==================== block 1
Block 1, met1 routing:
Bar = 50 microns. Supply wires on this layer in grey.
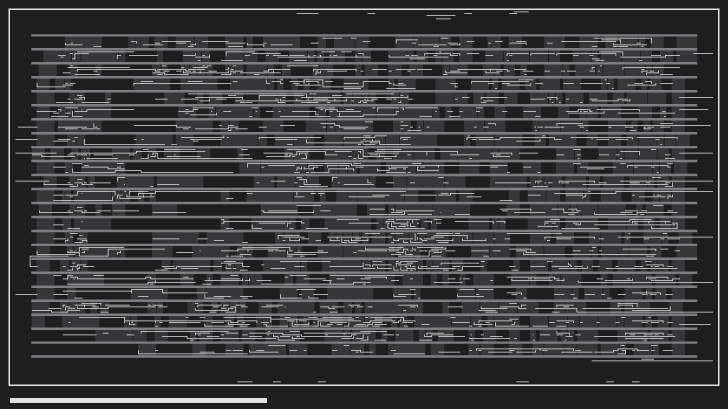

==> src/rtl/icache_linefill_ctrl.sv <==
// icache_linefill_ctrl: single-outstanding instruction-cache line refill sequencer
module icache_linefill_ctrl #(
    parameter int MSHR_ENTRY_INDEX_WIDTH = 3,
    parameter int ICACHE_INDEX_WIDTH     = 5,
    parameter int ADDR_WIDTH             = 32,
    parameter int BEAT_WIDTH             = 64,
    parameter int LINE_BEATS             = 4
) (
    input  logic                              clk,
    input  logic                              rst,
    input  logic                              txreq_vld,
    output logic                              txreq_rdy,
    input  logic [ADDR_WIDTH-1:0]             txreq_addr,
    input  logic [ICACHE_INDEX_WIDTH-1:0]     txreq_set,
    input  logic                              txreq_way,
    input  logic [MSHR_ENTRY_INDEX_WIDTH-1:0] txreq_id,
    output logic                              mem_req_vld,
    input  logic                              mem_req_rdy,
    output logic [ADDR_WIDTH-1:0]             mem_req_addr,
    output logic [MSHR_ENTRY_INDEX_WIDTH-1:0] mem_req_id,
    input  logic                              mem_rsp_vld,
    output logic                              mem_rsp_rdy,
    input  logic [BEAT_WIDTH-1:0]             mem_rsp_data,
    input  logic                              mem_rsp_last,
    output logic                              dataram_wr_vld,
    input  logic                              dataram_wr_rdy,
    output logic                              dataram_wr_way,
    output logic [ICACHE_INDEX_WIDTH-1:0]     dataram_wr_set,
    output logic [$clog2(LINE_BEATS)-1:0]     dataram_wr_beat,
    output logic [BEAT_WIDTH-1:0]             dataram_wr_data,
    output logic                              linefill_done,
    output logic [MSHR_ENTRY_INDEX_WIDTH-1:0] linefill_ack_index,
    output logic                              rsp_err
);
    localparam int BW = $clog2(LINE_BEATS);

    typedef enum logic [1:0] {IDLE, REQ, DATA, DONE} state_t;

    state_t                            state;
    logic [ADDR_WIDTH-1:0]             addr_q;
    logic [ICACHE_INDEX_WIDTH-1:0]     set_q;
    logic                              way_q;
    logic [MSHR_ENTRY_INDEX_WIDTH-1:0] id_q;
    logic [BW-1:0]                     beat_q;
    logic                              beat_acc;
    logic                              final_beat;

    // Handshake outputs decode straight from the state register; rst masks them so
    // nothing is offered while reset is held, even once the state is already IDLE.
    assign txreq_rdy      = !rst && state == IDLE;
    assign mem_req_vld    = !rst && state == REQ;
    assign mem_rsp_rdy    = !rst && state == DATA && dataram_wr_rdy;
    assign dataram_wr_vld = !rst && state == DATA && mem_rsp_vld;
    assign linefill_done  = !rst && state == DONE;

    assign mem_req_addr       = mem_req_vld ? addr_q : '0;
    assign mem_req_id         = mem_req_vld ? id_q : '0;
    assign dataram_wr_way     = dataram_wr_vld ? way_q : 1'b0;
    assign dataram_wr_set     = dataram_wr_vld ? set_q : '0;
    assign dataram_wr_beat    = dataram_wr_vld ? beat_q : '0;
    assign dataram_wr_data    = dataram_wr_vld ? mem_rsp_data : '0;
    assign linefill_ack_index = linefill_done ? id_q : '0;

    assign beat_acc   = dataram_wr_vld && dataram_wr_rdy;
    assign final_beat = beat_q == BW'(LINE_BEATS - 1);

    // Fill sequencer: latch the miss, issue the read, count beats into the RAM, report done.
    always_ff @(posedge clk) begin
        if (rst) begin
            state   <= IDLE;
            addr_q  <= '0;
            set_q   <= '0;
            way_q   <= 1'b0;
            id_q    <= '0;
            beat_q  <= '0;
            rsp_err <= 1'b0;
        end else begin
            case (state)
                IDLE: if (txreq_vld) begin
                    addr_q <= txreq_addr;
                    set_q  <= txreq_set;
                    way_q  <= txreq_way;
                    id_q   <= txreq_id;
                    beat_q <= '0;
                    state  <= REQ;
                end
                REQ: if (mem_req_rdy) state <= DATA;
                DATA: if (beat_acc) begin
                    beat_q <= beat_q + BW'(1);
                    if (mem_rsp_last != final_beat) rsp_err <= 1'b1;
                    if (final_beat) state <= DONE;
                end
                DONE: state <= IDLE;
                default: state <= IDLE;
            endcase
        end
    end
endmodule

==> config.mk <==
export PLATFORM = sky130hd
export DESIGN_NAME = icache_linefill_ctrl
export DESIGN_NICKNAME = d
export VERILOG_FILES = /design/src/rtl/icache_linefill_ctrl.sv
export SDC_FILE = /design/constraint.sdc
export NUM_CORES = 1
export LEC_CHECK = 0
export ABC_AREA = 1
export CAP_MARGIN = 20
export CORE_ASPECT_RATIO = 0.5
export CORE_MARGIN = 4
export CORE_UTILIZATION = 31
export DETAILED_ROUTE_END_ITERATION = 8
export GPL_TIMING_DRIVEN = 0
export PLACE_DENSITY_LB_ADDON = 0.3
export SLEW_MARGIN = 5
export SYNTH_ARGS = -nofsm -noshare
export SYNTH_HDL_FRONTEND = slang
export SYNTH_SLANG_ARGS = --single-unit
export TNS_END_PERCENT = 50
==> constraint.sdc <==
create_clock -name clk -period 1.5 [get_ports clk]
set_input_delay 0.225 -clock clk [delete_from_list [all_inputs] [get_ports clk]]
set_output_delay 0.225 -clock clk [all_outputs]
set_load 0.02 [all_outputs]
==================== block 2
## src/rtl/serial_add_ctrl.sv

```systemverilog
// rtl/serial_add_ctrl.sv - bit-serial add/subtract sequencer around one full-adder cell
//
// Latches two WIDTH-bit operands on an accepted start, then feeds one bit per
// clock (LSB first) through a full adder with a registered carry. The result
// appears after exactly WIDTH clocks together with a one-cycle done pulse.
//
// Optional feature macro: SERIAL_ADD_OVF_EN (adds the ovf output).
//
// Ports:
//   clk    in             system clock, rising edge
//   rst    in             synchronous active-high reset
//   start  in             request, sampled only while ready=1
//   a, b   in  [WIDTH]    operands, captured on the accepting edge
//   ci     in             carry-in, ignored when sub=1
//   sub    in             1 = compute a + ~b + 1
//   ready  out            idle or done; a start is accepted this cycle
//   busy   out            serial computation in progress
//   done   out            one-cycle pulse, S/cout valid
//   S      out [WIDTH]    result, held until next completion or reset
//   cout   out            carry out of the MSB (sub=1: 1 = no borrow)
//   ovf    out            two's-complement overflow (SERIAL_ADD_OVF_EN only)

module serial_add_ctrl #(
    parameter int WIDTH = 8
) (
    input  logic             clk,
    input  logic             rst,
    input  logic             start,
    input  logic [WIDTH-1:0] a,
    input  logic [WIDTH-1:0] b,
    input  logic             ci,
    input  logic             sub,
    output logic             ready,
    output logic             busy,
    output logic             done,
    output logic [WIDTH-1:0] S,
`ifdef SERIAL_ADD_OVF_EN
    output logic             ovf,
`endif
    output logic             cout
);

    localparam int CW = $clog2(WIDTH);

    typedef enum logic [1:0] {
        IDLE = 2'd0,
        RUN  = 2'd1,
        DONE = 2'd2
    } state_t;

    state_t state;
    state_t state_nxt;

    logic [WIDTH-1:0] opa;
    logic [WIDTH-1:0] opb;
    logic             carry;
    logic [CW-1:0]    cnt;
    // Holds the WIDTH-1 sum bits produced so far; the final bit is joined
    // directly from the adder on the completing edge.
    logic [WIDTH-2:0] acc;

    logic             accept;
    logic             last;
    logic             s_bit;
    logic             c_nxt;
    logic [WIDTH-1:0] shin;

    assign last  = (cnt == CW'(WIDTH - 1));
    assign s_bit = opa[0] ^ opb[0] ^ carry;
    assign c_nxt = (opa[0] & opb[0]) | (opa[0] & carry) | (opb[0] & carry);
    assign shin  = {s_bit, acc};

    always_ff @(posedge clk) begin
        if (rst) begin
            state <= IDLE;
        end else begin
            state <= state_nxt;
        end
    end

    always_comb begin
        state_nxt = state;
        ready     = 1'b0;
        busy      = 1'b0;
        done      = 1'b0;
        accept    = 1'b0;
        case (state)
            IDLE: begin
                ready = 1'b1;
                if (start) begin
                    accept    = 1'b1;
                    state_nxt = RUN;
                end
            end
            RUN: begin
                busy = 1'b1;
                if (last) begin
                    state_nxt = DONE;
                end
            end
            DONE: begin
                ready = 1'b1;
                done  = 1'b1;
                // Back-to-back accept skips the idle bubble.
                if (start) begin
                    accept    = 1'b1;
                    state_nxt = RUN;
                end else begin
                    state_nxt = IDLE;
                end
            end
            default: begin
                state_nxt = IDLE;
            end
        endcase
    end

    always_ff @(posedge clk) begin
        if (rst) begin
            opa   <= '0;
            opb   <= '0;
            carry <= 1'b0;
            cnt   <= '0;
            acc   <= '0;
            S     <= '0;
            cout  <= 1'b0;
`ifdef SERIAL_ADD_OVF_EN
            ovf   <= 1'b0;
`endif
        end else if (accept) begin
            opa   <= a;
            // Subtraction is a + ~b with the carry-in forced to 1.
            opb   <= sub ? ~b : b;
            carry <= sub ? 1'b1 : ci;
            cnt   <= '0;
            acc   <= '0;
        end else if (state == RUN) begin
            opa   <= opa >> 1;
            opb   <= opb >> 1;
            carry <= c_nxt;
            acc   <= shin[WIDTH-1:1];
            cnt   <= cnt + CW'(1);
            if (last) begin
                S    <= shin;
                cout <= c_nxt;
`ifdef SERIAL_ADD_OVF_EN
                // carry is the carry into the MSB on this final step.
                ovf  <= carry ^ c_nxt;
`endif
            end
        end
    end

endmodule

```

## config.mk

```make
export PLATFORM = sky130hd
export DESIGN_NAME = serial_add_ctrl
export DESIGN_NICKNAME = d
export VERILOG_FILES = /design/src/rtl/serial_add_ctrl.sv
export SDC_FILE = /design/constraint.sdc
export NUM_CORES = 1
export LEC_CHECK = 0
export CORE_MARGIN = 5
export CORE_UTILIZATION = 30
export CTS_CLUSTER_DIAMETER = 150
export DETAILED_ROUTE_END_ITERATION = 8
export SYNTH_ARGS = -nofsm -noshare
export SYNTH_HDL_FRONTEND = slang
export SYNTH_SLANG_ARGS = --single-unit
```

## constraint.sdc

```tcl
create_clock -name clk -period 3.68 [get_ports clk]
set_input_delay 0.552 -clock clk [delete_from_list [all_inputs] [get_ports clk]]
set_output_delay 0.552 -clock clk [all_outputs]
set_load 0.03 [all_outputs]
```

Block 2, the metal 2 layer:
Bar = 20 microns.
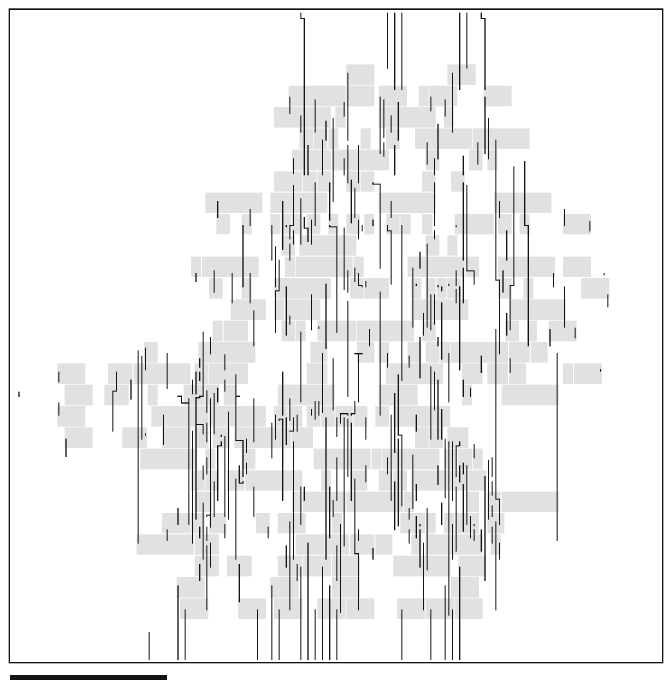
main direction	vertical
longest straight run	24.5 microns

Block 2, sizing map:
Bar = 20 microns.
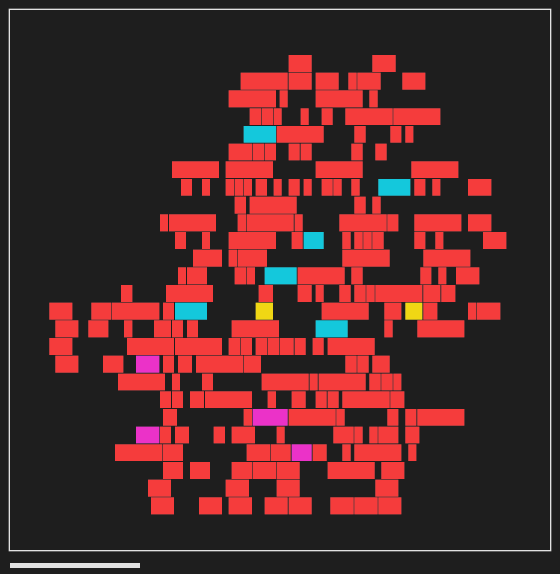
colour	size	cells	most used
red	drive 1 or less	199	dfxtp_1
yellow	drive 3 to 4	2	buf_4
cyan	drive 6 and up	6	clkbuf_8
magenta	drive 2	4	nor3_2

==> COMMIT_EDITMSG, block 2 <==
Log flow metrics for this revision

- The run finished with clean final reports.
* Via density: 4.758
- The share of total power dissipated in combinational logic is 0.145.
- Final clock period utilization by the worst path: 0.6995
- On the reported timing paths, the clock transition at the registers reads 0.07 ns.
* Number of hold-repair buffers added at the cts stage: 0
- The power report attributes to the clock group a share of 0.316.
- Adder-cell share of the synthesized area: 0.02815
- According to the finish report, the design has a final net count of 235.
* Top metal layer carrying routed signals: met4
- The smallest clock period supported by the final layout is computed as around 2.6 ns.
- STA shows the worst reg2reg path with a cell count of 3.
- Yosys shows that the main logic family after synthesis is simple AND/OR/NAND/NOR gates.
- Number of antenna repair diodes: 0
* Final routed wirelength across all metal layers: 3295 microns
- Sequential power: ~0.00044 W
- Post-Synthesis Cells: 185
* Fillcell total: 557
- Per the cell usage report, the commonest logic cells after layout are 38 x sky130_fd_sc_hd__dfxtp_1, 35 x sky130_fd_sc_hd__nand2_1, 32 x sky130_fd_sc_hd__clkdlybuf4s50_1, 22 x sky130_fd_sc_hd__a21oi_1, 15 x sky130_fd_sc_hd__nor3_1.
* Global routing usage summed across all routing layers: 0.09907
* Worst hold path stage count: 2
- TritonCTS built the clock tree.
Block 1, track usage over the die:
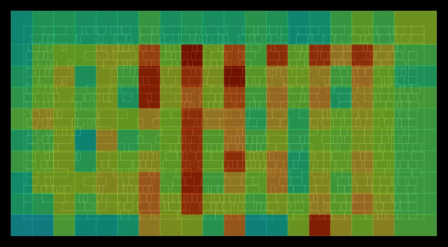
met1 demand-to-capacity share in global routing: 0.2134
WL per Instance: 12.77 microns

Notes on 'met1 routing' of block 1 above:
longest straight run	48.8 microns
wire length on this layer	3,800 microns
share of all routed wire	38%
nets with wire on the layer	702

==> COMMIT_EDITMSG, block 1 <==
Log flow metrics for this revision

- Sequential power: 0.00168 W
* Yosys Instances: between 400 and 500
- In this run the maximum-capacitance check reported violations numbering 0.
- The switching component of the power was reported as 0.001858 W.
- The share of total power dissipated in the clock network is 0.231.
* Xor/xnor cell area share of the yosys netlist: 0.003349
* Share of final-layout standard cells stronger than drive strength 1: 0.3574
- Clock buf/inv share: 0.03054
- Setup slack after layout: -0.2666 ns
- In this run the full chip footprint comes out at between 0.01 and 0.015 sq mm.
- Per the finish-stage timing summary, setup violations number 110.
- Data arrival time at the worst-slack endpoint: 1.54 ns
- Clock-pin slew on the worst setup and hold paths: 0.06 ns
- GRT busiest layer: met2
- Violated checks: setup timing
- After routing, the total negative slack on setup checks comes to -22.77 ns.
* Combined flip-flop and latch cell area: a little over 900 sq um
- Status: finished with violations
* Final routed wirelength across all metal layers: 9935 microns
- Cell depth of the worst setup path: 8
- The report gives the cell count of the worst hold path as 2.
- FF-to-FF setup slack: 0.06 ns
- Met3 global-route usage: 0.02686
* Number of primary I/O pins: roughly 230
* TritonCTS clock tree: yes
* Synthesized chip area reported by yosys: 0.002615 sq mm
- Design area: approximately 0.0054 sq mm

==================== block 3
Block 3, track usage over the die:
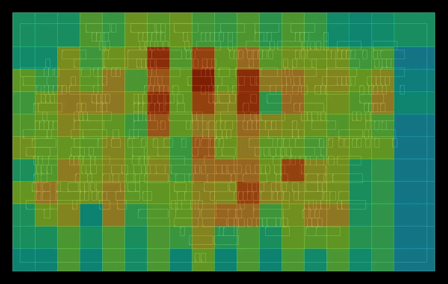

==> src/rtl/ps2_packet_decoder_if.sv <==
// Bundle of frame-in and packet-out signals between the PS/2 reader side and
// the packet decoder. The decoder uses the slave modport; the reader/cursor
// side (or a testbench) uses master.
interface ps2_packet_decoder_if;
  logic        word_ready;
  logic [10:0] data;
  logic        packet_valid;
  logic        btn_left;
  logic        btn_right;
  logic        btn_middle;
  logic [8:0]  dx;
  logic [8:0]  dy;
  logic        x_ovf;
  logic        y_ovf;
  logic        frame_err;
  logic [7:0]  err_cnt;

  modport master (
    output word_ready, data,
    input  packet_valid, btn_left, btn_right, btn_middle, dx, dy, x_ovf, y_ovf,
    input  frame_err, err_cnt
  );

  modport slave (
    input  word_ready, data,
    output packet_valid, btn_left, btn_right, btn_middle, dx, dy, x_ovf, y_ovf,
    output frame_err, err_cnt
  );
endinterface

==> src/rtl/ps2_packet_decoder.sv <==
// PS/2 mouse packet decoder: validates 11-bit frames, assembles three bytes
// into a packet (buttons, signed 9-bit dx/dy, overflow flags) and drops a
// partial packet after an inter-byte idle timeout.
module ps2_packet_decoder #(
  parameter int unsigned PKT_TIMEOUT = 200000,
  parameter int unsigned TO_W        = 18
) (
  input logic                 ck,
  input logic                 reset,
  ps2_packet_decoder_if.slave bus
);

  localparam logic [1:0] StWaitB0 = 2'd0;
  localparam logic [1:0] StWaitB1 = 2'd1;
  localparam logic [1:0] StWaitB2 = 2'd2;

  localparam logic [TO_W-1:0] TimeoutVal = TO_W'(PKT_TIMEOUT);

  logic [1:0]      st_q, st_d;
  logic [TO_W-1:0] to_q, to_d;
  logic            wr_q;
  // byte0 minus its always-one sync bit: {b7, b6, b5, b4, b2, b1, b0}
  logic [6:0]      b0_q, b0_d;
  logic [7:0]      b1_q, b1_d;
  logic            pv_q, pv_d;
  logic            fe_q, fe_d;
  logic [7:0]      err_q, err_d;
  logic [2:0]      btn_q, btn_d;
  logic [8:0]      dx_q, dx_d;
  logic [8:0]      dy_q, dy_d;
  logic [1:0]      ovf_q, ovf_d;

  logic       accept;
  logic       frame_ok;
  logic [7:0] rx_byte;

  assign accept   = bus.word_ready & ~wr_q;
  assign frame_ok = ~bus.data[10] & bus.data[0] & (^bus.data[9:1]);

  // D0 arrives first and sits in the MSB side of the frame, so reverse it.
  always_comb begin
    rx_byte = '0;
    for (int i = 0; i < 8; i++) begin
      rx_byte[i] = bus.data[9-i];
    end
  end

  // Next-state: frame validation, packet FSM, inter-byte timeout.
  always_comb begin
    st_d  = st_q;
    to_d  = to_q;
    b0_d  = b0_q;
    b1_d  = b1_q;
    pv_d  = 1'b0;
    fe_d  = 1'b0;
    err_d = err_q;
    btn_d = btn_q;
    dx_d  = dx_q;
    dy_d  = dy_q;
    ovf_d = ovf_q;

    if (accept) begin
      // An accept takes priority over a timeout landing on the same edge.
      to_d = '0;
      if (!frame_ok) begin
        fe_d = 1'b1;
        st_d = StWaitB0;
      end else begin
        case (st_q)
          StWaitB0: begin
            if (rx_byte[3]) begin
              b0_d = {rx_byte[7:4], rx_byte[2:0]};
              st_d = StWaitB1;
            end else begin
              fe_d = 1'b1;
            end
          end
          StWaitB1: begin
            b1_d = rx_byte;
            st_d = StWaitB2;
          end
          StWaitB2: begin
            btn_d = b0_q[2:0];
            dx_d  = {b0_q[3], b1_q};
            dy_d  = {b0_q[4], rx_byte};
            ovf_d = b0_q[6:5];
            pv_d  = 1'b1;
            st_d  = StWaitB0;
          end
          default: st_d = StWaitB0;
        endcase
      end
      if (fe_d && (err_q != 8'hFF)) begin
        err_d = err_q + 8'd1;
      end
    end else if (st_q != StWaitB0) begin
      if (to_q >= TimeoutVal) begin
        st_d = StWaitB0;
        to_d = '0;
      end else begin
        to_d = to_q + TO_W'(1);
      end
    end else begin
      to_d = '0;
    end
  end

  // State and registered outputs, synchronous active-low reset.
  always_ff @(posedge ck) begin
    if (!reset) begin
      st_q  <= StWaitB0;
      to_q  <= '0;
      wr_q  <= 1'b0;
      b0_q  <= '0;
      b1_q  <= '0;
      pv_q  <= 1'b0;
      fe_q  <= 1'b0;
      err_q <= '0;
      btn_q <= '0;
      dx_q  <= '0;
      dy_q  <= '0;
      ovf_q <= '0;
    end else begin
      st_q  <= st_d;
      to_q  <= to_d;
      wr_q  <= bus.word_ready;
      b0_q  <= b0_d;
      b1_q  <= b1_d;
      pv_q  <= pv_d;
      fe_q  <= fe_d;
      err_q <= err_d;
      btn_q <= btn_d;
      dx_q  <= dx_d;
      dy_q  <= dy_d;
      ovf_q <= ovf_d;
    end
  end

  assign bus.packet_valid = pv_q;
  assign bus.frame_err    = fe_q;
  assign bus.err_cnt      = err_q;
  assign bus.btn_left     = btn_q[0];
  assign bus.btn_right    = btn_q[1];
  assign bus.btn_middle   = btn_q[2];
  assign bus.dx           = dx_q;
  assign bus.dy           = dy_q;
  assign bus.x_ovf        = ovf_q[0];
  assign bus.y_ovf        = ovf_q[1];

endmodule

==> src/flat_wrapper.sv <==
// flat-port wrapper written by rule: the top's interface ports become plain ports
module ps2_packet_decoder_flat 
#(
  parameter int unsigned PKT_TIMEOUT = 200000,
  parameter int unsigned TO_W        = 18
)
  (ck, reset, bus_word_ready, bus_data, bus_packet_valid, bus_btn_left, bus_btn_right, bus_btn_middle, bus_dx, bus_dy, bus_x_ovf, bus_y_ovf, bus_frame_err, bus_err_cnt);
  ps2_packet_decoder_if bus_i ();
  input logic ck;
  input logic reset;
  input wire logic [$bits(bus_i.word_ready)-1:0] bus_word_ready;
  input wire logic [$bits(bus_i.data)-1:0] bus_data;
  output wire logic [$bits(bus_i.packet_valid)-1:0] bus_packet_valid;
  output wire logic [$bits(bus_i.btn_left)-1:0] bus_btn_left;
  output wire logic [$bits(bus_i.btn_right)-1:0] bus_btn_right;
  output wire logic [$bits(bus_i.btn_middle)-1:0] bus_btn_middle;
  output wire logic [$bits(bus_i.dx)-1:0] bus_dx;
  output wire logic [$bits(bus_i.dy)-1:0] bus_dy;
  output wire logic [$bits(bus_i.x_ovf)-1:0] bus_x_ovf;
  output wire logic [$bits(bus_i.y_ovf)-1:0] bus_y_ovf;
  output wire logic [$bits(bus_i.frame_err)-1:0] bus_frame_err;
  output wire logic [$bits(bus_i.err_cnt)-1:0] bus_err_cnt;
  assign bus_i.word_ready = bus_word_ready;
  assign bus_i.data = bus_data;
  assign bus_packet_valid = bus_i.packet_valid;
  assign bus_btn_left = bus_i.btn_left;
  assign bus_btn_right = bus_i.btn_right;
  assign bus_btn_middle = bus_i.btn_middle;
  assign bus_dx = bus_i.dx;
  assign bus_dy = bus_i.dy;
  assign bus_x_ovf = bus_i.x_ovf;
  assign bus_y_ovf = bus_i.y_ovf;
  assign bus_frame_err = bus_i.frame_err;
  assign bus_err_cnt = bus_i.err_cnt;
  ps2_packet_decoder #(.PKT_TIMEOUT(PKT_TIMEOUT), .TO_W(TO_W)) u_core (.ck(ck), .reset(reset), .bus(bus_i));
endmodule
==> config.mk <==
export PLATFORM = sky130hd
export DESIGN_NAME = ps2_packet_decoder_flat
export DESIGN_NICKNAME = d
export VERILOG_FILES = /design/src/rtl/ps2_packet_decoder_if.sv /design/src/rtl/ps2_packet_decoder.sv /design/src/flat_wrapper.sv
export SDC_FILE = /design/constraint.sdc
export NUM_CORES = 1
export LEC_CHECK = 0
export ABC_AREA = 1
export CAP_MARGIN = 15
export CORE_ASPECT_RATIO = 0.6
export CORE_MARGIN = 2
export CORE_UTILIZATION = 34
export CTS_CLUSTER_SIZE = 10
export DETAILED_ROUTE_END_ITERATION = 8
export DONT_BUFFER_PORTS = 1
export GPL_ROUTABILITY_DRIVEN = 0
export PLACE_DENSITY = 0.56
export SYNTH_ARGS = -nofsm -noshare
export SYNTH_HDL_FRONTEND = slang
export SYNTH_SLANG_ARGS = --single-unit
==> constraint.sdc <==
create_clock -name ck -period 2.7 [get_ports ck]
set_clock_uncertainty 0.05 [all_clocks]
set_input_delay 0.27 -clock ck [delete_from_list [all_inputs] [get_ports ck]]
set_output_delay 0.27 -clock ck [all_outputs]
set_load 0.05 [all_outputs]
==================== block 4
--- src/rtl/bram1_stream.sv ---
// Burst sequencer driving a one-cycle-latency single-port BRAM for a streaming client.
// Write bursts go straight through to the RAM; read bursts return through a 2-entry output FIFO.
module bram1_stream #(
  parameter int Ncells = 1024,
  parameter int Wdata  = 8,
  parameter int Wlen   = $clog2(Ncells) + 1
) (
  input  logic                      CLK,
  input  logic                      RST,
  input  logic                      CMD_VALID,
  output logic                      CMD_READY,
  input  logic                      CMD_WR,
  input  logic [$clog2(Ncells)-1:0] CMD_ADDR,
  input  logic [Wlen-1:0]           CMD_LEN,
  input  logic [Wdata-1:0]          WDATA,
  input  logic                      WVALID,
  output logic                      WREADY,
  output logic [Wdata-1:0]          RDATA,
  output logic                      RVALID,
  input  logic                      RREADY,
  output logic                      DONE,
  output logic [$clog2(Ncells)-1:0] MEM_ADDR,
  output logic [Wdata-1:0]          MEM_DIN,
  output logic                      MEM_WR,
  input  logic [Wdata-1:0]          MEM_DOUT
);

  localparam int AW = $clog2(Ncells);

  typedef enum logic [1:0] {IDLE, WRITE, READ, FINISH} state_t;

  state_t           state;
  state_t           next_state;
  logic [AW-1:0]    addr;
  logic [AW-1:0]    next_addr;
  logic [Wlen-1:0]  remain;
  logic [Wlen-1:0]  pop_remain;
  logic             inflight;
  logic [Wdata-1:0] head;
  logic [Wdata-1:0] tail;
  logic             head_valid;
  logic             tail_valid;
  logic             cmd_take;
  logic             beat;
  logic             pop;
  logic             issue;
  logic [1:0]       occupancy;

  // Occupancy after this cycle; a read issued now lands in the FIFO next cycle.
  always_comb begin
    cmd_take   = (state == IDLE) && CMD_VALID;
    beat       = (state == WRITE) && WVALID;
    pop        = head_valid && RREADY;
    occupancy  = {1'b0, head_valid} + {1'b0, tail_valid} + {1'b0, inflight} - {1'b0, pop};
    issue      = (state == READ) && (remain != '0) && (occupancy < 2'd2);
    next_addr  = (addr == AW'(Ncells - 1)) ? '0 : addr + 1'b1;
    next_state = state;
    case (state)
      IDLE: begin
        if (cmd_take) begin
          if (CMD_LEN == '0)  next_state = FINISH;
          else if (CMD_WR)    next_state = WRITE;
          else                next_state = READ;
        end
      end
      WRITE:   if (beat && remain == Wlen'(1))     next_state = FINISH;
      READ:    if (pop && pop_remain == Wlen'(1))  next_state = FINISH;
      FINISH:  next_state = IDLE;
      default: next_state = IDLE;
    endcase
  end

  always_comb begin
    CMD_READY = (state == IDLE) && !RST;
    WREADY    = (state == WRITE) && !RST;
    MEM_WR    = beat && !RST;
    MEM_DIN   = ((state == WRITE) && !RST) ? WDATA : '0;
    MEM_ADDR  = addr;
    RDATA     = head;
    RVALID    = head_valid && !RST;
    DONE      = (state == FINISH) && !RST;
  end

  always_ff @(posedge CLK) begin
    if (RST) begin
      state      <= IDLE;
      addr       <= '0;
      remain     <= '0;
      pop_remain <= '0;
      inflight   <= 1'b0;
      head       <= '0;
      tail       <= '0;
      head_valid <= 1'b0;
      tail_valid <= 1'b0;
    end else begin
      state    <= next_state;
      inflight <= issue;
      if (cmd_take) begin
        addr       <= CMD_ADDR;
        remain     <= CMD_LEN;
        pop_remain <= CMD_LEN;
      end else begin
        if (beat || issue) begin
          addr   <= next_addr;
          remain <= remain - 1'b1;
        end
        if (pop) pop_remain <= pop_remain - 1'b1;
      end
      // RAM data is captured unconditionally the cycle after issue; the issue rule keeps room.
      if (pop) begin
        if (tail_valid) begin
          head       <= tail;
          tail_valid <= inflight;
          if (inflight) tail <= MEM_DOUT;
        end else begin
          head_valid <= inflight;
          if (inflight) head <= MEM_DOUT;
        end
      end else if (inflight) begin
        if (!head_valid) begin
          head       <= MEM_DOUT;
          head_valid <= 1'b1;
        end else begin
          tail       <= MEM_DOUT;
          tail_valid <= 1'b1;
        end
      end
    end
  end

endmodule

--- config.mk ---
export PLATFORM = sky130hd
export DESIGN_NAME = bram1_stream
export DESIGN_NICKNAME = d
export VERILOG_FILES = /design/src/rtl/bram1_stream.sv
export SDC_FILE = /design/constraint.sdc
export NUM_CORES = 1
export LEC_CHECK = 0
export CAP_MARGIN = 20
export CELL_PAD_IN_SITES_DETAIL_PLACEMENT = 1
export CELL_PAD_IN_SITES_GLOBAL_PLACEMENT = 2
export CORE_MARGIN = 2
export CORE_UTILIZATION = 26
export DETAILED_ROUTE_END_ITERATION = 16
export PLACE_DENSITY = 0.75
export RECOVER_POWER = 50
export SYNTH_ARGS = -nofsm -noshare
export SYNTH_HDL_FRONTEND = slang
export SYNTH_SLANG_ARGS = --single-unit
--- constraint.sdc ---
create_clock -name CLK -period 2.2 [get_ports CLK]
set_clock_uncertainty 0.05 [all_clocks]
set_input_delay 0.33 -clock CLK [delete_from_list [all_inputs] [get_ports CLK]]
set_output_delay 0.33 -clock CLK [all_outputs]
set_load 0.02 [all_outputs]
==================== block 5
--- src/rtl/layer_sequencer.sv ---
// -----------------------------------------------------------------------------
// layer_sequencer
//
// Walks the network through every layer (1..NUM_LAYERS) and, inside each layer,
// through every partition (0..pcnt-1).  For each (layer, partition) pair it
// issues one dis_en pulse to the distributor with stable layer_index, p_index
// and need_act, then waits for dis_all_done before moving on.  A per-pass
// watchdog abandons a pass that never completes and raises a sticky error.
//
// Ports
//   l_clk         in   single rising-edge clock
//   rst           in   asynchronous active-high reset
//   start         in   run request, only looked at while idle
//   abort         in   synchronous abort, returns to idle from any state
//   act_mask      in   per-layer activation flags (bit i -> layer i+1), latched at start
//   p_count       in   partitions per layer, latched at start (0 behaves as 1)
//   dis_all_done  in   distributor has finished the current pass
//   dis_en        out  one-cycle pass-start pulse
//   layer_index   out  current layer, 1-based, 0 while idle
//   p_index       out  current partition, 0-based
//   need_act      out  activation flag of the current layer
//   busy          out  high whenever a run is in progress
//   done          out  one-cycle pulse on normal run completion
//   timeout_err   out  sticky watchdog flag, cleared by the next accepted start
// -----------------------------------------------------------------------------
module layer_sequencer #(
   parameter int NUM_LAYERS = 4,
   parameter int TIMEOUT    = 1024,
   parameter int TO_W       = 11
) (
   input  logic                  l_clk,
   input  logic                  rst,
   input  logic                  start,
   input  logic                  abort,
   input  logic [NUM_LAYERS-1:0] act_mask,
   input  logic [3:0]            p_count,
   input  logic                  dis_all_done,
   output logic                  dis_en,
   output logic [3:0]            layer_index,
   output logic [3:0]            p_index,
   output logic                  need_act,
   output logic                  busy,
   output logic                  done,
   output logic                  timeout_err
);

   // FSM encoding
   localparam logic [1:0] ST_IDLE   = 2'd0;
   localparam logic [1:0] ST_ISSUE  = 2'd1;
   localparam logic [1:0] ST_WAIT   = 2'd2;
   localparam logic [1:0] ST_FINISH = 2'd3;

   localparam logic [3:0]      LAST_LAYER = 4'(NUM_LAYERS);
   localparam logic [TO_W-1:0] WD_LAST    = TO_W'(TIMEOUT - 1);
   localparam logic [TO_W-1:0] WD_ZERO    = TO_W'(0);
   localparam logic [TO_W-1:0] WD_ONE     = TO_W'(1);

   // A partition count of zero still means one pass per layer.
   function automatic logic [3:0] clamp_pcount(input logic [3:0] cnt);
      if (cnt == 4'd0) begin
         return 4'd1;
      end else begin
         return cnt;
      end
   endfunction

   // Activation flag for a 1-based layer number; caller guarantees layer_num >= 1.
   function automatic logic mask_bit(input logic [15:0] mask, input logic [3:0] layer_num);
      return mask[layer_num - 4'd1];
   endfunction

   logic [1:0]      state_r;
   logic [15:0]     mask_r;     // zero-extended copy of act_mask taken at start
   logic [3:0]      pcnt_r;     // clamped partition count taken at start
   logic [TO_W-1:0] wd_r;       // cycles spent in WAIT for the current pass

   logic [1:0]      state_nxt_s;
   logic [15:0]     mask_nxt_s;
   logic [3:0]      pcnt_nxt_s;
   logic [TO_W-1:0] wd_nxt_s;
   logic [3:0]      layer_nxt_s;
   logic [3:0]      pidx_nxt_s;
   logic            need_nxt_s;
   logic            terr_nxt_s;

   // Next-state and next-output decode; the output flops below simply capture it.
   always_comb begin
      state_nxt_s = state_r;
      mask_nxt_s  = mask_r;
      pcnt_nxt_s  = pcnt_r;
      wd_nxt_s    = wd_r;
      layer_nxt_s = layer_index;
      pidx_nxt_s  = p_index;
      need_nxt_s  = need_act;
      terr_nxt_s  = timeout_err;

      if (abort) begin
         // Abort overrides everything, including a start seen in IDLE.
         state_nxt_s = ST_IDLE;
         layer_nxt_s = 4'd0;
         pidx_nxt_s  = 4'd0;
         need_nxt_s  = 1'b0;
      end else begin
         case (state_r)
            ST_IDLE: begin
               if (start) begin
                  mask_nxt_s  = 16'(act_mask);
                  pcnt_nxt_s  = clamp_pcount(p_count);
                  layer_nxt_s = 4'd1;
                  pidx_nxt_s  = 4'd0;
                  need_nxt_s  = act_mask[0];
                  terr_nxt_s  = 1'b0;
                  state_nxt_s = ST_ISSUE;
               end else begin
                  state_nxt_s = ST_IDLE;
               end
            end

            ST_ISSUE: begin
               // dis_all_done is deliberately ignored here; the pass has only
               // just been launched.
               wd_nxt_s    = WD_ZERO;
               state_nxt_s = ST_WAIT;
            end

            ST_WAIT: begin
               // Completion is checked before the watchdog so that a done on
               // the deadline cycle still counts as a normal completion.
               if (dis_all_done) begin
                  if (p_index < (pcnt_r - 4'd1)) begin
                     pidx_nxt_s  = p_index + 4'd1;
                     state_nxt_s = ST_ISSUE;
                  end else if (layer_index < LAST_LAYER) begin
                     layer_nxt_s = layer_index + 4'd1;
                     pidx_nxt_s  = 4'd0;
                     need_nxt_s  = mask_bit(mask_r, layer_index + 4'd1);
                     state_nxt_s = ST_ISSUE;
                  end else begin
                     state_nxt_s = ST_FINISH;
                  end
               end else if (wd_r == WD_LAST) begin
                  terr_nxt_s  = 1'b1;
                  layer_nxt_s = 4'd0;
                  pidx_nxt_s  = 4'd0;
                  need_nxt_s  = 1'b0;
                  state_nxt_s = ST_IDLE;
               end else begin
                  wd_nxt_s = wd_r + WD_ONE;
               end
            end

            ST_FINISH: begin
               layer_nxt_s = 4'd0;
               pidx_nxt_s  = 4'd0;
               need_nxt_s  = 1'b0;
               state_nxt_s = ST_IDLE;
            end

            default: begin
               layer_nxt_s = 4'd0;
               pidx_nxt_s  = 4'd0;
               need_nxt_s  = 1'b0;
               state_nxt_s = ST_IDLE;
            end
         endcase
      end
   end

   // State, latched run parameters, watchdog and all registered outputs.
   always_ff @(posedge l_clk or posedge rst) begin
      if (rst) begin
         state_r     <= ST_IDLE;
         mask_r      <= 16'd0;
         pcnt_r      <= 4'd1;
         wd_r        <= WD_ZERO;
         dis_en      <= 1'b0;
         layer_index <= 4'd0;
         p_index     <= 4'd0;
         need_act    <= 1'b0;
         busy        <= 1'b0;
         done        <= 1'b0;
         timeout_err <= 1'b0;
      end else begin
         state_r     <= state_nxt_s;
         mask_r      <= mask_nxt_s;
         pcnt_r      <= pcnt_nxt_s;
         wd_r        <= wd_nxt_s;
         layer_index <= layer_nxt_s;
         p_index     <= pidx_nxt_s;
         need_act    <= need_nxt_s;
         timeout_err <= terr_nxt_s;
         // Moore outputs are registered copies of the state being entered.
         dis_en      <= (state_nxt_s == ST_ISSUE);
         busy        <= (state_nxt_s != ST_IDLE);
         done        <= (state_nxt_s == ST_FINISH);
      end
   end

endmodule

--- config.mk ---
export PLATFORM = sky130hd
export DESIGN_NAME = layer_sequencer
export DESIGN_NICKNAME = d
export VERILOG_FILES = /design/src/rtl/layer_sequencer.sv
export SDC_FILE = /design/constraint.sdc
export NUM_CORES = 1
export LEC_CHECK = 0
export ABC_AREA = 0
export CAP_MARGIN = 10
export CELL_PAD_IN_SITES_DETAIL_PLACEMENT = 1
export CELL_PAD_IN_SITES_GLOBAL_PLACEMENT = 1
export CORE_MARGIN = 10
export CORE_UTILIZATION = 35
export CTS_CLUSTER_SIZE = 8
export DETAILED_ROUTE_END_ITERATION = 8
export MAX_ROUTING_LAYER = met4
export PLACE_DENSITY = 0.8
export SETUP_SLACK_MARGIN = 0.05
export SLEW_MARGIN = 40
export SYNTH_ARGS = -nofsm -noshare
export SYNTH_HDL_FRONTEND = slang
export SYNTH_SLANG_ARGS = --single-unit
export TNS_END_PERCENT = 10
--- constraint.sdc ---
create_clock -name l_clk -period 2.65 [get_ports l_clk]
set_input_delay 0.265 -clock l_clk [delete_from_list [all_inputs] [get_ports l_clk]]
set_output_delay 0.265 -clock l_clk [all_outputs]
set_load 0.01 [all_outputs]

==> notes/layouts.md <==
Pictures saved along the way, in no particular order.

Met1 routing.
panel A
Bar = 20 microns. Supply wires on this layer in grey.
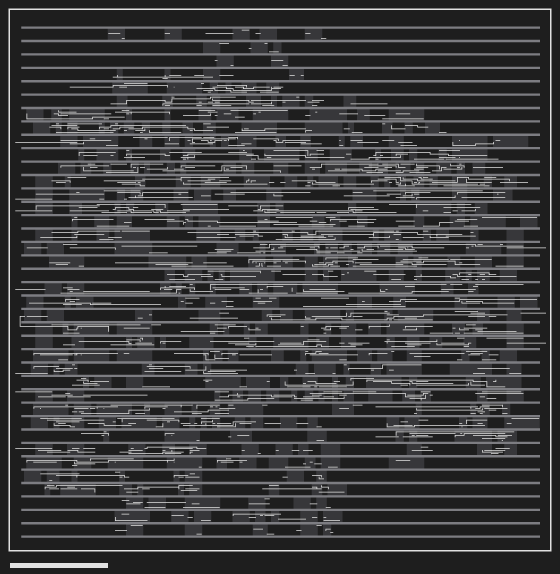
panel B
Bar = 20 microns. Supply wires on this layer in grey.
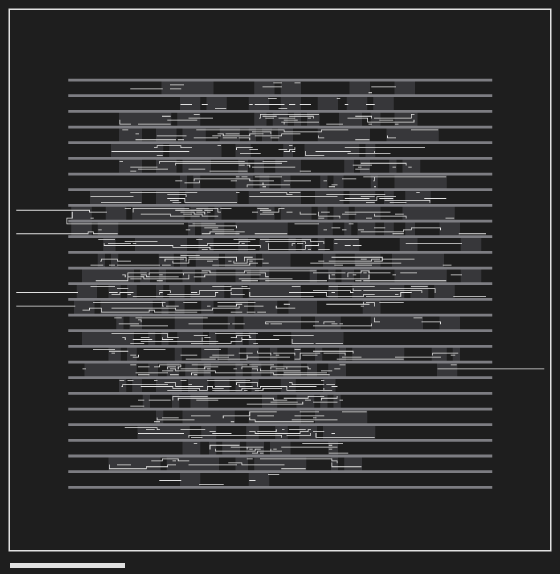
panel C
Bar = 50 microns. Supply wires on this layer in grey.
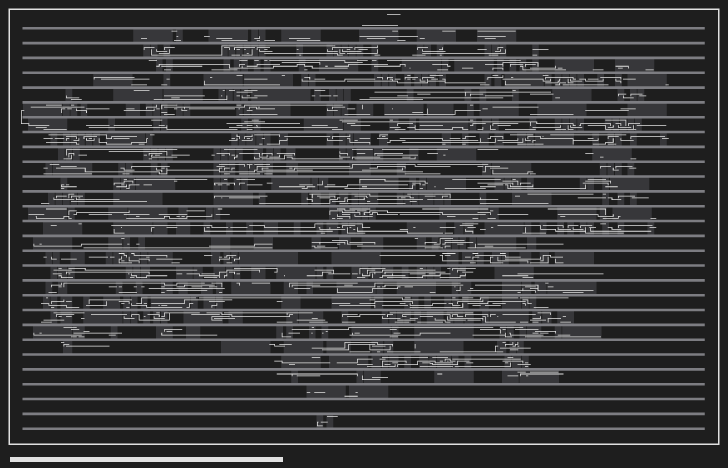
| picture | from |
|---|---|
| panel C | block 3 |
| panel B | block 5 |
| panel A | block 4 |
The one with the largest die is panel A.

Block 3, close-up of the layout:
Bar = 10 microns. Region (45, 4) to (85, 44) microns. Cells in grey, sequential cells in the stronger grey; small squares are vias.
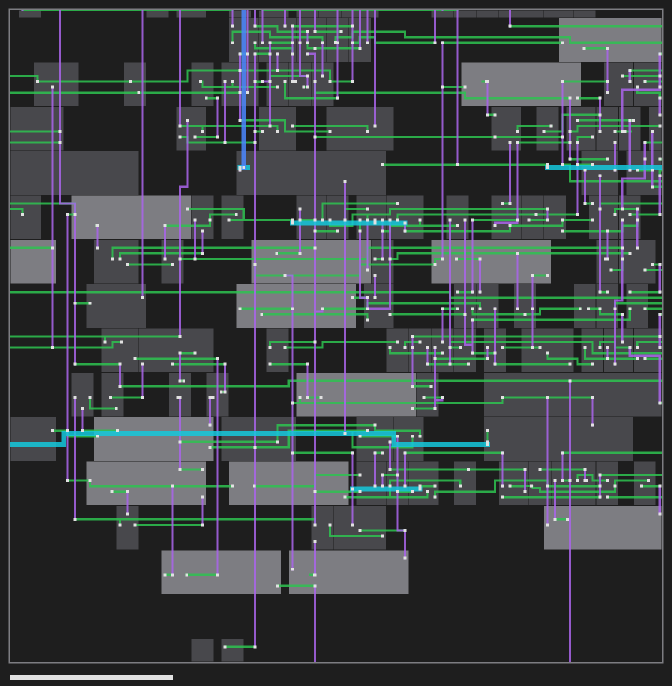
colour	layer
cyan	met3
blue	met4
green	met1
purple	met2
netlist names of flops here include	`u_core.to_q` (12), `u_core.bus.frame_err` (1)
sequential cells in the window	13
cells with their middle in the window	103
most frequent	inv_1 (18), nor2_1 (16), nand2_1 (14)

About 'track usage over the die' of block 3:
WL per Instance: 12.11 microns
met3 global-route usage: 0.07775
met2 Usage GRT: 0.2257
core utilization of the finished layout: 0.4090

==> COMMIT_EDITMSG, block 3 <==
Log flow metrics for this revision

* Status: finished clean
* Data arrival time at the worst-slack endpoint: 2.26 ns
* Length of routed met2 wiring: 3086 microns
- Switching share of power: 0.2254
- Core Footprint: 0.009189 sq mm
- Area growth from synthesis to layout: 16.34%
- Largest net degree at the start of global routing: 48
- Tally of OpenROAD warnings: 28
- According to the report, the first pass of detailed routing completed in 5 iterations.
- Multi-input gate share of the layout cell area: 0.3935
- The first global-routing pass estimated 12,740 microns of wire.
* Count of different cell masters after synthesis: 26
- Top cell type by total area after synthesis: sky130_fd_sc_hd__dfxtp_1
- Post-cts repair resize count: 0
- Summing every instance area after synthesis gives around 0.0032 sq mm.
* Floorplan die area: just over 0.01 sq mm
- Setup repair after global routing left no endpoint under its margin.
* Minimum period implied by the final worst setup slack: 2.108 ns
- Cell-internal power: 0.002011 W
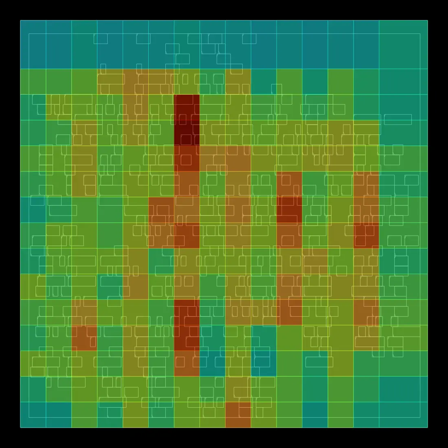
Block 4: track usage over the die
met3 global-route usage: 0.02430
core utilization of the finished layout: 0.3805
global routing usage summed across all routing layers: 0.1558
met1 demand-to-capacity share in global routing: 0.1964

Block 4, sizing map:
Bar = 20 microns.
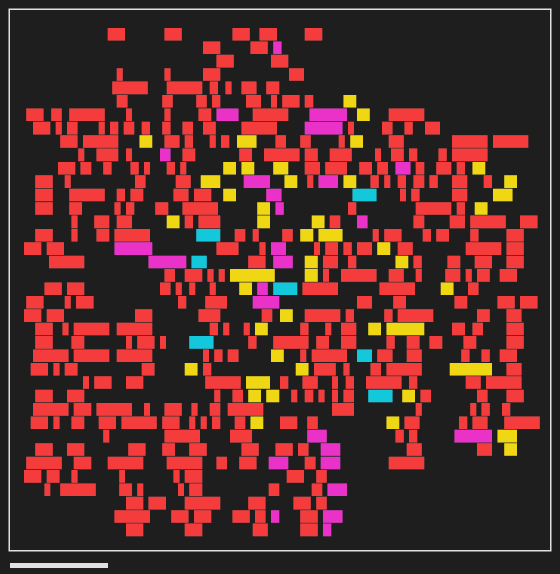
colour	size	cells	most used
red	drive 1 or less	361	clkdlybuf4s50_1
cyan	drive 6 and up	7	clkbuf_8
magenta	drive 2	26	clkdlybuf4s15_2
yellow	drive 3 to 4	45	buf_4

==> COMMIT_EDITMSG, block 4 <==
Log flow metrics for this revision

* Worst setup SP type: register
- Detailed routing placed a total of 269 microns of wire on met3.
* Worst Hold Slack: 0.4550 ns
- Required time worst endpoint: ~2.4 ns
* Tightest Pin Transition: 0.6804 ns
- Floorplan die area: 0.01203 sq mm
- Root buffer cell: sky130_fd_sc_hd__clkbuf_8
* Dominant kind of cell by area: multi-input combinational cells
- The flow ran to the end, and the final reports show no timing, DRC or antenna violations.
- Per the synthesis report, the adder-cell share of the synthesized area is 0.04741.
- Cell depth of the worst setup path: 6
- Gate Area: 0.001779 sq mm
- The top cell type in the final layout, fill and taps aside, is sky130_fd_sc_hd__clkdlybuf4s50_1.
- Buffers outside the clock class: approximately 110
- Kind of capture point of the worst setup path: register
- Final number of setup-violating endpoints: 0
- Entering global routing, the biggest net connects 32 pins.
* Final hold violation count: 0
- Sequential cell fraction of total power: 0.345
* Synthesized area per cell: ~8.6 sq um
- The finished layout holds slightly below 600 standard cells, fillers aside.
Block 5, sizing map:
Bar = 20 microns.
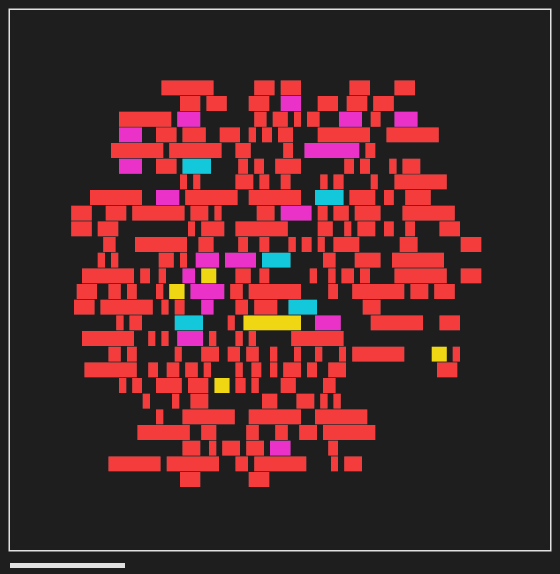
colour	size	cells	most used
cyan	drive 6 and up	5	clkbuf_8
magenta	drive 2	17	mux2_2
red	drive 1 or less	194	dfrtp_1
yellow	drive 3 to 4	5	buf_4

Block 5, the metal 2 layer:
Bar = 20 microns.
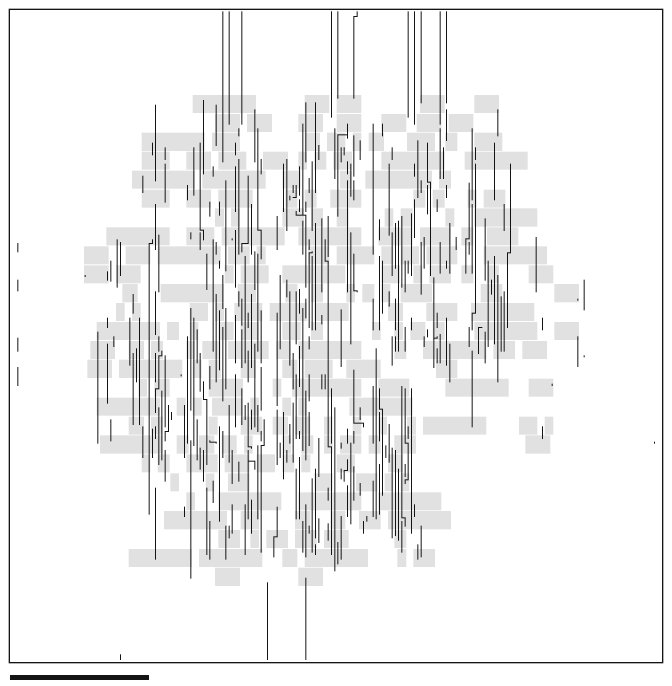
main direction	vertical
nets with wire on the layer	214

==> COMMIT_EDITMSG, block 5 <==
Log flow metrics for this revision

* Inverters: 12
- Measured on the final layout, the clock distribution area share stands at 0.03280.
- The clock tree has to reach 34 sinks.
* Status: finished clean
* Met2 Usage GRT: 0.1699
* Area growth from synthesis to layout: 22.21%
- In this run the most used layer during global routing was met2.
- Peak fanout along the critical path: 4
* Number of primary I/O pins: 26
- Ys async rst share: 1.000
* Gate Area: about 1000 sq um
- Net count entering floorplan: 211
- Post-Synth AOI/OAI Area: 0.1958
* Buf+Inv Stages, Crit Path: 1
- Final routed wirelength across all metal layers: 4696 microns
* Path type of the worst min-delay path: in2async
- Leaving out fill and tap cells, the most frequent cells in the layout are 33 x sky130_fd_sc_hd__dfrtp_1, 25 x sky130_fd_sc_hd__clkdlybuf4s50_1, 22 x sky130_fd_sc_hd__nor2_1, 12 x sky130_fd_sc_hd__inv_1.
- Worst R2R End: p_index[3]
- The initialized floorplan defines 26 standard-cell rows.
- The most critical hold endpoint after final layout shows a slack of 0.3807 ns.
- Endpoint of the worst setup timing path: p_index[3]
- Power dissipated in combinational cells: about 0.00028 W
- Yosys instantiated no cell more often than sky130_fd_sc_hd__dfrtp_1.
* Postcts setup bufs: 0
- Max stage delay on crit path: 0.54 ns
- Number of buffers added by the clock tree synthesis step: 5
- Cell depth of the worst flop-to-flop path: 9
- The number of antenna diodes in the final layout is 0.
- Of the post-synthesis cell area, the dominant cell type holds 0.4336.

==================== block 6
Block 6, close-up of the layout:
Bar = 10 microns. Region (191, 107) to (231, 147) microns. Cells in grey, sequential cells in the stronger grey; small squares are vias.
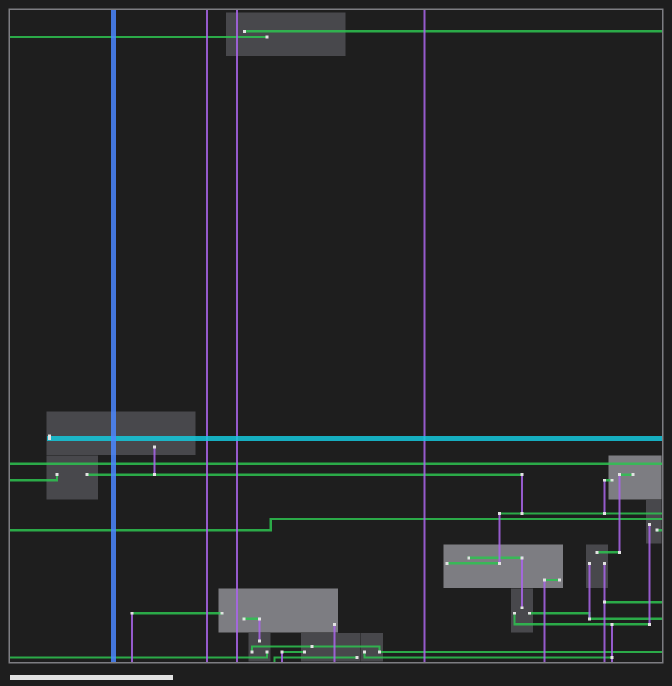

<file path="config.mk">
export PLATFORM = sky130hd
export DESIGN_NAME = data_bus_matrix_n
export DESIGN_NICKNAME = d
export VERILOG_FILES = /design/src/rtl/data_bus_matrix_n.sv
export SDC_FILE = /design/constraint.sdc
export NUM_CORES = 1
export LEC_CHECK = 0
export CORE_AREA = 4 4 418 420
export DETAILED_ROUTE_END_ITERATION = 10
export DIE_AREA = 0 0 422 424
export PLACE_DENSITY = 0.36
export REMOVE_ABC_BUFFERS = 1
export SETUP_SLACK_MARGIN = 0.3
export SLEW_MARGIN = 0
export SYNTH_ARGS = -nofsm -noshare
export SYNTH_HDL_FRONTEND = slang
export SYNTH_SLANG_ARGS = --single-unit
</file>
<file path="constraint.sdc">
create_clock -name ACLK -period 4.8 [get_ports ACLK]
set_input_delay 0.96 -clock ACLK [delete_from_list [all_inputs] [get_ports ACLK]]
set_output_delay 0.96 -clock ACLK [all_outputs]
set_load 0.01 [all_outputs]
</file>
<file path="src/rtl/data_bus_matrix_n.sv">
// Data-side bus matrix: one load/store port fanned out to NUM_SLAVES address-decoded slaves.
// Optional per-access wait limit enabled by defining DBM_TIMEOUT_EN.
module data_bus_matrix_n #(
    parameter int NUM_SLAVES     = 3,
    parameter int ADDR_W         = 64,
    parameter int DATA_W         = 64,
    parameter int SEL_LSB        = 28,
    parameter int SEL_W          = 3,
    parameter int TIMEOUT_CYCLES = 256
) (
    input  logic                           ACLK,
    input  logic                           ARESETn,
    input  logic                           ReadReqIn,
    input  logic [ADDR_W-1:0]              ReadAddrIn,
    input  logic                           WriteReqIn,
    input  logic [ADDR_W-1:0]              WriteAddrIn,
    input  logic [DATA_W-1:0]              WriteDataIn,
    input  logic [DATA_W/8-1:0]            WriteStrbIn,
    output logic                           BusBusy,
    output logic [DATA_W-1:0]              ReadDataOut,
    output logic                           ReadDataReady,
    output logic                           WriteDataOver,
    output logic                           BusError,
    output logic [NUM_SLAVES*ADDR_W-1:0]   ReadAddrOut,
    output logic [NUM_SLAVES-1:0]          ReadEnableOut,
    input  logic [NUM_SLAVES*DATA_W-1:0]   ReadDataIn,
    input  logic [NUM_SLAVES-1:0]          ReadReadyIn,
    output logic [NUM_SLAVES*ADDR_W-1:0]   WriteAddrOut,
    output logic [NUM_SLAVES*DATA_W-1:0]   WriteDataOut,
    output logic [NUM_SLAVES*DATA_W/8-1:0] WriteStrbOut,
    output logic [NUM_SLAVES-1:0]          WriteEnableOut,
    input  logic [NUM_SLAVES-1:0]          WriteReadyIn
);
    localparam int STRB_W = DATA_W / 8;
    localparam logic [SEL_W:0] SEL_LIM = (SEL_W + 1)'(NUM_SLAVES);

    if (NUM_SLAVES < 1 || NUM_SLAVES > 8 || (2 ** SEL_W) < NUM_SLAVES || TIMEOUT_CYCLES < 2)
    begin : g_bad_params
        $error("data_bus_matrix_n: illegal parameter combination");
    end

    typedef enum logic [2:0] {S_IDLE, S_RD, S_WR, S_RESP, S_ERR} state_t;

    state_t                         state_q, state_d;
    logic                           op_wr_q, op_wr_d;
    logic                           wr_pend_q, wr_pend_d;
    logic [ADDR_W-1:0]              rd_addr_q, rd_addr_d, wr_addr_q, wr_addr_d;
    logic [DATA_W-1:0]              wr_data_q, wr_data_d, rd_data_q, rd_data_d;
    logic [STRB_W-1:0]              wr_strb_q, wr_strb_d;
    logic                           busy_q, busy_d, rd_rdy_q, rd_rdy_d;
    logic                           wr_over_q, wr_over_d, err_q, err_d;
    logic [NUM_SLAVES-1:0]          rd_en_q, rd_en_d, wr_en_q, wr_en_d;
    logic [NUM_SLAVES*ADDR_W-1:0]   rd_lane_a_q, rd_lane_a_d, wr_lane_a_q, wr_lane_a_d;
    logic [NUM_SLAVES*DATA_W-1:0]   wr_lane_d_q, wr_lane_d_d;
    logic [NUM_SLAVES*STRB_W-1:0]   wr_lane_s_q, wr_lane_s_d;

    logic [SEL_W-1:0]  in_rd_sel, in_wr_sel, rd_sel_q, wr_sel_q, nxt_rd_sel, nxt_wr_sel;
    logic              in_rd_ok, in_wr_ok, wr_q_ok;
    logic [DATA_W-1:0] rd_mux;
    logic              rd_hit, wr_hit, tmo_hit;

    assign in_rd_sel  = ReadAddrIn[SEL_LSB +: SEL_W];
    assign in_wr_sel  = WriteAddrIn[SEL_LSB +: SEL_W];
    assign rd_sel_q   = rd_addr_q[SEL_LSB +: SEL_W];
    assign wr_sel_q   = wr_addr_q[SEL_LSB +: SEL_W];
    assign nxt_rd_sel = rd_addr_d[SEL_LSB +: SEL_W];
    assign nxt_wr_sel = wr_addr_d[SEL_LSB +: SEL_W];
    assign in_rd_ok   = {1'b0, in_rd_sel} < SEL_LIM;
    assign in_wr_ok   = {1'b0, in_wr_sel} < SEL_LIM;
    assign wr_q_ok    = {1'b0, wr_sel_q} < SEL_LIM;

    // Ready only counts when it comes from the slave whose enable we are driving.
    always_comb begin
        rd_mux = '0;
        rd_hit = 1'b0;
        wr_hit = 1'b0;
        for (int i = 0; i < NUM_SLAVES; i++) begin
            if (rd_sel_q == SEL_W'(i)) begin
                rd_mux = ReadDataIn[i*DATA_W +: DATA_W];
                rd_hit = ReadReadyIn[i] & rd_en_q[i];
            end
            if (wr_sel_q == SEL_W'(i))
                wr_hit = WriteReadyIn[i] & wr_en_q[i];
        end
    end

`ifdef DBM_TIMEOUT_EN
    localparam int CNT_W = (TIMEOUT_CYCLES > 2) ? $clog2(TIMEOUT_CYCLES) : 1;
    logic [CNT_W-1:0] tmo_q, tmo_d;

    assign tmo_hit = (tmo_q == CNT_W'(TIMEOUT_CYCLES - 1));
    assign tmo_d   = ((state_q == S_RD || state_q == S_WR) && state_d == state_q) ?
                     tmo_q + 1'b1 : '0;

    always_ff @(posedge ACLK) begin
        if (!ARESETn) tmo_q <= '0;
        else          tmo_q <= tmo_d;
    end
`else
    assign tmo_hit = 1'b0;
`endif

    always_comb begin
        state_d   = state_q;
        op_wr_d   = op_wr_q;
        wr_pend_d = wr_pend_q;
        rd_addr_d = rd_addr_q;
        wr_addr_d = wr_addr_q;
        wr_data_d = wr_data_q;
        wr_strb_d = wr_strb_q;
        rd_data_d = rd_data_q;
        case (state_q)
            S_IDLE: begin
                if (wr_pend_q) begin
                    wr_pend_d = 1'b0;
                    op_wr_d   = 1'b1;
                    state_d   = wr_q_ok ? S_WR : S_ERR;
                end else if (ReadReqIn) begin
                    op_wr_d   = 1'b0;
                    rd_addr_d = ReadAddrIn;
                    state_d   = in_rd_ok ? S_RD : S_ERR;
                    if (WriteReqIn) begin
                        wr_pend_d = 1'b1;
                        wr_addr_d = WriteAddrIn;
                        wr_data_d = WriteDataIn;
                        wr_strb_d = WriteStrbIn;
                    end
                end else if (WriteReqIn) begin
                    op_wr_d   = 1'b1;
                    wr_addr_d = WriteAddrIn;
                    wr_data_d = WriteDataIn;
                    wr_strb_d = WriteStrbIn;
                    state_d   = in_wr_ok ? S_WR : S_ERR;
                end
            end
            S_RD: begin
                if (rd_hit) begin
                    rd_data_d = rd_mux;
                    state_d   = S_RESP;
                end else if (tmo_hit) begin
                    state_d = S_ERR;
                end
            end
            S_WR: begin
                if (wr_hit)       state_d = S_RESP;
                else if (tmo_hit) state_d = S_ERR;
            end
            default: state_d = S_IDLE;
        endcase
        if (state_d == S_ERR && !op_wr_d)
            rd_data_d = '0;
    end

    // Every output is the registered image of the state being entered.
    always_comb begin
        rd_rdy_d    = (state_d == S_RESP || state_d == S_ERR) && !op_wr_d;
        wr_over_d   = (state_d == S_RESP || state_d == S_ERR) && op_wr_d;
        err_d       = (state_d == S_ERR);
        busy_d      = (state_d != S_IDLE) || wr_pend_d;
        rd_en_d     = '0;
        wr_en_d     = '0;
        rd_lane_a_d = '0;
        wr_lane_a_d = '0;
        wr_lane_d_d = '0;
        wr_lane_s_d = '0;
        for (int i = 0; i < NUM_SLAVES; i++) begin
            rd_en_d[i] = (state_d == S_RD) && (nxt_rd_sel == SEL_W'(i));
            wr_en_d[i] = (state_d == S_WR) && (nxt_wr_sel == SEL_W'(i));
            if (rd_en_d[i])
                rd_lane_a_d[i*ADDR_W +: ADDR_W] = rd_addr_d;
            if (wr_en_d[i]) begin
                wr_lane_a_d[i*ADDR_W +: ADDR_W] = wr_addr_d;
                wr_lane_d_d[i*DATA_W +: DATA_W] = wr_data_d;
                wr_lane_s_d[i*STRB_W +: STRB_W] = wr_strb_d;
            end
        end
    end

    always_ff @(posedge ACLK) begin
        if (!ARESETn) begin
            state_q     <= S_IDLE;
            op_wr_q     <= 1'b0;
            wr_pend_q   <= 1'b0;
            rd_addr_q   <= '0;
            wr_addr_q   <= '0;
            wr_data_q   <= '0;
            wr_strb_q   <= '0;
            rd_data_q   <= '0;
            busy_q      <= 1'b0;
            rd_rdy_q    <= 1'b0;
            wr_over_q   <= 1'b0;
            err_q       <= 1'b0;
            rd_en_q     <= '0;
            wr_en_q     <= '0;
            rd_lane_a_q <= '0;
            wr_lane_a_q <= '0;
            wr_lane_d_q <= '0;
            wr_lane_s_q <= '0;
        end else begin
            state_q     <= state_d;
            op_wr_q     <= op_wr_d;
            wr_pend_q   <= wr_pend_d;
            rd_addr_q   <= rd_addr_d;
            wr_addr_q   <= wr_addr_d;
            wr_data_q   <= wr_data_d;
            wr_strb_q   <= wr_strb_d;
            rd_data_q   <= rd_data_d;
            busy_q      <= busy_d;
            rd_rdy_q    <= rd_rdy_d;
            wr_over_q   <= wr_over_d;
            err_q       <= err_d;
            rd_en_q     <= rd_en_d;
            wr_en_q     <= wr_en_d;
            rd_lane_a_q <= rd_lane_a_d;
            wr_lane_a_q <= wr_lane_a_d;
            wr_lane_d_q <= wr_lane_d_d;
            wr_lane_s_q <= wr_lane_s_d;
        end
    end

    assign BusBusy        = busy_q;
    assign ReadDataOut    = rd_data_q;
    assign ReadDataReady  = rd_rdy_q;
    assign WriteDataOver  = wr_over_q;
    assign BusError       = err_q;
    assign ReadEnableOut  = rd_en_q;
    assign WriteEnableOut = wr_en_q;
    assign ReadAddrOut    = rd_lane_a_q;
    assign WriteAddrOut   = wr_lane_a_q;
    assign WriteDataOut   = wr_lane_d_q;
    assign WriteStrbOut   = wr_lane_s_q;

endmodule

</file>
==================== block 7
### config.mk
export PLATFORM = sky130hd
export DESIGN_NAME = riscy_port_bridge_flat
export DESIGN_NICKNAME = d
export VERILOG_FILES = /design/src/rtl/riscy_port_bridge_if.sv /design/src/rtl/riscy_port_bridge.sv /design/src/flat_wrapper.sv
export SDC_FILE = /design/constraint.sdc
export NUM_CORES = 1
export LEC_CHECK = 0
export CORE_ASPECT_RATIO = 1.4
export CORE_UTILIZATION = 40
export DETAILED_ROUTE_END_ITERATION = 10
export PLACE_DENSITY = 0.67
export SETUP_SLACK_MARGIN = 0.05
export SLEW_MARGIN = 10
export SYNTH_ARGS = -nofsm -noshare
export SYNTH_HDL_FRONTEND = slang
export SYNTH_SLANG_ARGS = --single-unit
### constraint.sdc
create_clock -name CLK -period 2.5 [get_ports CLK]
set_input_delay 0.375 -clock CLK [delete_from_list [all_inputs] [get_ports CLK]]
set_output_delay 0.375 -clock CLK [all_outputs]
set_load 0.05 [all_outputs]
### src/rtl/riscy_port_bridge_if.sv
// riscy_port_bridge_if: core-side and device-side signals of the port bridge.
// slave = bridge, master = core plus external device.
interface riscy_port_bridge_if #(
  parameter int WIDTH = 8
);
  logic             CPU_WR;
  logic [WIDTH-1:0] CPU_DOUT;
  logic             CPU_RD;
  logic [WIDTH-1:0] CPU_DIN;
  logic             CLR_ERR;
  logic             EXT_STB;
  logic [WIDTH-1:0] EXT_DATA;
  logic             EXT_ACK;
  logic [WIDTH-1:0] EXT_IN;
  logic             EXT_IN_VLD;
  logic             FULL;
  logic             EMPTY;
  logic             IN_RDY;
  logic             WR_ERR;
  logic             OVR;

  modport slave (
    input  CPU_WR, CPU_DOUT, CPU_RD, CLR_ERR,
    input  EXT_ACK, EXT_IN, EXT_IN_VLD,
    output CPU_DIN, EXT_STB, EXT_DATA,
    output FULL, EMPTY, IN_RDY, WR_ERR, OVR
  );

  modport master (
    output CPU_WR, CPU_DOUT, CPU_RD, CLR_ERR,
    output EXT_ACK, EXT_IN, EXT_IN_VLD,
    input  CPU_DIN, EXT_STB, EXT_DATA,
    input  FULL, EMPTY, IN_RDY, WR_ERR, OVR
  );
endinterface

### src/rtl/riscy_port_bridge.sv
// riscy_port_bridge: output FIFO with four-phase STB/ACK delivery, strobed
// input holding register, FIFO status and sticky WR_ERR/OVR flags.
// Ports: CLK, RST (async, active-low), bus (riscy_port_bridge_if.slave).
// Define IO_BRIDGE_SYNC_EN to put two-flop synchronisers on EXT_ACK and
// EXT_IN_VLD; leave it undefined only for a device clocked by CLK.
module riscy_port_bridge #(
  parameter int DEPTH = 4,
  parameter int WIDTH = 8
) (
  input logic               CLK,
  input logic               RST,
  riscy_port_bridge_if.slave bus
);
  localparam int AW = (DEPTH > 1) ? $clog2(DEPTH) : 1;
  localparam int CW = AW + 1;

  typedef enum logic [1:0] {
    IDLE = 2'd0,
    REQ  = 2'd1,
    REL  = 2'd2
  } st_e;

  st_e              st_q;
  st_e              st_d;
  logic [WIDTH-1:0] mem [DEPTH];
  logic [AW-1:0]    rp_q;
  logic [AW-1:0]    wp_q;
  logic [CW-1:0]    cnt_q;
  logic [CW-1:0]    cnt_d;
  logic             full;
  logic             empty;
  logic             stb;
  logic             pop;
  logic             push_ok;
  logic             wr_set;
  logic             ack_s;
  logic             vld_s;
  logic             vld_q;
  logic             cap;
  logic             ovr_set;
  logic [WIDTH-1:0] din_q;
  logic             rdy_q;
  logic             werr_q;
  logic             ovr_q;

`ifdef IO_BRIDGE_SYNC_EN
  logic [1:0] ack_sy;
  logic [1:0] vld_sy;

  always_ff @(posedge CLK or negedge RST) begin
    if (!RST) begin
      ack_sy <= '0;
      vld_sy <= '0;
    end else begin
      ack_sy <= {ack_sy[0], bus.EXT_ACK};
      vld_sy <= {vld_sy[0], bus.EXT_IN_VLD};
    end
  end

  assign ack_s = ack_sy[1];
  assign vld_s = vld_sy[1];
`else
  assign ack_s = bus.EXT_ACK;
  assign vld_s = bus.EXT_IN_VLD;
`endif

  assign full    = (cnt_q == CW'(DEPTH));
  assign empty   = (cnt_q == '0);
  // A full FIFO still takes a push when the head leaves on the same edge.
  assign push_ok = bus.CPU_WR && (!full || pop);
  assign wr_set  = bus.CPU_WR && full && !pop;
  assign cnt_d   = cnt_q + CW'(push_ok) - CW'(pop);

  always_ff @(posedge CLK or negedge RST) begin
    if (!RST) begin
      st_q <= IDLE;
    end else begin
      st_q <= st_d;
    end
  end

  always_comb begin
    st_d = st_q;
    unique case (st_q)
      IDLE:    if (!empty) st_d = REQ;
      REQ:     if (ack_s)  st_d = REL;
      REL:     if (!ack_s) st_d = IDLE;
      default: st_d = IDLE;
    endcase
  end

  always_comb begin
    stb = 1'b0;
    pop = 1'b0;
    unique case (st_q)
      REQ: begin
        stb = 1'b1;
        pop = ack_s;
      end
      default: begin
        stb = 1'b0;
        pop = 1'b0;
      end
    endcase
  end

  always_ff @(posedge CLK or negedge RST) begin
    if (!RST) begin
      rp_q  <= '0;
      wp_q  <= '0;
      cnt_q <= '0;
    end else begin
      if (push_ok) wp_q <= wp_q + AW'(1);
      if (pop)     rp_q <= rp_q + AW'(1);
      cnt_q <= cnt_d;
    end
  end

  always_ff @(posedge CLK) begin
    if (push_ok) mem[wp_q] <= bus.CPU_DOUT;
  end

  assign cap     = vld_s && !vld_q;
  assign ovr_set = cap && rdy_q && !bus.CPU_RD;

  always_ff @(posedge CLK or negedge RST) begin
    if (!RST) begin
      vld_q  <= 1'b0;
      din_q  <= '0;
      rdy_q  <= 1'b0;
      werr_q <= 1'b0;
      ovr_q  <= 1'b0;
    end else begin
      vld_q <= vld_s;
      if (cap) begin
        din_q <= bus.EXT_IN;
        rdy_q <= 1'b1;
      end else if (bus.CPU_RD) begin
        rdy_q <= 1'b0;
      end
      // Set beats clear when both land on one edge.
      werr_q <= wr_set  || (werr_q && !bus.CLR_ERR);
      ovr_q  <= ovr_set || (ovr_q  && !bus.CLR_ERR);
    end
  end

  assign bus.EXT_STB  = stb;
  assign bus.EXT_DATA = empty ? '0 : mem[rp_q];
  assign bus.CPU_DIN  = din_q;
  assign bus.FULL     = full;
  assign bus.EMPTY    = empty;
  assign bus.IN_RDY   = rdy_q;
  assign bus.WR_ERR   = werr_q;
  assign bus.OVR      = ovr_q;
endmodule

### src/flat_wrapper.sv
// flat-port wrapper written by rule: the top's interface ports become plain ports
module riscy_port_bridge_flat 
#(
  parameter int DEPTH = 4,
  parameter int WIDTH = 8
)
  (CLK, RST, bus_CPU_WR, bus_CPU_DOUT, bus_CPU_RD, bus_CLR_ERR, bus_EXT_ACK, bus_EXT_IN, bus_EXT_IN_VLD, bus_CPU_DIN, bus_EXT_STB, bus_EXT_DATA, bus_FULL, bus_EMPTY, bus_IN_RDY, bus_WR_ERR, bus_OVR);
  riscy_port_bridge_if #(.WIDTH(WIDTH)) bus_i ();
  input logic CLK;
  input logic RST;
  input wire logic [$bits(bus_i.CPU_WR)-1:0] bus_CPU_WR;
  input wire logic [$bits(bus_i.CPU_DOUT)-1:0] bus_CPU_DOUT;
  input wire logic [$bits(bus_i.CPU_RD)-1:0] bus_CPU_RD;
  input wire logic [$bits(bus_i.CLR_ERR)-1:0] bus_CLR_ERR;
  input wire logic [$bits(bus_i.EXT_ACK)-1:0] bus_EXT_ACK;
  input wire logic [$bits(bus_i.EXT_IN)-1:0] bus_EXT_IN;
  input wire logic [$bits(bus_i.EXT_IN_VLD)-1:0] bus_EXT_IN_VLD;
  output wire logic [$bits(bus_i.CPU_DIN)-1:0] bus_CPU_DIN;
  output wire logic [$bits(bus_i.EXT_STB)-1:0] bus_EXT_STB;
  output wire logic [$bits(bus_i.EXT_DATA)-1:0] bus_EXT_DATA;
  output wire logic [$bits(bus_i.FULL)-1:0] bus_FULL;
  output wire logic [$bits(bus_i.EMPTY)-1:0] bus_EMPTY;
  output wire logic [$bits(bus_i.IN_RDY)-1:0] bus_IN_RDY;
  output wire logic [$bits(bus_i.WR_ERR)-1:0] bus_WR_ERR;
  output wire logic [$bits(bus_i.OVR)-1:0] bus_OVR;
  assign bus_i.CPU_WR = bus_CPU_WR;
  assign bus_i.CPU_DOUT = bus_CPU_DOUT;
  assign bus_i.CPU_RD = bus_CPU_RD;
  assign bus_i.CLR_ERR = bus_CLR_ERR;
  assign bus_i.EXT_ACK = bus_EXT_ACK;
  assign bus_i.EXT_IN = bus_EXT_IN;
  assign bus_i.EXT_IN_VLD = bus_EXT_IN_VLD;
  assign bus_CPU_DIN = bus_i.CPU_DIN;
  assign bus_EXT_STB = bus_i.EXT_STB;
  assign bus_EXT_DATA = bus_i.EXT_DATA;
  assign bus_FULL = bus_i.FULL;
  assign bus_EMPTY = bus_i.EMPTY;
  assign bus_IN_RDY = bus_i.IN_RDY;
  assign bus_WR_ERR = bus_i.WR_ERR;
  assign bus_OVR = bus_i.OVR;
  riscy_port_bridge #(.DEPTH(DEPTH), .WIDTH(WIDTH)) u_core (.CLK(CLK), .RST(RST), .bus(bus_i));
endmodule
Block 6, the metal 2 layer:
Bar = 100 microns.
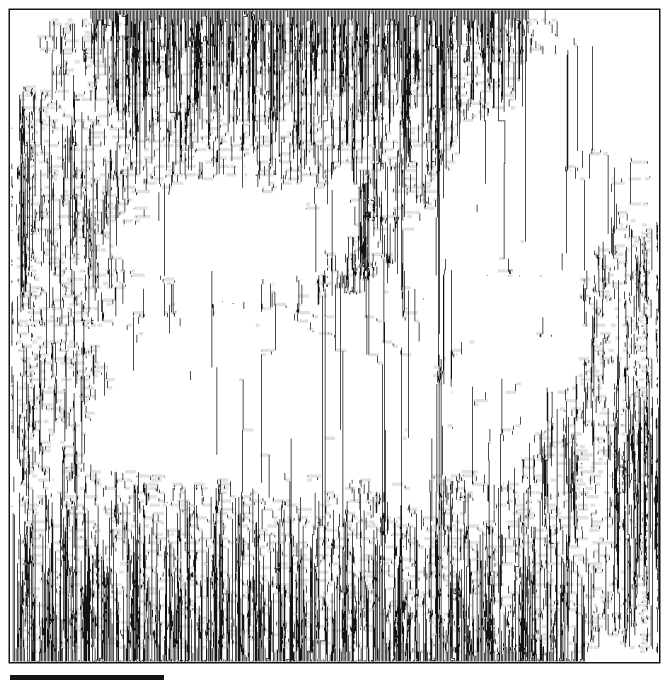
share of all routed wire	52%
longest straight run	210 microns
main direction	vertical
nets with wire on the layer	3,329
wire length on this layer	68.5 mm

About 'close-up of the layout' of block 6:
colour	layer
green	met1
purple	met2
blue	met4
cyan	met3
netlist names of flops here include	`WriteDataOut` (1), `wr_data_q` (1)
cells with their middle in the window	11
most frequent	nor2_1 (5), dfxtp_1 (2)
sequential cells in the window	2

==> COMMIT_EDITMSG, block 6 <==
Log flow metrics for this revision

- The flow ran to the end, and the final reports show no timing, DRC or antenna violations.
- On met2, the global router reports a usage of 0.2554.
- Summing all non-filler instances in the final layout gives an area of 0.04293 sq mm.
- Per the OpenROAD floorplan log, the area of the core is 0.1710 sq mm.
- In the post-synthesis netlist, the cell with the most instances is sky130_fd_sc_hd__dfxtp_1.
- In this run the count of I/O pins placed on the die edge is 1,076.
* DIE HEIGHT: approximately 420 microns
- In the synthesized netlist, the cells that appear most often are 879 x sky130_fd_sc_hd__dfxtp_1, 810 x sky130_fd_sc_hd__nor2_1, 260 x sky130_fd_sc_hd__mux2i_1, 136 x sky130_fd_sc_hd__a21oi_1, 73 x sky130_fd_sc_hd__nand2_1.
- The power report puts the net switching power at 0.004595 W.
* Power dissipated in combinational cells: 0.00204 W
- The congestion estimate from routability-driven global placement came to a little over 0.8.
- The fraction of cell area in multi-input combinational cells is reported as 0.1850.
* Remaining global-route overflow: 0
- Non-clock buffers in the final layout number 1,112.
* Portion of total power attributed to the clock network: 0.443
- Total power divided by cell area: about 400 mW/mm^2
- Met3 global-route usage: 0.04686
- Horizontal extent of the die: 422 microns
* Top-area cell type share of the netlist area: 0.6672
- Per report_power, the Clock row totals 0.00769 W.
- The number of gates resized after CTS was 0.
* Number of hold-repair buffers added at the cts stage: 0
- Warnings raised by the tools during the run amount to 28.
- After synthesis, the design contains 2,504 cells according to Yosys.
* Length of routed met2 wiring: 68,550 microns
- In the final layout, the share of cells above drive strength 1 is 0.06749.
Block 7, close-up of the layout:
Bar = 10 microns. Region (12, 7) to (52, 47) microns. Cells in grey, sequential cells in the stronger grey; small squares are vias.
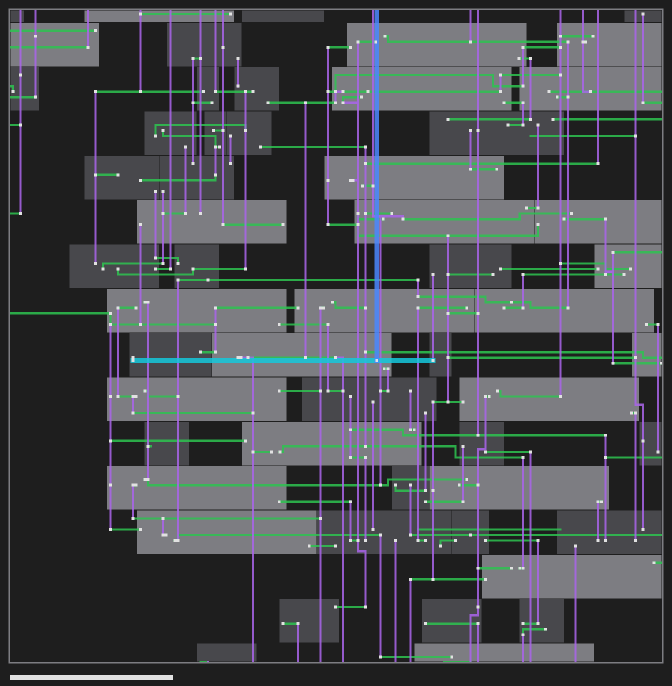
colour	layer
purple	met2
blue	met4
green	met1
cyan	met3
netlist names of flops here include	`u_core.mem` (18)
cells with their middle in the window	45
sequential cells in the window	20
most frequent	edfxtp_1 (18), mux4_2 (4)

==> COMMIT_EDITMSG, block 7 <==
Log flow metrics for this revision

* Status: finished clean
- Remaining global-route overflow: 0
- Per the cell usage report, the commonest logic cells after layout are 35 x sky130_fd_sc_hd__clkdlybuf4s50_1, 32 x sky130_fd_sc_hd__edfxtp_1, 20 x sky130_fd_sc_hd__dfrtp_1, 10 x sky130_fd_sc_hd__nor2b_1, 10 x sky130_fd_sc_hd__buf_4.
* HPWL after detailed placement: 2593 microns
* Final hold violation count: 0
- At the worst endpoint, the required time is between 2 and 2.5 ns.
- The largest single stage delay on the critical path is roughly 0.85 ns.
* Area growth from synthesis to layout: 26.69%
- Via count of the first global-routing pass: 1,222
- Multiplexer fraction of the synthesized cell area: 0.1314
- Share of power burned in combinational logic: 0.451
- Path type of the worst min-delay path: reg2reg
- Tightest Pin Transition: 0.9594 ns
- Core utilization of the finished layout: 0.5291
* Minimum period implied by the final worst setup slack: 2.279 ns
- Non-clock buffers in the final layout number roughly 45.

==================== block 8
===== config.mk =====
export PLATFORM = sky130hd
export DESIGN_NAME = alarm_ctl
export DESIGN_NICKNAME = d
export VERILOG_FILES = /design/src/rtl/alarm_ctl.sv
export SDC_FILE = /design/constraint.sdc
export NUM_CORES = 1
export LEC_CHECK = 0
export CORE_MARGIN = 3
export CORE_UTILIZATION = 46
export CTS_BUF_LIST = sky130_fd_sc_hd__clkbuf_4
export DETAILED_ROUTE_END_ITERATION = 6
export PLACE_DENSITY = 0.74
export SLEW_MARGIN = 40
export SYNTH_ARGS = -nofsm -noshare
export SYNTH_HDL_FRONTEND = slang
export SYNTH_SLANG_ARGS = --single-unit

===== constraint.sdc =====
create_clock -name clk_i -period 1.8 [get_ports clk_i]
set_input_delay 0.36 -clock clk_i [delete_from_list [all_inputs] [get_ports clk_i]]
set_output_delay 0.36 -clock clk_i [all_outputs]
set_load 0.005 [all_outputs]

===== src/rtl/alarm_ctl.sv =====
// Alarm stage behind the 12-hour clock core: alarm time edit, match detect, IDLE/ARMED/RINGING/SNOOZE control, beeper drive.
// Latency: match edge -> ringing/buzz on the next clk edge; alarm edits visible one clk after the pulse.
// Backpressure: none; all pulse inputs are consumed in the clk they arrive, and edits are ignored while ringing/snoozing.
module alarm_ctl #(
    parameter int RING_SEC   = 60,
    parameter int SNOOZE_MIN = 9
) (
    input  logic       clk_i,
    input  logic       rst_ni,
    input  logic       tick_sec_i,
    input  logic [3:0] cur_hr_tens_i,
    input  logic [3:0] cur_hr_ones_i,
    input  logic [3:0] cur_min_tens_i,
    input  logic [3:0] cur_min_ones_i,
    input  logic       cur_pm_i,
    input  logic       alarm_en_i,
    input  logic       set_mode_i,
    input  logic       inc_hr_i,
    input  logic       inc_min_i,
    input  logic       snooze_i,
    input  logic       stop_i,
    output logic [3:0] al_hr_tens_o,
    output logic [3:0] al_hr_ones_o,
    output logic [3:0] al_min_tens_o,
    output logic [3:0] al_min_ones_o,
    output logic       al_pm_o,
    output logic       buzz_o,
    output logic       ringing_o,
    output logic       snoozing_o
);

    typedef enum logic [1:0] {
        ST_IDLE    = 2'd0,
        ST_ARMED   = 2'd1,
        ST_RINGING = 2'd2,
        ST_SNOOZE  = 2'd3
    } state_e;

    localparam int         SNOOZE_SEC  = SNOOZE_MIN * 60;
    localparam logic [9:0] RING_LAST   = 10'(RING_SEC - 1);
    localparam logic [9:0] SNOOZE_LAST = 10'(SNOOZE_SEC - 1);

    // The second counter is 10 bits wide; both durations must fit in it.
    if (RING_SEC < 1 || RING_SEC > 1023) begin : g_ring_sec_chk
        $error("alarm_ctl: RING_SEC must be in 1..1023");
    end
    if (SNOOZE_SEC < 1 || SNOOZE_SEC > 1023) begin : g_snooze_sec_chk
        $error("alarm_ctl: SNOOZE_MIN*60 must be in 1..1023");
    end

    state_e     state_q, state_d;
    logic [9:0] sec_cnt_q, sec_cnt_d;
    logic       beep_q, beep_d;
    logic       match_prev_q;

    logic [3:0] al_hr_tens_q, al_hr_tens_d;
    logic [3:0] al_hr_ones_q, al_hr_ones_d;
    logic [3:0] al_min_tens_q, al_min_tens_d;
    logic [3:0] al_min_ones_q, al_min_ones_d;
    logic       al_pm_q, al_pm_d;

    logic edit_en;
    logic match;
    logic fire;

    // Editing is only meaningful while not actively alarming.
    assign edit_en = set_mode_i & ((state_q == ST_IDLE) | (state_q == ST_ARMED));

    // Full-time compare including AM/PM; the previous value gives a rising-edge fire.
    assign match = (cur_hr_tens_i  == al_hr_tens_q)  &
                   (cur_hr_ones_i  == al_hr_ones_q)  &
                   (cur_min_tens_i == al_min_tens_q) &
                   (cur_min_ones_i == al_min_ones_q) &
                   (cur_pm_i       == al_pm_q);
    assign fire  = match & ~match_prev_q & ~set_mode_i;

    // Alarm time edit: 12-hour BCD hour wrap with AM/PM toggle at 11->12, minute wraps without carry.
    always_comb begin
        al_hr_tens_d  = al_hr_tens_q;
        al_hr_ones_d  = al_hr_ones_q;
        al_min_tens_d = al_min_tens_q;
        al_min_ones_d = al_min_ones_q;
        al_pm_d       = al_pm_q;

        if (edit_en && inc_hr_i) begin
            if (al_hr_tens_q == 4'd1) begin
                case (al_hr_ones_q)
                    4'd2: begin
                        al_hr_tens_d = 4'd0;
                        al_hr_ones_d = 4'd1;
                    end
                    4'd1: begin
                        al_hr_ones_d = 4'd2;
                        al_pm_d      = ~al_pm_q;
                    end
                    default: al_hr_ones_d = al_hr_ones_q + 4'd1;
                endcase
            end else if (al_hr_ones_q == 4'd9) begin
                al_hr_tens_d = 4'd1;
                al_hr_ones_d = 4'd0;
            end else begin
                al_hr_ones_d = al_hr_ones_q + 4'd1;
            end
        end

        if (edit_en && inc_min_i) begin
            if (al_min_ones_q == 4'd9) begin
                al_min_ones_d = 4'd0;
                al_min_tens_d = (al_min_tens_q == 4'd5) ? 4'd0 : al_min_tens_q + 4'd1;
            end else begin
                al_min_ones_d = al_min_ones_q + 4'd1;
            end
        end
    end

    // Next state: alarm_en low beats stop, which beats snooze, which beats timeouts and fire.
    always_comb begin
        state_d   = state_q;
        sec_cnt_d = sec_cnt_q;
        beep_d    = beep_q;

        if (!alarm_en_i) begin
            state_d   = ST_IDLE;
            sec_cnt_d = 10'd0;
        end else begin
            case (state_q)
                ST_IDLE: begin
                    // Arming takes a clk; a match in that same clk is not acted on.
                    state_d = ST_ARMED;
                end
                ST_ARMED: begin
                    if (fire) begin
                        state_d   = ST_RINGING;
                        sec_cnt_d = 10'd0;
                        beep_d    = 1'b1;
                    end
                end
                ST_RINGING: begin
                    if (stop_i) begin
                        state_d = ST_ARMED;
                    end else if (snooze_i) begin
                        state_d   = ST_SNOOZE;
                        sec_cnt_d = 10'd0;
                    end else if (tick_sec_i) begin
                        beep_d = ~beep_q;
                        if (sec_cnt_q == RING_LAST) begin
                            state_d   = ST_ARMED;
                            sec_cnt_d = 10'd0;
                        end else begin
                            sec_cnt_d = sec_cnt_q + 10'd1;
                        end
                    end
                end
                ST_SNOOZE: begin
                    // A snooze pulse here is deliberately ignored; the snooze period is not extended.
                    if (stop_i) begin
                        state_d = ST_ARMED;
                    end else if (tick_sec_i) begin
                        if (sec_cnt_q == SNOOZE_LAST) begin
                            state_d   = ST_RINGING;
                            sec_cnt_d = 10'd0;
                            beep_d    = 1'b1;
                        end else begin
                            sec_cnt_d = sec_cnt_q + 10'd1;
                        end
                    end
                end
                default: state_d = ST_IDLE;
            endcase
        end
    end

    // Control state, second counter and beep phase; match history starts at 1 so reset never fires.
    always_ff @(posedge clk_i or negedge rst_ni) begin
        if (!rst_ni) begin
            state_q      <= ST_IDLE;
            sec_cnt_q    <= 10'd0;
            beep_q       <= 1'b1;
            match_prev_q <= 1'b1;
        end else begin
            state_q      <= state_d;
            sec_cnt_q    <= sec_cnt_d;
            beep_q       <= beep_d;
            match_prev_q <= match;
        end
    end

    // Alarm time registers, reset to 12:00 AM.
    always_ff @(posedge clk_i or negedge rst_ni) begin
        if (!rst_ni) begin
            al_hr_tens_q  <= 4'd1;
            al_hr_ones_q  <= 4'd2;
            al_min_tens_q <= 4'd0;
            al_min_ones_q <= 4'd0;
            al_pm_q       <= 1'b0;
        end else begin
            al_hr_tens_q  <= al_hr_tens_d;
            al_hr_ones_q  <= al_hr_ones_d;
            al_min_tens_q <= al_min_tens_d;
            al_min_ones_q <= al_min_ones_d;
            al_pm_q       <= al_pm_d;
        end
    end

    // Outputs decode straight from registers, so an async reset clears buzz immediately.
    assign al_hr_tens_o  = al_hr_tens_q;
    assign al_hr_ones_o  = al_hr_ones_q;
    assign al_min_tens_o = al_min_tens_q;
    assign al_min_ones_o = al_min_ones_q;
    assign al_pm_o       = al_pm_q;
    assign ringing_o     = (state_q == ST_RINGING);
    assign snoozing_o    = (state_q == ST_SNOOZE);
    assign buzz_o        = (state_q == ST_RINGING) & beep_q;

endmodule

==================== block 9
==> src/rtl/acc_sequencer_if.sv <==
`default_nettype none
// ============================================================================
// Module      : acc_sequencer_if
// Description : Command handshake bundle (valid/ready, opcode, operand)
//               feeding the accumulator sequencer.
// Revision    : 1.0 - initial release
// ============================================================================
interface acc_sequencer_if #(
  parameter int WIDTH = 16
);
  logic             in_valid;
  logic             in_ready;
  logic [1:0]       op;
  logic [WIDTH-1:0] operand;

  modport master (
    output in_valid,
    output op,
    output operand,
    input  in_ready
  );

  modport slave (
    input  in_valid,
    input  op,
    input  operand,
    output in_ready
  );
endinterface
`default_nettype wire

==> src/rtl/acc_sequencer.sv <==
`default_nettype none
// ============================================================================
// Module      : acc_sequencer
// Description : Command sequencer and arithmetic stage in front of reg16.
//               One write per command; MUL is a 16-cycle shift-add.
//               Optional macro ACC_SAT_EN: saturate instead of wrapping.
// Revision    : 1.0 - initial release
// ============================================================================
module acc_sequencer #(
  parameter int WIDTH = 16
) (
  input  wire logic             CLK,
  input  wire logic             reset,
  acc_sequencer_if.slave        cmd,
  input  wire logic [WIDTH-1:0] acc_q,
  output logic      [WIDTH-1:0] reg_d,
  output logic                  reg_e,
  output logic                  busy,
  output logic                  ovf
);

  localparam int PW    = 2 * WIDTH;
  localparam int CNT_W = $clog2(WIDTH);
  localparam logic [CNT_W-1:0] CNT_LAST = CNT_W'(WIDTH - 1);

  localparam logic [1:0] OP_LOAD = 2'b00;
  localparam logic [1:0] OP_ADD  = 2'b01;
  localparam logic [1:0] OP_SUB  = 2'b10;
  localparam logic [1:0] OP_MUL  = 2'b11;

  typedef enum logic [1:0] {
    S_IDLE   = 2'd0,
    S_MUL    = 2'd1,
    S_COMMIT = 2'd2
  } state_t;

  state_t           state_q, state_d;
  logic [WIDTH-1:0] reg_d_q, reg_d_d;
  logic             ovf_q, ovf_d;
  logic [PW-1:0]    mcand_q, mcand_d;
  logic [WIDTH-1:0] mplier_q, mplier_d;
  logic [PW-1:0]    prod_q, prod_d;
  logic [CNT_W-1:0] cnt_q, cnt_d;

  logic [WIDTH:0]   sum_w;
  logic [WIDTH:0]   diff_w;
  logic             carry_w;
  logic             borrow_w;
  logic [PW-1:0]    prod_next_w;
  logic             prod_hi_w;
  logic [WIDTH-1:0] add_res_w;
  logic [WIDTH-1:0] sub_res_w;
  logic [WIDTH-1:0] mul_res_w;

  assign sum_w       = {1'b0, acc_q} + {1'b0, cmd.operand};
  assign diff_w      = {1'b0, acc_q} - {1'b0, cmd.operand};
  assign carry_w     = sum_w[WIDTH];
  assign borrow_w    = diff_w[WIDTH];
  // Final iteration must see its own partial product, so results use the next value
  assign prod_next_w = prod_q + (mplier_q[0] ? mcand_q : '0);
  assign prod_hi_w   = |prod_next_w[PW-1:WIDTH];

`ifdef ACC_SAT_EN
  assign add_res_w = carry_w   ? '1 : sum_w[WIDTH-1:0];
  assign sub_res_w = borrow_w  ? '0 : diff_w[WIDTH-1:0];
  assign mul_res_w = prod_hi_w ? '1 : prod_next_w[WIDTH-1:0];
`else
  assign add_res_w = sum_w[WIDTH-1:0];
  assign sub_res_w = diff_w[WIDTH-1:0];
  assign mul_res_w = prod_next_w[WIDTH-1:0];
`endif

  always_comb begin
    state_d  = state_q;
    reg_d_d  = reg_d_q;
    ovf_d    = ovf_q;
    mcand_d  = mcand_q;
    mplier_d = mplier_q;
    prod_d   = prod_q;
    cnt_d    = cnt_q;
    case (state_q)
      S_IDLE: begin
        if (cmd.in_valid) begin
          case (cmd.op)
            OP_LOAD: begin
              reg_d_d = cmd.operand;
              ovf_d   = 1'b0;
              state_d = S_COMMIT;
            end
            OP_ADD: begin
              reg_d_d = add_res_w;
              ovf_d   = ovf_q | carry_w;
              state_d = S_COMMIT;
            end
            OP_SUB: begin
              reg_d_d = sub_res_w;
              ovf_d   = ovf_q | borrow_w;
              state_d = S_COMMIT;
            end
            default: begin
              mcand_d  = {{WIDTH{1'b0}}, acc_q};
              mplier_d = cmd.operand;
              prod_d   = '0;
              cnt_d    = '0;
              state_d  = S_MUL;
            end
          endcase
        end
      end
      S_MUL: begin
        prod_d   = prod_next_w;
        mcand_d  = mcand_q << 1;
        mplier_d = mplier_q >> 1;
        cnt_d    = cnt_q + 1'b1;
        if (cnt_q == CNT_LAST) begin
          reg_d_d = mul_res_w;
          ovf_d   = ovf_q | prod_hi_w;
          state_d = S_COMMIT;
        end
      end
      S_COMMIT: state_d = S_IDLE;
      default:  state_d = S_IDLE;
    endcase
  end

  always_ff @(posedge CLK or negedge reset) begin
    if (!reset) begin
      state_q  <= S_IDLE;
      reg_d_q  <= '0;
      ovf_q    <= 1'b0;
      mcand_q  <= '0;
      mplier_q <= '0;
      prod_q   <= '0;
      cnt_q    <= '0;
    end else begin
      state_q  <= state_d;
      reg_d_q  <= reg_d_d;
      ovf_q    <= ovf_d;
      mcand_q  <= mcand_d;
      mplier_q <= mplier_d;
      prod_q   <= prod_d;
      cnt_q    <= cnt_d;
    end
  end

  // Decoded straight from state so an async reset kills reg_e at once
  assign cmd.in_ready = (state_q == S_IDLE);
  assign busy         = (state_q != S_IDLE);
  assign reg_e        = (state_q == S_COMMIT);
  assign reg_d        = reg_d_q;
  assign ovf          = ovf_q;

endmodule
`default_nettype wire
==> src/flat_wrapper.sv <==
// flat-port wrapper written by rule: the top's interface ports become plain ports
module acc_sequencer_flat 
#(
  parameter int WIDTH = 16
)
  (CLK, reset, acc_q, reg_d, reg_e, busy, ovf, cmd_in_valid, cmd_op, cmd_operand, cmd_in_ready);
  acc_sequencer_if #(.WIDTH(WIDTH)) cmd_i ();
  input  wire logic CLK;
  input  wire logic reset;
  input  wire logic [WIDTH-1:0] acc_q;
  output logic      [WIDTH-1:0] reg_d;
  output logic reg_e;
  output logic busy;
  output logic ovf;
  input wire logic [$bits(cmd_i.in_valid)-1:0] cmd_in_valid;
  input wire logic [$bits(cmd_i.op)-1:0] cmd_op;
  input wire logic [$bits(cmd_i.operand)-1:0] cmd_operand;
  output wire logic [$bits(cmd_i.in_ready)-1:0] cmd_in_ready;
  assign cmd_i.in_valid = cmd_in_valid;
  assign cmd_i.op = cmd_op;
  assign cmd_i.operand = cmd_operand;
  assign cmd_in_ready = cmd_i.in_ready;
  acc_sequencer #(.WIDTH(WIDTH)) u_core (.CLK(CLK), .reset(reset), .cmd(cmd_i), .acc_q(acc_q), .reg_d(reg_d), .reg_e(reg_e), .busy(busy), .ovf(ovf));
endmodule
==> config.mk <==
export PLATFORM = sky130hd
export DESIGN_NAME = acc_sequencer_flat
export DESIGN_NICKNAME = d
export VERILOG_FILES = /design/src/rtl/acc_sequencer_if.sv /design/src/rtl/acc_sequencer.sv /design/src/flat_wrapper.sv
export SDC_FILE = /design/constraint.sdc
export NUM_CORES = 1
export LEC_CHECK = 0
export CAP_MARGIN = 20
export CORE_ASPECT_RATIO = 0.9
export CORE_MARGIN = 5
export CORE_UTILIZATION = 49
export DETAILED_ROUTE_END_ITERATION = 10
export GPL_TIMING_DRIVEN = 0
export PLACE_DENSITY = 0.69
export SLEW_MARGIN = 20
export SYNTH_ARGS = -nofsm -noshare
export SYNTH_HDL_FRONTEND = slang
export SYNTH_SLANG_ARGS = --single-unit
==> constraint.sdc <==
create_clock -name CLK -period 9.25 [get_ports CLK]
set_clock_uncertainty 0.05 [all_clocks]
set_input_delay 2.775 -clock CLK [delete_from_list [all_inputs] [get_ports CLK]]
set_output_delay 2.775 -clock CLK [all_outputs]
set_load 0.005 [all_outputs]
==================== block 10
`src/rtl/mult_booth_seq_if.sv`:
```
// mult_booth_seq_if: start/ready handshake and operand/result bus
// for the sequential Booth multiplier.
interface mult_booth_seq_if;
  logic        start;
  logic [31:0] multiplicand;
  logic [31:0] multiplier;
  logic        busy;
  logic        resultReady;
  logic [31:0] result;
  logic        exception;

  modport master (
    output start,
    output multiplicand,
    output multiplier,
    input  busy,
    input  resultReady,
    input  result,
    input  exception
  );

  modport slave (
    input  start,
    input  multiplicand,
    input  multiplier,
    output busy,
    output resultReady,
    output result,
    output exception
  );
endinterface

```
`src/rtl/mult_booth_seq.sv`:
```
// mult_booth_seq: radix-4 Booth signed 32x32 multiplier, 16 cycles.
// Define MULT_OVF_EN to build the signed-overflow exception logic.
module mult_booth_seq (
  input  logic             clock,
  input  logic             reset_n,
  mult_booth_seq_if.slave  bus
);

  typedef enum logic [1:0] {
    IDLE = 2'd0,
    RUN  = 2'd1,
    DONE = 2'd2
  } state_e;

  state_e      state_q, state_d;
  logic [33:0] hi_q, hi_d;
  logic [31:0] lo_q, lo_d;
  logic        q_q, q_d;
  logic [33:0] acand_q, acand_d;
  logic [3:0]  cnt_q, cnt_d;
  logic [31:0] res_q, res_d;

  logic [33:0] mag;
  logic        neg;
  logic [33:0] add_b;
  logic [33:0] sum;

  // Booth recode of {lo[1:0], q} into magnitude and sign
  always_comb begin
    mag = '0;
    neg = 1'b0;
    unique case ({lo_q[1:0], q_q})
      3'b000: mag = '0;
      3'b001: mag = acand_q;
      3'b010: mag = acand_q;
      3'b011: mag = {acand_q[32:0], 1'b0};
      3'b100: begin
        mag = {acand_q[32:0], 1'b0};
        neg = 1'b1;
      end
      3'b101: begin
        mag = acand_q;
        neg = 1'b1;
      end
      3'b110: begin
        mag = acand_q;
        neg = 1'b1;
      end
      3'b111: mag = '0;
      default: mag = '0;
    endcase
  end

  // 34-bit adder; negation is invert plus carry-in
  always_comb begin
    add_b = neg ? ~mag : mag;
    sum   = hi_q + add_b + {33'd0, neg};
  end

  // Next-state and datapath update
  always_comb begin
    state_d = state_q;
    hi_d    = hi_q;
    lo_d    = lo_q;
    q_d     = q_q;
    acand_d = acand_q;
    cnt_d   = cnt_q;
    res_d   = res_q;
    unique case (state_q)
      IDLE: begin
        if (bus.start) begin
          hi_d    = '0;
          lo_d    = bus.multiplier;
          q_d     = 1'b0;
          acand_d = {{2{bus.multiplicand[31]}},
                     bus.multiplicand};
          cnt_d   = '0;
          state_d = RUN;
        end
      end
      RUN: begin
        hi_d  = {{2{sum[33]}}, sum[33:2]};
        lo_d  = {sum[1:0], lo_q[31:2]};
        q_d   = lo_q[1];
        cnt_d = cnt_q + 4'd1;
        if (cnt_q == 4'd15) state_d = DONE;
      end
      DONE: begin
        res_d   = lo_q;
        state_d = IDLE;
      end
      default: state_d = IDLE;
    endcase
  end

  // State and datapath registers
  always_ff @(posedge clock or negedge reset_n) begin
    if (!reset_n) begin
      state_q <= IDLE;
      hi_q    <= '0;
      lo_q    <= '0;
      q_q     <= 1'b0;
      acand_q <= '0;
      cnt_q   <= '0;
      res_q   <= '0;
    end else begin
      state_q <= state_d;
      hi_q    <= hi_d;
      lo_q    <= lo_d;
      q_q     <= q_d;
      acand_q <= acand_d;
      cnt_q   <= cnt_d;
      res_q   <= res_d;
    end
  end

`ifdef MULT_OVF_EN
  logic exc_q, exc_d;
  logic ovf;

  // Product overflows when the high word is not a sign copy of lo
  always_comb begin
    ovf   = (hi_q[31:0] != {32{lo_q[31]}});
    exc_d = exc_q;
    if (state_q == DONE) exc_d = ovf;
  end

  // Exception register, updated with the result
  always_ff @(posedge clock or negedge reset_n) begin
    if (!reset_n) exc_q <= 1'b0;
    else          exc_q <= exc_d;
  end

  assign bus.exception = exc_q;
`else
  assign bus.exception = 1'b0;
`endif

  assign bus.busy        = (state_q != IDLE);
  assign bus.resultReady = (state_q == DONE);
  assign bus.result      = res_q;

endmodule
```
`src/flat_wrapper.sv`:
```
// flat-port wrapper written by rule: the top's interface ports become plain ports
module mult_booth_seq_flat 
  (clock, reset_n, bus_start, bus_multiplicand, bus_multiplier, bus_busy, bus_resultReady, bus_result, bus_exception);
  mult_booth_seq_if bus_i ();
  input  logic clock;
  input  logic reset_n;
  input wire logic [$bits(bus_i.start)-1:0] bus_start;
  input wire logic [$bits(bus_i.multiplicand)-1:0] bus_multiplicand;
  input wire logic [$bits(bus_i.multiplier)-1:0] bus_multiplier;
  output wire logic [$bits(bus_i.busy)-1:0] bus_busy;
  output wire logic [$bits(bus_i.resultReady)-1:0] bus_resultReady;
  output wire logic [$bits(bus_i.result)-1:0] bus_result;
  output wire logic [$bits(bus_i.exception)-1:0] bus_exception;
  assign bus_i.start = bus_start;
  assign bus_i.multiplicand = bus_multiplicand;
  assign bus_i.multiplier = bus_multiplier;
  assign bus_busy = bus_i.busy;
  assign bus_resultReady = bus_i.resultReady;
  assign bus_result = bus_i.result;
  assign bus_exception = bus_i.exception;
  mult_booth_seq u_core (.clock(clock), .reset_n(reset_n), .bus(bus_i));
endmodule
```
`config.mk`:
```
export PLATFORM = sky130hd
export DESIGN_NAME = mult_booth_seq_flat
export DESIGN_NICKNAME = d
export VERILOG_FILES = /design/src/rtl/mult_booth_seq_if.sv /design/src/rtl/mult_booth_seq.sv /design/src/flat_wrapper.sv
export SDC_FILE = /design/constraint.sdc
export NUM_CORES = 1
export LEC_CHECK = 0
export CAP_MARGIN = 10
export CORE_ASPECT_RATIO = 0.75
export CORE_MARGIN = 2
export CORE_UTILIZATION = 50
export DETAILED_ROUTE_END_ITERATION = 6
export PLACE_DENSITY_LB_ADDON = 0.15
export SETUP_SLACK_MARGIN = 0.5
export SYNTH_ARGS = -nofsm -noshare
export SYNTH_HDL_FRONTEND = slang
export SYNTH_SLANG_ARGS = --single-unit
```
`constraint.sdc`:
```
create_clock -name clock -period 5.2 [get_ports clock]
set_input_delay 1.56 -clock clock [delete_from_list [all_inputs] [get_ports clock]]
set_output_delay 1.56 -clock clock [all_outputs]
set_load 0.03 [all_outputs]
```
Block 10, the metal 2 layer:
Bar = 50 microns.
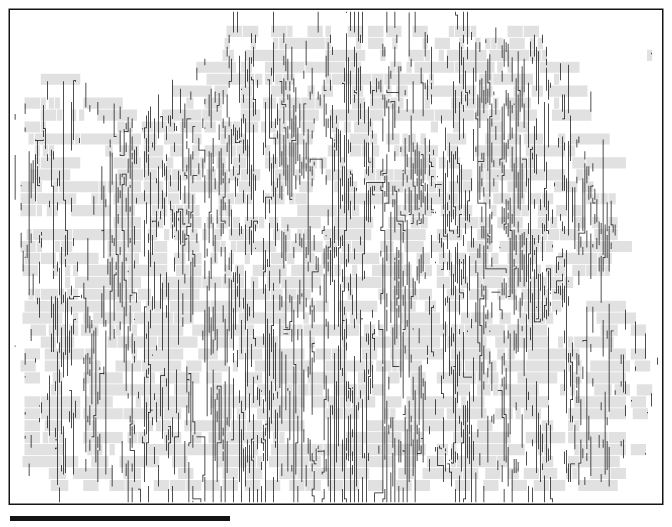
nets with wire on the layer	837
wire length on this layer	8,570 microns
main direction	vertical
longest straight run	44.8 microns

==> COMMIT_EDITMSG, block 10 <==
Log flow metrics for this revision

* Yosys top cell by instances: sky130_fd_sc_hd__nand2_1
* Final clock period utilization by the worst path: 0.8337
- Commonest non-fill, non-tap cell in the layout: sky130_fd_sc_hd__nand2_1
- Counting plain and timing-repair buffers in the layout gives 111.
- Yosys Instances: 861
* Area growth from synthesis to layout: 22.31%
* Endpoint of the worst setup timing path: u_core.hi_q[24]
- Worst R2R End: u_core.hi_q[24]
* Floorplan die area: 0.01667 sq mm
- After synthesis, the netlist uses 67 different library cells.
* Number of antenna repair diodes: 0
- Ys async rst share: 1.000
- Minimum period implied by the final worst setup slack: roughly 4.3 ns
* Kind of capture point of the worst setup path: register
- Number of antenna violations at the first check in global routing: 0
- Top-area cell type share of the netlist area: 0.4319
- The flow ran to the end, and the final reports show no timing, DRC or antenna violations.
- Across all layers, the routed design uses ~6.6k vias.
* Highest achievable clock rate: 0.2307 GHz
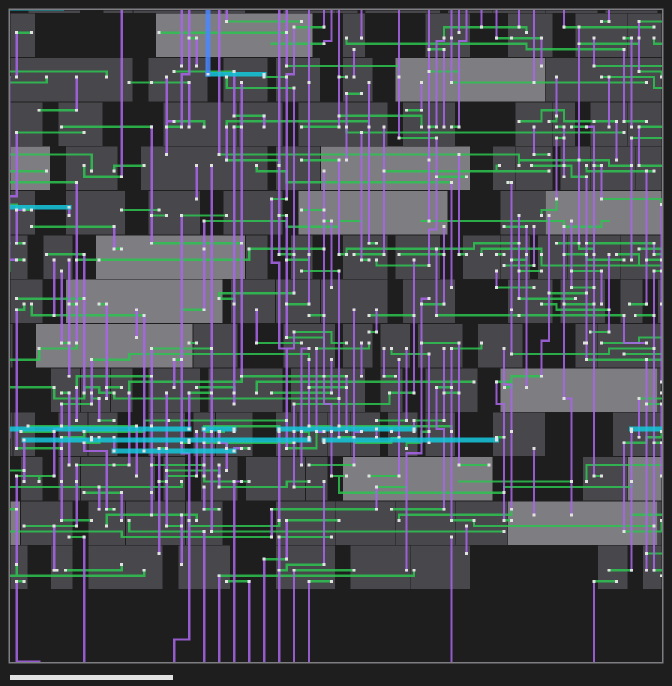
Block 8: close-up of the layout
Bar = 10 microns. Region (15, 1) to (55, 41) microns. Cells in grey, sequential cells in the stronger grey; small squares are vias.
colour	layer
cyan	met3
blue	met4
purple	met2
green	met1
most frequent	buf_4 (14), clkdlybuf4s50_1 (10), o21ai_0 (9)
sequential cells in the window	11
cells with their middle in the window	118
netlist names of flops here include	`al_hr_ones_o` (3), `sec_cnt_q` (2), `state_q` (2)

Block 8, the metal 2 layer:
Bar = 20 microns.
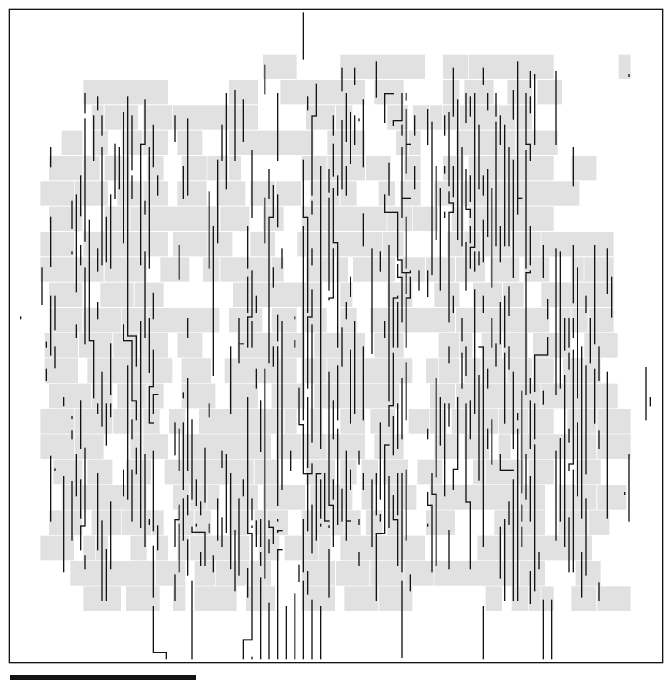
longest straight run	30.3 microns
wire length on this layer	2,400 microns
nets with wire on the layer	277
share of all routed wire	50%
main direction	vertical

==> COMMIT_EDITMSG, block 8 <==
Log flow metrics for this revision

- Once synthesis finished, the tally of register bits stood at 28.
* Buffers outside the clock class: 88
* Global routing usage summed across all routing layers: 0.1979
* Met3 global-route usage: 0.03022
- Number of nets in the finished design: between 300 and 400
- Std cell rows: 22
- TritonCTS built the clock tree.
- Core utilization of the finished layout: 0.7428
- Violated checks: setup timing
* Kind of capture point of the worst setup path: register
- The final layout contains a sequential cell count of 28.
* Setup slack after layout: -0.005556 ns
- The flow ran to the end, but the final reports show violations.
- Final number of setup-violating endpoints: 1
- Number of violations reported at the end of detailed-routing iteration 0: approximately 80
- Final-layout non-clock buffer area share: 0.2696
- Of the synthesized area, sequential elements account for 0.3743.
Block 9, met1 routing:
Bar = 50 microns. Supply wires on this layer in grey.
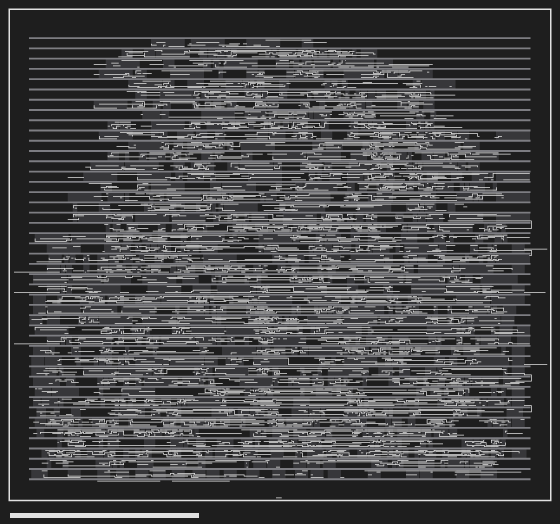
main direction	horizontal
nets with wire on the layer	1,034

==> COMMIT_EDITMSG, block 9 <==
Log flow metrics for this revision

* Number of hold-repair buffers added at the cts stage: 0
- Broken down by cell family, the worst path's largest delay share belongs to AND-OR/OR-AND gates.
- The synthesized design contains 103 register bits.
- Clock sink count: 103
- 741 cells are multi-input combinational gates.
- Tightest Pin Transition: 1.010 ns
- The flow ran to the end, and the final reports show no timing, DRC or antenna violations.
- Final number of setup-violating endpoints: 0
* Core utilization of the finished layout: 0.5768
* Core Footprint: between 0.015 and 0.02 sq mm
- Sequential fraction of the synthesis area: 0.3294
- Worst hold path stage count: 2
- Per the post-route antenna check, the number of violating nets is 0.
- For this floorplan the total number of well-tap instances is 202.
- In this run the critical register-to-register path is launched from u_core.mplier_q[0].
* Max transition margin: 0.3095
- Met2 Usage GRT: 0.3738
- After layout, the clock buffer instance count stands at 11.
- For this run, the script counts the antenna cells in the layout as 0.
* Share of final-layout standard cells stronger than drive strength 1: 0.03645
- Met3 WL: around 1500 microns
- Largest registers in the final layout: u_core.mcand_q: 32 flops, u_core.prod_q: 32 flops
- DIE HEIGHT: between 100 and 150 microns
- When the netlist entered floorplanning its net count stood at roughly 1.1k.
- The detailed router used layers up to and including met4.
- For this design the top-level I/O count stands at ~57.
- Top cells by area in the synthesized netlist: sky130_fd_sc_hd__dfrtp_1 33%, sky130_fd_sc_hd__ha_1 11%, sky130_fd_sc_hd__nand2_1 4.9%, sky130_fd_sc_hd__a21oi_1 4.9%, sky130_fd_sc_hd__nor2_1 4.3%

==> layout pictures side by side <==
Sizing map.
picture 1
Bar = 50 microns.
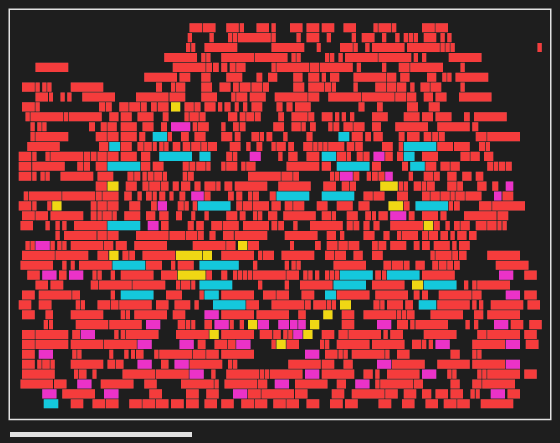
picture 2
Bar = 50 microns.
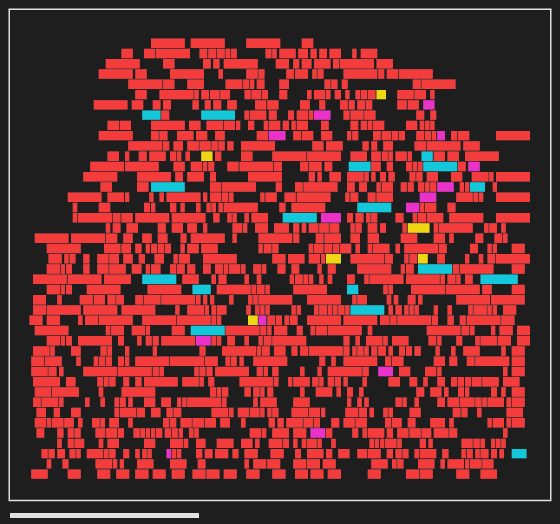
picture 3
Bar = 20 microns.
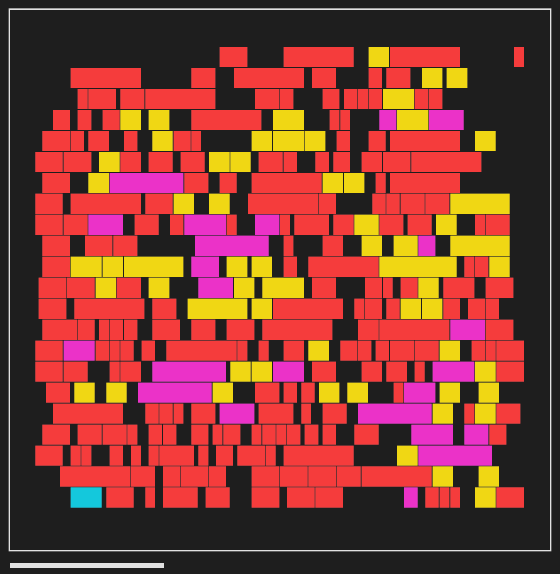
block 9 -> picture 2
block 10 -> picture 1
block 8 -> picture 3
The one with the fewest cells is picture 3.
The one with the smallest die is picture 3.


==================== block 11
Block 11, sizing map:
Bar = 20 microns.
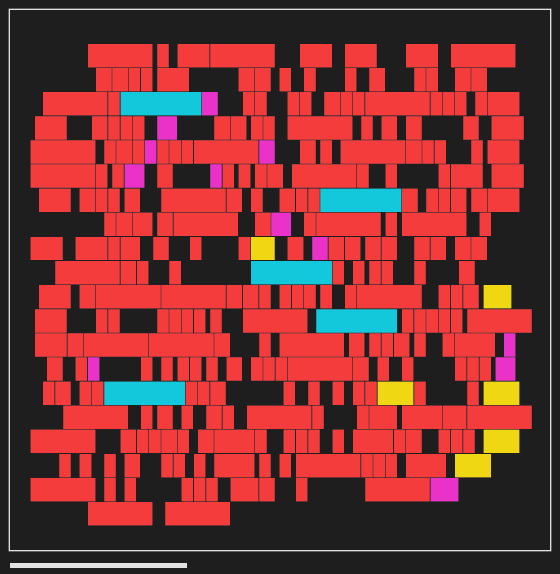

==> src/rtl/tholin_div_pkg.sv <==
// Shared types and widths for the nibble-loaded sequential divider.
// Latency: n/a (declarations only).
// Backpressure: n/a.
package tholin_div_pkg;

    localparam int DVD_W = 8;
    localparam int DVS_W = 4;

    typedef enum logic [1:0] {
        LOAD = 2'd0,
        CALC = 2'd1,
        DONE = 2'd2
    } state_t;

endpackage

==> src/rtl/tholin_div_step.sv <==
// One restoring-division step: shift in a dividend bit, subtract divisor if it fits.
// Latency: purely combinational.
// Backpressure: none.
module tholin_div_step #(
    parameter int DVS_W = tholin_div_pkg::DVS_W
) (
    input  logic [DVS_W-1:0] r_in,
    input  logic             dvd_bit,
    input  logic [DVS_W-1:0] divisor,
    output logic [DVS_W-1:0] r_out,
    output logic             q_bit
);

    logic [DVS_W:0] trial;
    logic [DVS_W:0] diff;

    always_comb begin
        trial = {r_in, dvd_bit};
        diff  = trial - {1'b0, divisor};
        if (trial >= {1'b0, divisor}) begin
            r_out = diff[DVS_W-1:0];
            q_bit = 1'b1;
        end else begin
            r_out = trial[DVS_W-1:0];
            q_bit = 1'b0;
        end
    end

endmodule

==> src/rtl/tholin_seq_divider.sv <==
// Nibble-loaded 8/4 restoring divider, one quotient bit per clock.
// Latency: done 8 edges after the divisor write (1 edge when divisor is zero).
// Backpressure: none; writes during CALC are dropped, host polls done.
module tholin_seq_divider #(
    parameter int DVD_W = tholin_div_pkg::DVD_W,
    parameter int DVS_W = tholin_div_pkg::DVS_W
) (
    input  logic             clk,
    input  logic             rst_n,
    input  logic [DVS_W-1:0] nib_in,
    input  logic             wr_en,
    input  logic             out_sel,
    output logic [DVD_W-1:0] dout,
    output logic             busy,
    output logic             done,
    output logic             div_zero
);

    import tholin_div_pkg::*;

    localparam int CNT_W = $clog2(DVD_W);

    state_t             state_q, state_d;
    logic [1:0]         ptr_q, ptr_d;
    logic [CNT_W-1:0]   cnt_q, cnt_d;
    logic [DVD_W-1:0]   dividend_q, dividend_d;
    logic [DVS_W-1:0]   divisor_q, divisor_d;
    logic [DVD_W-1:0]   quot_q, quot_d;
    logic [DVS_W-1:0]   rem_q, rem_d;
    logic               done_q, done_d;
    logic               div_zero_q, div_zero_d;

    logic [DVS_W-1:0]   step_r;
    logic               step_q;

    tholin_div_step #(.DVS_W(DVS_W)) u_step (
        .r_in    (rem_q),
        .dvd_bit (dividend_q[cnt_q]),
        .divisor (divisor_q),
        .r_out   (step_r),
        .q_bit   (step_q)
    );

    always_comb begin
        state_d    = state_q;
        ptr_d      = ptr_q;
        cnt_d      = cnt_q;
        dividend_d = dividend_q;
        divisor_d  = divisor_q;
        quot_d     = quot_q;
        rem_d      = rem_q;
        done_d     = done_q;
        div_zero_d = div_zero_q;

        case (state_q)
            LOAD: begin
                if (wr_en) begin
                    case (ptr_q)
                        2'd0: begin
                            dividend_d[DVS_W-1:0] = nib_in;
                            ptr_d = 2'd1;
                        end
                        2'd1: begin
                            dividend_d[DVD_W-1:DVS_W] = nib_in;
                            ptr_d = 2'd2;
                        end
                        default: begin
                            divisor_d = nib_in;
                            ptr_d     = 2'd0;
                            cnt_d     = CNT_W'(DVD_W - 1);
                            rem_d     = '0;
                            quot_d    = '0;
                            state_d   = CALC;
                        end
                    endcase
                end
            end
            CALC: begin
                // A zero divisor spends one CALC cycle, then reports saturated results.
                if (divisor_q == '0) begin
                    quot_d     = '1;
                    rem_d      = '1;
                    div_zero_d = 1'b1;
                    done_d     = 1'b1;
                    state_d    = DONE;
                end else begin
                    rem_d  = step_r;
                    quot_d = {quot_q[DVD_W-2:0], step_q};
                    cnt_d  = cnt_q - 1'b1;
                    if (cnt_q == '0) begin
                        done_d  = 1'b1;
                        state_d = DONE;
                    end
                end
            end
            DONE: begin
                if (wr_en) begin
                    dividend_d[DVS_W-1:0] = nib_in;
                    ptr_d      = 2'd1;
                    quot_d     = '0;
                    rem_d      = '0;
                    done_d     = 1'b0;
                    div_zero_d = 1'b0;
                    state_d    = LOAD;
                end
            end
            default: begin
                state_d = LOAD;
                ptr_d   = 2'd0;
            end
        endcase
    end

    always_ff @(posedge clk) begin
        if (!rst_n) begin
            state_q    <= LOAD;
            ptr_q      <= 2'd0;
            cnt_q      <= '0;
            dividend_q <= '0;
            divisor_q  <= '0;
            quot_q     <= '0;
            rem_q      <= '0;
            done_q     <= 1'b0;
            div_zero_q <= 1'b0;
        end else begin
            state_q    <= state_d;
            ptr_q      <= ptr_d;
            cnt_q      <= cnt_d;
            dividend_q <= dividend_d;
            divisor_q  <= divisor_d;
            quot_q     <= quot_d;
            rem_q      <= rem_d;
            done_q     <= done_d;
            div_zero_q <= div_zero_d;
        end
    end

    assign busy     = (state_q == CALC) || ((state_q == LOAD) && (ptr_q != 2'd0));
    assign done     = done_q;
    assign div_zero = div_zero_q;
    assign dout     = out_sel ? {{(DVD_W-DVS_W){1'b0}}, rem_q} : quot_q;

endmodule
==> config.mk <==
export PLATFORM = sky130hd
export DESIGN_NAME = tholin_seq_divider
export DESIGN_NICKNAME = d
export VERILOG_FILES = /design/src/rtl/tholin_div_pkg.sv /design/src/rtl/tholin_div_step.sv /design/src/rtl/tholin_seq_divider.sv
export SDC_FILE = /design/constraint.sdc
export NUM_CORES = 1
export LEC_CHECK = 0
export ABC_AREA = 1
export CAP_MARGIN = 20
export CORE_MARGIN = 2
export CORE_UTILIZATION = 55
export CTS_BUF_LIST = sky130_fd_sc_hd__clkbuf_16
export DETAILED_ROUTE_END_ITERATION = 12
export GPL_TIMING_DRIVEN = 0
export PLACE_DENSITY_LB_ADDON = 0.15
export RECOVER_POWER = 25
export SKIP_CTS_REPAIR_TIMING = 1
export SYNTH_ARGS = -nofsm -noshare
export SYNTH_HDL_FRONTEND = slang
export SYNTH_HIERARCHICAL = 1
export SYNTH_SLANG_ARGS = --single-unit
==> constraint.sdc <==
create_clock -name clk -period 2.6 [get_ports clk]
set_input_delay 0.39 -clock clk [delete_from_list [all_inputs] [get_ports clk]]
set_output_delay 0.39 -clock clk [all_outputs]
set_load 0.02 [all_outputs]
==================== block 12
==> config.mk <==
export PLATFORM = sky130hd
export DESIGN_NAME = mtm_riscv_boot_flash_loader_flat
export DESIGN_NICKNAME = d
export VERILOG_FILES = /design/src/rtl/mtm_riscv_boot_flash_loader_if.sv /design/src/rtl/mtm_riscv_boot_flash_loader.sv /design/src/flat_wrapper.sv
export SDC_FILE = /design/constraint.sdc
export NUM_CORES = 1
export LEC_CHECK = 0
export CAP_MARGIN = 30
export CORE_MARGIN = 3
export CORE_UTILIZATION = 30
export DETAILED_ROUTE_END_ITERATION = 8
export GPL_TIMING_DRIVEN = 0
export HOLD_SLACK_MARGIN = 0.06
export PLACE_DENSITY = 0.49
export SLEW_MARGIN = 20
export SYNTH_ARGS = -nofsm -noshare
export SYNTH_HDL_FRONTEND = slang
export SYNTH_SLANG_ARGS = --single-unit
==> constraint.sdc <==
create_clock -name clk -period 3.2 [get_ports clk]
set_input_delay 0.48 -clock clk [delete_from_list [all_inputs] [get_ports clk]]
set_output_delay 0.48 -clock clk [all_outputs]
set_load 0.01 [all_outputs]
==> src/rtl/mtm_riscv_boot_flash_loader_if.sv <==
// rtl/mtm_riscv_boot_flash_loader_if.sv - SPI flash pins and code-RAM write port of the boot loader
interface mtm_riscv_boot_flash_loader_if #(
   parameter int ADDR_W = 12
);
   logic              spi_sclk;
   logic              spi_cs_n;
   logic              spi_mosi;
   logic              spi_miso;
   logic              ram_req;
   logic              ram_gnt;
   logic [ADDR_W-1:0] ram_addr;
   logic [31:0]       ram_wdata;

   modport master (
      output spi_sclk, spi_cs_n, spi_mosi, ram_req, ram_addr, ram_wdata,
      input  spi_miso, ram_gnt
   );

   modport slave (
      input  spi_sclk, spi_cs_n, spi_mosi, ram_req, ram_addr, ram_wdata,
      output spi_miso, ram_gnt
   );
endinterface

==> src/rtl/mtm_riscv_boot_flash_loader.sv <==
// rtl/mtm_riscv_boot_flash_loader.sv - SPI NOR (READ 0x03) boot image loader into code RAM
// Define BOOT_CHECKSUM_EN to read and verify a zero-sum trailer word after the image.
module mtm_riscv_boot_flash_loader #(
   parameter int          ADDR_W     = 12,
   parameter int          MAX_WORDS  = 4096,
   parameter int          CLK_DIV    = 2,
   parameter logic [23:0] FLASH_BASE = 24'h000000
) (
   input  logic                         clk,
   input  logic                         rst_n,
   mtm_riscv_boot_flash_loader_if.master bus,
   output logic                         core_rst_n,
   output logic                         boot_sequence_done,
   output logic                         boot_error
);
   localparam logic [2:0] S_IDLE  = 3'd0;
   localparam logic [2:0] S_CMD   = 3'd1;
   localparam logic [2:0] S_HDR   = 3'd2;
   localparam logic [2:0] S_DATA  = 3'd3;
   localparam logic [2:0] S_WRITE = 3'd4;
   localparam logic [2:0] S_CSUM  = 3'd5;
   localparam logic [2:0] S_DONE  = 3'd6;
   localparam logic [2:0] S_ERROR = 3'd7;

   localparam int               DIV_W    = (CLK_DIV > 1) ? $clog2(CLK_DIV) : 1;
   localparam logic [DIV_W-1:0] DIV_LAST = DIV_W'(CLK_DIV - 1);

   logic [2:0]       state;
   logic [DIV_W-1:0] div_cnt;
   logic [4:0]       bit_cnt;
   logic [31:0]      cmd_sr;
   logic [31:0]      rx_sr;
   logic [ADDR_W:0]  index;
   logic [ADDR_W:0]  n_words;
   logic [ADDR_W:0]  index_nxt;
   logic [31:0]      rx_word;
   logic             shifting;
   logic             tick;
   logic             rise;
   logic             fall;
   logic             last_bit;
`ifdef BOOT_CHECKSUM_EN
   logic [31:0]      csum;
`endif

   // SCLK only runs in the shifting states; WRITE parks it low with the divider cleared
   assign shifting  = (state == S_CMD) || (state == S_HDR) || (state == S_DATA) || (state == S_CSUM);
   assign tick      = shifting && (div_cnt == DIV_LAST);
   assign rise      = tick && !bus.spi_sclk;
   assign fall      = tick && bus.spi_sclk;
   assign last_bit  = (bit_cnt == 5'd31);
   assign index_nxt = index + (ADDR_W+1)'(1);
   // bytes arrive MSB first, first byte is the least significant
   assign rx_word   = {rx_sr[7:0], rx_sr[15:8], rx_sr[23:16], rx_sr[31:24]};

   always_ff @(posedge clk or negedge rst_n) begin
      if (!rst_n) begin
         state              <= S_IDLE;
         div_cnt            <= '0;
         bit_cnt            <= '0;
         cmd_sr             <= '0;
         rx_sr              <= '0;
         index              <= '0;
         n_words            <= '0;
         bus.spi_sclk       <= 1'b0;
         bus.spi_cs_n       <= 1'b1;
         bus.spi_mosi       <= 1'b0;
         bus.ram_req        <= 1'b0;
         bus.ram_addr       <= '0;
         bus.ram_wdata      <= '0;
         core_rst_n         <= 1'b0;
         boot_sequence_done <= 1'b0;
         boot_error         <= 1'b0;
`ifdef BOOT_CHECKSUM_EN
         csum               <= '0;
`endif
      end else begin
         if (!shifting || tick) begin
            div_cnt <= '0;
         end else begin
            div_cnt <= div_cnt + DIV_W'(1);
         end

         if (rise) begin
            bus.spi_sclk <= 1'b1;
            if (state != S_CMD) begin
               rx_sr <= {rx_sr[30:0], bus.spi_miso};
            end
         end else if (fall) begin
            bus.spi_sclk <= 1'b0;
            bit_cnt      <= bit_cnt + 5'd1;
         end

         case (state)
            S_IDLE: begin
               bus.spi_cs_n <= 1'b0;
               cmd_sr       <= {8'h03, FLASH_BASE};
               bus.spi_mosi <= 1'b0;
               bit_cnt      <= '0;
               index        <= '0;
               state        <= S_CMD;
            end
            S_CMD: begin
               if (fall) begin
                  cmd_sr       <= {cmd_sr[30:0], 1'b0};
                  bus.spi_mosi <= last_bit ? 1'b0 : cmd_sr[30];
                  if (last_bit) begin
                     state <= S_HDR;
                  end
               end else if (tick && bit_cnt == 5'd0 && !bus.spi_sclk) begin
                  bus.spi_mosi <= cmd_sr[31];
               end
            end
            S_HDR: begin
               if (fall && last_bit) begin
                  if (rx_word == 32'd0 || rx_word > 32'(MAX_WORDS)) begin
                     bus.spi_cs_n <= 1'b1;
                     boot_error   <= 1'b1;
                     state        <= S_ERROR;
                  end else begin
                     n_words <= rx_word[ADDR_W:0];
                     state   <= S_DATA;
                  end
               end
            end
            S_DATA: begin
               if (fall && last_bit) begin
                  bus.ram_req   <= 1'b1;
                  bus.ram_addr  <= index[ADDR_W-1:0];
                  bus.ram_wdata <= rx_word;
`ifdef BOOT_CHECKSUM_EN
                  csum          <= csum + rx_word;
`endif
                  state         <= S_WRITE;
               end
            end
            S_WRITE: begin
               if (bus.ram_gnt) begin
                  bus.ram_req <= 1'b0;
                  index       <= index_nxt;
                  if (index_nxt == n_words) begin
`ifdef BOOT_CHECKSUM_EN
                     state <= S_CSUM;
`else
                     bus.spi_cs_n       <= 1'b1;
                     core_rst_n         <= 1'b1;
                     boot_sequence_done <= 1'b1;
                     state              <= S_DONE;
`endif
                  end else begin
                     state <= S_DATA;
                  end
               end
            end
            S_CSUM: begin
`ifdef BOOT_CHECKSUM_EN
               if (fall && last_bit) begin
                  bus.spi_cs_n <= 1'b1;
                  if (csum + rx_word == 32'd0) begin
                     core_rst_n         <= 1'b1;
                     boot_sequence_done <= 1'b1;
                     state              <= S_DONE;
                  end else begin
                     boot_error <= 1'b1;
                     state      <= S_ERROR;
                  end
               end
`else
               state <= S_ERROR;
`endif
            end
            S_DONE: begin
               state <= S_DONE;
            end
            default: begin
               state <= S_ERROR;
            end
         endcase
      end
   end
endmodule
==> src/flat_wrapper.sv <==
// flat-port wrapper written by rule: the top's interface ports become plain ports
module mtm_riscv_boot_flash_loader_flat 
#(
   parameter int          ADDR_W     = 12,
   parameter int          MAX_WORDS  = 4096,
   parameter int          CLK_DIV    = 2,
   parameter logic [23:0] FLASH_BASE = 24'h000000
)
  (clk, rst_n, core_rst_n, boot_sequence_done, boot_error, bus_spi_sclk, bus_spi_cs_n, bus_spi_mosi, bus_ram_req, bus_ram_addr, bus_ram_wdata, bus_spi_miso, bus_ram_gnt);
  mtm_riscv_boot_flash_loader_if #(.ADDR_W(ADDR_W)) bus_i ();
  input  logic clk;
  input  logic rst_n;
  output logic core_rst_n;
  output logic boot_sequence_done;
  output logic boot_error;
  output wire logic [$bits(bus_i.spi_sclk)-1:0] bus_spi_sclk;
  output wire logic [$bits(bus_i.spi_cs_n)-1:0] bus_spi_cs_n;
  output wire logic [$bits(bus_i.spi_mosi)-1:0] bus_spi_mosi;
  output wire logic [$bits(bus_i.ram_req)-1:0] bus_ram_req;
  output wire logic [$bits(bus_i.ram_addr)-1:0] bus_ram_addr;
  output wire logic [$bits(bus_i.ram_wdata)-1:0] bus_ram_wdata;
  input wire logic [$bits(bus_i.spi_miso)-1:0] bus_spi_miso;
  input wire logic [$bits(bus_i.ram_gnt)-1:0] bus_ram_gnt;
  assign bus_spi_sclk = bus_i.spi_sclk;
  assign bus_spi_cs_n = bus_i.spi_cs_n;
  assign bus_spi_mosi = bus_i.spi_mosi;
  assign bus_ram_req = bus_i.ram_req;
  assign bus_ram_addr = bus_i.ram_addr;
  assign bus_ram_wdata = bus_i.ram_wdata;
  assign bus_i.spi_miso = bus_spi_miso;
  assign bus_i.ram_gnt = bus_ram_gnt;
  mtm_riscv_boot_flash_loader #(.ADDR_W(ADDR_W), .MAX_WORDS(MAX_WORDS), .CLK_DIV(CLK_DIV), .FLASH_BASE(FLASH_BASE)) u_core (.clk(clk), .rst_n(rst_n), .bus(bus_i), .core_rst_n(core_rst_n), .boot_sequence_done(boot_sequence_done), .boot_error(boot_error));
endmodule
==================== block 13
### config.mk
export PLATFORM = sky130hd
export DESIGN_NAME = mux_writeback_stage
export DESIGN_NICKNAME = d
export VERILOG_FILES = /design/src/rtl/mux_wb_pkg.sv /design/src/rtl/mux_writeback_stage_load_align.sv /design/src/rtl/mux_writeback_stage.sv
export SDC_FILE = /design/constraint.sdc
export NUM_CORES = 1
export LEC_CHECK = 0
export ABC_CLOCK_PERIOD_IN_PS = 3100
export CAP_MARGIN = 20
export CELL_PAD_IN_SITES_DETAIL_PLACEMENT = 0
export CELL_PAD_IN_SITES_GLOBAL_PLACEMENT = 1
export CORE_AREA = 2 2 113 115
export CTS_CLUSTER_SIZE = 12
export DETAILED_ROUTE_END_ITERATION = 6
export DIE_AREA = 0 0 115 117
export PLACE_DENSITY_LB_ADDON = 0.2
export REMOVE_ABC_BUFFERS = 1
export SLEW_MARGIN = 30
export SYNTH_ARGS = -nofsm -noshare
export SYNTH_HDL_FRONTEND = slang
export SYNTH_SLANG_ARGS = --single-unit
### constraint.sdc
create_clock -name in_clk -period 3.1 [get_ports in_clk]
set_input_delay 0.62 -clock in_clk [delete_from_list [all_inputs] [get_ports in_clk]]
set_output_delay 0.62 -clock in_clk [all_outputs]
set_load 0.005 [all_outputs]
### src/rtl/mux_wb_pkg.sv
// Shared constants for the writeback stage: load-size codes and FSM state encoding.
package mux_wb_pkg;

    localparam logic [1:0] LS_BYTE = 2'b00;
    localparam logic [1:0] LS_HALF = 2'b01;
    localparam logic [1:0] LS_WORD = 2'b10;

    typedef enum logic {
        ST_RUN      = 1'b0,
        ST_WAIT_MEM = 1'b1
    } wb_state_e;

endpackage

### src/rtl/mux_writeback_stage_load_align.sv
// Big-endian byte/half/word extraction from a memory read word, with sign or zero extension.
// Purely combinational; sizes other than byte/half pass the whole word through.
module load_align
    import mux_wb_pkg::*;
(
    input  logic [31:0] rdata_i,
    input  logic [1:0]  size_i,
    input  logic        signed_i,
    input  logic [1:0]  offset_i,
    output logic [31:0] data_o
);

    logic [7:0]  byte_sel;
    logic [15:0] half_sel;

    always_comb begin
        case (offset_i)
            2'd0:    byte_sel = rdata_i[31:24];
            2'd1:    byte_sel = rdata_i[23:16];
            2'd2:    byte_sel = rdata_i[15:8];
            default: byte_sel = rdata_i[7:0];
        endcase
        // Half-word alignment only looks at offset bit 1.
        half_sel = offset_i[1] ? rdata_i[15:0] : rdata_i[31:16];
        case (size_i)
            LS_BYTE: data_o = {{24{signed_i & byte_sel[7]}}, byte_sel};
            LS_HALF: data_o = {{16{signed_i & half_sel[15]}}, half_sel};
            default: data_o = rdata_i;
        endcase
    end

endmodule

### src/rtl/mux_writeback_stage.sv
// MIPS writeback stage: source mux for non-loads (1 cycle), loads wait for mem ack then align (1 + wait).
// out_ready drops while a load waits; optional memory-wait timeout under MUX_WB_TIMEOUT_EN.
module mux_writeback_stage
    import mux_wb_pkg::*;
#(
    parameter int NUM_SRC        = 4,
    parameter int SEL_W          = $clog2(NUM_SRC),
    parameter int REG_ADDR_W     = 5,
    parameter int TIMEOUT_CYCLES = 16
) (
    input  logic                    in_clk,
    input  logic                    in_rst,
    input  logic                    in_valid,
    output logic                    out_ready,
    input  logic [NUM_SRC*32-1:0]   in_src_data,
    input  logic [SEL_W-1:0]        in_select,
    input  logic                    in_is_load,
    input  logic [1:0]              in_load_size,
    input  logic                    in_load_signed,
    input  logic [1:0]              in_byte_offset,
    input  logic [REG_ADDR_W-1:0]   in_rd,
    input  logic                    in_reg_write,
    input  logic [31:0]             in_mem_rdata,
    input  logic                    in_mem_ack,
    output logic                    out_wb_valid,
    output logic [31:0]             out_wb_data,
    output logic [REG_ADDR_W-1:0]   out_wb_rd,
    output logic                    out_wb_we,
    output logic                    out_wb_err
);

    if (NUM_SRC < 2 || NUM_SRC > 16 || TIMEOUT_CYCLES < 1) begin : g_bad_param
        $error("mux_writeback_stage: NUM_SRC must be 2..16 and TIMEOUT_CYCLES >= 1");
    end

    wb_state_e             state_q, state_d;
    logic                  wb_valid_q, wb_valid_d;
    logic                  wb_we_q, wb_we_d;
    logic                  wb_err_q, wb_err_d;
    logic [31:0]           wb_data_q, wb_data_d;
    logic [REG_ADDR_W-1:0] wb_rd_q, wb_rd_d;
    logic [REG_ADDR_W-1:0] ld_rd_q, ld_rd_d;
    logic                  ld_we_q, ld_we_d;
    logic                  ld_signed_q, ld_signed_d;
    logic [1:0]            ld_size_q, ld_size_d;
    logic [1:0]            ld_off_q, ld_off_d;
    logic [31:0]           sel_data;
    logic [31:0]           aligned;
    logic                  accept;
    logic                  timeout_hit;

    assign out_ready = (state_q == ST_RUN);
    assign accept    = in_valid && out_ready;

    // Out-of-range selects fall through to zero.
    always_comb begin
        sel_data = 32'h0;
        for (int i = 0; i < NUM_SRC; i++) begin
            if (int'(in_select) == i) sel_data = in_src_data[32*i +: 32];
        end
    end

    load_align u_load_align (
        .rdata_i  (in_mem_rdata),
        .size_i   (ld_size_q),
        .signed_i (ld_signed_q),
        .offset_i (ld_off_q),
        .data_o   (aligned)
    );

`ifdef MUX_WB_TIMEOUT_EN
    localparam int CNT_W = $clog2(TIMEOUT_CYCLES + 1);
    logic [CNT_W-1:0] cnt_q, cnt_d;

    // Fires on the last allowed wait cycle; a concurrent ack still wins in the FSM.
    assign timeout_hit = (state_q == ST_WAIT_MEM) && !in_mem_ack &&
                         (cnt_q == CNT_W'(TIMEOUT_CYCLES - 1));

    always_comb begin
        cnt_d = cnt_q;
        if (accept && in_is_load)                          cnt_d = '0;
        else if (state_q == ST_WAIT_MEM && !in_mem_ack)    cnt_d = cnt_q + 1'b1;
    end

    always_ff @(posedge in_clk or posedge in_rst) begin
        if (in_rst) cnt_q <= '0;
        else        cnt_q <= cnt_d;
    end
`else
    assign timeout_hit = 1'b0;
`endif

    always_comb begin
        state_d     = state_q;
        wb_valid_d  = 1'b0;
        wb_we_d     = 1'b0;
        wb_err_d    = 1'b0;
        wb_data_d   = wb_data_q;
        wb_rd_d     = wb_rd_q;
        ld_rd_d     = ld_rd_q;
        ld_we_d     = ld_we_q;
        ld_signed_d = ld_signed_q;
        ld_size_d   = ld_size_q;
        ld_off_d    = ld_off_q;
        case (state_q)
            ST_RUN: begin
                if (accept) begin
                    if (in_is_load) begin
                        ld_rd_d     = in_rd;
                        ld_we_d     = in_reg_write;
                        ld_signed_d = in_load_signed;
                        ld_size_d   = in_load_size;
                        ld_off_d    = in_byte_offset;
                        state_d     = ST_WAIT_MEM;
                    end else begin
                        wb_valid_d = 1'b1;
                        wb_data_d  = sel_data;
                        wb_rd_d    = in_rd;
                        wb_we_d    = in_reg_write;
                    end
                end
            end
            ST_WAIT_MEM: begin
                if (in_mem_ack) begin
                    wb_valid_d = 1'b1;
                    wb_data_d  = aligned;
                    wb_rd_d    = ld_rd_q;
                    wb_we_d    = ld_we_q;
                    state_d    = ST_RUN;
                end else if (timeout_hit) begin
                    wb_valid_d = 1'b1;
                    wb_data_d  = 32'h0;
                    wb_err_d   = 1'b1;
                    state_d    = ST_RUN;
                end
            end
            default: state_d = ST_RUN;
        endcase
    end

    always_ff @(posedge in_clk or posedge in_rst) begin
        if (in_rst) begin
            state_q     <= ST_RUN;
            wb_valid_q  <= 1'b0;
            wb_we_q     <= 1'b0;
            wb_err_q    <= 1'b0;
            wb_data_q   <= 32'h0;
            wb_rd_q     <= '0;
            ld_rd_q     <= '0;
            ld_we_q     <= 1'b0;
            ld_signed_q <= 1'b0;
            ld_size_q   <= LS_WORD;
            ld_off_q    <= 2'b00;
        end else begin
            state_q     <= state_d;
            wb_valid_q  <= wb_valid_d;
            wb_we_q     <= wb_we_d;
            wb_err_q    <= wb_err_d;
            wb_data_q   <= wb_data_d;
            wb_rd_q     <= wb_rd_d;
            ld_rd_q     <= ld_rd_d;
            ld_we_q     <= ld_we_d;
            ld_signed_q <= ld_signed_d;
            ld_size_q   <= ld_size_d;
            ld_off_q    <= ld_off_d;
        end
    end

    assign out_wb_valid = wb_valid_q;
    assign out_wb_data  = wb_data_q;
    assign out_wb_rd    = wb_rd_q;
    assign out_wb_we    = wb_we_q;
    assign out_wb_err   = wb_err_q;

endmodule

==================== block 14
### src/rtl/stopwatch_pkg.sv
// Shared stopwatch display constants: digit count and active-low segment
// patterns ordered g..a as seg[6:0].
package stopwatch_pkg;

  localparam int DIGITS = 4;

  localparam logic [6:0] SEG_0     = 7'b1000000;
  localparam logic [6:0] SEG_1     = 7'b1111001;
  localparam logic [6:0] SEG_2     = 7'b0100100;
  localparam logic [6:0] SEG_3     = 7'b0110000;
  localparam logic [6:0] SEG_4     = 7'b0011001;
  localparam logic [6:0] SEG_5     = 7'b0010010;
  localparam logic [6:0] SEG_6     = 7'b0000010;
  localparam logic [6:0] SEG_7     = 7'b1111000;
  localparam logic [6:0] SEG_8     = 7'b0000000;
  localparam logic [6:0] SEG_9     = 7'b0010000;
  localparam logic [6:0] SEG_DASH  = 7'b0111111;
  localparam logic [6:0] SEG_BLANK = 7'b1111111;

endpackage

### src/rtl/bcd_to_seg.sv
// Combinational BCD to active-low seven-segment decode; non-BCD codes
// (10..15) render as a dash.
module bcd_to_seg
  import stopwatch_pkg::*;
(
  input  logic [3:0] bcd,
  output logic [6:0] seg
);

  always_comb begin
    seg = SEG_DASH;
    case (bcd)
      4'd0:    seg = SEG_0;
      4'd1:    seg = SEG_1;
      4'd2:    seg = SEG_2;
      4'd3:    seg = SEG_3;
      4'd4:    seg = SEG_4;
      4'd5:    seg = SEG_5;
      4'd6:    seg = SEG_6;
      4'd7:    seg = SEG_7;
      4'd8:    seg = SEG_8;
      4'd9:    seg = SEG_9;
      default: seg = SEG_DASH;
    endcase
  end

endmodule

### src/rtl/seg7_scan_driver.sv
// Four-digit multiplexed seven-segment driver: prescaled digit scan over a
// frame snapshot of the BCD inputs, with optional leading-zero blanking.
module seg7_scan_driver
  import stopwatch_pkg::*;
#(
  parameter int SCAN_DIV = 100000,
  parameter int DP_POS   = 2,
  parameter int BLANK_LZ = 1
) (
  input  logic       clk,
  input  logic       reset,
  input  logic [3:0] s0,
  input  logic [3:0] s1,
  input  logic [3:0] s2,
  input  logic [3:0] s3,
  output logic [3:0] an,
  output logic [6:0] seg,
  output logic       dp
);

  localparam int             PW   = (SCAN_DIV > 1) ? $clog2(SCAN_DIV) : 1;
  localparam logic [PW-1:0]  PMAX = PW'(SCAN_DIV - 1);

  logic [PW-1:0]            presc_p0;
  logic [1:0]               idx_p0;
  logic [DIGITS-1:0][3:0]   shadow_p0;
  logic                     vld_p1;
  logic                     tick;
  logic [6:0]               seg_dec;

  // A digit is suppressed when it and every more-significant digit are zero,
  // but never at or right of the decimal point, and never digit 0.
  function automatic logic lz_blank(input logic [1:0] k,
                                    input logic [DIGITS-1:0][3:0] frame);
    logic [15:0] upper;
    upper = 16'(frame) >> (4 * int'(k));
    return (BLANK_LZ != 0) && (k != 2'd0) && (int'(k) > DP_POS) && (upper == 16'd0);
  endfunction

  assign tick = (presc_p0 == PMAX);

  bcd_to_seg u_dec (
    .bcd (shadow_p0[idx_p0]),
    .seg (seg_dec)
  );

  always_ff @(posedge clk) begin
    if (!reset) begin
      presc_p0  <= '0;
      idx_p0    <= 2'd3;
      shadow_p0 <= '0;
      vld_p1    <= 1'b0;
      an        <= 4'b1111;
      seg       <= SEG_BLANK;
      dp        <= 1'b1;
    end else begin
      // stage 0: prescaler, scan index and frame snapshot
      presc_p0 <= tick ? '0 : presc_p0 + 1'b1;
      vld_p1   <= tick;
      if (tick) begin
        idx_p0 <= idx_p0 + 2'd1;
        if (idx_p0 == 2'd3)
          shadow_p0 <= {s3, s2, s1, s0};
      end
      // stage 1: drive the pins from the freshly advanced index
      if (vld_p1) begin
        an  <= ~(4'b0001 << idx_p0);
        seg <= lz_blank(idx_p0, shadow_p0) ? SEG_BLANK : seg_dec;
        dp  <= (int'(idx_p0) != DP_POS);
      end
    end
  end

endmodule

### config.mk
export PLATFORM = sky130hd
export DESIGN_NAME = seg7_scan_driver
export DESIGN_NICKNAME = d
export VERILOG_FILES = /design/src/rtl/stopwatch_pkg.sv /design/src/rtl/bcd_to_seg.sv /design/src/rtl/seg7_scan_driver.sv
export SDC_FILE = /design/constraint.sdc
export NUM_CORES = 1
export LEC_CHECK = 0
export ABC_AREA = 1
export CELL_PAD_IN_SITES_DETAIL_PLACEMENT = 0
export CELL_PAD_IN_SITES_GLOBAL_PLACEMENT = 2
export CORE_MARGIN = 2
export CORE_UTILIZATION = 31
export CTS_CLUSTER_SIZE = 30
export DETAILED_ROUTE_END_ITERATION = 6
export PLACE_DENSITY = 0.88
export SLEW_MARGIN = 20
export SYNTH_ARGS = -nofsm -noshare
export SYNTH_HDL_FRONTEND = slang
export SYNTH_SLANG_ARGS = --single-unit
export TNS_END_PERCENT = 20
### constraint.sdc
create_clock -name clk -period 2.35 [get_ports clk]
set_input_delay 0.5875 -clock clk [delete_from_list [all_inputs] [get_ports clk]]
set_output_delay 0.5875 -clock clk [all_outputs]
set_load 0.1 [all_outputs]

==> screenshots <==
Sizing map.
image #1
Bar = 20 microns.
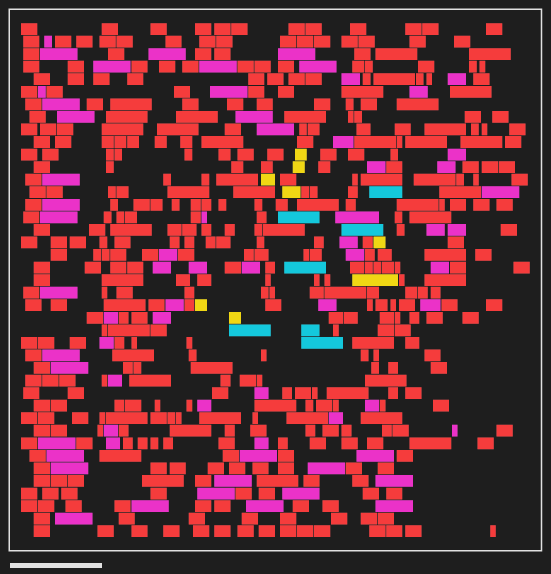
image #2
Bar = 20 microns.
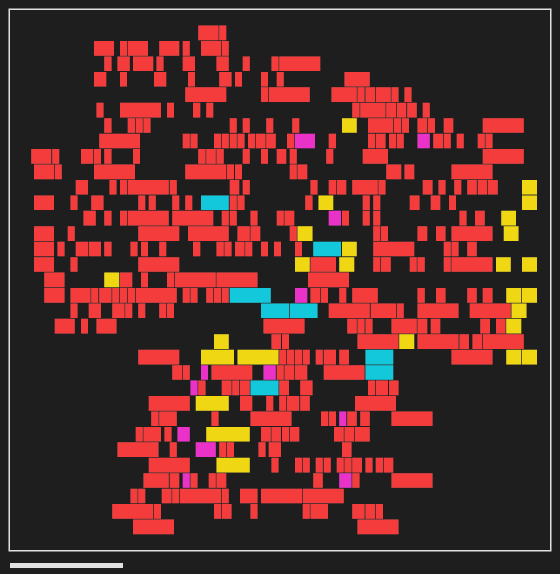
image #3
Bar = 50 microns.
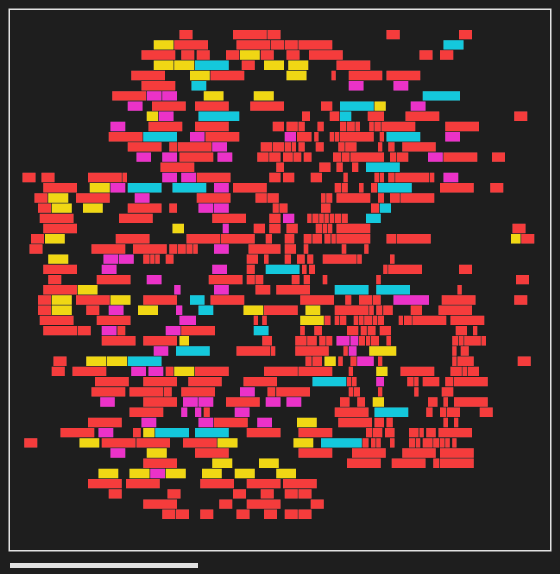
| from | picture |
|---|---|
| block 13 | image #1 |
| block 14 | image #2 |
| block 12 | image #3 |
- most cells: image #3
- fewest cells: image #2

Block 13, the metal 2 layer:
Bar = 20 microns.
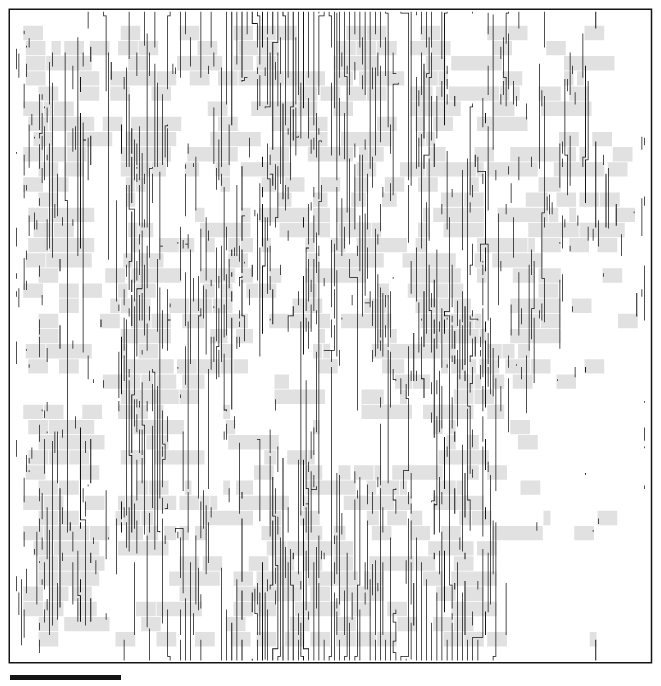
nets with wire on the layer	637
wire length on this layer	6,640 microns
longest straight run	59.5 microns

Block 13, close-up of the layout:
Bar = 10 microns. Region (38, 15) to (78, 55) microns. Cells in grey, sequential cells in the stronger grey; small squares are vias.
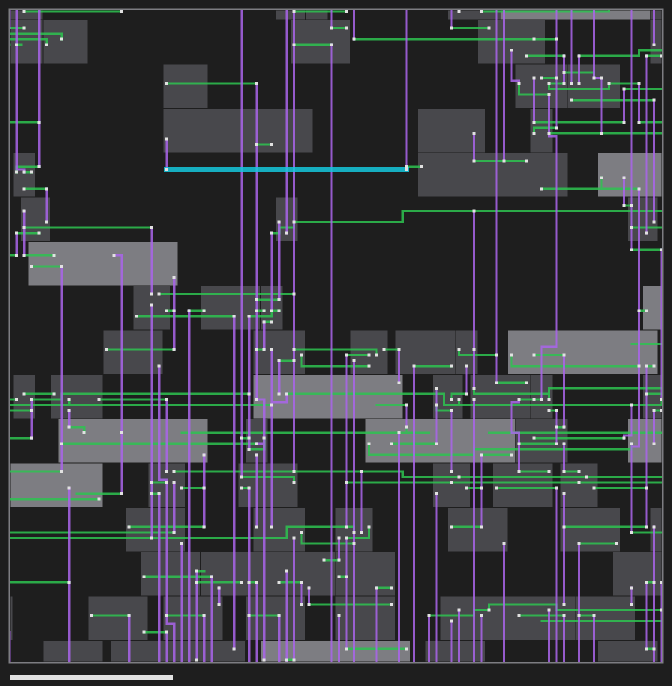
colour	layer
cyan	met3
purple	met2
green	met1
most frequent	clkdlybuf4s50_1 (17), nand2_1 (7)
netlist names of flops here include	`out_wb_data` (6)
cells with their middle in the window	56
sequential cells in the window	6

==> COMMIT_EDITMSG, block 13 <==
Log flow metrics for this revision

* Switching share of power: 0.3158
- Number of primary I/O pins: roughly 220
- GRT busiest layer: met2
* FFs & Latches: approximately 51
* Cell-internal power: between 0.0015 and 0.002 W
- STA classifies the critical path endpoint as an output pin.
* I/O Buffers: 217
- Peak fanout along the critical path: 16
* Worst-case clock skew: 0.008261 ns
- Met1 demand-to-capacity share in global routing: 0.2212
- In this run the worst hold path is classified as reg2reg.
- WL per Instance: 18.94 microns
- The switching component of the power was reported as 0.0008665 W.
- Top cells by area in the synthesized netlist: sky130_fd_sc_hd__dfrtp_1 36%, sky130_fd_sc_hd__mux4_2 21%, sky130_fd_sc_hd__mux2_2 5.8%, sky130_fd_sc_hd__o22ai_1 3.2%, sky130_fd_sc_hd__a22oi_1 3.0%
* Setup TNS Final: 0 ns
- Per the detail_route report, DRC violations left total 0.
* Area post-placement: roughly 0.0058 sq mm
- LEAKAGE: 2.199 nW
- The flow ran to the end, and the final reports show no timing, DRC or antenna violations.
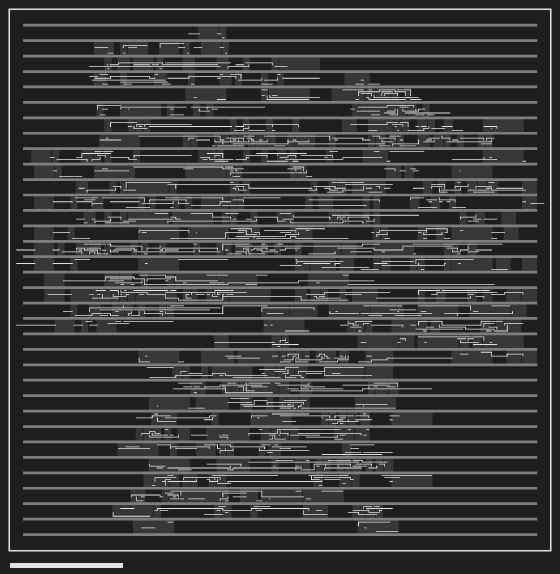
Block 14: met1 routing
Bar = 20 microns. Supply wires on this layer in grey.
nets with wire on the layer	395
longest straight run	25.8 microns

==> COMMIT_EDITMSG, block 14 <==
Log flow metrics for this revision

- Status: finished clean
- Kind of capture point of the worst setup path: register
- After floorplanning, the core was divided into 33 placement rows.
- Drc violations: 0
- According to the timing report, the arrival time at the worst endpoint equals 2.11 ns.
- Counting flops with an async set or reset pin after synthesis yields a share of 0.
- STA shows the worst min-delay path finishing at presc_p0[0].
- In this run, placement finished with an instance count of about 500.
- In the global route stage, overall resource usage came out at 0.1306.
- Measured in cells, the most critical reg-to-reg path has a length of 12.
- The share of total power dissipated in sequential elements is 0.547.
- In the final layout, the fill cell count is 867.
- GRT busiest layer: met2
- The clock buffers instantiated in the layout total 7.
- The STA report counts the stages on the worst setup path as 12.
- Total power normalized to cell area comes to 481.5 mW/mm^2.
- Per the post-route antenna check, the number of violating nets is 0.
- Critical R2R Launch: idx_p0[0]
- In this run the tightest slew margin relative to its limit is 0.6126.
- Combinational cells consume a total of 0.000126 W.
- Insertion delay of the later-clocked pin in the worst-skew pair: 0.30 ns
- Multiplexer fraction of the synthesized cell area: 0
Block 12, track usage over the die:
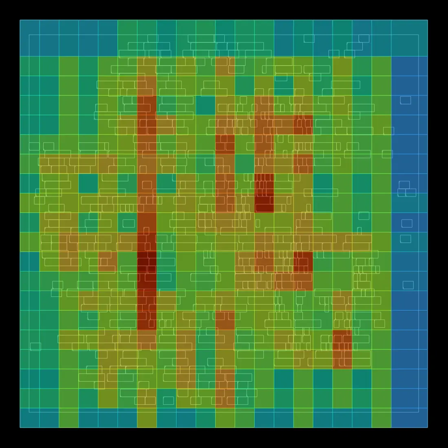
met2 Usage GRT: 0.1872
GRT busiest layer: met2

==> COMMIT_EDITMSG, block 12 <==
Log flow metrics for this revision

- The flow ran to the end, and the final reports show no timing, DRC or antenna violations.
- Of the post-synthesis cell area, the part taken by muxes is 0.1984.
- Yosys Instances: 451
- Area growth from synthesis to layout: 25.69%
* Synthesized chip area reported by yosys: roughly 0.0057 sq mm
* Highest achievable clock rate: 0.4047 GHz
- Via count of the first global-routing pass: 3,806
- Root buffer cell: sky130_fd_sc_hd__clkbuf_16
- Power comes to 0.004147 W.
* Count of different cell masters after synthesis: roughly 55
* Endpoint with the worst hold slack: u_core.cmd_sr[24]
- For this run, the register share of the synthesized area comes to 0.5482.
- Synthesis inferred 125 register bits.
* Share of final-layout standard cells stronger than drive strength 1: 0.2616
* Switching share of power: 0.2599
* FFs & Latches: 125
- Endpoints failing hold in the final report were tallied at 0.
- Via density: 4.879
Block 11, track usage over the die:
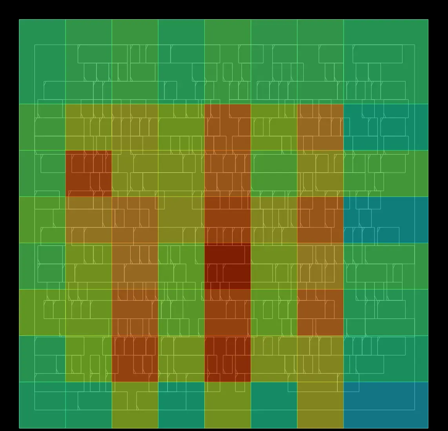
WL per Instance: 10.85 microns
GRT busiest layer: met2
core utilization of the finished layout: 0.6967
met1 demand-to-capacity share in global routing: 0.3052

Block 11, met1 routing:
Bar = 20 microns. Supply wires on this layer in grey.
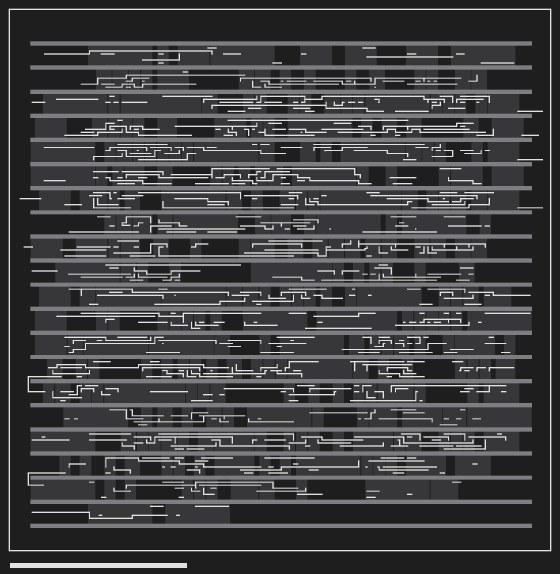
main direction	horizontal
share of all routed wire	49%
nets with wire on the layer	289
wire length on this layer	1,800 microns
longest straight run	20.2 microns

## Picture notes: 'sizing map' of block 11
colour	size	cells
magenta	drive 2	12
yellow	drive 3 to 4	6
red	drive 1 or less	273
cyan	drive 6 and up	5

==> COMMIT_EDITMSG, block 11 <==
Log flow metrics for this revision

- In this run the deepest clock path goes through 2 buffers.
- Most used standard cells in the synthesized netlist: 67 x sky130_fd_sc_hd__nand2_1, 41 x sky130_fd_sc_hd__nor2_1, 33 x sky130_fd_sc_hd__dfxtp_1, 31 x sky130_fd_sc_hd__inv_1, 23 x sky130_fd_sc_hd__nand3_1
- Drc violations: 0
- TritonCTS built the clock tree.
- Status: finished clean
- According to the I/O placement log, the pin count is 19.
- Setup repair after global routing left no endpoint under its margin.
- The cell-mix breakdown from Yosys lists the XOR/XNOR area share as 0.009838.
* Worst R2R End: rem_q[2]
- Tightest Pin Transition: about 0.51 ns
* Sequential fraction of the synthesis area: 0.3710
* DRT antenna net count: 0
- In this run the cell area of the synthesized design comes to 0.001780 sq mm.
- Critical R2R Launch: cnt_q[0]
* Clock buf/inv share: 0.06359
- Synthesized chip area reported by yosys: 0.001780 sq mm
* Core Footprint: around 0.0031 sq mm
- In the final layout, the registers with the most flip-flops are dividend_q: 8 flops, quot_q: 8 flops.
- Floorplan die area: 0.003708 sq mm
- Total clock network power: 0.000536 W
- Clock-pin slew on the worst setup and hold paths: 0.05 ns

==================== block 15
Block 15, met1 routing:
Bar = 20 microns. Supply wires on this layer in grey.
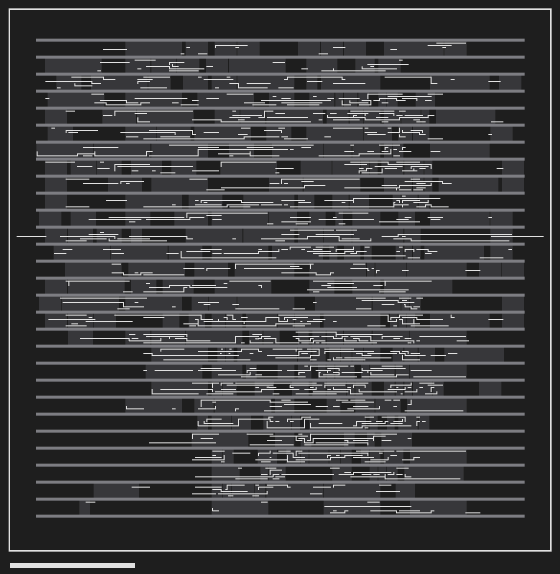

**src/rtl/hex_display_scanner_pkg.sv**
```systemverilog
// Shared constants, FSM states and sizing helper for the hex display scanner.
package hex_display_scanner_pkg;

    localparam logic [6:0] SEG_BLANK = 7'h7F;

    typedef enum logic {
        ST_GAP,
        ST_ON
    } state_t;

    function automatic int cnt_width(input int a, input int b);
        int m;
        m = (a > b) ? a : b;
        return (m > 1) ? $clog2(m) : 1;
    endfunction

endpackage

```
**src/rtl/hex_display_scanner_hexdigit.sv**
```systemverilog
// Hex nibble to active-low gfedcba segment pattern.
module hex_display_scanner_hexdigit (
    input  logic [3:0] nibble,
    output logic [6:0] seg
);

    always_comb begin
        seg = 7'h7F;
        unique case (nibble)
            4'h0: seg = 7'b1000000;
            4'h1: seg = 7'b1111001;
            4'h2: seg = 7'b0100100;
            4'h3: seg = 7'b0110000;
            4'h4: seg = 7'b0011001;
            4'h5: seg = 7'b0010010;
            4'h6: seg = 7'b0000010;
            4'h7: seg = 7'b1111000;
            4'h8: seg = 7'b0000000;
            4'h9: seg = 7'b0011000;
            4'hA: seg = 7'b0001000;
            4'hB: seg = 7'b0000011;
            4'hC: seg = 7'b0100111;
            4'hD: seg = 7'b0100001;
            4'hE: seg = 7'b0000110;
            4'hF: seg = 7'b0001110;
        endcase
    end

endmodule

```
**src/rtl/hex_display_scanner.sv**
```systemverilog
// Multiplexed seven-segment scanner with frame-aligned loads.
// Optional LEADING_ZERO_SUPPRESS_EN blanks leading zero digits.
module hex_display_scanner
    import hex_display_scanner_pkg::*;
#(
    parameter int NUM_DIGITS  = 4,
    parameter int REFRESH_DIV = 50000,
    parameter int GAP_CYCLES  = 500
) (
    input  logic                    clk,
    input  logic                    reset_n,
    input  logic                    load_valid,
    output logic                    load_ready,
    input  logic [4*NUM_DIGITS-1:0] load_data,
    input  logic [NUM_DIGITS-1:0]   blank_mask,
    output logic [6:0]              seg_out,
    output logic [NUM_DIGITS-1:0]   digit_sel_n,
    output logic                    frame_start
);

    localparam int CW = cnt_width(REFRESH_DIV, GAP_CYCLES);
    localparam int IW = (NUM_DIGITS > 1) ? $clog2(NUM_DIGITS) : 1;
    localparam logic [CW-1:0] GAP_LAST = CW'(GAP_CYCLES - 1);
    localparam logic [CW-1:0] ON_LAST  = CW'(REFRESH_DIV - 1);
    localparam logic [IW-1:0] IDX_LAST = IW'(NUM_DIGITS - 1);

    state_t                     state;
    logic [IW-1:0]              idx;
    logic [CW-1:0]              cnt;
    logic                       first;
    logic [NUM_DIGITS-1:0][3:0] disp;
    logic [NUM_DIGITS-1:0][3:0] pend_data;
    logic                       pend;
    logic [3:0]                 nib;
    logic [6:0]                 seg_dec;
    logic [NUM_DIGITS-1:0]      sel_n;
    logic [NUM_DIGITS-1:0]      dark;
    logic                       gap_done;
    logic                       boundary;
    logic                       xfer;

    assign gap_done   = (state == ST_GAP) && (cnt == GAP_LAST);
    assign boundary   = gap_done && !first && (idx == IDX_LAST);
    assign xfer       = load_valid && load_ready;
    assign load_ready = ~pend;
    assign nib        = disp[idx];

    hex_display_scanner_hexdigit u_hexdigit (
        .nibble (nib),
        .seg    (seg_dec)
    );

    always_comb begin
        for (int i = 0; i < NUM_DIGITS; i++) begin
            sel_n[i] = (idx != IW'(i));
        end
    end

`ifdef LEADING_ZERO_SUPPRESS_EN
    logic zero_above;

    // Digit 0 is excluded so an all-zero value still shows "0".
    always_comb begin
        dark       = blank_mask;
        zero_above = 1'b1;
        for (int i = NUM_DIGITS - 1; i > 0; i--) begin
            zero_above = zero_above & (disp[i] == 4'h0);
            dark[i]    = dark[i] | zero_above;
        end
    end
`else
    always_comb begin
        dark = blank_mask;
    end
`endif

    always_ff @(posedge clk or negedge reset_n) begin
        if (!reset_n) begin
            state       <= ST_GAP;
            idx         <= '0;
            cnt         <= '0;
            first       <= 1'b1;
            seg_out     <= SEG_BLANK;
            digit_sel_n <= '1;
            frame_start <= 1'b0;
        end else begin
            frame_start <= 1'b0;
            unique case (state)
                ST_GAP: begin
                    seg_out     <= SEG_BLANK;
                    digit_sel_n <= '1;
                    if (gap_done) begin
                        cnt   <= '0;
                        state <= ST_ON;
                        first <= 1'b0;
                        // The gap after reset leads straight into digit 0.
                        if (!first) begin
                            idx <= (idx == IDX_LAST) ? '0 : idx + 1'b1;
                        end
                    end else begin
                        cnt <= cnt + 1'b1;
                    end
                end
                ST_ON: begin
                    seg_out     <= dark[idx] ? SEG_BLANK : seg_dec;
                    digit_sel_n <= sel_n;
                    frame_start <= (idx == '0) && (cnt == '0);
                    if (cnt == ON_LAST) begin
                        cnt   <= '0;
                        state <= ST_GAP;
                    end else begin
                        cnt <= cnt + 1'b1;
                    end
                end
                default: ;
            endcase
        end
    end

    always_ff @(posedge clk or negedge reset_n) begin
        if (!reset_n) begin
            disp      <= '0;
            pend_data <= '0;
            pend      <= 1'b0;
        end else if (boundary && pend) begin
            disp <= pend_data;
            pend <= 1'b0;
        end else if (xfer) begin
            pend_data <= load_data;
            pend      <= 1'b1;
        end
    end

endmodule

```
**config.mk**
```make
export PLATFORM = sky130hd
export DESIGN_NAME = hex_display_scanner
export DESIGN_NICKNAME = d
export VERILOG_FILES = /design/src/rtl/hex_display_scanner_pkg.sv /design/src/rtl/hex_display_scanner_hexdigit.sv /design/src/rtl/hex_display_scanner.sv
export SDC_FILE = /design/constraint.sdc
export NUM_CORES = 1
export LEC_CHECK = 0
export CAP_MARGIN = 30
export CORE_MARGIN = 4
export CORE_UTILIZATION = 50
export CTS_CLUSTER_SIZE = 28
export DETAILED_ROUTE_END_ITERATION = 10
export PLACE_DENSITY = 0.75
export SETUP_SLACK_MARGIN = 0.15
export SLEW_MARGIN = 20
export SYNTH_ARGS = -nofsm -noshare
export SYNTH_HDL_FRONTEND = slang
export SYNTH_SLANG_ARGS = --single-unit
export TNS_END_PERCENT = 1
```
**constraint.sdc**
```tcl
create_clock -name clk -period 2.08 [get_ports clk]
set_input_delay 0.416 -clock clk [delete_from_list [all_inputs] [get_ports clk]]
set_output_delay 0.416 -clock clk [all_outputs]
set_load 0.01 [all_outputs]
```
==================== block 16
$ cat src/rtl/recip_mul_seq.sv
// Sequential shift-add multiplier: {pq,pf} = n * {rq,rf}, one multiplier bit per cycle, saturating on overflow.
// Latency WIDTH+1 cycles from accept to out_valid (RECIP_MUL_EARLY_EXIT_EN: stops once remaining n is zero).
// Backpressure: in_ready only while idle; the result is held with out_valid until out_ready.
module recip_mul_seq #(
  parameter int WIDTH = 16
) (
  input  logic             clk,
  input  logic             rst,
  input  logic             in_valid,
  output logic             in_ready,
  input  logic [WIDTH-1:0] n,
  input  logic [WIDTH-1:0] rq,
  input  logic [WIDTH-1:0] rf,
  output logic             out_valid,
  input  logic             out_ready,
  output logic [WIDTH-1:0] pq,
  output logic [WIDTH-1:0] pf,
  output logic             ovf
);

  localparam int KW = (WIDTH > 1) ? $clog2(WIDTH) : 1;

  typedef enum logic [1:0] {IDLE, BUSY, DONE} state_t;

  state_t             state, state_nxt;
  logic [WIDTH-1:0]   n_sh;
  logic [3*WIDTH-1:0] m_sh;
  logic [3*WIDTH-1:0] acc;
  logic [3*WIDTH-1:0] acc_nxt;
  logic [KW-1:0]      k;
  logic               last;
  logic               hi_nz;

  assign acc_nxt = n_sh[0] ? (acc + m_sh) : acc;
  assign hi_nz   = |acc_nxt[3*WIDTH-1:2*WIDTH];

`ifdef RECIP_MUL_EARLY_EXIT_EN
  // Nothing left to add once the remaining multiplier bits are all zero.
  assign last = (n_sh[WIDTH-1:1] == '0) || (k == KW'(WIDTH-1));
`else
  assign last = (k == KW'(WIDTH-1));
`endif

  always_ff @(posedge clk) begin
    if (rst) state <= IDLE;
    else     state <= state_nxt;
  end

  always_comb begin
    state_nxt = state;
    in_ready  = 1'b0;
    out_valid = 1'b0;
    case (state)
      IDLE: begin
        in_ready = 1'b1;
        if (in_valid) state_nxt = BUSY;
      end
      BUSY: begin
        if (last) state_nxt = DONE;
      end
      DONE: begin
        out_valid = 1'b1;
        if (out_ready) state_nxt = IDLE;
      end
      default: state_nxt = IDLE;
    endcase
  end

  always_ff @(posedge clk) begin
    if (rst) begin
      n_sh <= '0;
      m_sh <= '0;
      acc  <= '0;
      k    <= '0;
      pq   <= '0;
      pf   <= '0;
      ovf  <= 1'b0;
    end else begin
      case (state)
        IDLE: begin
          if (in_valid) begin
            n_sh <= n;
            m_sh <= {{WIDTH{1'b0}}, rq, rf};
            acc  <= '0;
            k    <= '0;
          end
        end
        BUSY: begin
          acc  <= acc_nxt;
          n_sh <= n_sh >> 1;
          m_sh <= m_sh << 1;
          k    <= k + 1'b1;
          if (last) begin
            ovf <= hi_nz;
            pq  <= hi_nz ? {WIDTH{1'b1}} : acc_nxt[2*WIDTH-1:WIDTH];
            pf  <= hi_nz ? {WIDTH{1'b1}} : acc_nxt[WIDTH-1:0];
          end
        end
        default: ;
      endcase
    end
  end

endmodule

$ cat config.mk
export PLATFORM = sky130hd
export DESIGN_NAME = recip_mul_seq
export DESIGN_NICKNAME = d
export VERILOG_FILES = /design/src/rtl/recip_mul_seq.sv
export SDC_FILE = /design/constraint.sdc
export NUM_CORES = 1
export LEC_CHECK = 0
export CAP_MARGIN = 30
export CORE_MARGIN = 4
export CORE_UTILIZATION = 45
export CTS_CLUSTER_SIZE = 40
export DETAILED_ROUTE_END_ITERATION = 16
export GPL_TIMING_DRIVEN = 0
export SYNTH_ARGS = -nofsm -noshare
export SYNTH_HDL_FRONTEND = slang
export SYNTH_SLANG_ARGS = --single-unit
$ cat constraint.sdc
create_clock -name clk -period 10.4 [get_ports clk]
set_input_delay 2.08 -clock clk [delete_from_list [all_inputs] [get_ports clk]]
set_output_delay 2.08 -clock clk [all_outputs]
set_load 0.005 [all_outputs]
==================== block 17
==> config.mk <==
export PLATFORM = sky130hd
export DESIGN_NAME = fill_readout_sequencer_flat
export DESIGN_NICKNAME = d
export VERILOG_FILES = /design/src/rtl/fill_readout_sequencer_if.sv /design/src/rtl/fill_readout_sequencer.sv /design/src/flat_wrapper.sv
export SDC_FILE = /design/constraint.sdc
export NUM_CORES = 1
export LEC_CHECK = 0
export CORE_ASPECT_RATIO = 0.75
export CORE_MARGIN = 2
export CORE_UTILIZATION = 35
export DETAILED_ROUTE_END_ITERATION = 6
export DONT_BUFFER_PORTS = 1
export PLACE_DENSITY_LB_ADDON = 0.05
export REMOVE_ABC_BUFFERS = 1
export SETUP_SLACK_MARGIN = 0.15
export SLEW_MARGIN = 20
export SYNTH_ARGS = -nofsm -noshare
export SYNTH_HDL_FRONTEND = slang
export SYNTH_SLANG_ARGS = --single-unit
export TNS_END_PERCENT = 100
==> constraint.sdc <==
create_clock -name clk125 -period 8 [get_ports clk125]
set_input_delay 0.8 -clock clk125 [delete_from_list [all_inputs] [get_ports clk125]]
set_output_delay 0.8 -clock clk125 [all_outputs]
set_load 0.02 [all_outputs]
==> src/rtl/fill_readout_sequencer_if.sv <==
// Handshake bundle between the fill readout sequencer, the header FIFO,
// ddr3_intf and the master-FPGA command logic.
interface fill_readout_sequencer_if;
    logic         readout_req;
    logic         fill_header_fifo_empty;
    logic [127:0] fill_header_fifo_out;
    logic         fill_header_fifo_rd_en;
    logic [22:0]  ddr3_rd_start_addr;
    logic [23:0]  ddr3_rd_burst_cnt;
    logic         enable_reading;
    logic         reading_done;
    logic         readout_busy;
    logic         readout_done;
    logic [1:0]   readout_status;
    logic [23:0]  readout_fill_num;
    logic [15:0]  readout_fill_cnt;

    modport master (
        input  readout_req,
        input  fill_header_fifo_empty,
        input  fill_header_fifo_out,
        input  reading_done,
        output fill_header_fifo_rd_en,
        output ddr3_rd_start_addr,
        output ddr3_rd_burst_cnt,
        output enable_reading,
        output readout_busy,
        output readout_done,
        output readout_status,
        output readout_fill_num,
        output readout_fill_cnt
    );

    modport slave (
        output readout_req,
        output fill_header_fifo_empty,
        output fill_header_fifo_out,
        output reading_done,
        input  fill_header_fifo_rd_en,
        input  ddr3_rd_start_addr,
        input  ddr3_rd_burst_cnt,
        input  enable_reading,
        input  readout_busy,
        input  readout_done,
        input  readout_status,
        input  readout_fill_num,
        input  readout_fill_cnt
    );
endinterface

==> src/rtl/fill_readout_sequencer.sv <==
// Pops one fill header per readout request, runs the DDR3 read through
// ddr3_intf and reports status, fill number and good-fill count.
module fill_readout_sequencer #(
    parameter logic [31:0] TIMEOUT_CYCLES = 32'd12500000,
    parameter logic [23:0] MAX_BURSTS     = 24'h800000
) (
    input  logic                        clk125,
    input  logic                        reset_clk125_n,
    fill_readout_sequencer_if.master    bus
);

    typedef enum logic [2:0] {
        IDLE      = 3'd0,
        CHECK     = 3'd1,
        START     = 3'd2,
        WAIT_DONE = 3'd3,
        FINISH    = 3'd4
    } state_t;

    state_t       state_r;
    state_t       state_next_s;
    logic [1:0]   fin_status_s;
    logic         pop_s;
    logic         bad_cnt_s;
    logic         tmo_hit_s;

    logic         pending_r;
    logic [22:0]  hdr_addr_r;
    logic [23:0]  hdr_cnt_r;
    logic [23:0]  hdr_fill_r;
    logic [31:0]  tmo_cnt_r;
    logic [22:0]  rd_addr_r;
    logic [23:0]  rd_cnt_r;
    logic         enable_r;
    logic         busy_r;
    logic         done_r;
    logic [1:0]   status_r;
    logic [23:0]  fill_num_r;
    logic [15:0]  fill_cnt_r;

    // The pop stays combinational so the FWFT head is taken in the first cycle it is valid.
    assign pop_s     = (state_r == IDLE) && pending_r && !bus.fill_header_fifo_empty;
    assign bad_cnt_s = (hdr_cnt_r == 24'd0) || (hdr_cnt_r > MAX_BURSTS);
    assign tmo_hit_s = ((tmo_cnt_r + 32'd1) == (TIMEOUT_CYCLES - 32'd1));

    // Next-state and completion-status decode
    always_comb begin
        state_next_s = state_r;
        fin_status_s = 2'b00;
        case (state_r)
            IDLE: begin
                if (pop_s) begin
                    state_next_s = CHECK;
                end else begin
                    state_next_s = IDLE;
                end
            end
            CHECK: begin
                if (bad_cnt_s) begin
                    state_next_s = FINISH;
                    fin_status_s = 2'b01;
                end else begin
                    state_next_s = START;
                end
            end
            START: begin
                state_next_s = WAIT_DONE;
            end
            WAIT_DONE: begin
                if (bus.reading_done) begin
                    state_next_s = FINISH;
                    fin_status_s = 2'b00;
                end else if (tmo_hit_s) begin
                    state_next_s = FINISH;
                    fin_status_s = 2'b10;
                end else begin
                    state_next_s = WAIT_DONE;
                end
            end
            FINISH: begin
                state_next_s = IDLE;
            end
            default: begin
                state_next_s = IDLE;
            end
        endcase
    end

    // State register
    always_ff @(posedge clk125 or negedge reset_clk125_n) begin
        if (!reset_clk125_n) begin
            state_r <= IDLE;
        end else begin
            state_r <= state_next_s;
        end
    end

    // One-deep request latch; requests while pending or busy are dropped
    always_ff @(posedge clk125 or negedge reset_clk125_n) begin
        if (!reset_clk125_n) begin
            pending_r <= 1'b0;
        end else if (pop_s) begin
            pending_r <= 1'b0;
        end else if (bus.readout_req && (state_r == IDLE)) begin
            pending_r <= 1'b1;
        end
    end

    // Header field capture on pop
    always_ff @(posedge clk125 or negedge reset_clk125_n) begin
        if (!reset_clk125_n) begin
            hdr_addr_r <= 23'd0;
            hdr_cnt_r  <= 24'd0;
            hdr_fill_r <= 24'd0;
        end else if (pop_s) begin
            hdr_addr_r <= bus.fill_header_fifo_out[22:0];
            hdr_cnt_r  <= bus.fill_header_fifo_out[46:23];
            hdr_fill_r <= bus.fill_header_fifo_out[70:47];
        end
    end

    // Read window timeout counter
    always_ff @(posedge clk125 or negedge reset_clk125_n) begin
        if (!reset_clk125_n) begin
            tmo_cnt_r <= 32'd0;
        end else if (state_r == START) begin
            tmo_cnt_r <= 32'd0;
        end else if (state_r == WAIT_DONE) begin
            tmo_cnt_r <= tmo_cnt_r + 32'd1;
        end
    end

    // DDR3 read command, only updated by a header that passed the count check
    always_ff @(posedge clk125 or negedge reset_clk125_n) begin
        if (!reset_clk125_n) begin
            rd_addr_r <= 23'd0;
            rd_cnt_r  <= 24'd0;
        end else if ((state_r == CHECK) && !bad_cnt_s) begin
            rd_addr_r <= hdr_addr_r;
            rd_cnt_r  <= hdr_cnt_r;
        end
    end

    // Registered state-derived strobes
    always_ff @(posedge clk125 or negedge reset_clk125_n) begin
        if (!reset_clk125_n) begin
            enable_r <= 1'b0;
            busy_r   <= 1'b0;
            done_r   <= 1'b0;
        end else begin
            enable_r <= (state_next_s == START) || (state_next_s == WAIT_DONE);
            busy_r   <= (state_next_s != IDLE);
            done_r   <= (state_next_s == FINISH);
        end
    end

    // Completion report, held until the next finish
    always_ff @(posedge clk125 or negedge reset_clk125_n) begin
        if (!reset_clk125_n) begin
            status_r   <= 2'b00;
            fill_num_r <= 24'd0;
            fill_cnt_r <= 16'd0;
        end else if (state_next_s == FINISH) begin
            status_r   <= fin_status_s;
            fill_num_r <= hdr_fill_r;
            if (fin_status_s == 2'b00) begin
                fill_cnt_r <= fill_cnt_r + 16'd1;
            end
        end
    end

    assign bus.fill_header_fifo_rd_en = pop_s;
    assign bus.ddr3_rd_start_addr     = rd_addr_r;
    assign bus.ddr3_rd_burst_cnt      = rd_cnt_r;
    assign bus.enable_reading         = enable_r;
    assign bus.readout_busy           = busy_r;
    assign bus.readout_done           = done_r;
    assign bus.readout_status         = status_r;
    assign bus.readout_fill_num       = fill_num_r;
    assign bus.readout_fill_cnt       = fill_cnt_r;

endmodule
==> src/flat_wrapper.sv <==
// flat-port wrapper written by rule: the top's interface ports become plain ports
module fill_readout_sequencer_flat 
#(
    parameter logic [31:0] TIMEOUT_CYCLES = 32'd12500000,
    parameter logic [23:0] MAX_BURSTS     = 24'h800000
)
  (clk125, reset_clk125_n, bus_readout_req, bus_fill_header_fifo_empty, bus_fill_header_fifo_out, bus_reading_done, bus_fill_header_fifo_rd_en, bus_ddr3_rd_start_addr, bus_ddr3_rd_burst_cnt, bus_enable_reading, bus_readout_busy, bus_readout_done, bus_readout_status, bus_readout_fill_num, bus_readout_fill_cnt);
  fill_readout_sequencer_if bus_i ();
  input  logic clk125;
  input  logic reset_clk125_n;
  input wire logic [$bits(bus_i.readout_req)-1:0] bus_readout_req;
  input wire logic [$bits(bus_i.fill_header_fifo_empty)-1:0] bus_fill_header_fifo_empty;
  input wire logic [$bits(bus_i.fill_header_fifo_out)-1:0] bus_fill_header_fifo_out;
  input wire logic [$bits(bus_i.reading_done)-1:0] bus_reading_done;
  output wire logic [$bits(bus_i.fill_header_fifo_rd_en)-1:0] bus_fill_header_fifo_rd_en;
  output wire logic [$bits(bus_i.ddr3_rd_start_addr)-1:0] bus_ddr3_rd_start_addr;
  output wire logic [$bits(bus_i.ddr3_rd_burst_cnt)-1:0] bus_ddr3_rd_burst_cnt;
  output wire logic [$bits(bus_i.enable_reading)-1:0] bus_enable_reading;
  output wire logic [$bits(bus_i.readout_busy)-1:0] bus_readout_busy;
  output wire logic [$bits(bus_i.readout_done)-1:0] bus_readout_done;
  output wire logic [$bits(bus_i.readout_status)-1:0] bus_readout_status;
  output wire logic [$bits(bus_i.readout_fill_num)-1:0] bus_readout_fill_num;
  output wire logic [$bits(bus_i.readout_fill_cnt)-1:0] bus_readout_fill_cnt;
  assign bus_i.readout_req = bus_readout_req;
  assign bus_i.fill_header_fifo_empty = bus_fill_header_fifo_empty;
  assign bus_i.fill_header_fifo_out = bus_fill_header_fifo_out;
  assign bus_i.reading_done = bus_reading_done;
  assign bus_fill_header_fifo_rd_en = bus_i.fill_header_fifo_rd_en;
  assign bus_ddr3_rd_start_addr = bus_i.ddr3_rd_start_addr;
  assign bus_ddr3_rd_burst_cnt = bus_i.ddr3_rd_burst_cnt;
  assign bus_enable_reading = bus_i.enable_reading;
  assign bus_readout_busy = bus_i.readout_busy;
  assign bus_readout_done = bus_i.readout_done;
  assign bus_readout_status = bus_i.readout_status;
  assign bus_readout_fill_num = bus_i.readout_fill_num;
  assign bus_readout_fill_cnt = bus_i.readout_fill_cnt;
  fill_readout_sequencer #(.TIMEOUT_CYCLES(TIMEOUT_CYCLES), .MAX_BURSTS(MAX_BURSTS)) u_core (.clk125(clk125), .reset_clk125_n(reset_clk125_n), .bus(bus_i));
endmodule
==================== block 18
$ cat config.mk
export PLATFORM = sky130hd
export DESIGN_NAME = vco_band_cal
export DESIGN_NICKNAME = d
export VERILOG_FILES = /design/src/rtl/vco_band_cal.sv
export SDC_FILE = /design/constraint.sdc
export NUM_CORES = 1
export LEC_CHECK = 0
export CAP_MARGIN = 15
export CORE_UTILIZATION = 65
export CTS_BUF_LIST = sky130_fd_sc_hd__clkbuf_4
export CTS_CLUSTER_DIAMETER = 80
export DETAILED_ROUTE_END_ITERATION = 10
export PLACE_DENSITY = 0.89
export SLEW_MARGIN = 20
export SYNTH_ARGS = -nofsm -noshare
export SYNTH_HDL_FRONTEND = slang
export SYNTH_SLANG_ARGS = --single-unit
export TNS_END_PERCENT = 30
$ cat constraint.sdc
create_clock -name refclk -period 8.2 [get_ports refclk]
set_input_delay 0.82 -clock refclk [delete_from_list [all_inputs] [get_ports refclk]]
set_output_delay 0.82 -clock refclk [all_outputs]
set_load 0.01 [all_outputs]
$ cat src/rtl/vco_band_cal.sv
`default_nettype none
// ============================================================================
// Module      : vco_band_cal
// Description : Successive-approximation VCO band calibrator with post-search
//               verification; VCO_CAL_TRACK_EN adds post-lock drift tracking.
// Revision    : 1.0 - initial release
// ============================================================================
module vco_band_cal #(
    parameter int unsigned TUNE_W     = 5,
    parameter int unsigned CNT_W      = 12,
    parameter int unsigned REF_WIN    = 256,
    parameter int unsigned SETTLE_CYC = 32,
    parameter int unsigned TOL        = 2,
    parameter int unsigned TUNE_RST   = (1 << (TUNE_W - 1)) - 1
) (
    input  logic              refclk,
    input  logic              rst,
    input  logic              start,
    input  logic              vco_tick,
    input  logic [CNT_W-1:0]  target,
    output logic [TUNE_W-1:0] tune,
    output logic              busy,
    output logic              done,
    output logic              cal_err,
    output logic [CNT_W-1:0]  meas_cnt
);

    localparam int unsigned c_CYC_MAX = (SETTLE_CYC > REF_WIN) ? SETTLE_CYC : REF_WIN;
    localparam int unsigned c_CYC_W   = $clog2(c_CYC_MAX + 1);
    localparam int unsigned c_IDX_W   = (TUNE_W > 1) ? $clog2(TUNE_W) : 1;

    localparam logic [c_CYC_W-1:0] c_SETTLE_LAST = c_CYC_W'(SETTLE_CYC - 1);
    localparam logic [c_CYC_W-1:0] c_WIN_LAST    = c_CYC_W'(REF_WIN - 1);
    localparam logic [TUNE_W-1:0]  c_TUNE_RST    = TUNE_W'(TUNE_RST);
    localparam logic [TUNE_W-1:0]  c_TUNE_INIT   = TUNE_W'(1) << (TUNE_W - 1);
    localparam logic [c_IDX_W-1:0] c_IDX_INIT    = c_IDX_W'(TUNE_W - 1);
    localparam logic [CNT_W-1:0]   c_TOL         = CNT_W'(TOL);

    typedef enum logic [3:0] {
        S_IDLE     = 4'd0,
        S_SETTLE   = 4'd1,
        S_MEASURE  = 4'd2,
        S_DECIDE   = 4'd3,
        S_VSETTLE  = 4'd4,
        S_VMEASURE = 4'd5,
        S_DONE     = 4'd6
`ifdef VCO_CAL_TRACK_EN
        ,
        S_TSETTLE  = 4'd7,
        S_TMEASURE = 4'd8
`endif
    } state_t;

    state_t             r_state;
    state_t             w_state_nxt;
    logic [c_CYC_W-1:0] r_cyc;
    logic [CNT_W-1:0]   r_tick;
    logic [CNT_W-1:0]   r_target;
    logic [CNT_W-1:0]   r_meas;
    logic [TUNE_W-1:0]  r_tune;
    logic [c_IDX_W-1:0] r_idx;
    logic               r_cal_err;

    logic [CNT_W-1:0]   w_tick_nxt;
    logic [CNT_W-1:0]   w_diff;
    logic               w_over;
    logic               w_settle_end;
    logic               w_win_end;
    logic               w_in_settle;
    logic               w_in_meas;
    logic               w_in_track;
    logic               w_start_ok;
    logic [TUNE_W-1:0]  w_tune_dec;

    assign w_settle_end = (r_cyc == c_SETTLE_LAST);
    assign w_win_end    = (r_cyc == c_WIN_LAST);
    // Saturating tick count including the current cycle's tick.
    assign w_tick_nxt   = (vco_tick && (r_tick != '1)) ? r_tick + 1'b1 : r_tick;
    assign w_diff       = (w_tick_nxt > r_target) ? (w_tick_nxt - r_target)
                                                  : (r_target - w_tick_nxt);
    assign w_over       = (w_diff > c_TOL);

`ifdef VCO_CAL_TRACK_EN
    assign w_in_track  = (r_state == S_TSETTLE) || (r_state == S_TMEASURE);
    assign w_in_settle = (r_state == S_SETTLE) || (r_state == S_VSETTLE) || (r_state == S_TSETTLE);
    assign w_in_meas   = (r_state == S_MEASURE) || (r_state == S_VMEASURE) || (r_state == S_TMEASURE);
`else
    assign w_in_track  = 1'b0;
    assign w_in_settle = (r_state == S_SETTLE) || (r_state == S_VSETTLE);
    assign w_in_meas   = (r_state == S_MEASURE) || (r_state == S_VMEASURE);
`endif

    assign w_start_ok = start && ((r_state == S_IDLE) || w_in_track);

    always_comb begin
        w_tune_dec = r_tune;
        if (r_meas > r_target) begin
            w_tune_dec[r_idx] = 1'b0;
        end
        if (r_idx != '0) begin
            w_tune_dec[r_idx - 1'b1] = 1'b1;
        end
    end

    always_comb begin
        w_state_nxt = r_state;
        case (r_state)
            S_IDLE:     if (start) w_state_nxt = S_SETTLE;
            S_SETTLE:   if (w_settle_end) w_state_nxt = S_MEASURE;
            S_MEASURE:  if (w_win_end) w_state_nxt = S_DECIDE;
            S_DECIDE:   w_state_nxt = (r_idx == '0) ? S_VSETTLE : S_SETTLE;
            S_VSETTLE:  if (w_settle_end) w_state_nxt = S_VMEASURE;
            S_VMEASURE: if (w_win_end) w_state_nxt = S_DONE;
`ifdef VCO_CAL_TRACK_EN
            S_DONE:     w_state_nxt = S_TSETTLE;
            S_TSETTLE: begin
                if (start)             w_state_nxt = S_SETTLE;
                else if (w_settle_end) w_state_nxt = S_TMEASURE;
            end
            S_TMEASURE: begin
                if (start)          w_state_nxt = S_SETTLE;
                else if (w_win_end) w_state_nxt = S_TSETTLE;
            end
`else
            S_DONE:     w_state_nxt = S_IDLE;
`endif
            default:    w_state_nxt = S_IDLE;
        endcase
    end

    always_ff @(posedge refclk) begin
        if (rst) begin
            r_state <= S_IDLE;
        end else begin
            r_state <= w_state_nxt;
        end
    end

    always_ff @(posedge refclk) begin
        if (rst) begin
            r_cyc     <= '0;
            r_tick    <= '0;
            r_target  <= '0;
            r_meas    <= '0;
            r_tune    <= c_TUNE_RST;
            r_idx     <= '0;
            r_cal_err <= 1'b0;
        end else begin
            if (w_state_nxt != r_state) begin
                r_cyc <= '0;
            end else if (w_in_settle || w_in_meas) begin
                r_cyc <= r_cyc + 1'b1;
            end
            // Counter is held at zero outside a running window so each window starts clean.
            r_tick <= (w_in_meas && (w_state_nxt == r_state)) ? w_tick_nxt : '0;

            if (w_start_ok) begin
                r_target  <= target;
                r_cal_err <= 1'b0;
                r_idx     <= c_IDX_INIT;
                r_tune    <= c_TUNE_INIT;
            end else begin
                case (r_state)
                    S_MEASURE: begin
                        if (w_win_end) r_meas <= w_tick_nxt;
                    end
                    S_DECIDE: begin
                        r_tune <= w_tune_dec;
                        if (r_idx != '0) r_idx <= r_idx - 1'b1;
                    end
                    S_VMEASURE: begin
                        if (w_win_end) begin
                            r_meas    <= w_tick_nxt;
                            r_cal_err <= w_over;
                        end
                    end
`ifdef VCO_CAL_TRACK_EN
                    S_TMEASURE: begin
                        if (w_win_end) begin
                            r_meas    <= w_tick_nxt;
                            r_cal_err <= 1'b0;
                            if (w_over && (w_tick_nxt > r_target)) begin
                                if (r_tune == '0) r_cal_err <= 1'b1;
                                else              r_tune    <= r_tune - 1'b1;
                            end else if (w_over) begin
                                if (r_tune == '1) r_cal_err <= 1'b1;
                                else              r_tune    <= r_tune + 1'b1;
                            end
                        end
                    end
`endif
                    default: ;
                endcase
            end
        end
    end

    assign tune     = r_tune;
    assign busy     = (r_state != S_IDLE) && !w_in_track;
    assign done     = (r_state == S_DONE);
    assign cal_err  = r_cal_err;
    assign meas_cnt = r_meas;

endmodule
`default_nettype wire

Block 16, the metal 2 layer:
Bar = 50 microns.
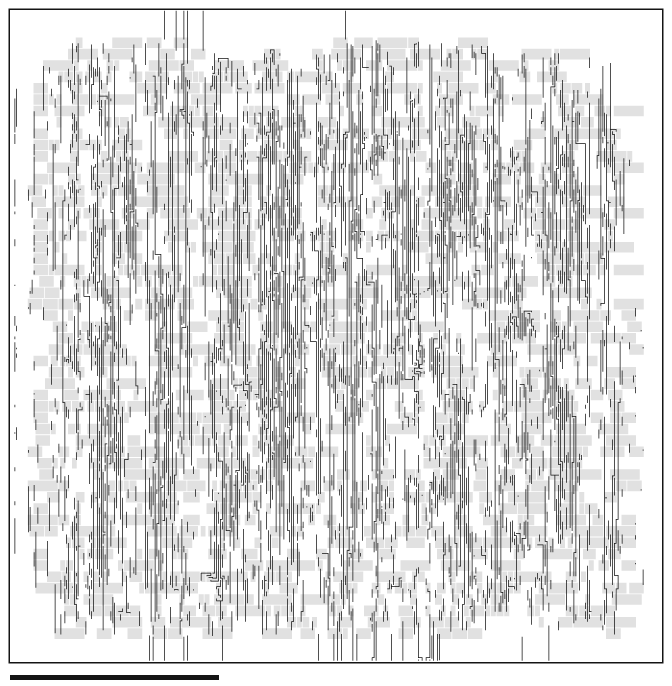
share of all routed wire	44%
nets with wire on the layer	1,203
longest straight run	64.9 microns
main direction	vertical

==> COMMIT_EDITMSG, block 16 <==
Log flow metrics for this revision

- First-pass GRT wire length: 50,950 microns
- The critical path endpoint has a required time of 8.32 ns.
- Sorting the synthesized cells by area gives the leading types as sky130_fd_sc_hd__dfxtp_1 31%, sky130_fd_sc_hd__nor2_1 11%, sky130_fd_sc_hd__a21oi_1 6.6%, sky130_fd_sc_hd__ha_1 6.1%, sky130_fd_sc_hd__a22oi_1 4.3%.
- Worst Hold Slack: between 0.4 and 0.5 ns
- Yosys reported that registers with async set or reset make up 0.
- Per the post-synthesis report, the number of cells in the design is 1,294.
* Most used standard cells in the synthesized netlist: 290 x sky130_fd_sc_hd__nor2_1, 151 x sky130_fd_sc_hd__dfxtp_1, 131 x sky130_fd_sc_hd__a21oi_1, 66 x sky130_fd_sc_hd__clkbuf_1, 64 x sky130_fd_sc_hd__nand2_1
* Max stage delay on crit path: 0.54 ns
- I/O Buffers: 85
- Post-place setup slack: 5.624 ns
- For this block, the via count after detailed routing is between 9k and 10k.
- Number of synthesized flops with an enable pin: 0
- Power dissipated in combinational cells: 0.000226 W
- Overall power consumption after layout is estimated at ~0.0015 W.
- Power attributed to the clock group is 0.000615 W.
* Met2 Usage GRT: 0.4104
- Excluding fillers, the count of instances in the completed layout stands at between 1.5k and 2k.
- Remaining global-route overflow: 0
- Xor/xnor cell area share of the yosys netlist: 0.03106
* Buffers outside the clock class: roughly 180
- Status: finished clean
- Final hold violation count: 0
- Met3 WL: 1581 microns
Block 17, the metal 2 layer:
Bar = 50 microns.
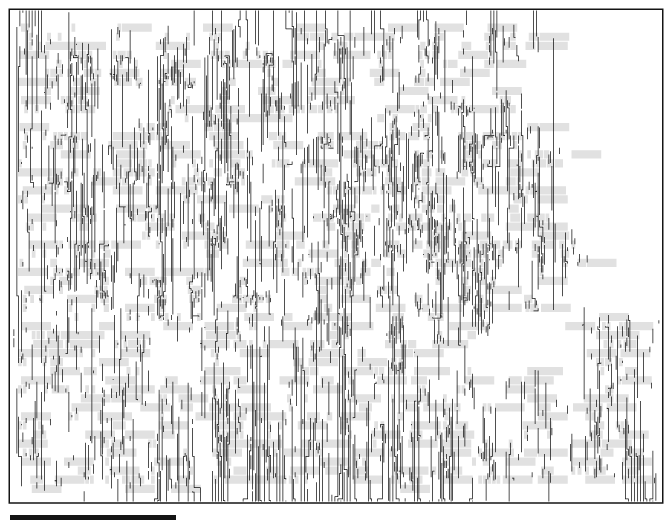
share of all routed wire	44%
main direction	vertical
nets with wire on the layer	823

==> COMMIT_EDITMSG, block 17 <==
Log flow metrics for this revision

* Top logic cell family in the synthesized netlist: simple AND/OR/NAND/NOR gates
* Fillcell total: 2,720
- According to the cell report, flip-flops and latches in the layout number roughly 200.
- Most common cell on crit path: sky130_fd_sc_hd__nand2_1
- Max transition margin: 0.3960
- Per the STA report, the cell with the highest stage delay on the worst path is sky130_fd_sc_hd__or4_4.
* Met3 WL: 1731 microns
- Timing analysis after detailed placement gives a worst setup slack of between 4 and 5 ns.
* Status: finished clean
- Clock-pin slew on the worst setup and hold paths: 0.07 ns
- Yosys top cell by instances: sky130_fd_sc_hd__nand2_1
- Per the run summary, max-cap violations total 0.
* Top cells by area in the synthesized netlist: sky130_fd_sc_hd__dfrtp_1 51%, sky130_fd_sc_hd__nand2_1 12%, sky130_fd_sc_hd__mux2_2 5.5%, sky130_fd_sc_hd__clkbuf_1 2.5%, sky130_fd_sc_hd__nand3_1 2.4%
* Switching pwr: 0.001432 W
- Final standard cell count with taps included and fillers excluded: 1,372
- The area fraction of the largest cell type after synthesis is 0.5137.
- Counting endpoints that fail hold in the final report gives 0.
- In the floorplan report the effective utilization is 0.3573.
- Std cell rows: 52
- The number of placed instances, taps included, is 1,342.
* Ys async rst share: 1.000
- Per the GRT congestion report, total overflow comes to 0.
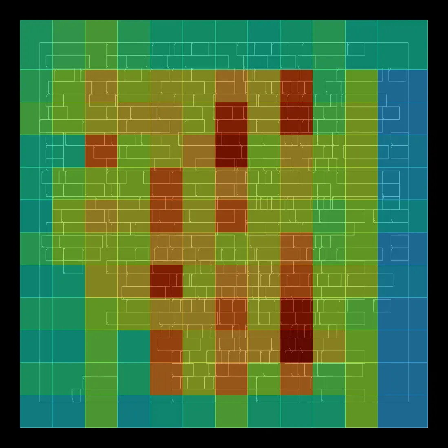
Block 15: track usage over the die
WL per Instance: 15.50 microns
core utilization of the finished layout: 0.6332
met3 global-route usage: 0.04183
met1 demand-to-capacity share in global routing: 0.2251

## Picture notes: 'met1 routing' of block 15
nets with wire on the layer	277
main direction	horizontal
longest straight run	23.0 microns

==> COMMIT_EDITMSG, block 15 <==
Log flow metrics for this revision

- The flow ran to the end, and the final reports show no timing, DRC or antenna violations.
* Area growth from synthesis to layout: 22.67%
* Worst Hold Slack: 0.08346 ns
- STA puts the critical path data required time at 2.30 ns.
- The detail route stage leaves a number of antenna-violating nets equal to 0.
- Per the synthesis report, the adder-cell share of the synthesized area is 0.04884.
- After routing the design area is 0.003771 sq mm.
- After clock tree synthesis, the repair step resized 3 gates.
- The kind of cell with the highest combined delay along the critical path is simple AND/OR/NAND/NOR gates.
- During I/O placement, the number of pins put on the boundary was 36.
- Inverters: 12
- Buf+Inv Stages, Crit Path: 0
- Per the repair_timing log after CTS, setup buffers inserted total 0.
- RSZ-0062 raised after global routing: yes
- The share of total power dissipated in combinational logic is 0.044.
* Sequential fraction of the synthesis area: 0.5340
- After filler insertion, the fill cell instance count of the layout stands at 450.
* Tightest Pin Transition: 0.4529 ns
Block 18, close-up of the layout:
Bar = 10 microns. Region (21, 4) to (61, 44) microns. Cells in grey, sequential cells in the stronger grey; small squares are vias.
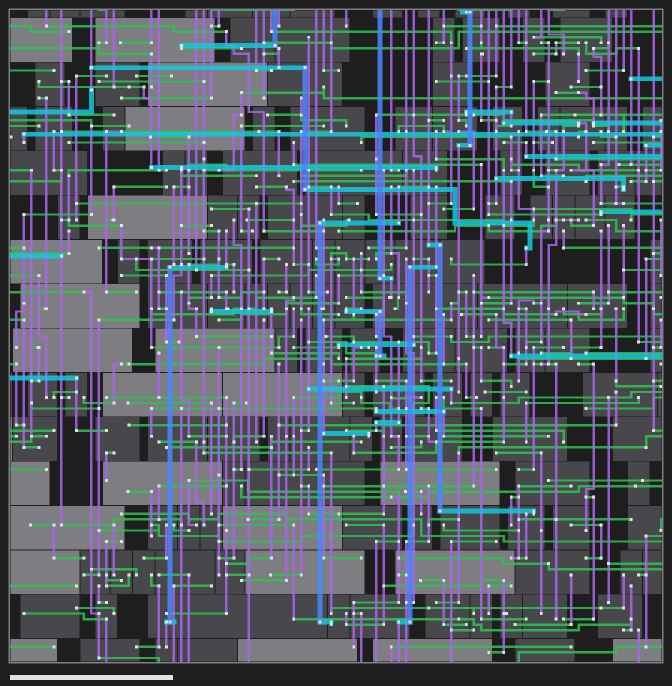
colour	layer
green	met1
purple	met2
blue	met4
cyan	met3
cells with their middle in the window	143
netlist names of flops here include	`r_tick` (7), `meas_cnt` (6), `r_target` (5)
sequential cells in the window	20
most frequent	dfxtp_1 (20), nand2_1 (17), nor2_1 (17)

==> COMMIT_EDITMSG, block 18 <==
Log flow metrics for this revision

- The final report lists a non-filler cell total of between 600 and 700.
* Class of the most critical setup path: reg2reg
- Via count of the first global-routing pass: 3,554
- OpenSTA lists the critical path endpoint as cal_err.
- Number of violations reported at the end of detailed-routing iteration 0: approximately 270
* Number of synthesis warnings: 0
- Multi-input gates: 401
* FFs & Latches: 58
- Worst setup SP type: register
- The routed design has just over 10,000 microns of wire.
- Yosys top cell by instances: sky130_fd_sc_hd__nor2_1
- Of the post-synthesis cell area, the part taken by muxes is 0.01704.
* Area post-placement: 0.004420 sq mm
* Biggest power consumer among the groups: sequential cells
- Status: finished clean
- Xor/xnor cell area share of the yosys netlist: 0.05539
- Clock-pin slew on the worst setup and hold paths: 0.09 ns
* Minimum period implied by the final worst setup slack: between 5 and 6 ns
- Of the total synthesized cell area, the portion taken by AND-OR and OR-AND cells is 0.2072.
* Most used standard cells in the synthesized netlist: 60 x sky130_fd_sc_hd__nor2_1, 58 x sky130_fd_sc_hd__dfxtp_1, 54 x sky130_fd_sc_hd__nand2_1, 39 x sky130_fd_sc_hd__ha_1, 37 x sky130_fd_sc_hd__a21oi_1

==> notes/layouts.md <==
Pictures saved along the way, in no particular order.

Met1 routing.
(a)
Bar = 50 microns. Supply wires on this layer in grey.
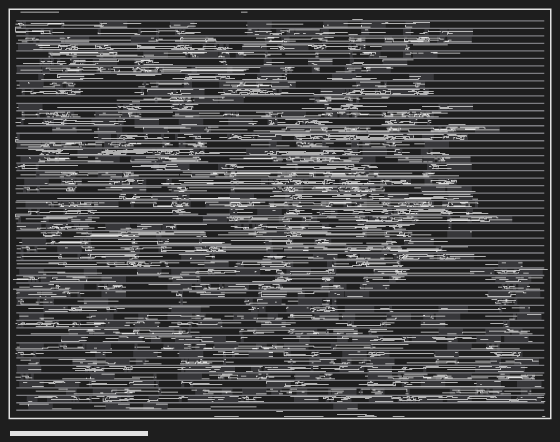
(b)
Bar = 50 microns. Supply wires on this layer in grey.
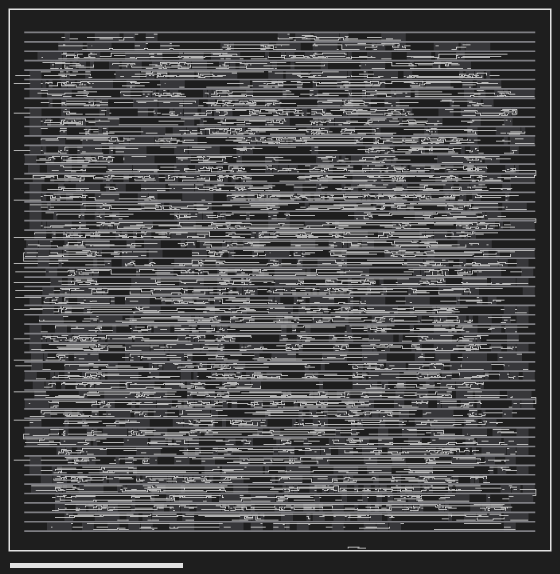
(c)
Bar = 20 microns. Supply wires on this layer in grey.
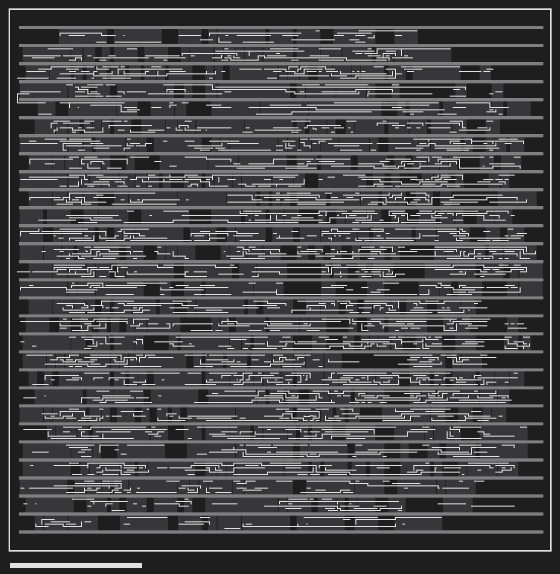
- largest die: (a)
- smallest die: (c)
(c) is block 18.
(a) is block 17.
(b) is block 16.


==================== block 19
Block 19, the metal 2 layer:
Bar = 50 microns.
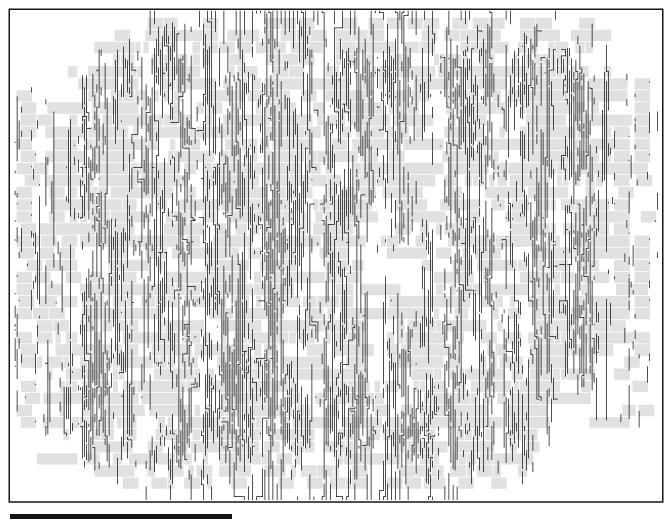

## src/rtl/alu_issue.sv

```systemverilog
// Issue stage for the RV32I integer ALU: decodes OP/OP-IMM into ALU fields and
// buffers them in a main+skid pair so in_ready comes straight from a flop.
module alu_issue #(
    parameter int DATA_WIDTH = 32
) (
    input  logic                  clk,
    input  logic                  rst,
    input  logic                  in_valid,
    output logic                  in_ready,
    input  logic [31:0]           instr,
    input  logic [DATA_WIDTH-1:0] rs1_value,
    input  logic [DATA_WIDTH-1:0] rs2_value,
    output logic                  out_valid,
    input  logic                  out_ready,
    output logic [DATA_WIDTH-1:0] lhs,
    output logic [DATA_WIDTH-1:0] rhs,
    output logic [2:0]            operation,
    output logic [6:0]            metadata,
    output logic [4:0]            rd,
    output logic                  illegal
);

    typedef struct packed {
        logic                  illegal;
        logic [DATA_WIDTH-1:0] lhs;
        logic [DATA_WIDTH-1:0] rhs;
        logic [2:0]            operation;
        logic [6:0]            metadata;
        logic [4:0]            rd;
    } entry_t;

    typedef enum logic [1:0] {
        EMPTY = 2'd0,
        ONE   = 2'd1,
        TWO   = 2'd2
    } state_t;

    localparam logic [DATA_WIDTH-1:0] SHAMT_MASK = DATA_WIDTH'(DATA_WIDTH - 1);

    logic [6:0]            opcode_s;
    logic [2:0]            funct3_s;
    logic [6:0]            funct7_s;
    logic                  legal_s;
    logic [DATA_WIDTH-1:0] rhs_s;
    logic [6:0]            meta_s;
    entry_t                dec_s;
    logic                  in_xfer_s;
    logic                  out_xfer_s;
    logic                  unused_s;

    state_t state_r;
    entry_t main_r;
    entry_t skid_r;
    logic   in_ready_r;
    logic   out_valid_r;

    assign opcode_s   = instr[6:0];
    assign funct3_s   = instr[14:12];
    assign funct7_s   = instr[31:25];
    assign unused_s   = ^instr[19:15];
    assign in_xfer_s  = in_valid && in_ready_r;
    assign out_xfer_s = out_valid_r && out_ready;

    // Decode the presented instruction into an ALU entry; illegal ones carry zeroed fields.
    always_comb begin
        legal_s = 1'b0;
        rhs_s   = '0;
        meta_s  = 7'h00;
        dec_s   = '0;
        case (opcode_s)
            7'h33: begin
                legal_s = (funct7_s == 7'h00) ||
                          ((funct7_s == 7'h20) && ((funct3_s == 3'd0) || (funct3_s == 3'd5)));
                meta_s  = funct7_s;
                if ((funct3_s == 3'd1) || (funct3_s == 3'd5)) begin
                    rhs_s = rs2_value & SHAMT_MASK;
                end else begin
                    rhs_s = rs2_value;
                end
            end
            7'h13: begin
                case (funct3_s)
                    3'd1: begin
                        legal_s = (funct7_s == 7'h00);
                        meta_s  = 7'h00;
                        rhs_s   = {{(DATA_WIDTH-5){1'b0}}, instr[24:20]};
                    end
                    3'd5: begin
                        legal_s = (funct7_s == 7'h00) || (funct7_s == 7'h20);
                        meta_s  = funct7_s;
                        rhs_s   = {{(DATA_WIDTH-5){1'b0}}, instr[24:20]};
                    end
                    default: begin
                        legal_s = 1'b1;
                        meta_s  = 7'h00;
                        rhs_s   = {{(DATA_WIDTH-12){instr[31]}}, instr[31:20]};
                    end
                endcase
            end
            default: begin
                legal_s = 1'b0;
            end
        endcase
        if (legal_s) begin
            dec_s.illegal   = 1'b0;
            dec_s.lhs       = rs1_value;
            dec_s.rhs       = rhs_s;
            dec_s.operation = funct3_s;
            dec_s.metadata  = meta_s;
            dec_s.rd        = instr[11:7];
        end else begin
            dec_s         = '0;
            dec_s.illegal = 1'b1;
        end
    end

    // Main/skid occupancy FSM; in_ready and out_valid are registered alongside the state.
    always_ff @(posedge clk or posedge rst) begin
        if (rst) begin
            state_r     <= EMPTY;
            main_r      <= '0;
            skid_r      <= '0;
            in_ready_r  <= 1'b1;
            out_valid_r <= 1'b0;
        end else begin
            case (state_r)
                EMPTY: begin
                    if (in_xfer_s) begin
                        main_r      <= dec_s;
                        out_valid_r <= 1'b1;
                        state_r     <= ONE;
                    end
                end
                ONE: begin
                    if (in_xfer_s && out_xfer_s) begin
                        main_r <= dec_s;
                    end else if (out_xfer_s) begin
                        out_valid_r <= 1'b0;
                        state_r     <= EMPTY;
                    end else if (in_xfer_s) begin
                        skid_r     <= dec_s;
                        in_ready_r <= 1'b0;
                        state_r    <= TWO;
                    end
                end
                TWO: begin
                    if (out_xfer_s) begin
                        main_r     <= skid_r;
                        in_ready_r <= 1'b1;
                        state_r    <= ONE;
                    end
                end
                default: begin
                    state_r     <= EMPTY;
                    in_ready_r  <= 1'b1;
                    out_valid_r <= 1'b0;
                end
            endcase
        end
    end

    assign in_ready  = in_ready_r;
    assign out_valid = out_valid_r;
    assign lhs       = main_r.lhs;
    assign rhs       = main_r.rhs;
    assign operation = main_r.operation;
    assign metadata  = main_r.metadata;
    assign rd        = main_r.rd;
    assign illegal   = main_r.illegal;

endmodule

```

## config.mk

```make
export PLATFORM = sky130hd
export DESIGN_NAME = alu_issue
export DESIGN_NICKNAME = d
export VERILOG_FILES = /design/src/rtl/alu_issue.sv
export SDC_FILE = /design/constraint.sdc
export NUM_CORES = 1
export LEC_CHECK = 0
export CORE_ASPECT_RATIO = 0.75
export CORE_MARGIN = 1
export CORE_UTILIZATION = 51
export DETAILED_ROUTE_END_ITERATION = 7
export PLACE_DENSITY = 0.79
export SLEW_MARGIN = 20
export SYNTH_ARGS = -nofsm -noshare
export SYNTH_HDL_FRONTEND = slang
export SYNTH_SLANG_ARGS = --single-unit
```

## constraint.sdc

```tcl
create_clock -name clk -period 7.6 [get_ports clk]
set_clock_uncertainty 0.05 [all_clocks]
set_input_delay 1.14 -clock clk [delete_from_list [all_inputs] [get_ports clk]]
set_output_delay 1.14 -clock clk [all_outputs]
set_load 0.01 [all_outputs]
```

==================== block 20
==> src/rtl/psum_gbf_pkg.sv <==
// Shared FSM encoding and beat-geometry helpers for the psum global-buffer reader.
package psum_gbf_pkg;

  typedef enum logic [2:0] {
    IDLE = 3'd0,
    REQ  = 3'd1,
    WAIT = 3'd2,
    SEND = 3'd3,
    DONE = 3'd4
  } state_t;

  localparam int DEF_GBF_DATA_BITWIDTH = 512;
  localparam int DEF_OUT_BITWIDTH      = 64;
  localparam int BEATS_PER_WORD        = DEF_GBF_DATA_BITWIDTH / DEF_OUT_BITWIDTH;
  localparam int BEAT_CNT_BITWIDTH     = (BEATS_PER_WORD > 1) ? $clog2(BEATS_PER_WORD) : 1;

  // Parameterised forms so instances with non-default widths stay self-consistent.
  function automatic int beats_per_word(input int gbf_bits, input int out_bits);
    return gbf_bits / out_bits;
  endfunction

  function automatic int beat_cnt_bits(input int beats);
    return (beats > 1) ? $clog2(beats) : 1;
  endfunction

endpackage

==> src/rtl/psum_word_serializer.sv <==
// Holds one BRAM word and slices it into stream beats, LSB beat first.
module psum_word_serializer
  import psum_gbf_pkg::*;
#(
  parameter int GBF_DATA_BITWIDTH = 512,
  parameter int OUT_BITWIDTH      = 64
) (
  input  logic                          clk,
  input  logic                          reset,
  input  logic                          capture,
  input  logic                          advance,
  input  logic [GBF_DATA_BITWIDTH-1:0]  word_in,
  output logic [OUT_BITWIDTH-1:0]       out_data,
  output logic [beat_cnt_bits(beats_per_word(GBF_DATA_BITWIDTH, OUT_BITWIDTH))-1:0] beat_cnt,
  output logic                          final_beat
);

  localparam int BEATS = beats_per_word(GBF_DATA_BITWIDTH, OUT_BITWIDTH);
  localparam int BCW   = beat_cnt_bits(BEATS);
  localparam logic [BCW-1:0] LAST_BEAT = BCW'(BEATS - 1);

  logic [GBF_DATA_BITWIDTH-1:0] word_q;
  logic [BCW-1:0]               beat_q;
  logic [OUT_BITWIDTH-1:0]      lanes [BEATS];

  always_ff @(posedge clk) begin
    if (!reset) begin
      word_q <= '0;
      beat_q <= '0;
    end else if (capture) begin
      word_q <= word_in;
      beat_q <= '0;
    end else if (advance) begin
      beat_q <= final_beat ? '0 : beat_q + BCW'(1);
    end
  end

  always_comb begin
    for (int i = 0; i < BEATS; i++) begin
      lanes[i] = word_q[i*OUT_BITWIDTH +: OUT_BITWIDTH];
    end
  end

  assign out_data   = lanes[beat_q];
  assign beat_cnt   = beat_q;
  assign final_beat = (beat_q == LAST_BEAT);

endmodule

==> src/rtl/psum_gbf_reader.sv <==
// Reads a run of psum words from the global-buffer BRAM and streams each word
// out as OUT_BITWIDTH beats with valid/ready handshaking, one word in flight.
module psum_gbf_reader
  import psum_gbf_pkg::*;
#(
  parameter int DATA_BITWIDTH     = 16,
  parameter int GBF_DATA_BITWIDTH = 512,
  parameter int OUT_BITWIDTH      = 64,
  parameter int ADDR_BITWIDTH     = 10
) (
  input  logic                         clk,
  input  logic                         reset,
  input  logic                         start,
  input  logic [ADDR_BITWIDTH-1:0]     base_addr,
  input  logic [ADDR_BITWIDTH:0]       num_words,
  output logic                         psum_read_en,
  output logic [ADDR_BITWIDTH-1:0]     psum_BRAM_addr,
  input  logic [GBF_DATA_BITWIDTH-1:0] psum_BRAM_data,
  output logic [OUT_BITWIDTH-1:0]      out_data,
  output logic                         out_valid,
  input  logic                         out_ready,
  output logic                         out_last,
  output logic                         busy,
  output logic                         rd_finish
);

  localparam int BEATS = beats_per_word(GBF_DATA_BITWIDTH, OUT_BITWIDTH);
  localparam int BCW   = beat_cnt_bits(BEATS);
  localparam int CNT_W = ADDR_BITWIDTH + 1;
  localparam logic [BCW-1:0] PEN_BEAT = BCW'(BEATS - 2);

  if ((GBF_DATA_BITWIDTH % OUT_BITWIDTH) != 0 || (OUT_BITWIDTH % DATA_BITWIDTH) != 0) begin : g_param_check
    $error("psum_gbf_reader: word width must be a multiple of beat width, beat of element");
  end

  state_t                 state;
  logic [ADDR_BITWIDTH-1:0] base_q;
  logic [CNT_W-1:0]       num_q;
  logic [CNT_W-1:0]       word_cnt;
  logic [CNT_W-1:0]       next_cnt;
  logic                   last_word;
  logic [BCW-1:0]         beat_cnt;
  logic                   final_beat;

  assign next_cnt  = word_cnt + CNT_W'(1);
  assign last_word = (next_cnt == num_q);

  psum_word_serializer #(
    .GBF_DATA_BITWIDTH (GBF_DATA_BITWIDTH),
    .OUT_BITWIDTH      (OUT_BITWIDTH)
  ) u_serializer (
    .clk        (clk),
    .reset      (reset),
    .capture    (state == WAIT),
    .advance    (out_valid && out_ready),
    .word_in    (psum_BRAM_data),
    .out_data   (out_data),
    .beat_cnt   (beat_cnt),
    .final_beat (final_beat)
  );

  // Outputs are registered and set on the transition into the state that owns them.
  always_ff @(posedge clk) begin
    if (!reset) begin
      state          <= IDLE;
      base_q         <= '0;
      num_q          <= '0;
      word_cnt       <= '0;
      psum_read_en   <= 1'b0;
      psum_BRAM_addr <= '0;
      out_valid      <= 1'b0;
      out_last       <= 1'b0;
      busy           <= 1'b0;
      rd_finish      <= 1'b0;
    end else begin
      case (state)
        IDLE: begin
          if (start) begin
            busy <= 1'b1;
            if (num_words != '0) begin
              base_q         <= base_addr;
              num_q          <= num_words;
              word_cnt       <= '0;
              psum_read_en   <= 1'b1;
              psum_BRAM_addr <= base_addr;
              state          <= REQ;
            end else begin
              rd_finish <= 1'b1;
              state     <= DONE;
            end
          end
        end
        REQ: begin
          psum_read_en <= 1'b0;
          state        <= WAIT;
        end
        WAIT: begin
          out_valid <= 1'b1;
          out_last  <= last_word && (BEATS == 1);
          state     <= SEND;
        end
        SEND: begin
          if (out_ready) begin
            if (final_beat) begin
              word_cnt  <= next_cnt;
              out_valid <= 1'b0;
              out_last  <= 1'b0;
              if (last_word) begin
                rd_finish <= 1'b1;
                state     <= DONE;
              end else begin
                psum_read_en   <= 1'b1;
                psum_BRAM_addr <= base_q + next_cnt[ADDR_BITWIDTH-1:0];
                state          <= REQ;
              end
            end else begin
              // Flag the upcoming beat when it is the last one of the job.
              out_last <= last_word && (beat_cnt == PEN_BEAT);
            end
          end
        end
        DONE: begin
          rd_finish <= 1'b0;
          busy      <= 1'b0;
          state     <= IDLE;
        end
        default: begin
          state <= IDLE;
        end
      endcase
    end
  end

endmodule

==> config.mk <==
export PLATFORM = sky130hd
export DESIGN_NAME = psum_gbf_reader
export DESIGN_NICKNAME = d
export VERILOG_FILES = /design/src/rtl/psum_gbf_pkg.sv /design/src/rtl/psum_word_serializer.sv /design/src/rtl/psum_gbf_reader.sv
export SDC_FILE = /design/constraint.sdc
export NUM_CORES = 1
export LEC_CHECK = 0
export CAP_MARGIN = 20
export CORE_MARGIN = 1.5
export CORE_UTILIZATION = 40
export CTS_CLUSTER_DIAMETER = 40
export DETAILED_ROUTE_END_ITERATION = 6
export PLACE_DENSITY = 0.66
export SETUP_SLACK_MARGIN = 0.3
export SLEW_MARGIN = 20
export SYNTH_ARGS = -nofsm -noshare
export SYNTH_HDL_FRONTEND = slang
export SYNTH_HIERARCHICAL = 1
export SYNTH_SLANG_ARGS = --single-unit
==> constraint.sdc <==
create_clock -name clk -period 5.7 [get_ports clk]
set_clock_uncertainty 0.05 [all_clocks]
set_input_delay 1.71 -clock clk [delete_from_list [all_inputs] [get_ports clk]]
set_output_delay 1.71 -clock clk [all_outputs]
set_load 0.02 [all_outputs]
==================== block 21
## src/rtl/cram_frame_loader_if.sv

```systemverilog
// Byte stream carrying configuration data from the bitstream front end into the CRAM frame loader.
// The host drives data/valid; the loader answers with ready.
interface cram_frame_loader_if;
    logic [7:0] in_data;
    logic       in_valid;
    logic       in_ready;

    modport master (output in_data, output in_valid, input in_ready);
    modport slave  (input in_data, input in_valid, output in_ready);
endinterface

```

## src/rtl/cram_frame_loader.sv

```systemverilog
// CRAM frame loader: serialises config bytes MSB-first into the column chain, then strobes the row
// word line once per full frame and steps through NUM_ROWS rows.
module cram_frame_loader #(
    parameter int FRAME_BITS = 16,
    parameter int NUM_ROWS   = 8,
    parameter int ADDR_W     = 3,
    parameter int WL_PULSE   = 2
) (
    input  logic                   clk,
    input  logic                   rst,
    input  logic                   start,
    cram_frame_loader_if.slave     cfg,
    output logic                   col_sdi,
    output logic                   col_shift,
    output logic [ADDR_W-1:0]      row_addr,
    output logic                   row_wl,
    output logic                   busy,
    output logic                   done,
    output logic                   err
);
    localparam int FCW = $clog2(FRAME_BITS + 1);
    localparam int PCW = (WL_PULSE > 1) ? $clog2(WL_PULSE) : 1;
    localparam logic [FCW-1:0]    FRAME_LAST = FCW'(FRAME_BITS - 8);
    localparam logic [FCW-1:0]    BYTE_BITS  = FCW'(8);
    localparam logic [PCW-1:0]    PULSE_LAST = PCW'(WL_PULSE - 1);
    localparam logic [ADDR_W-1:0] ROW_LAST   = ADDR_W'(NUM_ROWS - 1);

    typedef enum logic [2:0] {IDLE, LOAD, SHIFT, WRITE, FIN} state_t;

    state_t              state_reg;
    logic [7:0]          byte_reg;
    logic [2:0]          bit_reg;
    logic [FCW-1:0]      frame_cnt_reg;
    logic [PCW-1:0]      pulse_cnt_reg;
    logic                adv_pending_reg;
    logic                col_sdi_reg;
    logic                col_shift_reg;
    logic [ADDR_W-1:0]   row_addr_reg;
    logic                row_wl_reg;
    logic                busy_reg;
    logic                done_reg;
    logic                err_reg;
    logic [7:0]          msb_first;

    // msb_first[i] is the bit presented on shift cycle i of the captured byte.
    generate
        for (genvar gi = 0; gi < 8; gi++) begin : g_order
            assign msb_first[gi] = byte_reg[7-gi];
        end
    endgenerate

    assign cfg.in_ready = (state_reg == LOAD);

    always_ff @(posedge clk) begin
        if (rst) begin
            state_reg       <= IDLE;
            byte_reg        <= '0;
            bit_reg         <= '0;
            frame_cnt_reg   <= '0;
            pulse_cnt_reg   <= '0;
            adv_pending_reg <= 1'b0;
            col_sdi_reg     <= 1'b0;
            col_shift_reg   <= 1'b0;
            row_addr_reg    <= '0;
            row_wl_reg      <= 1'b0;
            busy_reg        <= 1'b0;
            done_reg        <= 1'b0;
            err_reg         <= 1'b0;
        end else begin
            if (start && busy_reg) begin
                err_reg <= 1'b1;
            end
            // Row advance is deferred one cycle so the address stays put the cycle after the strobe.
            if (adv_pending_reg) begin
                row_addr_reg    <= row_addr_reg + ADDR_W'(1);
                adv_pending_reg <= 1'b0;
            end

            case (state_reg)
                IDLE, FIN: begin
                    if (start) begin
                        state_reg     <= LOAD;
                        row_addr_reg  <= '0;
                        frame_cnt_reg <= '0;
                        done_reg      <= 1'b0;
                        busy_reg      <= 1'b1;
                    end
                end

                LOAD: begin
                    if (cfg.in_valid) begin
                        byte_reg      <= cfg.in_data;
                        bit_reg       <= '0;
                        col_sdi_reg   <= cfg.in_data[7];
                        col_shift_reg <= 1'b1;
                        state_reg     <= SHIFT;
                    end
                end

                SHIFT: begin
                    if (bit_reg == 3'd7) begin
                        col_shift_reg <= 1'b0;
                        col_sdi_reg   <= 1'b0;
                        if (frame_cnt_reg == FRAME_LAST) begin
                            frame_cnt_reg <= '0;
                            pulse_cnt_reg <= '0;
                            row_wl_reg    <= 1'b1;
                            state_reg     <= WRITE;
                        end else begin
                            frame_cnt_reg <= frame_cnt_reg + BYTE_BITS;
                            state_reg     <= LOAD;
                        end
                    end else begin
                        bit_reg     <= bit_reg + 3'd1;
                        col_sdi_reg <= msb_first[bit_reg + 3'd1];
                    end
                end

                WRITE: begin
                    if (pulse_cnt_reg == PULSE_LAST) begin
                        row_wl_reg <= 1'b0;
                        if (row_addr_reg == ROW_LAST) begin
                            done_reg  <= 1'b1;
                            busy_reg  <= 1'b0;
                            state_reg <= FIN;
                        end else begin
                            adv_pending_reg <= 1'b1;
                            state_reg       <= LOAD;
                        end
                    end else begin
                        pulse_cnt_reg <= pulse_cnt_reg + PCW'(1);
                    end
                end

                default: begin
                    state_reg <= IDLE;
                end
            endcase
        end
    end

    assign col_sdi   = col_sdi_reg;
    assign col_shift = col_shift_reg;
    assign row_addr  = row_addr_reg;
    assign row_wl    = row_wl_reg;
    assign busy      = busy_reg;
    assign done      = done_reg;
    assign err       = err_reg;
endmodule
```

## src/flat_wrapper.sv

```systemverilog
// flat-port wrapper written by rule: the top's interface ports become plain ports
module cram_frame_loader_flat 
#(
    parameter int FRAME_BITS = 16,
    parameter int NUM_ROWS   = 8,
    parameter int ADDR_W     = 3,
    parameter int WL_PULSE   = 2
)
  (clk, rst, start, col_sdi, col_shift, row_addr, row_wl, busy, done, err, cfg_in_data, cfg_in_valid, cfg_in_ready);
  cram_frame_loader_if cfg_i ();
  input  logic clk;
  input  logic rst;
  input  logic start;
  output logic col_sdi;
  output logic col_shift;
  output logic [ADDR_W-1:0] row_addr;
  output logic row_wl;
  output logic busy;
  output logic done;
  output logic err;
  input wire logic [$bits(cfg_i.in_data)-1:0] cfg_in_data;
  input wire logic [$bits(cfg_i.in_valid)-1:0] cfg_in_valid;
  output wire logic [$bits(cfg_i.in_ready)-1:0] cfg_in_ready;
  assign cfg_i.in_data = cfg_in_data;
  assign cfg_i.in_valid = cfg_in_valid;
  assign cfg_in_ready = cfg_i.in_ready;
  cram_frame_loader #(.FRAME_BITS(FRAME_BITS), .NUM_ROWS(NUM_ROWS), .ADDR_W(ADDR_W), .WL_PULSE(WL_PULSE)) u_core (.clk(clk), .rst(rst), .start(start), .cfg(cfg_i), .col_sdi(col_sdi), .col_shift(col_shift), .row_addr(row_addr), .row_wl(row_wl), .busy(busy), .done(done), .err(err));
endmodule
```

## config.mk

```make
export PLATFORM = sky130hd
export DESIGN_NAME = cram_frame_loader_flat
export DESIGN_NICKNAME = d
export VERILOG_FILES = /design/src/rtl/cram_frame_loader_if.sv /design/src/rtl/cram_frame_loader.sv /design/src/flat_wrapper.sv
export SDC_FILE = /design/constraint.sdc
export NUM_CORES = 1
export LEC_CHECK = 0
export CORE_UTILIZATION = 50
export CTS_CLUSTER_DIAMETER = 30
export DETAILED_ROUTE_END_ITERATION = 10
export PLACE_DENSITY = 0.76
export SETUP_SLACK_MARGIN = 0.5
export SYNTH_ARGS = -nofsm -noshare
export SYNTH_HDL_FRONTEND = slang
export SYNTH_SLANG_ARGS = --single-unit
```

## constraint.sdc

```tcl
create_clock -name clk -period 1.9 [get_ports clk]
set_input_delay 0.475 -clock clk [delete_from_list [all_inputs] [get_ports clk]]
set_output_delay 0.475 -clock clk [all_outputs]
set_load 0.01 [all_outputs]
```


==> layout pictures side by side <==
Track usage over the die.
shot_01.png
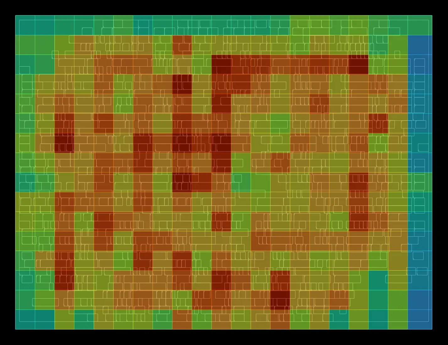
shot_02.png
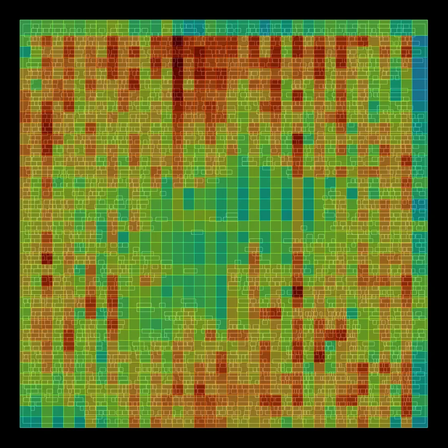
shot_03.png
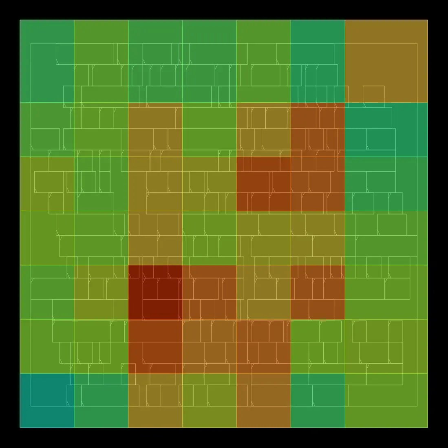
| picture | from |
|---|---|
| shot_01.png | block 19 |
| shot_03.png | block 21 |
| shot_02.png | block 20 |

Block 20, the metal 2 layer:
Bar = 100 microns.
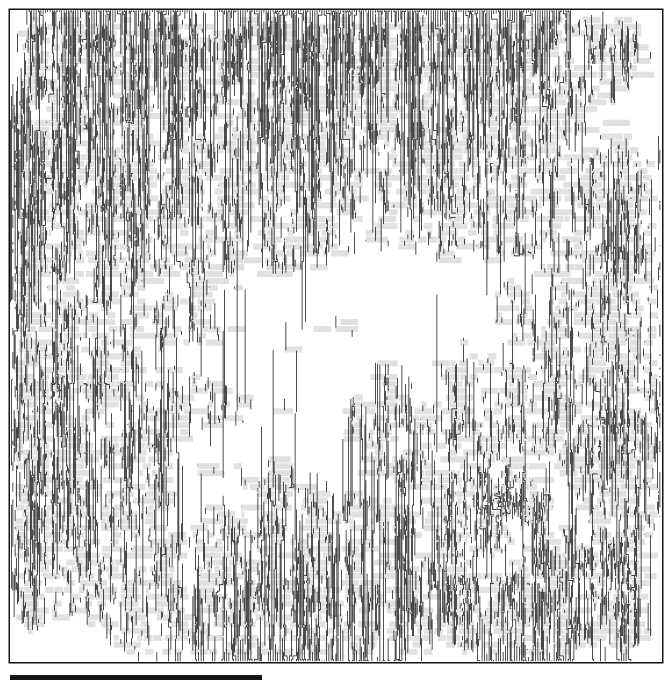
longest straight run	104 microns
share of all routed wire	50%
wire length on this layer	41.8 mm
nets with wire on the layer	2,908
main direction	vertical

==> COMMIT_EDITMSG, block 20 <==
Log flow metrics for this revision

* Status: finished clean
- Number of synthesized flops with an enable pin: 0
- Area growth from synthesis to layout: 40.36%
* Post-cts repair resize count: 0
- The highest metal layer carrying signal wires in the routed design is met5.
- The number of setup buffers added after CTS is 0.
- Static timing analysis puts the maximum clock frequency at about 0.20 GHz.
- Of the total power, the clock network draws 0.442.
- The fraction of final cell area spent on clock buffers and inverters in this run is 0.1038.
- The global routing report lists met3 layer usage as 0.06866.
- The power report lists the clock group at 0.00662 W.
- Per the post-run analysis, buffers plus inverters along the critical path come to 2.
- Dominant kind of cell by area: multi-input combinational cells
* Number of hold-repair buffers added at the cts stage: 0
- The area recorded from the Yosys report for this design is ~0.026 sq mm.
* GRT busiest layer: met2
* Sequential fraction of the synthesis area: 0.4341
* Minimum period implied by the final worst setup slack: 5.055 ns
- Flop and latch count out of synthesis: 565
- The worst setup path is launched from a register.
* Max IR drop VDD: 281.5 uV
- In the final layout, the share of cells above drive strength 1 is 0.1421.
* Biggest power consumer among the groups: the clock network
* DRT antenna net count: 0
- Looking at the clock tree report, the root buffer type is sky130_fd_sc_hd__clkbuf_16.
- Sequential power: 0.00496 W
* Tightest Pin Transition: 1.075 ns
* Length of routed met2 wiring: approximately 42,000 microns
- Broken down by cell family, the worst path's largest delay share belongs to buffers and inverters.
- In this run the cell area measured after placement is 0.03274 sq mm.
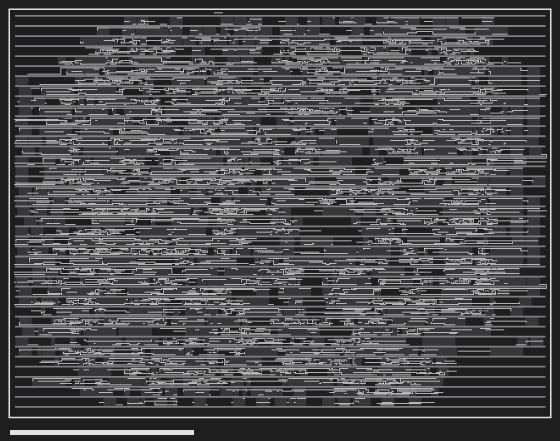
Block 19: met1 routing
Bar = 50 microns. Supply wires on this layer in grey.
longest straight run	38.6 microns
nets with wire on the layer	985
main direction	horizontal

Notes on 'the metal 2 layer' of block 19 above:
share of all routed wire	45%
longest straight run	41.1 microns
wire length on this layer	10,700 microns

==> COMMIT_EDITMSG, block 19 <==
Log flow metrics for this revision

- Status: finished clean
* GRT busiest layer: met2
- Data arrival time at the worst-slack endpoint: about 4.2 ns
- In this run the cell area of the synthesized design comes to 0.007994 sq mm.
- Among all stages on the critical path, the maximum delay recorded is between 0.6 and 0.7 ns.
- Clock buf/inv share: 0.06023
* Most used standard cells in the synthesized netlist: 252 x sky130_fd_sc_hd__nand2_1, 163 x sky130_fd_sc_hd__dfrtp_1, 91 x sky130_fd_sc_hd__o21ai_0, 85 x sky130_fd_sc_hd__clkbuf_1, 73 x sky130_fd_sc_hd__a31oi_1
* Yosys top cell by instances: sky130_fd_sc_hd__nand2_1
- Counting every instance in the synthesized netlist gives 904.
- Detailed routing inserted a total of approximately 7.5k vias.
* Combined flip-flop and latch cell area: between 0.004 and 0.005 sq mm
* Switching pwr: 0.0004173 W
- Drc violations: 0
- Hold path start: skid_r[31]
* Largest register by flop count: skid_r
- The placement stage leaves a total instance area of 0.009788 sq mm.
- The script extracted a total leakage power of about 4.3 nW.
- The share of total power dissipated in combinational logic is 0.067.
Block 21, met1 routing:
Bar = 20 microns. Supply wires on this layer in grey.
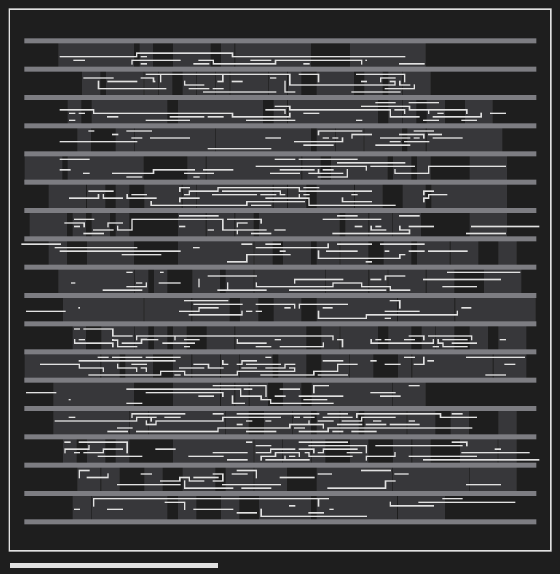
wire length on this layer	1,280 microns
main direction	horizontal
nets with wire on the layer	173

Block 21, metal layers overlaid:
Only two layers are drawn.
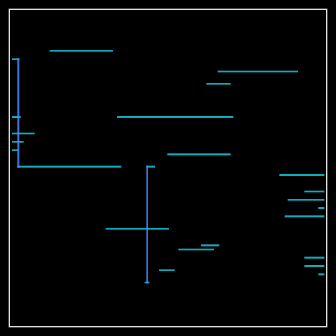
colour	layer	wire length
blue	met4	36.7 microns
cyan	met3	132 microns

==> COMMIT_EDITMSG, block 21 <==
Log flow metrics for this revision

* Status: finished clean
- Yosys reported that registers with async set or reset make up 0.
- Highest achievable clock rate: 0.6560 GHz
- PnR Total Power: 0.001037 W
- In this run the worst hold path is classified as reg2reg.
- Worst R2R End: u_core.col_sdi
* Worst hold path stage count: 2
- Number of nets in the finished design: about 200
- The path with the worst hold slack has its endpoint at u_core.byte_reg[1].
- Buffers outside the clock class: 39
* Inverters: 4
* Via count of the first global-routing pass: 1,085
- Detailed placement ended at an HPWL of 1989 microns.
- The final timing report lists clock skew as 0.006201 ns.
- After routing, the total negative slack on setup checks comes to 0 ns.
- Number of clock buffers in the layout: 4
- In this run, distinct cell masters in the synthesized netlist total 33.
- Worst Hold Slack: 0.4670 ns

==================== block 22
$ cat src/rtl/mem_arbiter_pkg.sv
// ---------------------------------------------------------------------------
// mem_arbiter_pkg
//   Shared types and constants for the CPU/DMA memory-port arbiter.
//   - state_t      : arbiter FSM states
//   - REQ_CPU/DMA  : requester indices used in request/grant vectors
//   - req_t        : one requester's access descriptor (wr/addr/wdata/be)
// ---------------------------------------------------------------------------
package mem_arbiter_pkg;

    typedef enum logic [1:0] {
        IDLE   = 2'd0,
        ACCESS = 2'd1,
        DONE   = 2'd2
    } state_t;

    localparam int REQ_CPU = 0;
    localparam int REQ_DMA = 1;

    localparam int ADDR_W = 23;   // word address [23:1]
    localparam int DATA_W = 16;
    localparam int BE_W   = 2;    // {high, low}
    localparam int CNT_W  = 4;    // holds WAIT_CYCLES up to 15

    typedef struct packed {
        logic              wr;
        logic [ADDR_W-1:0] addr;
        logic [DATA_W-1:0] wdata;
        logic [BE_W-1:0]   be;
    } req_t;

endpackage

$ cat src/rtl/mem_arbiter_if.sv
// ---------------------------------------------------------------------------
// mem_arbiter_if
//   Bundles the two requester ports and the shared memory port.
//   modport slave  : the arbiter (takes requests + mem_rdata, drives acks,
//                    read data and the memory-port controls)
//   modport master : the environment (requesters and the memory itself)
// ---------------------------------------------------------------------------
interface mem_arbiter_if;
    import mem_arbiter_pkg::*;

    // CPU requester
    logic              cpu_req;
    logic              cpu_wr;
    logic [ADDR_W-1:0] cpu_addr;
    logic [DATA_W-1:0] cpu_wdata;
    logic [BE_W-1:0]   cpu_be;
    logic              cpu_ack;
    logic [DATA_W-1:0] cpu_rdata;

    // DMA requester
    logic              dma_req;
    logic              dma_wr;
    logic [ADDR_W-1:0] dma_addr;
    logic [DATA_W-1:0] dma_wdata;
    logic [BE_W-1:0]   dma_be;
    logic              dma_ack;
    logic [DATA_W-1:0] dma_rdata;

    // Shared memory port
    logic              mem_cs;
    logic              mem_wr;
    logic [ADDR_W-1:0] mem_addr;
    logic [DATA_W-1:0] mem_wdata;
    logic              mem_high;
    logic              mem_low;
    logic [DATA_W-1:0] mem_rdata;

    modport slave (
        input  cpu_req, cpu_wr, cpu_addr, cpu_wdata, cpu_be,
        input  dma_req, dma_wr, dma_addr, dma_wdata, dma_be,
        input  mem_rdata,
        output cpu_ack, cpu_rdata, dma_ack, dma_rdata,
        output mem_cs, mem_wr, mem_addr, mem_wdata, mem_high, mem_low
    );

    modport master (
        output cpu_req, cpu_wr, cpu_addr, cpu_wdata, cpu_be,
        output dma_req, dma_wr, dma_addr, dma_wdata, dma_be,
        output mem_rdata,
        input  cpu_ack, cpu_rdata, dma_ack, dma_rdata,
        input  mem_cs, mem_wr, mem_addr, mem_wdata, mem_high, mem_low
    );

endinterface

$ cat src/rtl/mem_arbiter_rr_arbiter2.sv
// ---------------------------------------------------------------------------
// rr_arbiter2
//   Two-way round-robin selector, purely combinational.
//   req        : request vector, bit REQ_CPU / REQ_DMA
//   last_grant : index of the requester granted most recently
//   grant      : one-hot grant (all zero when nobody requests)
//   A lone request always wins; on a tie the requester that was not
//   granted last wins.
// ---------------------------------------------------------------------------
module rr_arbiter2
    import mem_arbiter_pkg::*;
(
    input  logic [1:0] req,
    input  logic       last_grant,
    output logic [1:0] grant
);

    always_comb begin
        grant = 2'b00;
        if (req[REQ_CPU] && req[REQ_DMA]) begin
            if (last_grant == 1'(REQ_DMA))
                grant[REQ_CPU] = 1'b1;
            else
                grant[REQ_DMA] = 1'b1;
        end else if (req[REQ_CPU]) begin
            grant[REQ_CPU] = 1'b1;
        end else if (req[REQ_DMA]) begin
            grant[REQ_DMA] = 1'b1;
        end
    end

endmodule

$ cat src/rtl/mem_arbiter.sv
// ---------------------------------------------------------------------------
// mem_arbiter
//   Shares one memory port between a CPU and a DMA requester.
//   Parameters:
//     WAIT_CYCLES : extra memory cycles held per access (0..15)
//   Ports:
//     clk : clock, rising edge
//     rst : synchronous active-high reset
//     bus : mem_arbiter_if.slave (requester handshakes + memory port)
//   Timeline for a request sampled in IDLE at edge t0:
//     cycles after t0 .. t0+WAIT_CYCLES : ACCESS, mem_cs high
//     edge t0+WAIT_CYCLES+1            : mem_rdata captured, -> DONE
//     edge t0+WAIT_CYCLES+2            : ack + rdata update, -> IDLE
//   The ack cycle is itself an IDLE cycle, so a req still high there is
//   treated as a fresh request at the following edge.
// ---------------------------------------------------------------------------
module mem_arbiter #(
    parameter int unsigned WAIT_CYCLES = 2
) (
    input  logic          clk,
    input  logic          rst,
    mem_arbiter_if.slave  bus
);
    import mem_arbiter_pkg::*;

    state_t             state;
    logic [CNT_W-1:0]   cnt;
    logic               last_grant;   // requester index granted last
    logic               gnt_dma;      // current access belongs to DMA
    logic               txn_wr;       // current access is a write
    logic [DATA_W-1:0]  rd_hold;      // read data captured on last ACCESS cycle

    logic [1:0]         req_vec;
    logic [1:0]         grant;
    req_t               cpu_r;
    req_t               dma_r;
    req_t               sel_r;

    assign req_vec[REQ_CPU] = bus.cpu_req;
    assign req_vec[REQ_DMA] = bus.dma_req;

    assign cpu_r = '{wr: bus.cpu_wr, addr: bus.cpu_addr, wdata: bus.cpu_wdata, be: bus.cpu_be};
    assign dma_r = '{wr: bus.dma_wr, addr: bus.dma_addr, wdata: bus.dma_wdata, be: bus.dma_be};
    assign sel_r = grant[REQ_DMA] ? dma_r : cpu_r;

    rr_arbiter2 u_rr (
        .req        (req_vec),
        .last_grant (last_grant),
        .grant      (grant)
    );

    always_ff @(posedge clk) begin
        if (rst) begin
            state         <= IDLE;
            cnt           <= '0;
            last_grant    <= 1'(REQ_DMA);   // so the CPU wins the first tie
            gnt_dma       <= 1'b0;
            txn_wr        <= 1'b0;
            rd_hold       <= '0;
            bus.mem_cs    <= 1'b0;
            bus.mem_wr    <= 1'b0;
            bus.mem_addr  <= '0;
            bus.mem_wdata <= '0;
            bus.mem_high  <= 1'b0;
            bus.mem_low   <= 1'b0;
            bus.cpu_ack   <= 1'b0;
            bus.dma_ack   <= 1'b0;
            bus.cpu_rdata <= '0;
            bus.dma_rdata <= '0;
        end else begin
            // acks are single-cycle pulses raised only from DONE
            bus.cpu_ack <= 1'b0;
            bus.dma_ack <= 1'b0;

            case (state)
                IDLE: begin
                    if (|grant) begin
                        gnt_dma       <= grant[REQ_DMA];
                        last_grant    <= grant[REQ_DMA];
                        txn_wr        <= sel_r.wr;
                        cnt           <= CNT_W'(WAIT_CYCLES);
                        // memory-port drive is registered here and held
                        // untouched for the whole ACCESS window
                        bus.mem_cs    <= 1'b1;
                        bus.mem_wr    <= sel_r.wr;
                        bus.mem_addr  <= sel_r.addr;
                        bus.mem_wdata <= sel_r.wdata;
                        bus.mem_high  <= sel_r.be[1];
                        bus.mem_low   <= sel_r.be[0];
                        state         <= ACCESS;
                    end
                end

                ACCESS: begin
                    if (cnt == '0) begin
                        rd_hold      <= bus.mem_rdata;
                        bus.mem_cs   <= 1'b0;
                        bus.mem_wr   <= 1'b0;
                        bus.mem_high <= 1'b0;
                        bus.mem_low  <= 1'b0;
                        state        <= DONE;
                    end else begin
                        cnt <= cnt - 1'b1;
                    end
                end

                DONE: begin
                    // rdata moves together with the ack so it stays valid
                    // from one ack to the next for that requester
                    if (gnt_dma) begin
                        bus.dma_ack <= 1'b1;
                        if (!txn_wr) bus.dma_rdata <= rd_hold;
                    end else begin
                        bus.cpu_ack <= 1'b1;
                        if (!txn_wr) bus.cpu_rdata <= rd_hold;
                    end
                    state <= IDLE;
                end

                default: state <= IDLE;
            endcase
        end
    end

endmodule

$ cat src/flat_wrapper.sv
// flat-port wrapper written by rule: the top's interface ports become plain ports
module mem_arbiter_flat import mem_arbiter_pkg::*;
#(
    parameter int unsigned WAIT_CYCLES = 2
)
  (clk, rst, bus_cpu_req, bus_cpu_wr, bus_cpu_addr, bus_cpu_wdata, bus_cpu_be, bus_dma_req, bus_dma_wr, bus_dma_addr, bus_dma_wdata, bus_dma_be, bus_mem_rdata, bus_cpu_ack, bus_cpu_rdata, bus_dma_ack, bus_dma_rdata, bus_mem_cs, bus_mem_wr, bus_mem_addr, bus_mem_wdata, bus_mem_high, bus_mem_low);
  mem_arbiter_if bus_i ();
  input  logic clk;
  input  logic rst;
  input wire logic [$bits(bus_i.cpu_req)-1:0] bus_cpu_req;
  input wire logic [$bits(bus_i.cpu_wr)-1:0] bus_cpu_wr;
  input wire logic [$bits(bus_i.cpu_addr)-1:0] bus_cpu_addr;
  input wire logic [$bits(bus_i.cpu_wdata)-1:0] bus_cpu_wdata;
  input wire logic [$bits(bus_i.cpu_be)-1:0] bus_cpu_be;
  input wire logic [$bits(bus_i.dma_req)-1:0] bus_dma_req;
  input wire logic [$bits(bus_i.dma_wr)-1:0] bus_dma_wr;
  input wire logic [$bits(bus_i.dma_addr)-1:0] bus_dma_addr;
  input wire logic [$bits(bus_i.dma_wdata)-1:0] bus_dma_wdata;
  input wire logic [$bits(bus_i.dma_be)-1:0] bus_dma_be;
  input wire logic [$bits(bus_i.mem_rdata)-1:0] bus_mem_rdata;
  output wire logic [$bits(bus_i.cpu_ack)-1:0] bus_cpu_ack;
  output wire logic [$bits(bus_i.cpu_rdata)-1:0] bus_cpu_rdata;
  output wire logic [$bits(bus_i.dma_ack)-1:0] bus_dma_ack;
  output wire logic [$bits(bus_i.dma_rdata)-1:0] bus_dma_rdata;
  output wire logic [$bits(bus_i.mem_cs)-1:0] bus_mem_cs;
  output wire logic [$bits(bus_i.mem_wr)-1:0] bus_mem_wr;
  output wire logic [$bits(bus_i.mem_addr)-1:0] bus_mem_addr;
  output wire logic [$bits(bus_i.mem_wdata)-1:0] bus_mem_wdata;
  output wire logic [$bits(bus_i.mem_high)-1:0] bus_mem_high;
  output wire logic [$bits(bus_i.mem_low)-1:0] bus_mem_low;
  assign bus_i.cpu_req = bus_cpu_req;
  assign bus_i.cpu_wr = bus_cpu_wr;
  assign bus_i.cpu_addr = bus_cpu_addr;
  assign bus_i.cpu_wdata = bus_cpu_wdata;
  assign bus_i.cpu_be = bus_cpu_be;
  assign bus_i.dma_req = bus_dma_req;
  assign bus_i.dma_wr = bus_dma_wr;
  assign bus_i.dma_addr = bus_dma_addr;
  assign bus_i.dma_wdata = bus_dma_wdata;
  assign bus_i.dma_be = bus_dma_be;
  assign bus_i.mem_rdata = bus_mem_rdata;
  assign bus_cpu_ack = bus_i.cpu_ack;
  assign bus_cpu_rdata = bus_i.cpu_rdata;
  assign bus_dma_ack = bus_i.dma_ack;
  assign bus_dma_rdata = bus_i.dma_rdata;
  assign bus_mem_cs = bus_i.mem_cs;
  assign bus_mem_wr = bus_i.mem_wr;
  assign bus_mem_addr = bus_i.mem_addr;
  assign bus_mem_wdata = bus_i.mem_wdata;
  assign bus_mem_high = bus_i.mem_high;
  assign bus_mem_low = bus_i.mem_low;
  mem_arbiter #(.WAIT_CYCLES(WAIT_CYCLES)) u_core (.clk(clk), .rst(rst), .bus(bus_i));
endmodule
$ cat config.mk
export PLATFORM = sky130hd
export DESIGN_NAME = mem_arbiter_flat
export DESIGN_NICKNAME = d
export VERILOG_FILES = /design/src/rtl/mem_arbiter_pkg.sv /design/src/rtl/mem_arbiter_if.sv /design/src/rtl/mem_arbiter_rr_arbiter2.sv /design/src/rtl/mem_arbiter.sv /design/src/flat_wrapper.sv
export SDC_FILE = /design/constraint.sdc
export NUM_CORES = 1
export LEC_CHECK = 0
export CORE_MARGIN = 5
export CORE_UTILIZATION = 43
export DETAILED_ROUTE_END_ITERATION = 8
export PLACE_DENSITY = 0.82
export SYNTH_ARGS = -nofsm -noshare
export SYNTH_HDL_FRONTEND = slang
export SYNTH_HIERARCHICAL = 1
export SYNTH_SLANG_ARGS = --single-unit
$ cat constraint.sdc
create_clock -name clk -period 1.66 [get_ports clk]
set_input_delay 0.166 -clock clk [delete_from_list [all_inputs] [get_ports clk]]
set_output_delay 0.166 -clock clk [all_outputs]
set_load 0.005 [all_outputs]
==================== block 23
==> src/rtl/hazard_controller.sv <==
// Pipeline hazard controller: load-use bubbles, taken-branch flushes and data-memory
// wait handling with a bounded timeout, plus stall and flush statistics.
module hazard_controller #(
  parameter int unsigned Index_size  = 4,
  parameter int unsigned MEM_TIMEOUT = 15,
  parameter int unsigned CNT_W       = 16
) (
  input  logic                  clk,
  input  logic                  rst,
  input  logic [Index_size-1:0] idRa,
  input  logic [Index_size-1:0] idRb,
  input  logic [Index_size-1:0] idRc,
  input  logic                  idUsesRb,
  input  logic                  idIsStore,
  input  logic [Index_size-1:0] exRd,
  input  logic                  exMemToReg,
  input  logic                  exRegWrite,
  input  logic                  exBranchTaken,
  input  logic                  memReq,
  input  logic                  memReady,
  output logic                  pcEn,
  output logic                  ifIdEn,
  output logic                  idExEn,
  output logic                  exMemEn,
  output logic                  ifIdFlush,
  output logic                  idExFlush,
  output logic [1:0]            state,
  output logic                  memTimeout,
  output logic [CNT_W-1:0]      stallCycles,
  output logic [7:0]            flushCount
);

  localparam int unsigned WaitW = (MEM_TIMEOUT > 1) ? $clog2(MEM_TIMEOUT + 1) : 1;

  typedef enum logic [1:0] {
    StRun     = 2'b00,
    StBubble  = 2'b01,
    StMemWait = 2'b10,
    StFlush   = 2'b11
  } state_e;

  state_e           r_state, w_state_d;
  logic             r_ret_flush, w_ret_flush_d;
  logic [WaitW-1:0] r_wait_cnt, w_wait_cnt_d;
  logic             w_load_use, w_mem_stall, w_timeout_hit, w_branch_evt;

  assign w_load_use = exMemToReg & exRegWrite &
                      ((exRd == idRa) | (idUsesRb & (exRd == idRb)) |
                       (idIsStore & (exRd == idRc)));
  assign w_mem_stall   = memReq & ~memReady;
  assign w_timeout_hit = (r_state == StMemWait) && (r_wait_cnt == WaitW'(MEM_TIMEOUT - 1));
  assign state         = r_state;

  always_comb begin
    w_state_d     = r_state;
    w_ret_flush_d = r_ret_flush;
    w_wait_cnt_d  = r_wait_cnt;
    w_branch_evt  = 1'b0;
    pcEn          = 1'b1;
    ifIdEn        = 1'b1;
    idExEn        = 1'b1;
    exMemEn       = 1'b1;
    ifIdFlush     = 1'b0;
    idExFlush     = 1'b0;
    case (r_state)
      StMemWait: begin
        if (memReady || w_timeout_hit) begin
          w_wait_cnt_d  = '0;
          w_ret_flush_d = 1'b0;
          w_state_d     = r_ret_flush ? StFlush : StRun;
        end else begin
          {pcEn, ifIdEn, idExEn, exMemEn} = 4'b0000;
          w_wait_cnt_d = r_wait_cnt + WaitW'(1);
        end
      end
      default: begin
        if (w_mem_stall) begin
          {pcEn, ifIdEn, idExEn, exMemEn} = 4'b0000;
          w_ret_flush_d = (r_state == StFlush);
          w_wait_cnt_d  = '0;
          w_state_d     = StMemWait;
        end else if (exBranchTaken) begin
          ifIdFlush    = 1'b1;
          idExFlush    = 1'b1;
          w_branch_evt = 1'b1;
          w_state_d    = StFlush;
        end else if (w_load_use && (r_state == StRun)) begin
          pcEn      = 1'b0;
          ifIdEn    = 1'b0;
          idExFlush = 1'b1;
          w_state_d = StBubble;
        end else begin
          // FLUSH keeps squashing IF/ID for its second cycle
          ifIdFlush = (r_state == StFlush);
          w_state_d = StRun;
        end
      end
    endcase
    // Reset masks any live hazard inputs so the pipeline sees plain RUN behaviour
    if (!rst) begin
      {pcEn, ifIdEn, idExEn, exMemEn} = 4'b1111;
      ifIdFlush = 1'b0;
      idExFlush = 1'b0;
    end
  end

  always_ff @(posedge clk or negedge rst) begin
    if (!rst) begin
      r_state     <= StRun;
      r_ret_flush <= 1'b0;
      r_wait_cnt  <= '0;
      memTimeout  <= 1'b0;
      stallCycles <= '0;
      flushCount  <= '0;
    end else begin
      r_state     <= w_state_d;
      r_ret_flush <= w_ret_flush_d;
      r_wait_cnt  <= w_wait_cnt_d;
      if (w_timeout_hit) memTimeout <= 1'b1;
      if (!pcEn && (stallCycles != '1)) stallCycles <= stallCycles + CNT_W'(1);
      if (w_branch_evt && (flushCount != 8'hFF)) flushCount <= flushCount + 8'd1;
    end
  end

endmodule

==> config.mk <==
export PLATFORM = sky130hd
export DESIGN_NAME = hazard_controller
export DESIGN_NICKNAME = d
export VERILOG_FILES = /design/src/rtl/hazard_controller.sv
export SDC_FILE = /design/constraint.sdc
export NUM_CORES = 1
export LEC_CHECK = 0
export CAP_MARGIN = 20
export CORE_UTILIZATION = 49
export DETAILED_ROUTE_END_ITERATION = 8
export PLACE_DENSITY = 0.87
export SETUP_SLACK_MARGIN = 0.2
export SLEW_MARGIN = 20
export SYNTH_ARGS = -nofsm -noshare
export SYNTH_HDL_FRONTEND = slang
export SYNTH_SLANG_ARGS = --single-unit
==> constraint.sdc <==
create_clock -name clk -period 5.2 [get_ports clk]
set_input_delay 1.04 -clock clk [delete_from_list [all_inputs] [get_ports clk]]
set_output_delay 1.04 -clock clk [all_outputs]
set_load 0.01 [all_outputs]
Block 22, sizing map:
Bar = 20 microns.
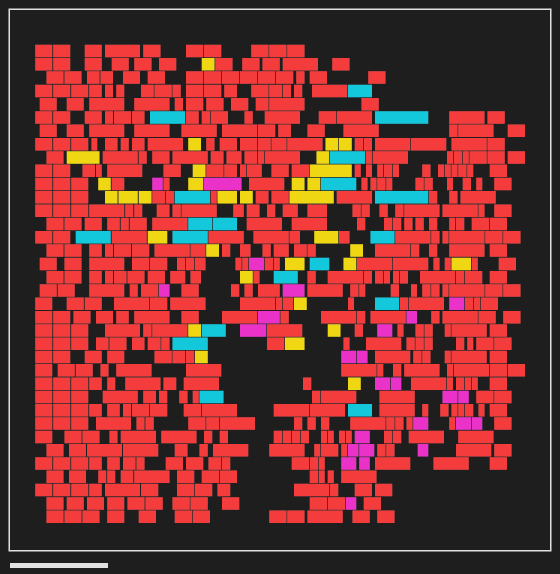
colour	size	cells	most used
cyan	drive 6 and up	19	clkbuf_8
red	drive 1 or less	572	clkdlybuf4s50_1
yellow	drive 3 to 4	32	buf_4
magenta	drive 2	26	a21oi_2

==> COMMIT_EDITMSG, block 22 <==
Log flow metrics for this revision

* Fillcell total: 790
- Of the synthesized area, sequential elements account for 0.4713.
* Design area: approximately 0.0066 sq mm
- The final timing summary puts the cycle share of the worst path at 0.9729.
- Yosys Instances: 470
* Clock-pin slew on the worst setup and hold paths: around 0.10 ns
* Met2 Usage GRT: 0.3631
- Hold path start: rst
- Max-slew violations: 0
* Tapcells inserted: between 100 and 150
- Minimum period implied by the final worst setup slack: around 1.6 ns
* Power dissipated in combinational cells: roughly 0.0019 W
- Status: finished clean
- Synthesized area per cell: 9.219 sq um
* Clock buf/inv share: 0.03251
- Of the combinational cells, the family taking the most area is AND-OR/OR-AND gates.
- Remaining global-route overflow: 0
- Required time worst endpoint: 1.87 ns
* Tally of OpenROAD warnings: 28
- The clock tree synthesis step divided the H-tree into 3 levels.
- Worst Hold Slack: about 0.27 ns
* Number of violations reported at the end of detailed-routing iteration 0: 164
- The tree is rooted in a sky130_fd_sc_hd__clkbuf_8.
- Looking at the clock tree report, the maximum root-to-sink buffer count equals 2.
- Horizontal extent of the die: 110.4 microns
- Combined flip-flop and latch cell area: between 0.002 and 0.0025 sq mm
* Dominant kind of cell by area: multi-input combinational cells
* Detailed-routing iteration count for the pre-antenna-repair pass: 4
Block 23, track usage over the die:
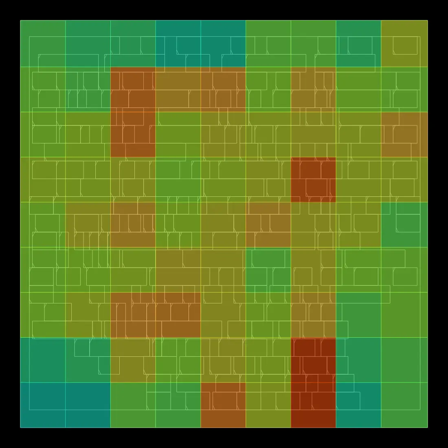
met1 demand-to-capacity share in global routing: 0.2571
met2 Usage GRT: 0.3393

==> COMMIT_EDITMSG, block 23 <==
Log flow metrics for this revision

* Area post-placement: 0.002381 sq mm
* Insertion delay of the later-clocked pin in the worst-skew pair: 0.32 ns
- Ordered list of cells on the worst path: clkdlybuf4s50_1 -> xor2_1 -> nor4_1 -> a31oi_1 -> a21oi_1 -> nor2_1 -> nor2_1 -> clkdlybuf4s50_1
* Number of violations reported at the end of detailed-routing iteration 0: between 80 and 90
* Clock buffer depth: 2
* Endpoint with the worst hold slack: memTimeout
* Share of final-layout standard cells stronger than drive strength 1: 0.09402
- The tool flagged a number of max-cap violations equal to 0.
* Area growth from synthesis to layout: 37.19%
- FF-to-FF setup slack: 2.84 ns
- Largest register by flop count: stallCycles
- Source of the critical timing path: exRd[3]
* Area fraction in and, or, nand and nor cells: 0.2547
- Switching share of power: 0.3415
- Post-Synthesis Cells: 173
- Synthesized area per cell: 10.31 sq um
* Number of antenna violations at the first check in global routing: 0
- The critical path endpoint has a required time of ~4.2 ns.
- The flow ran to the end, and the final reports show no timing, DRC or antenna violations.
- For reference, the mux area share after synthesis is 0.01263.
- FFs & Latches: 32
- Path type of the worst min-delay path: reg2reg
- Cell depth of the worst setup path: 8
- Dominant kind of cell by area: multi-input combinational cells

==> gallery <==
The metal 2 layer.
Bar = 20 microns.
Plate I
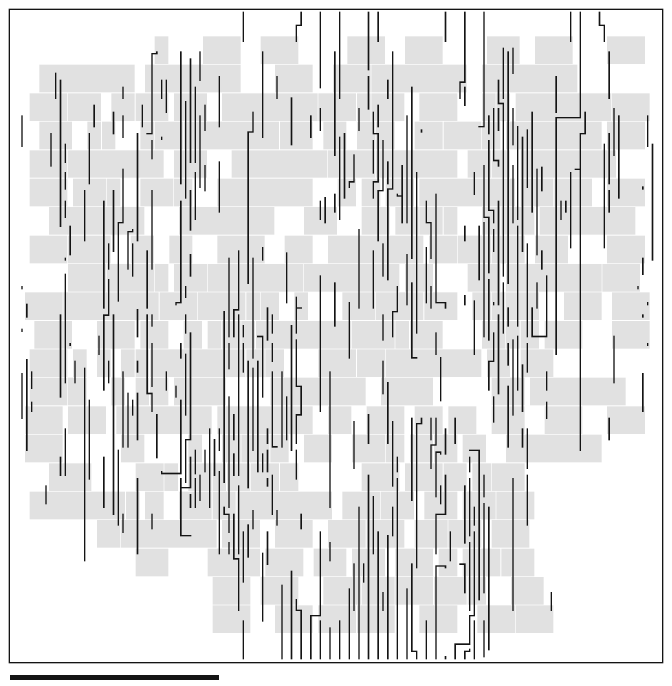
Plate II
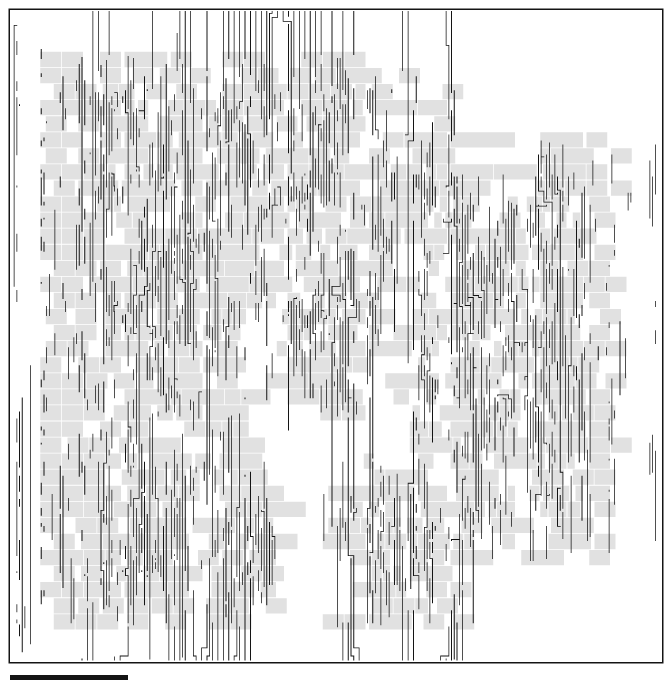
Plate I is block 23.
Plate II is block 22.
- largest die: Plate II



==> gallery <==
Track usage over the die.
picture 1
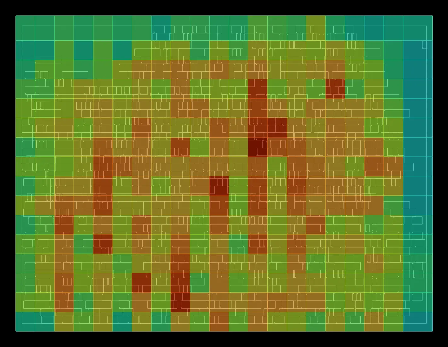
picture 2
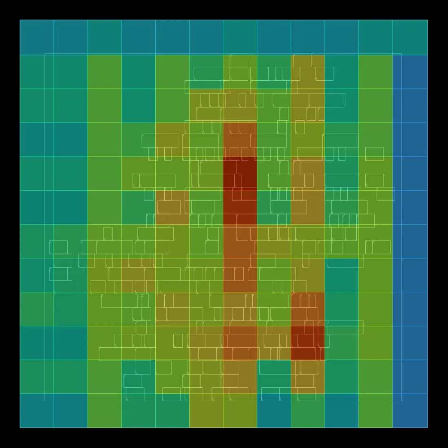
picture 3
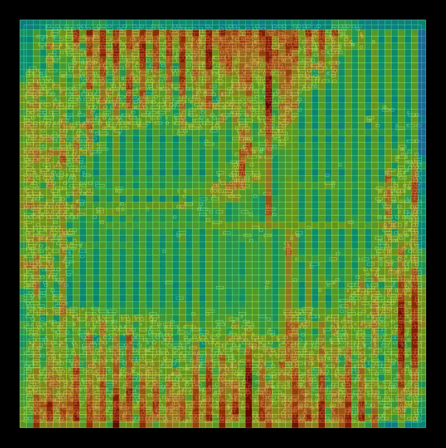
picture 4
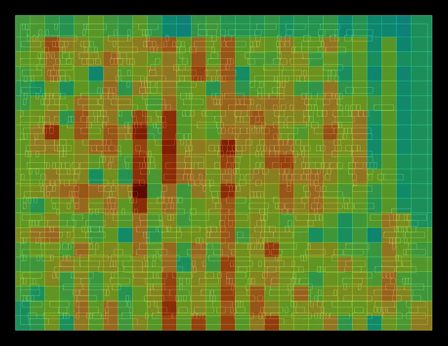
picture 5
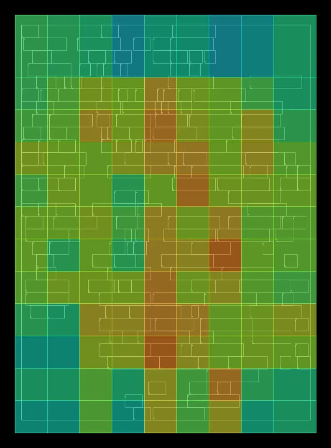
picture 6
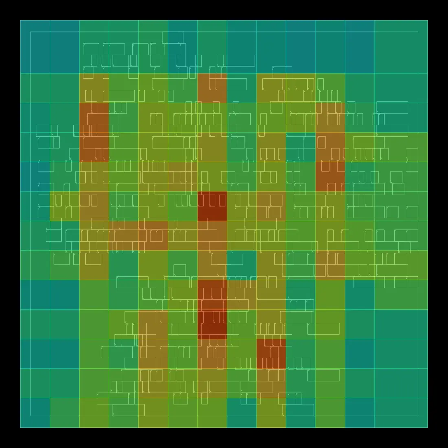
block 17: picture 4
block 10: picture 1
block 2: picture 2
block 6: picture 3
block 7: picture 5
block 14: picture 6


==> screenshots <==
The metal 2 layer.
shot_01.png
Bar = 50 microns.
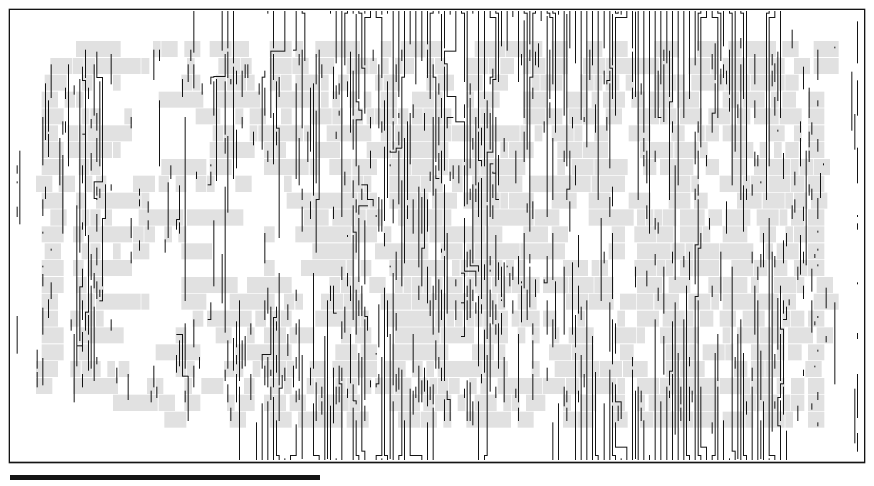
shot_02.png
Bar = 20 microns.
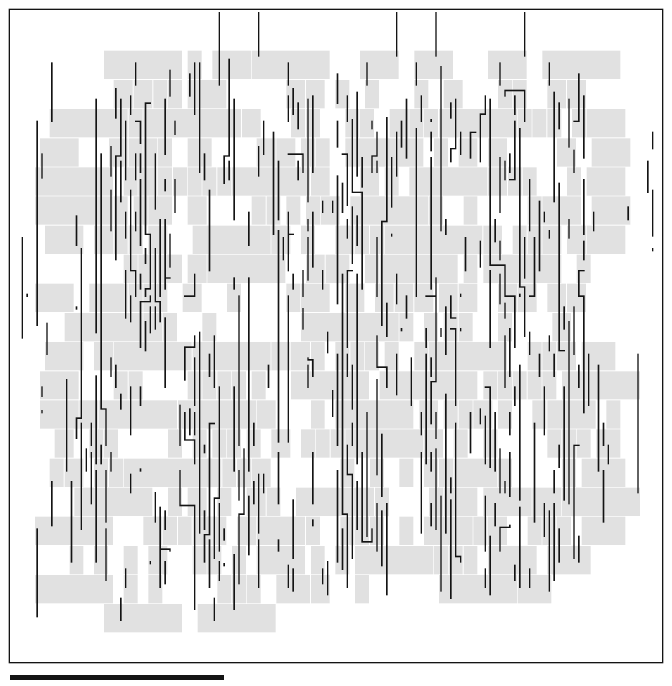
shot_03.png
Bar = 20 microns.
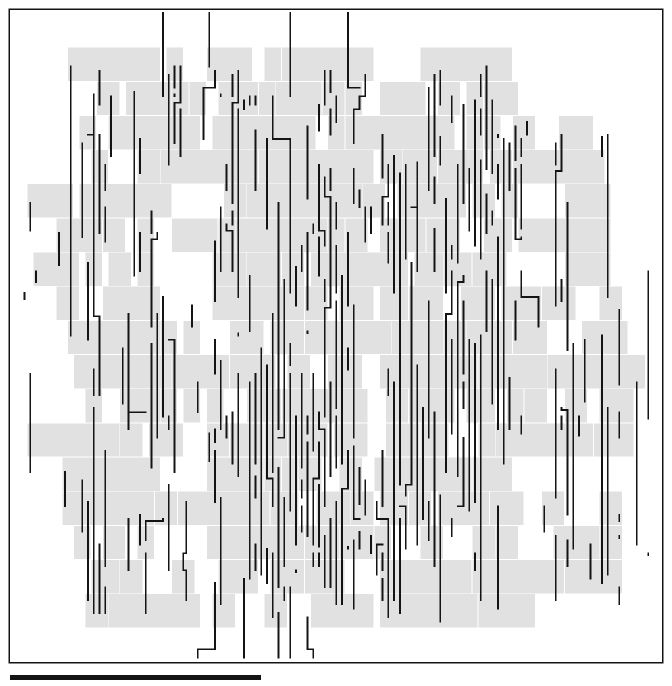
shot_04.png
Bar = 20 microns.
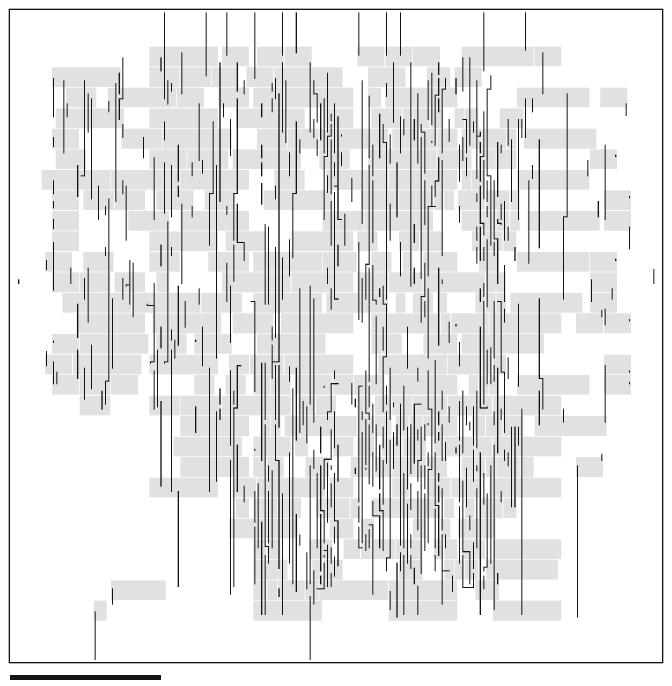
shot_05.png
Bar = 20 microns.
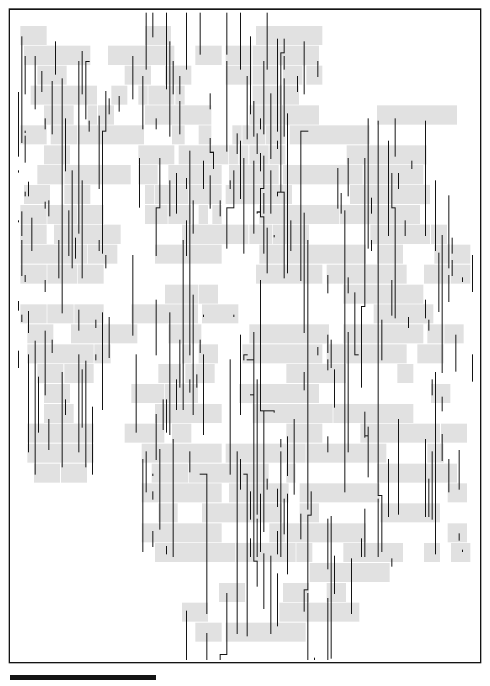
shot_06.png
Bar = 50 microns.
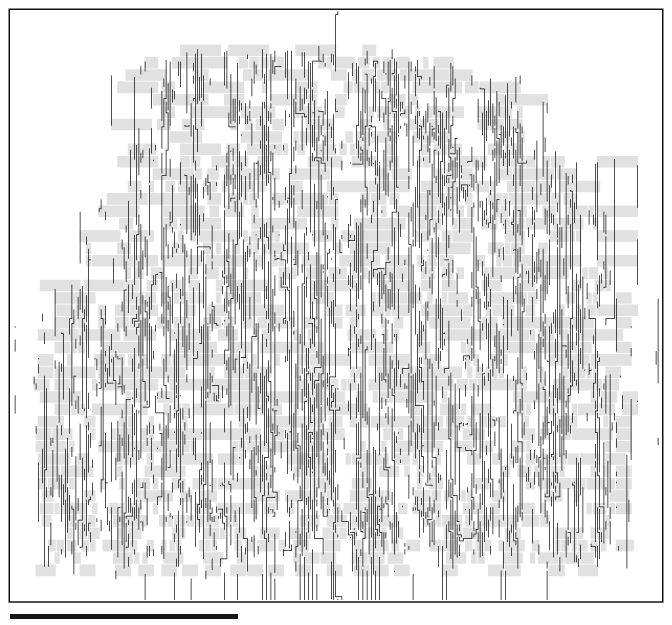
| picture | from |
|---|---|
| shot_05.png | block 7 |
| shot_04.png | block 15 |
| shot_03.png | block 21 |
| shot_02.png | block 11 |
| shot_01.png | block 1 |
| shot_06.png | block 9 |
Of these, largest die: shot_06.png
Of these, smallest die: shot_03.png

Power figures rest on the tool's default switching activity, not on a simulated workload.
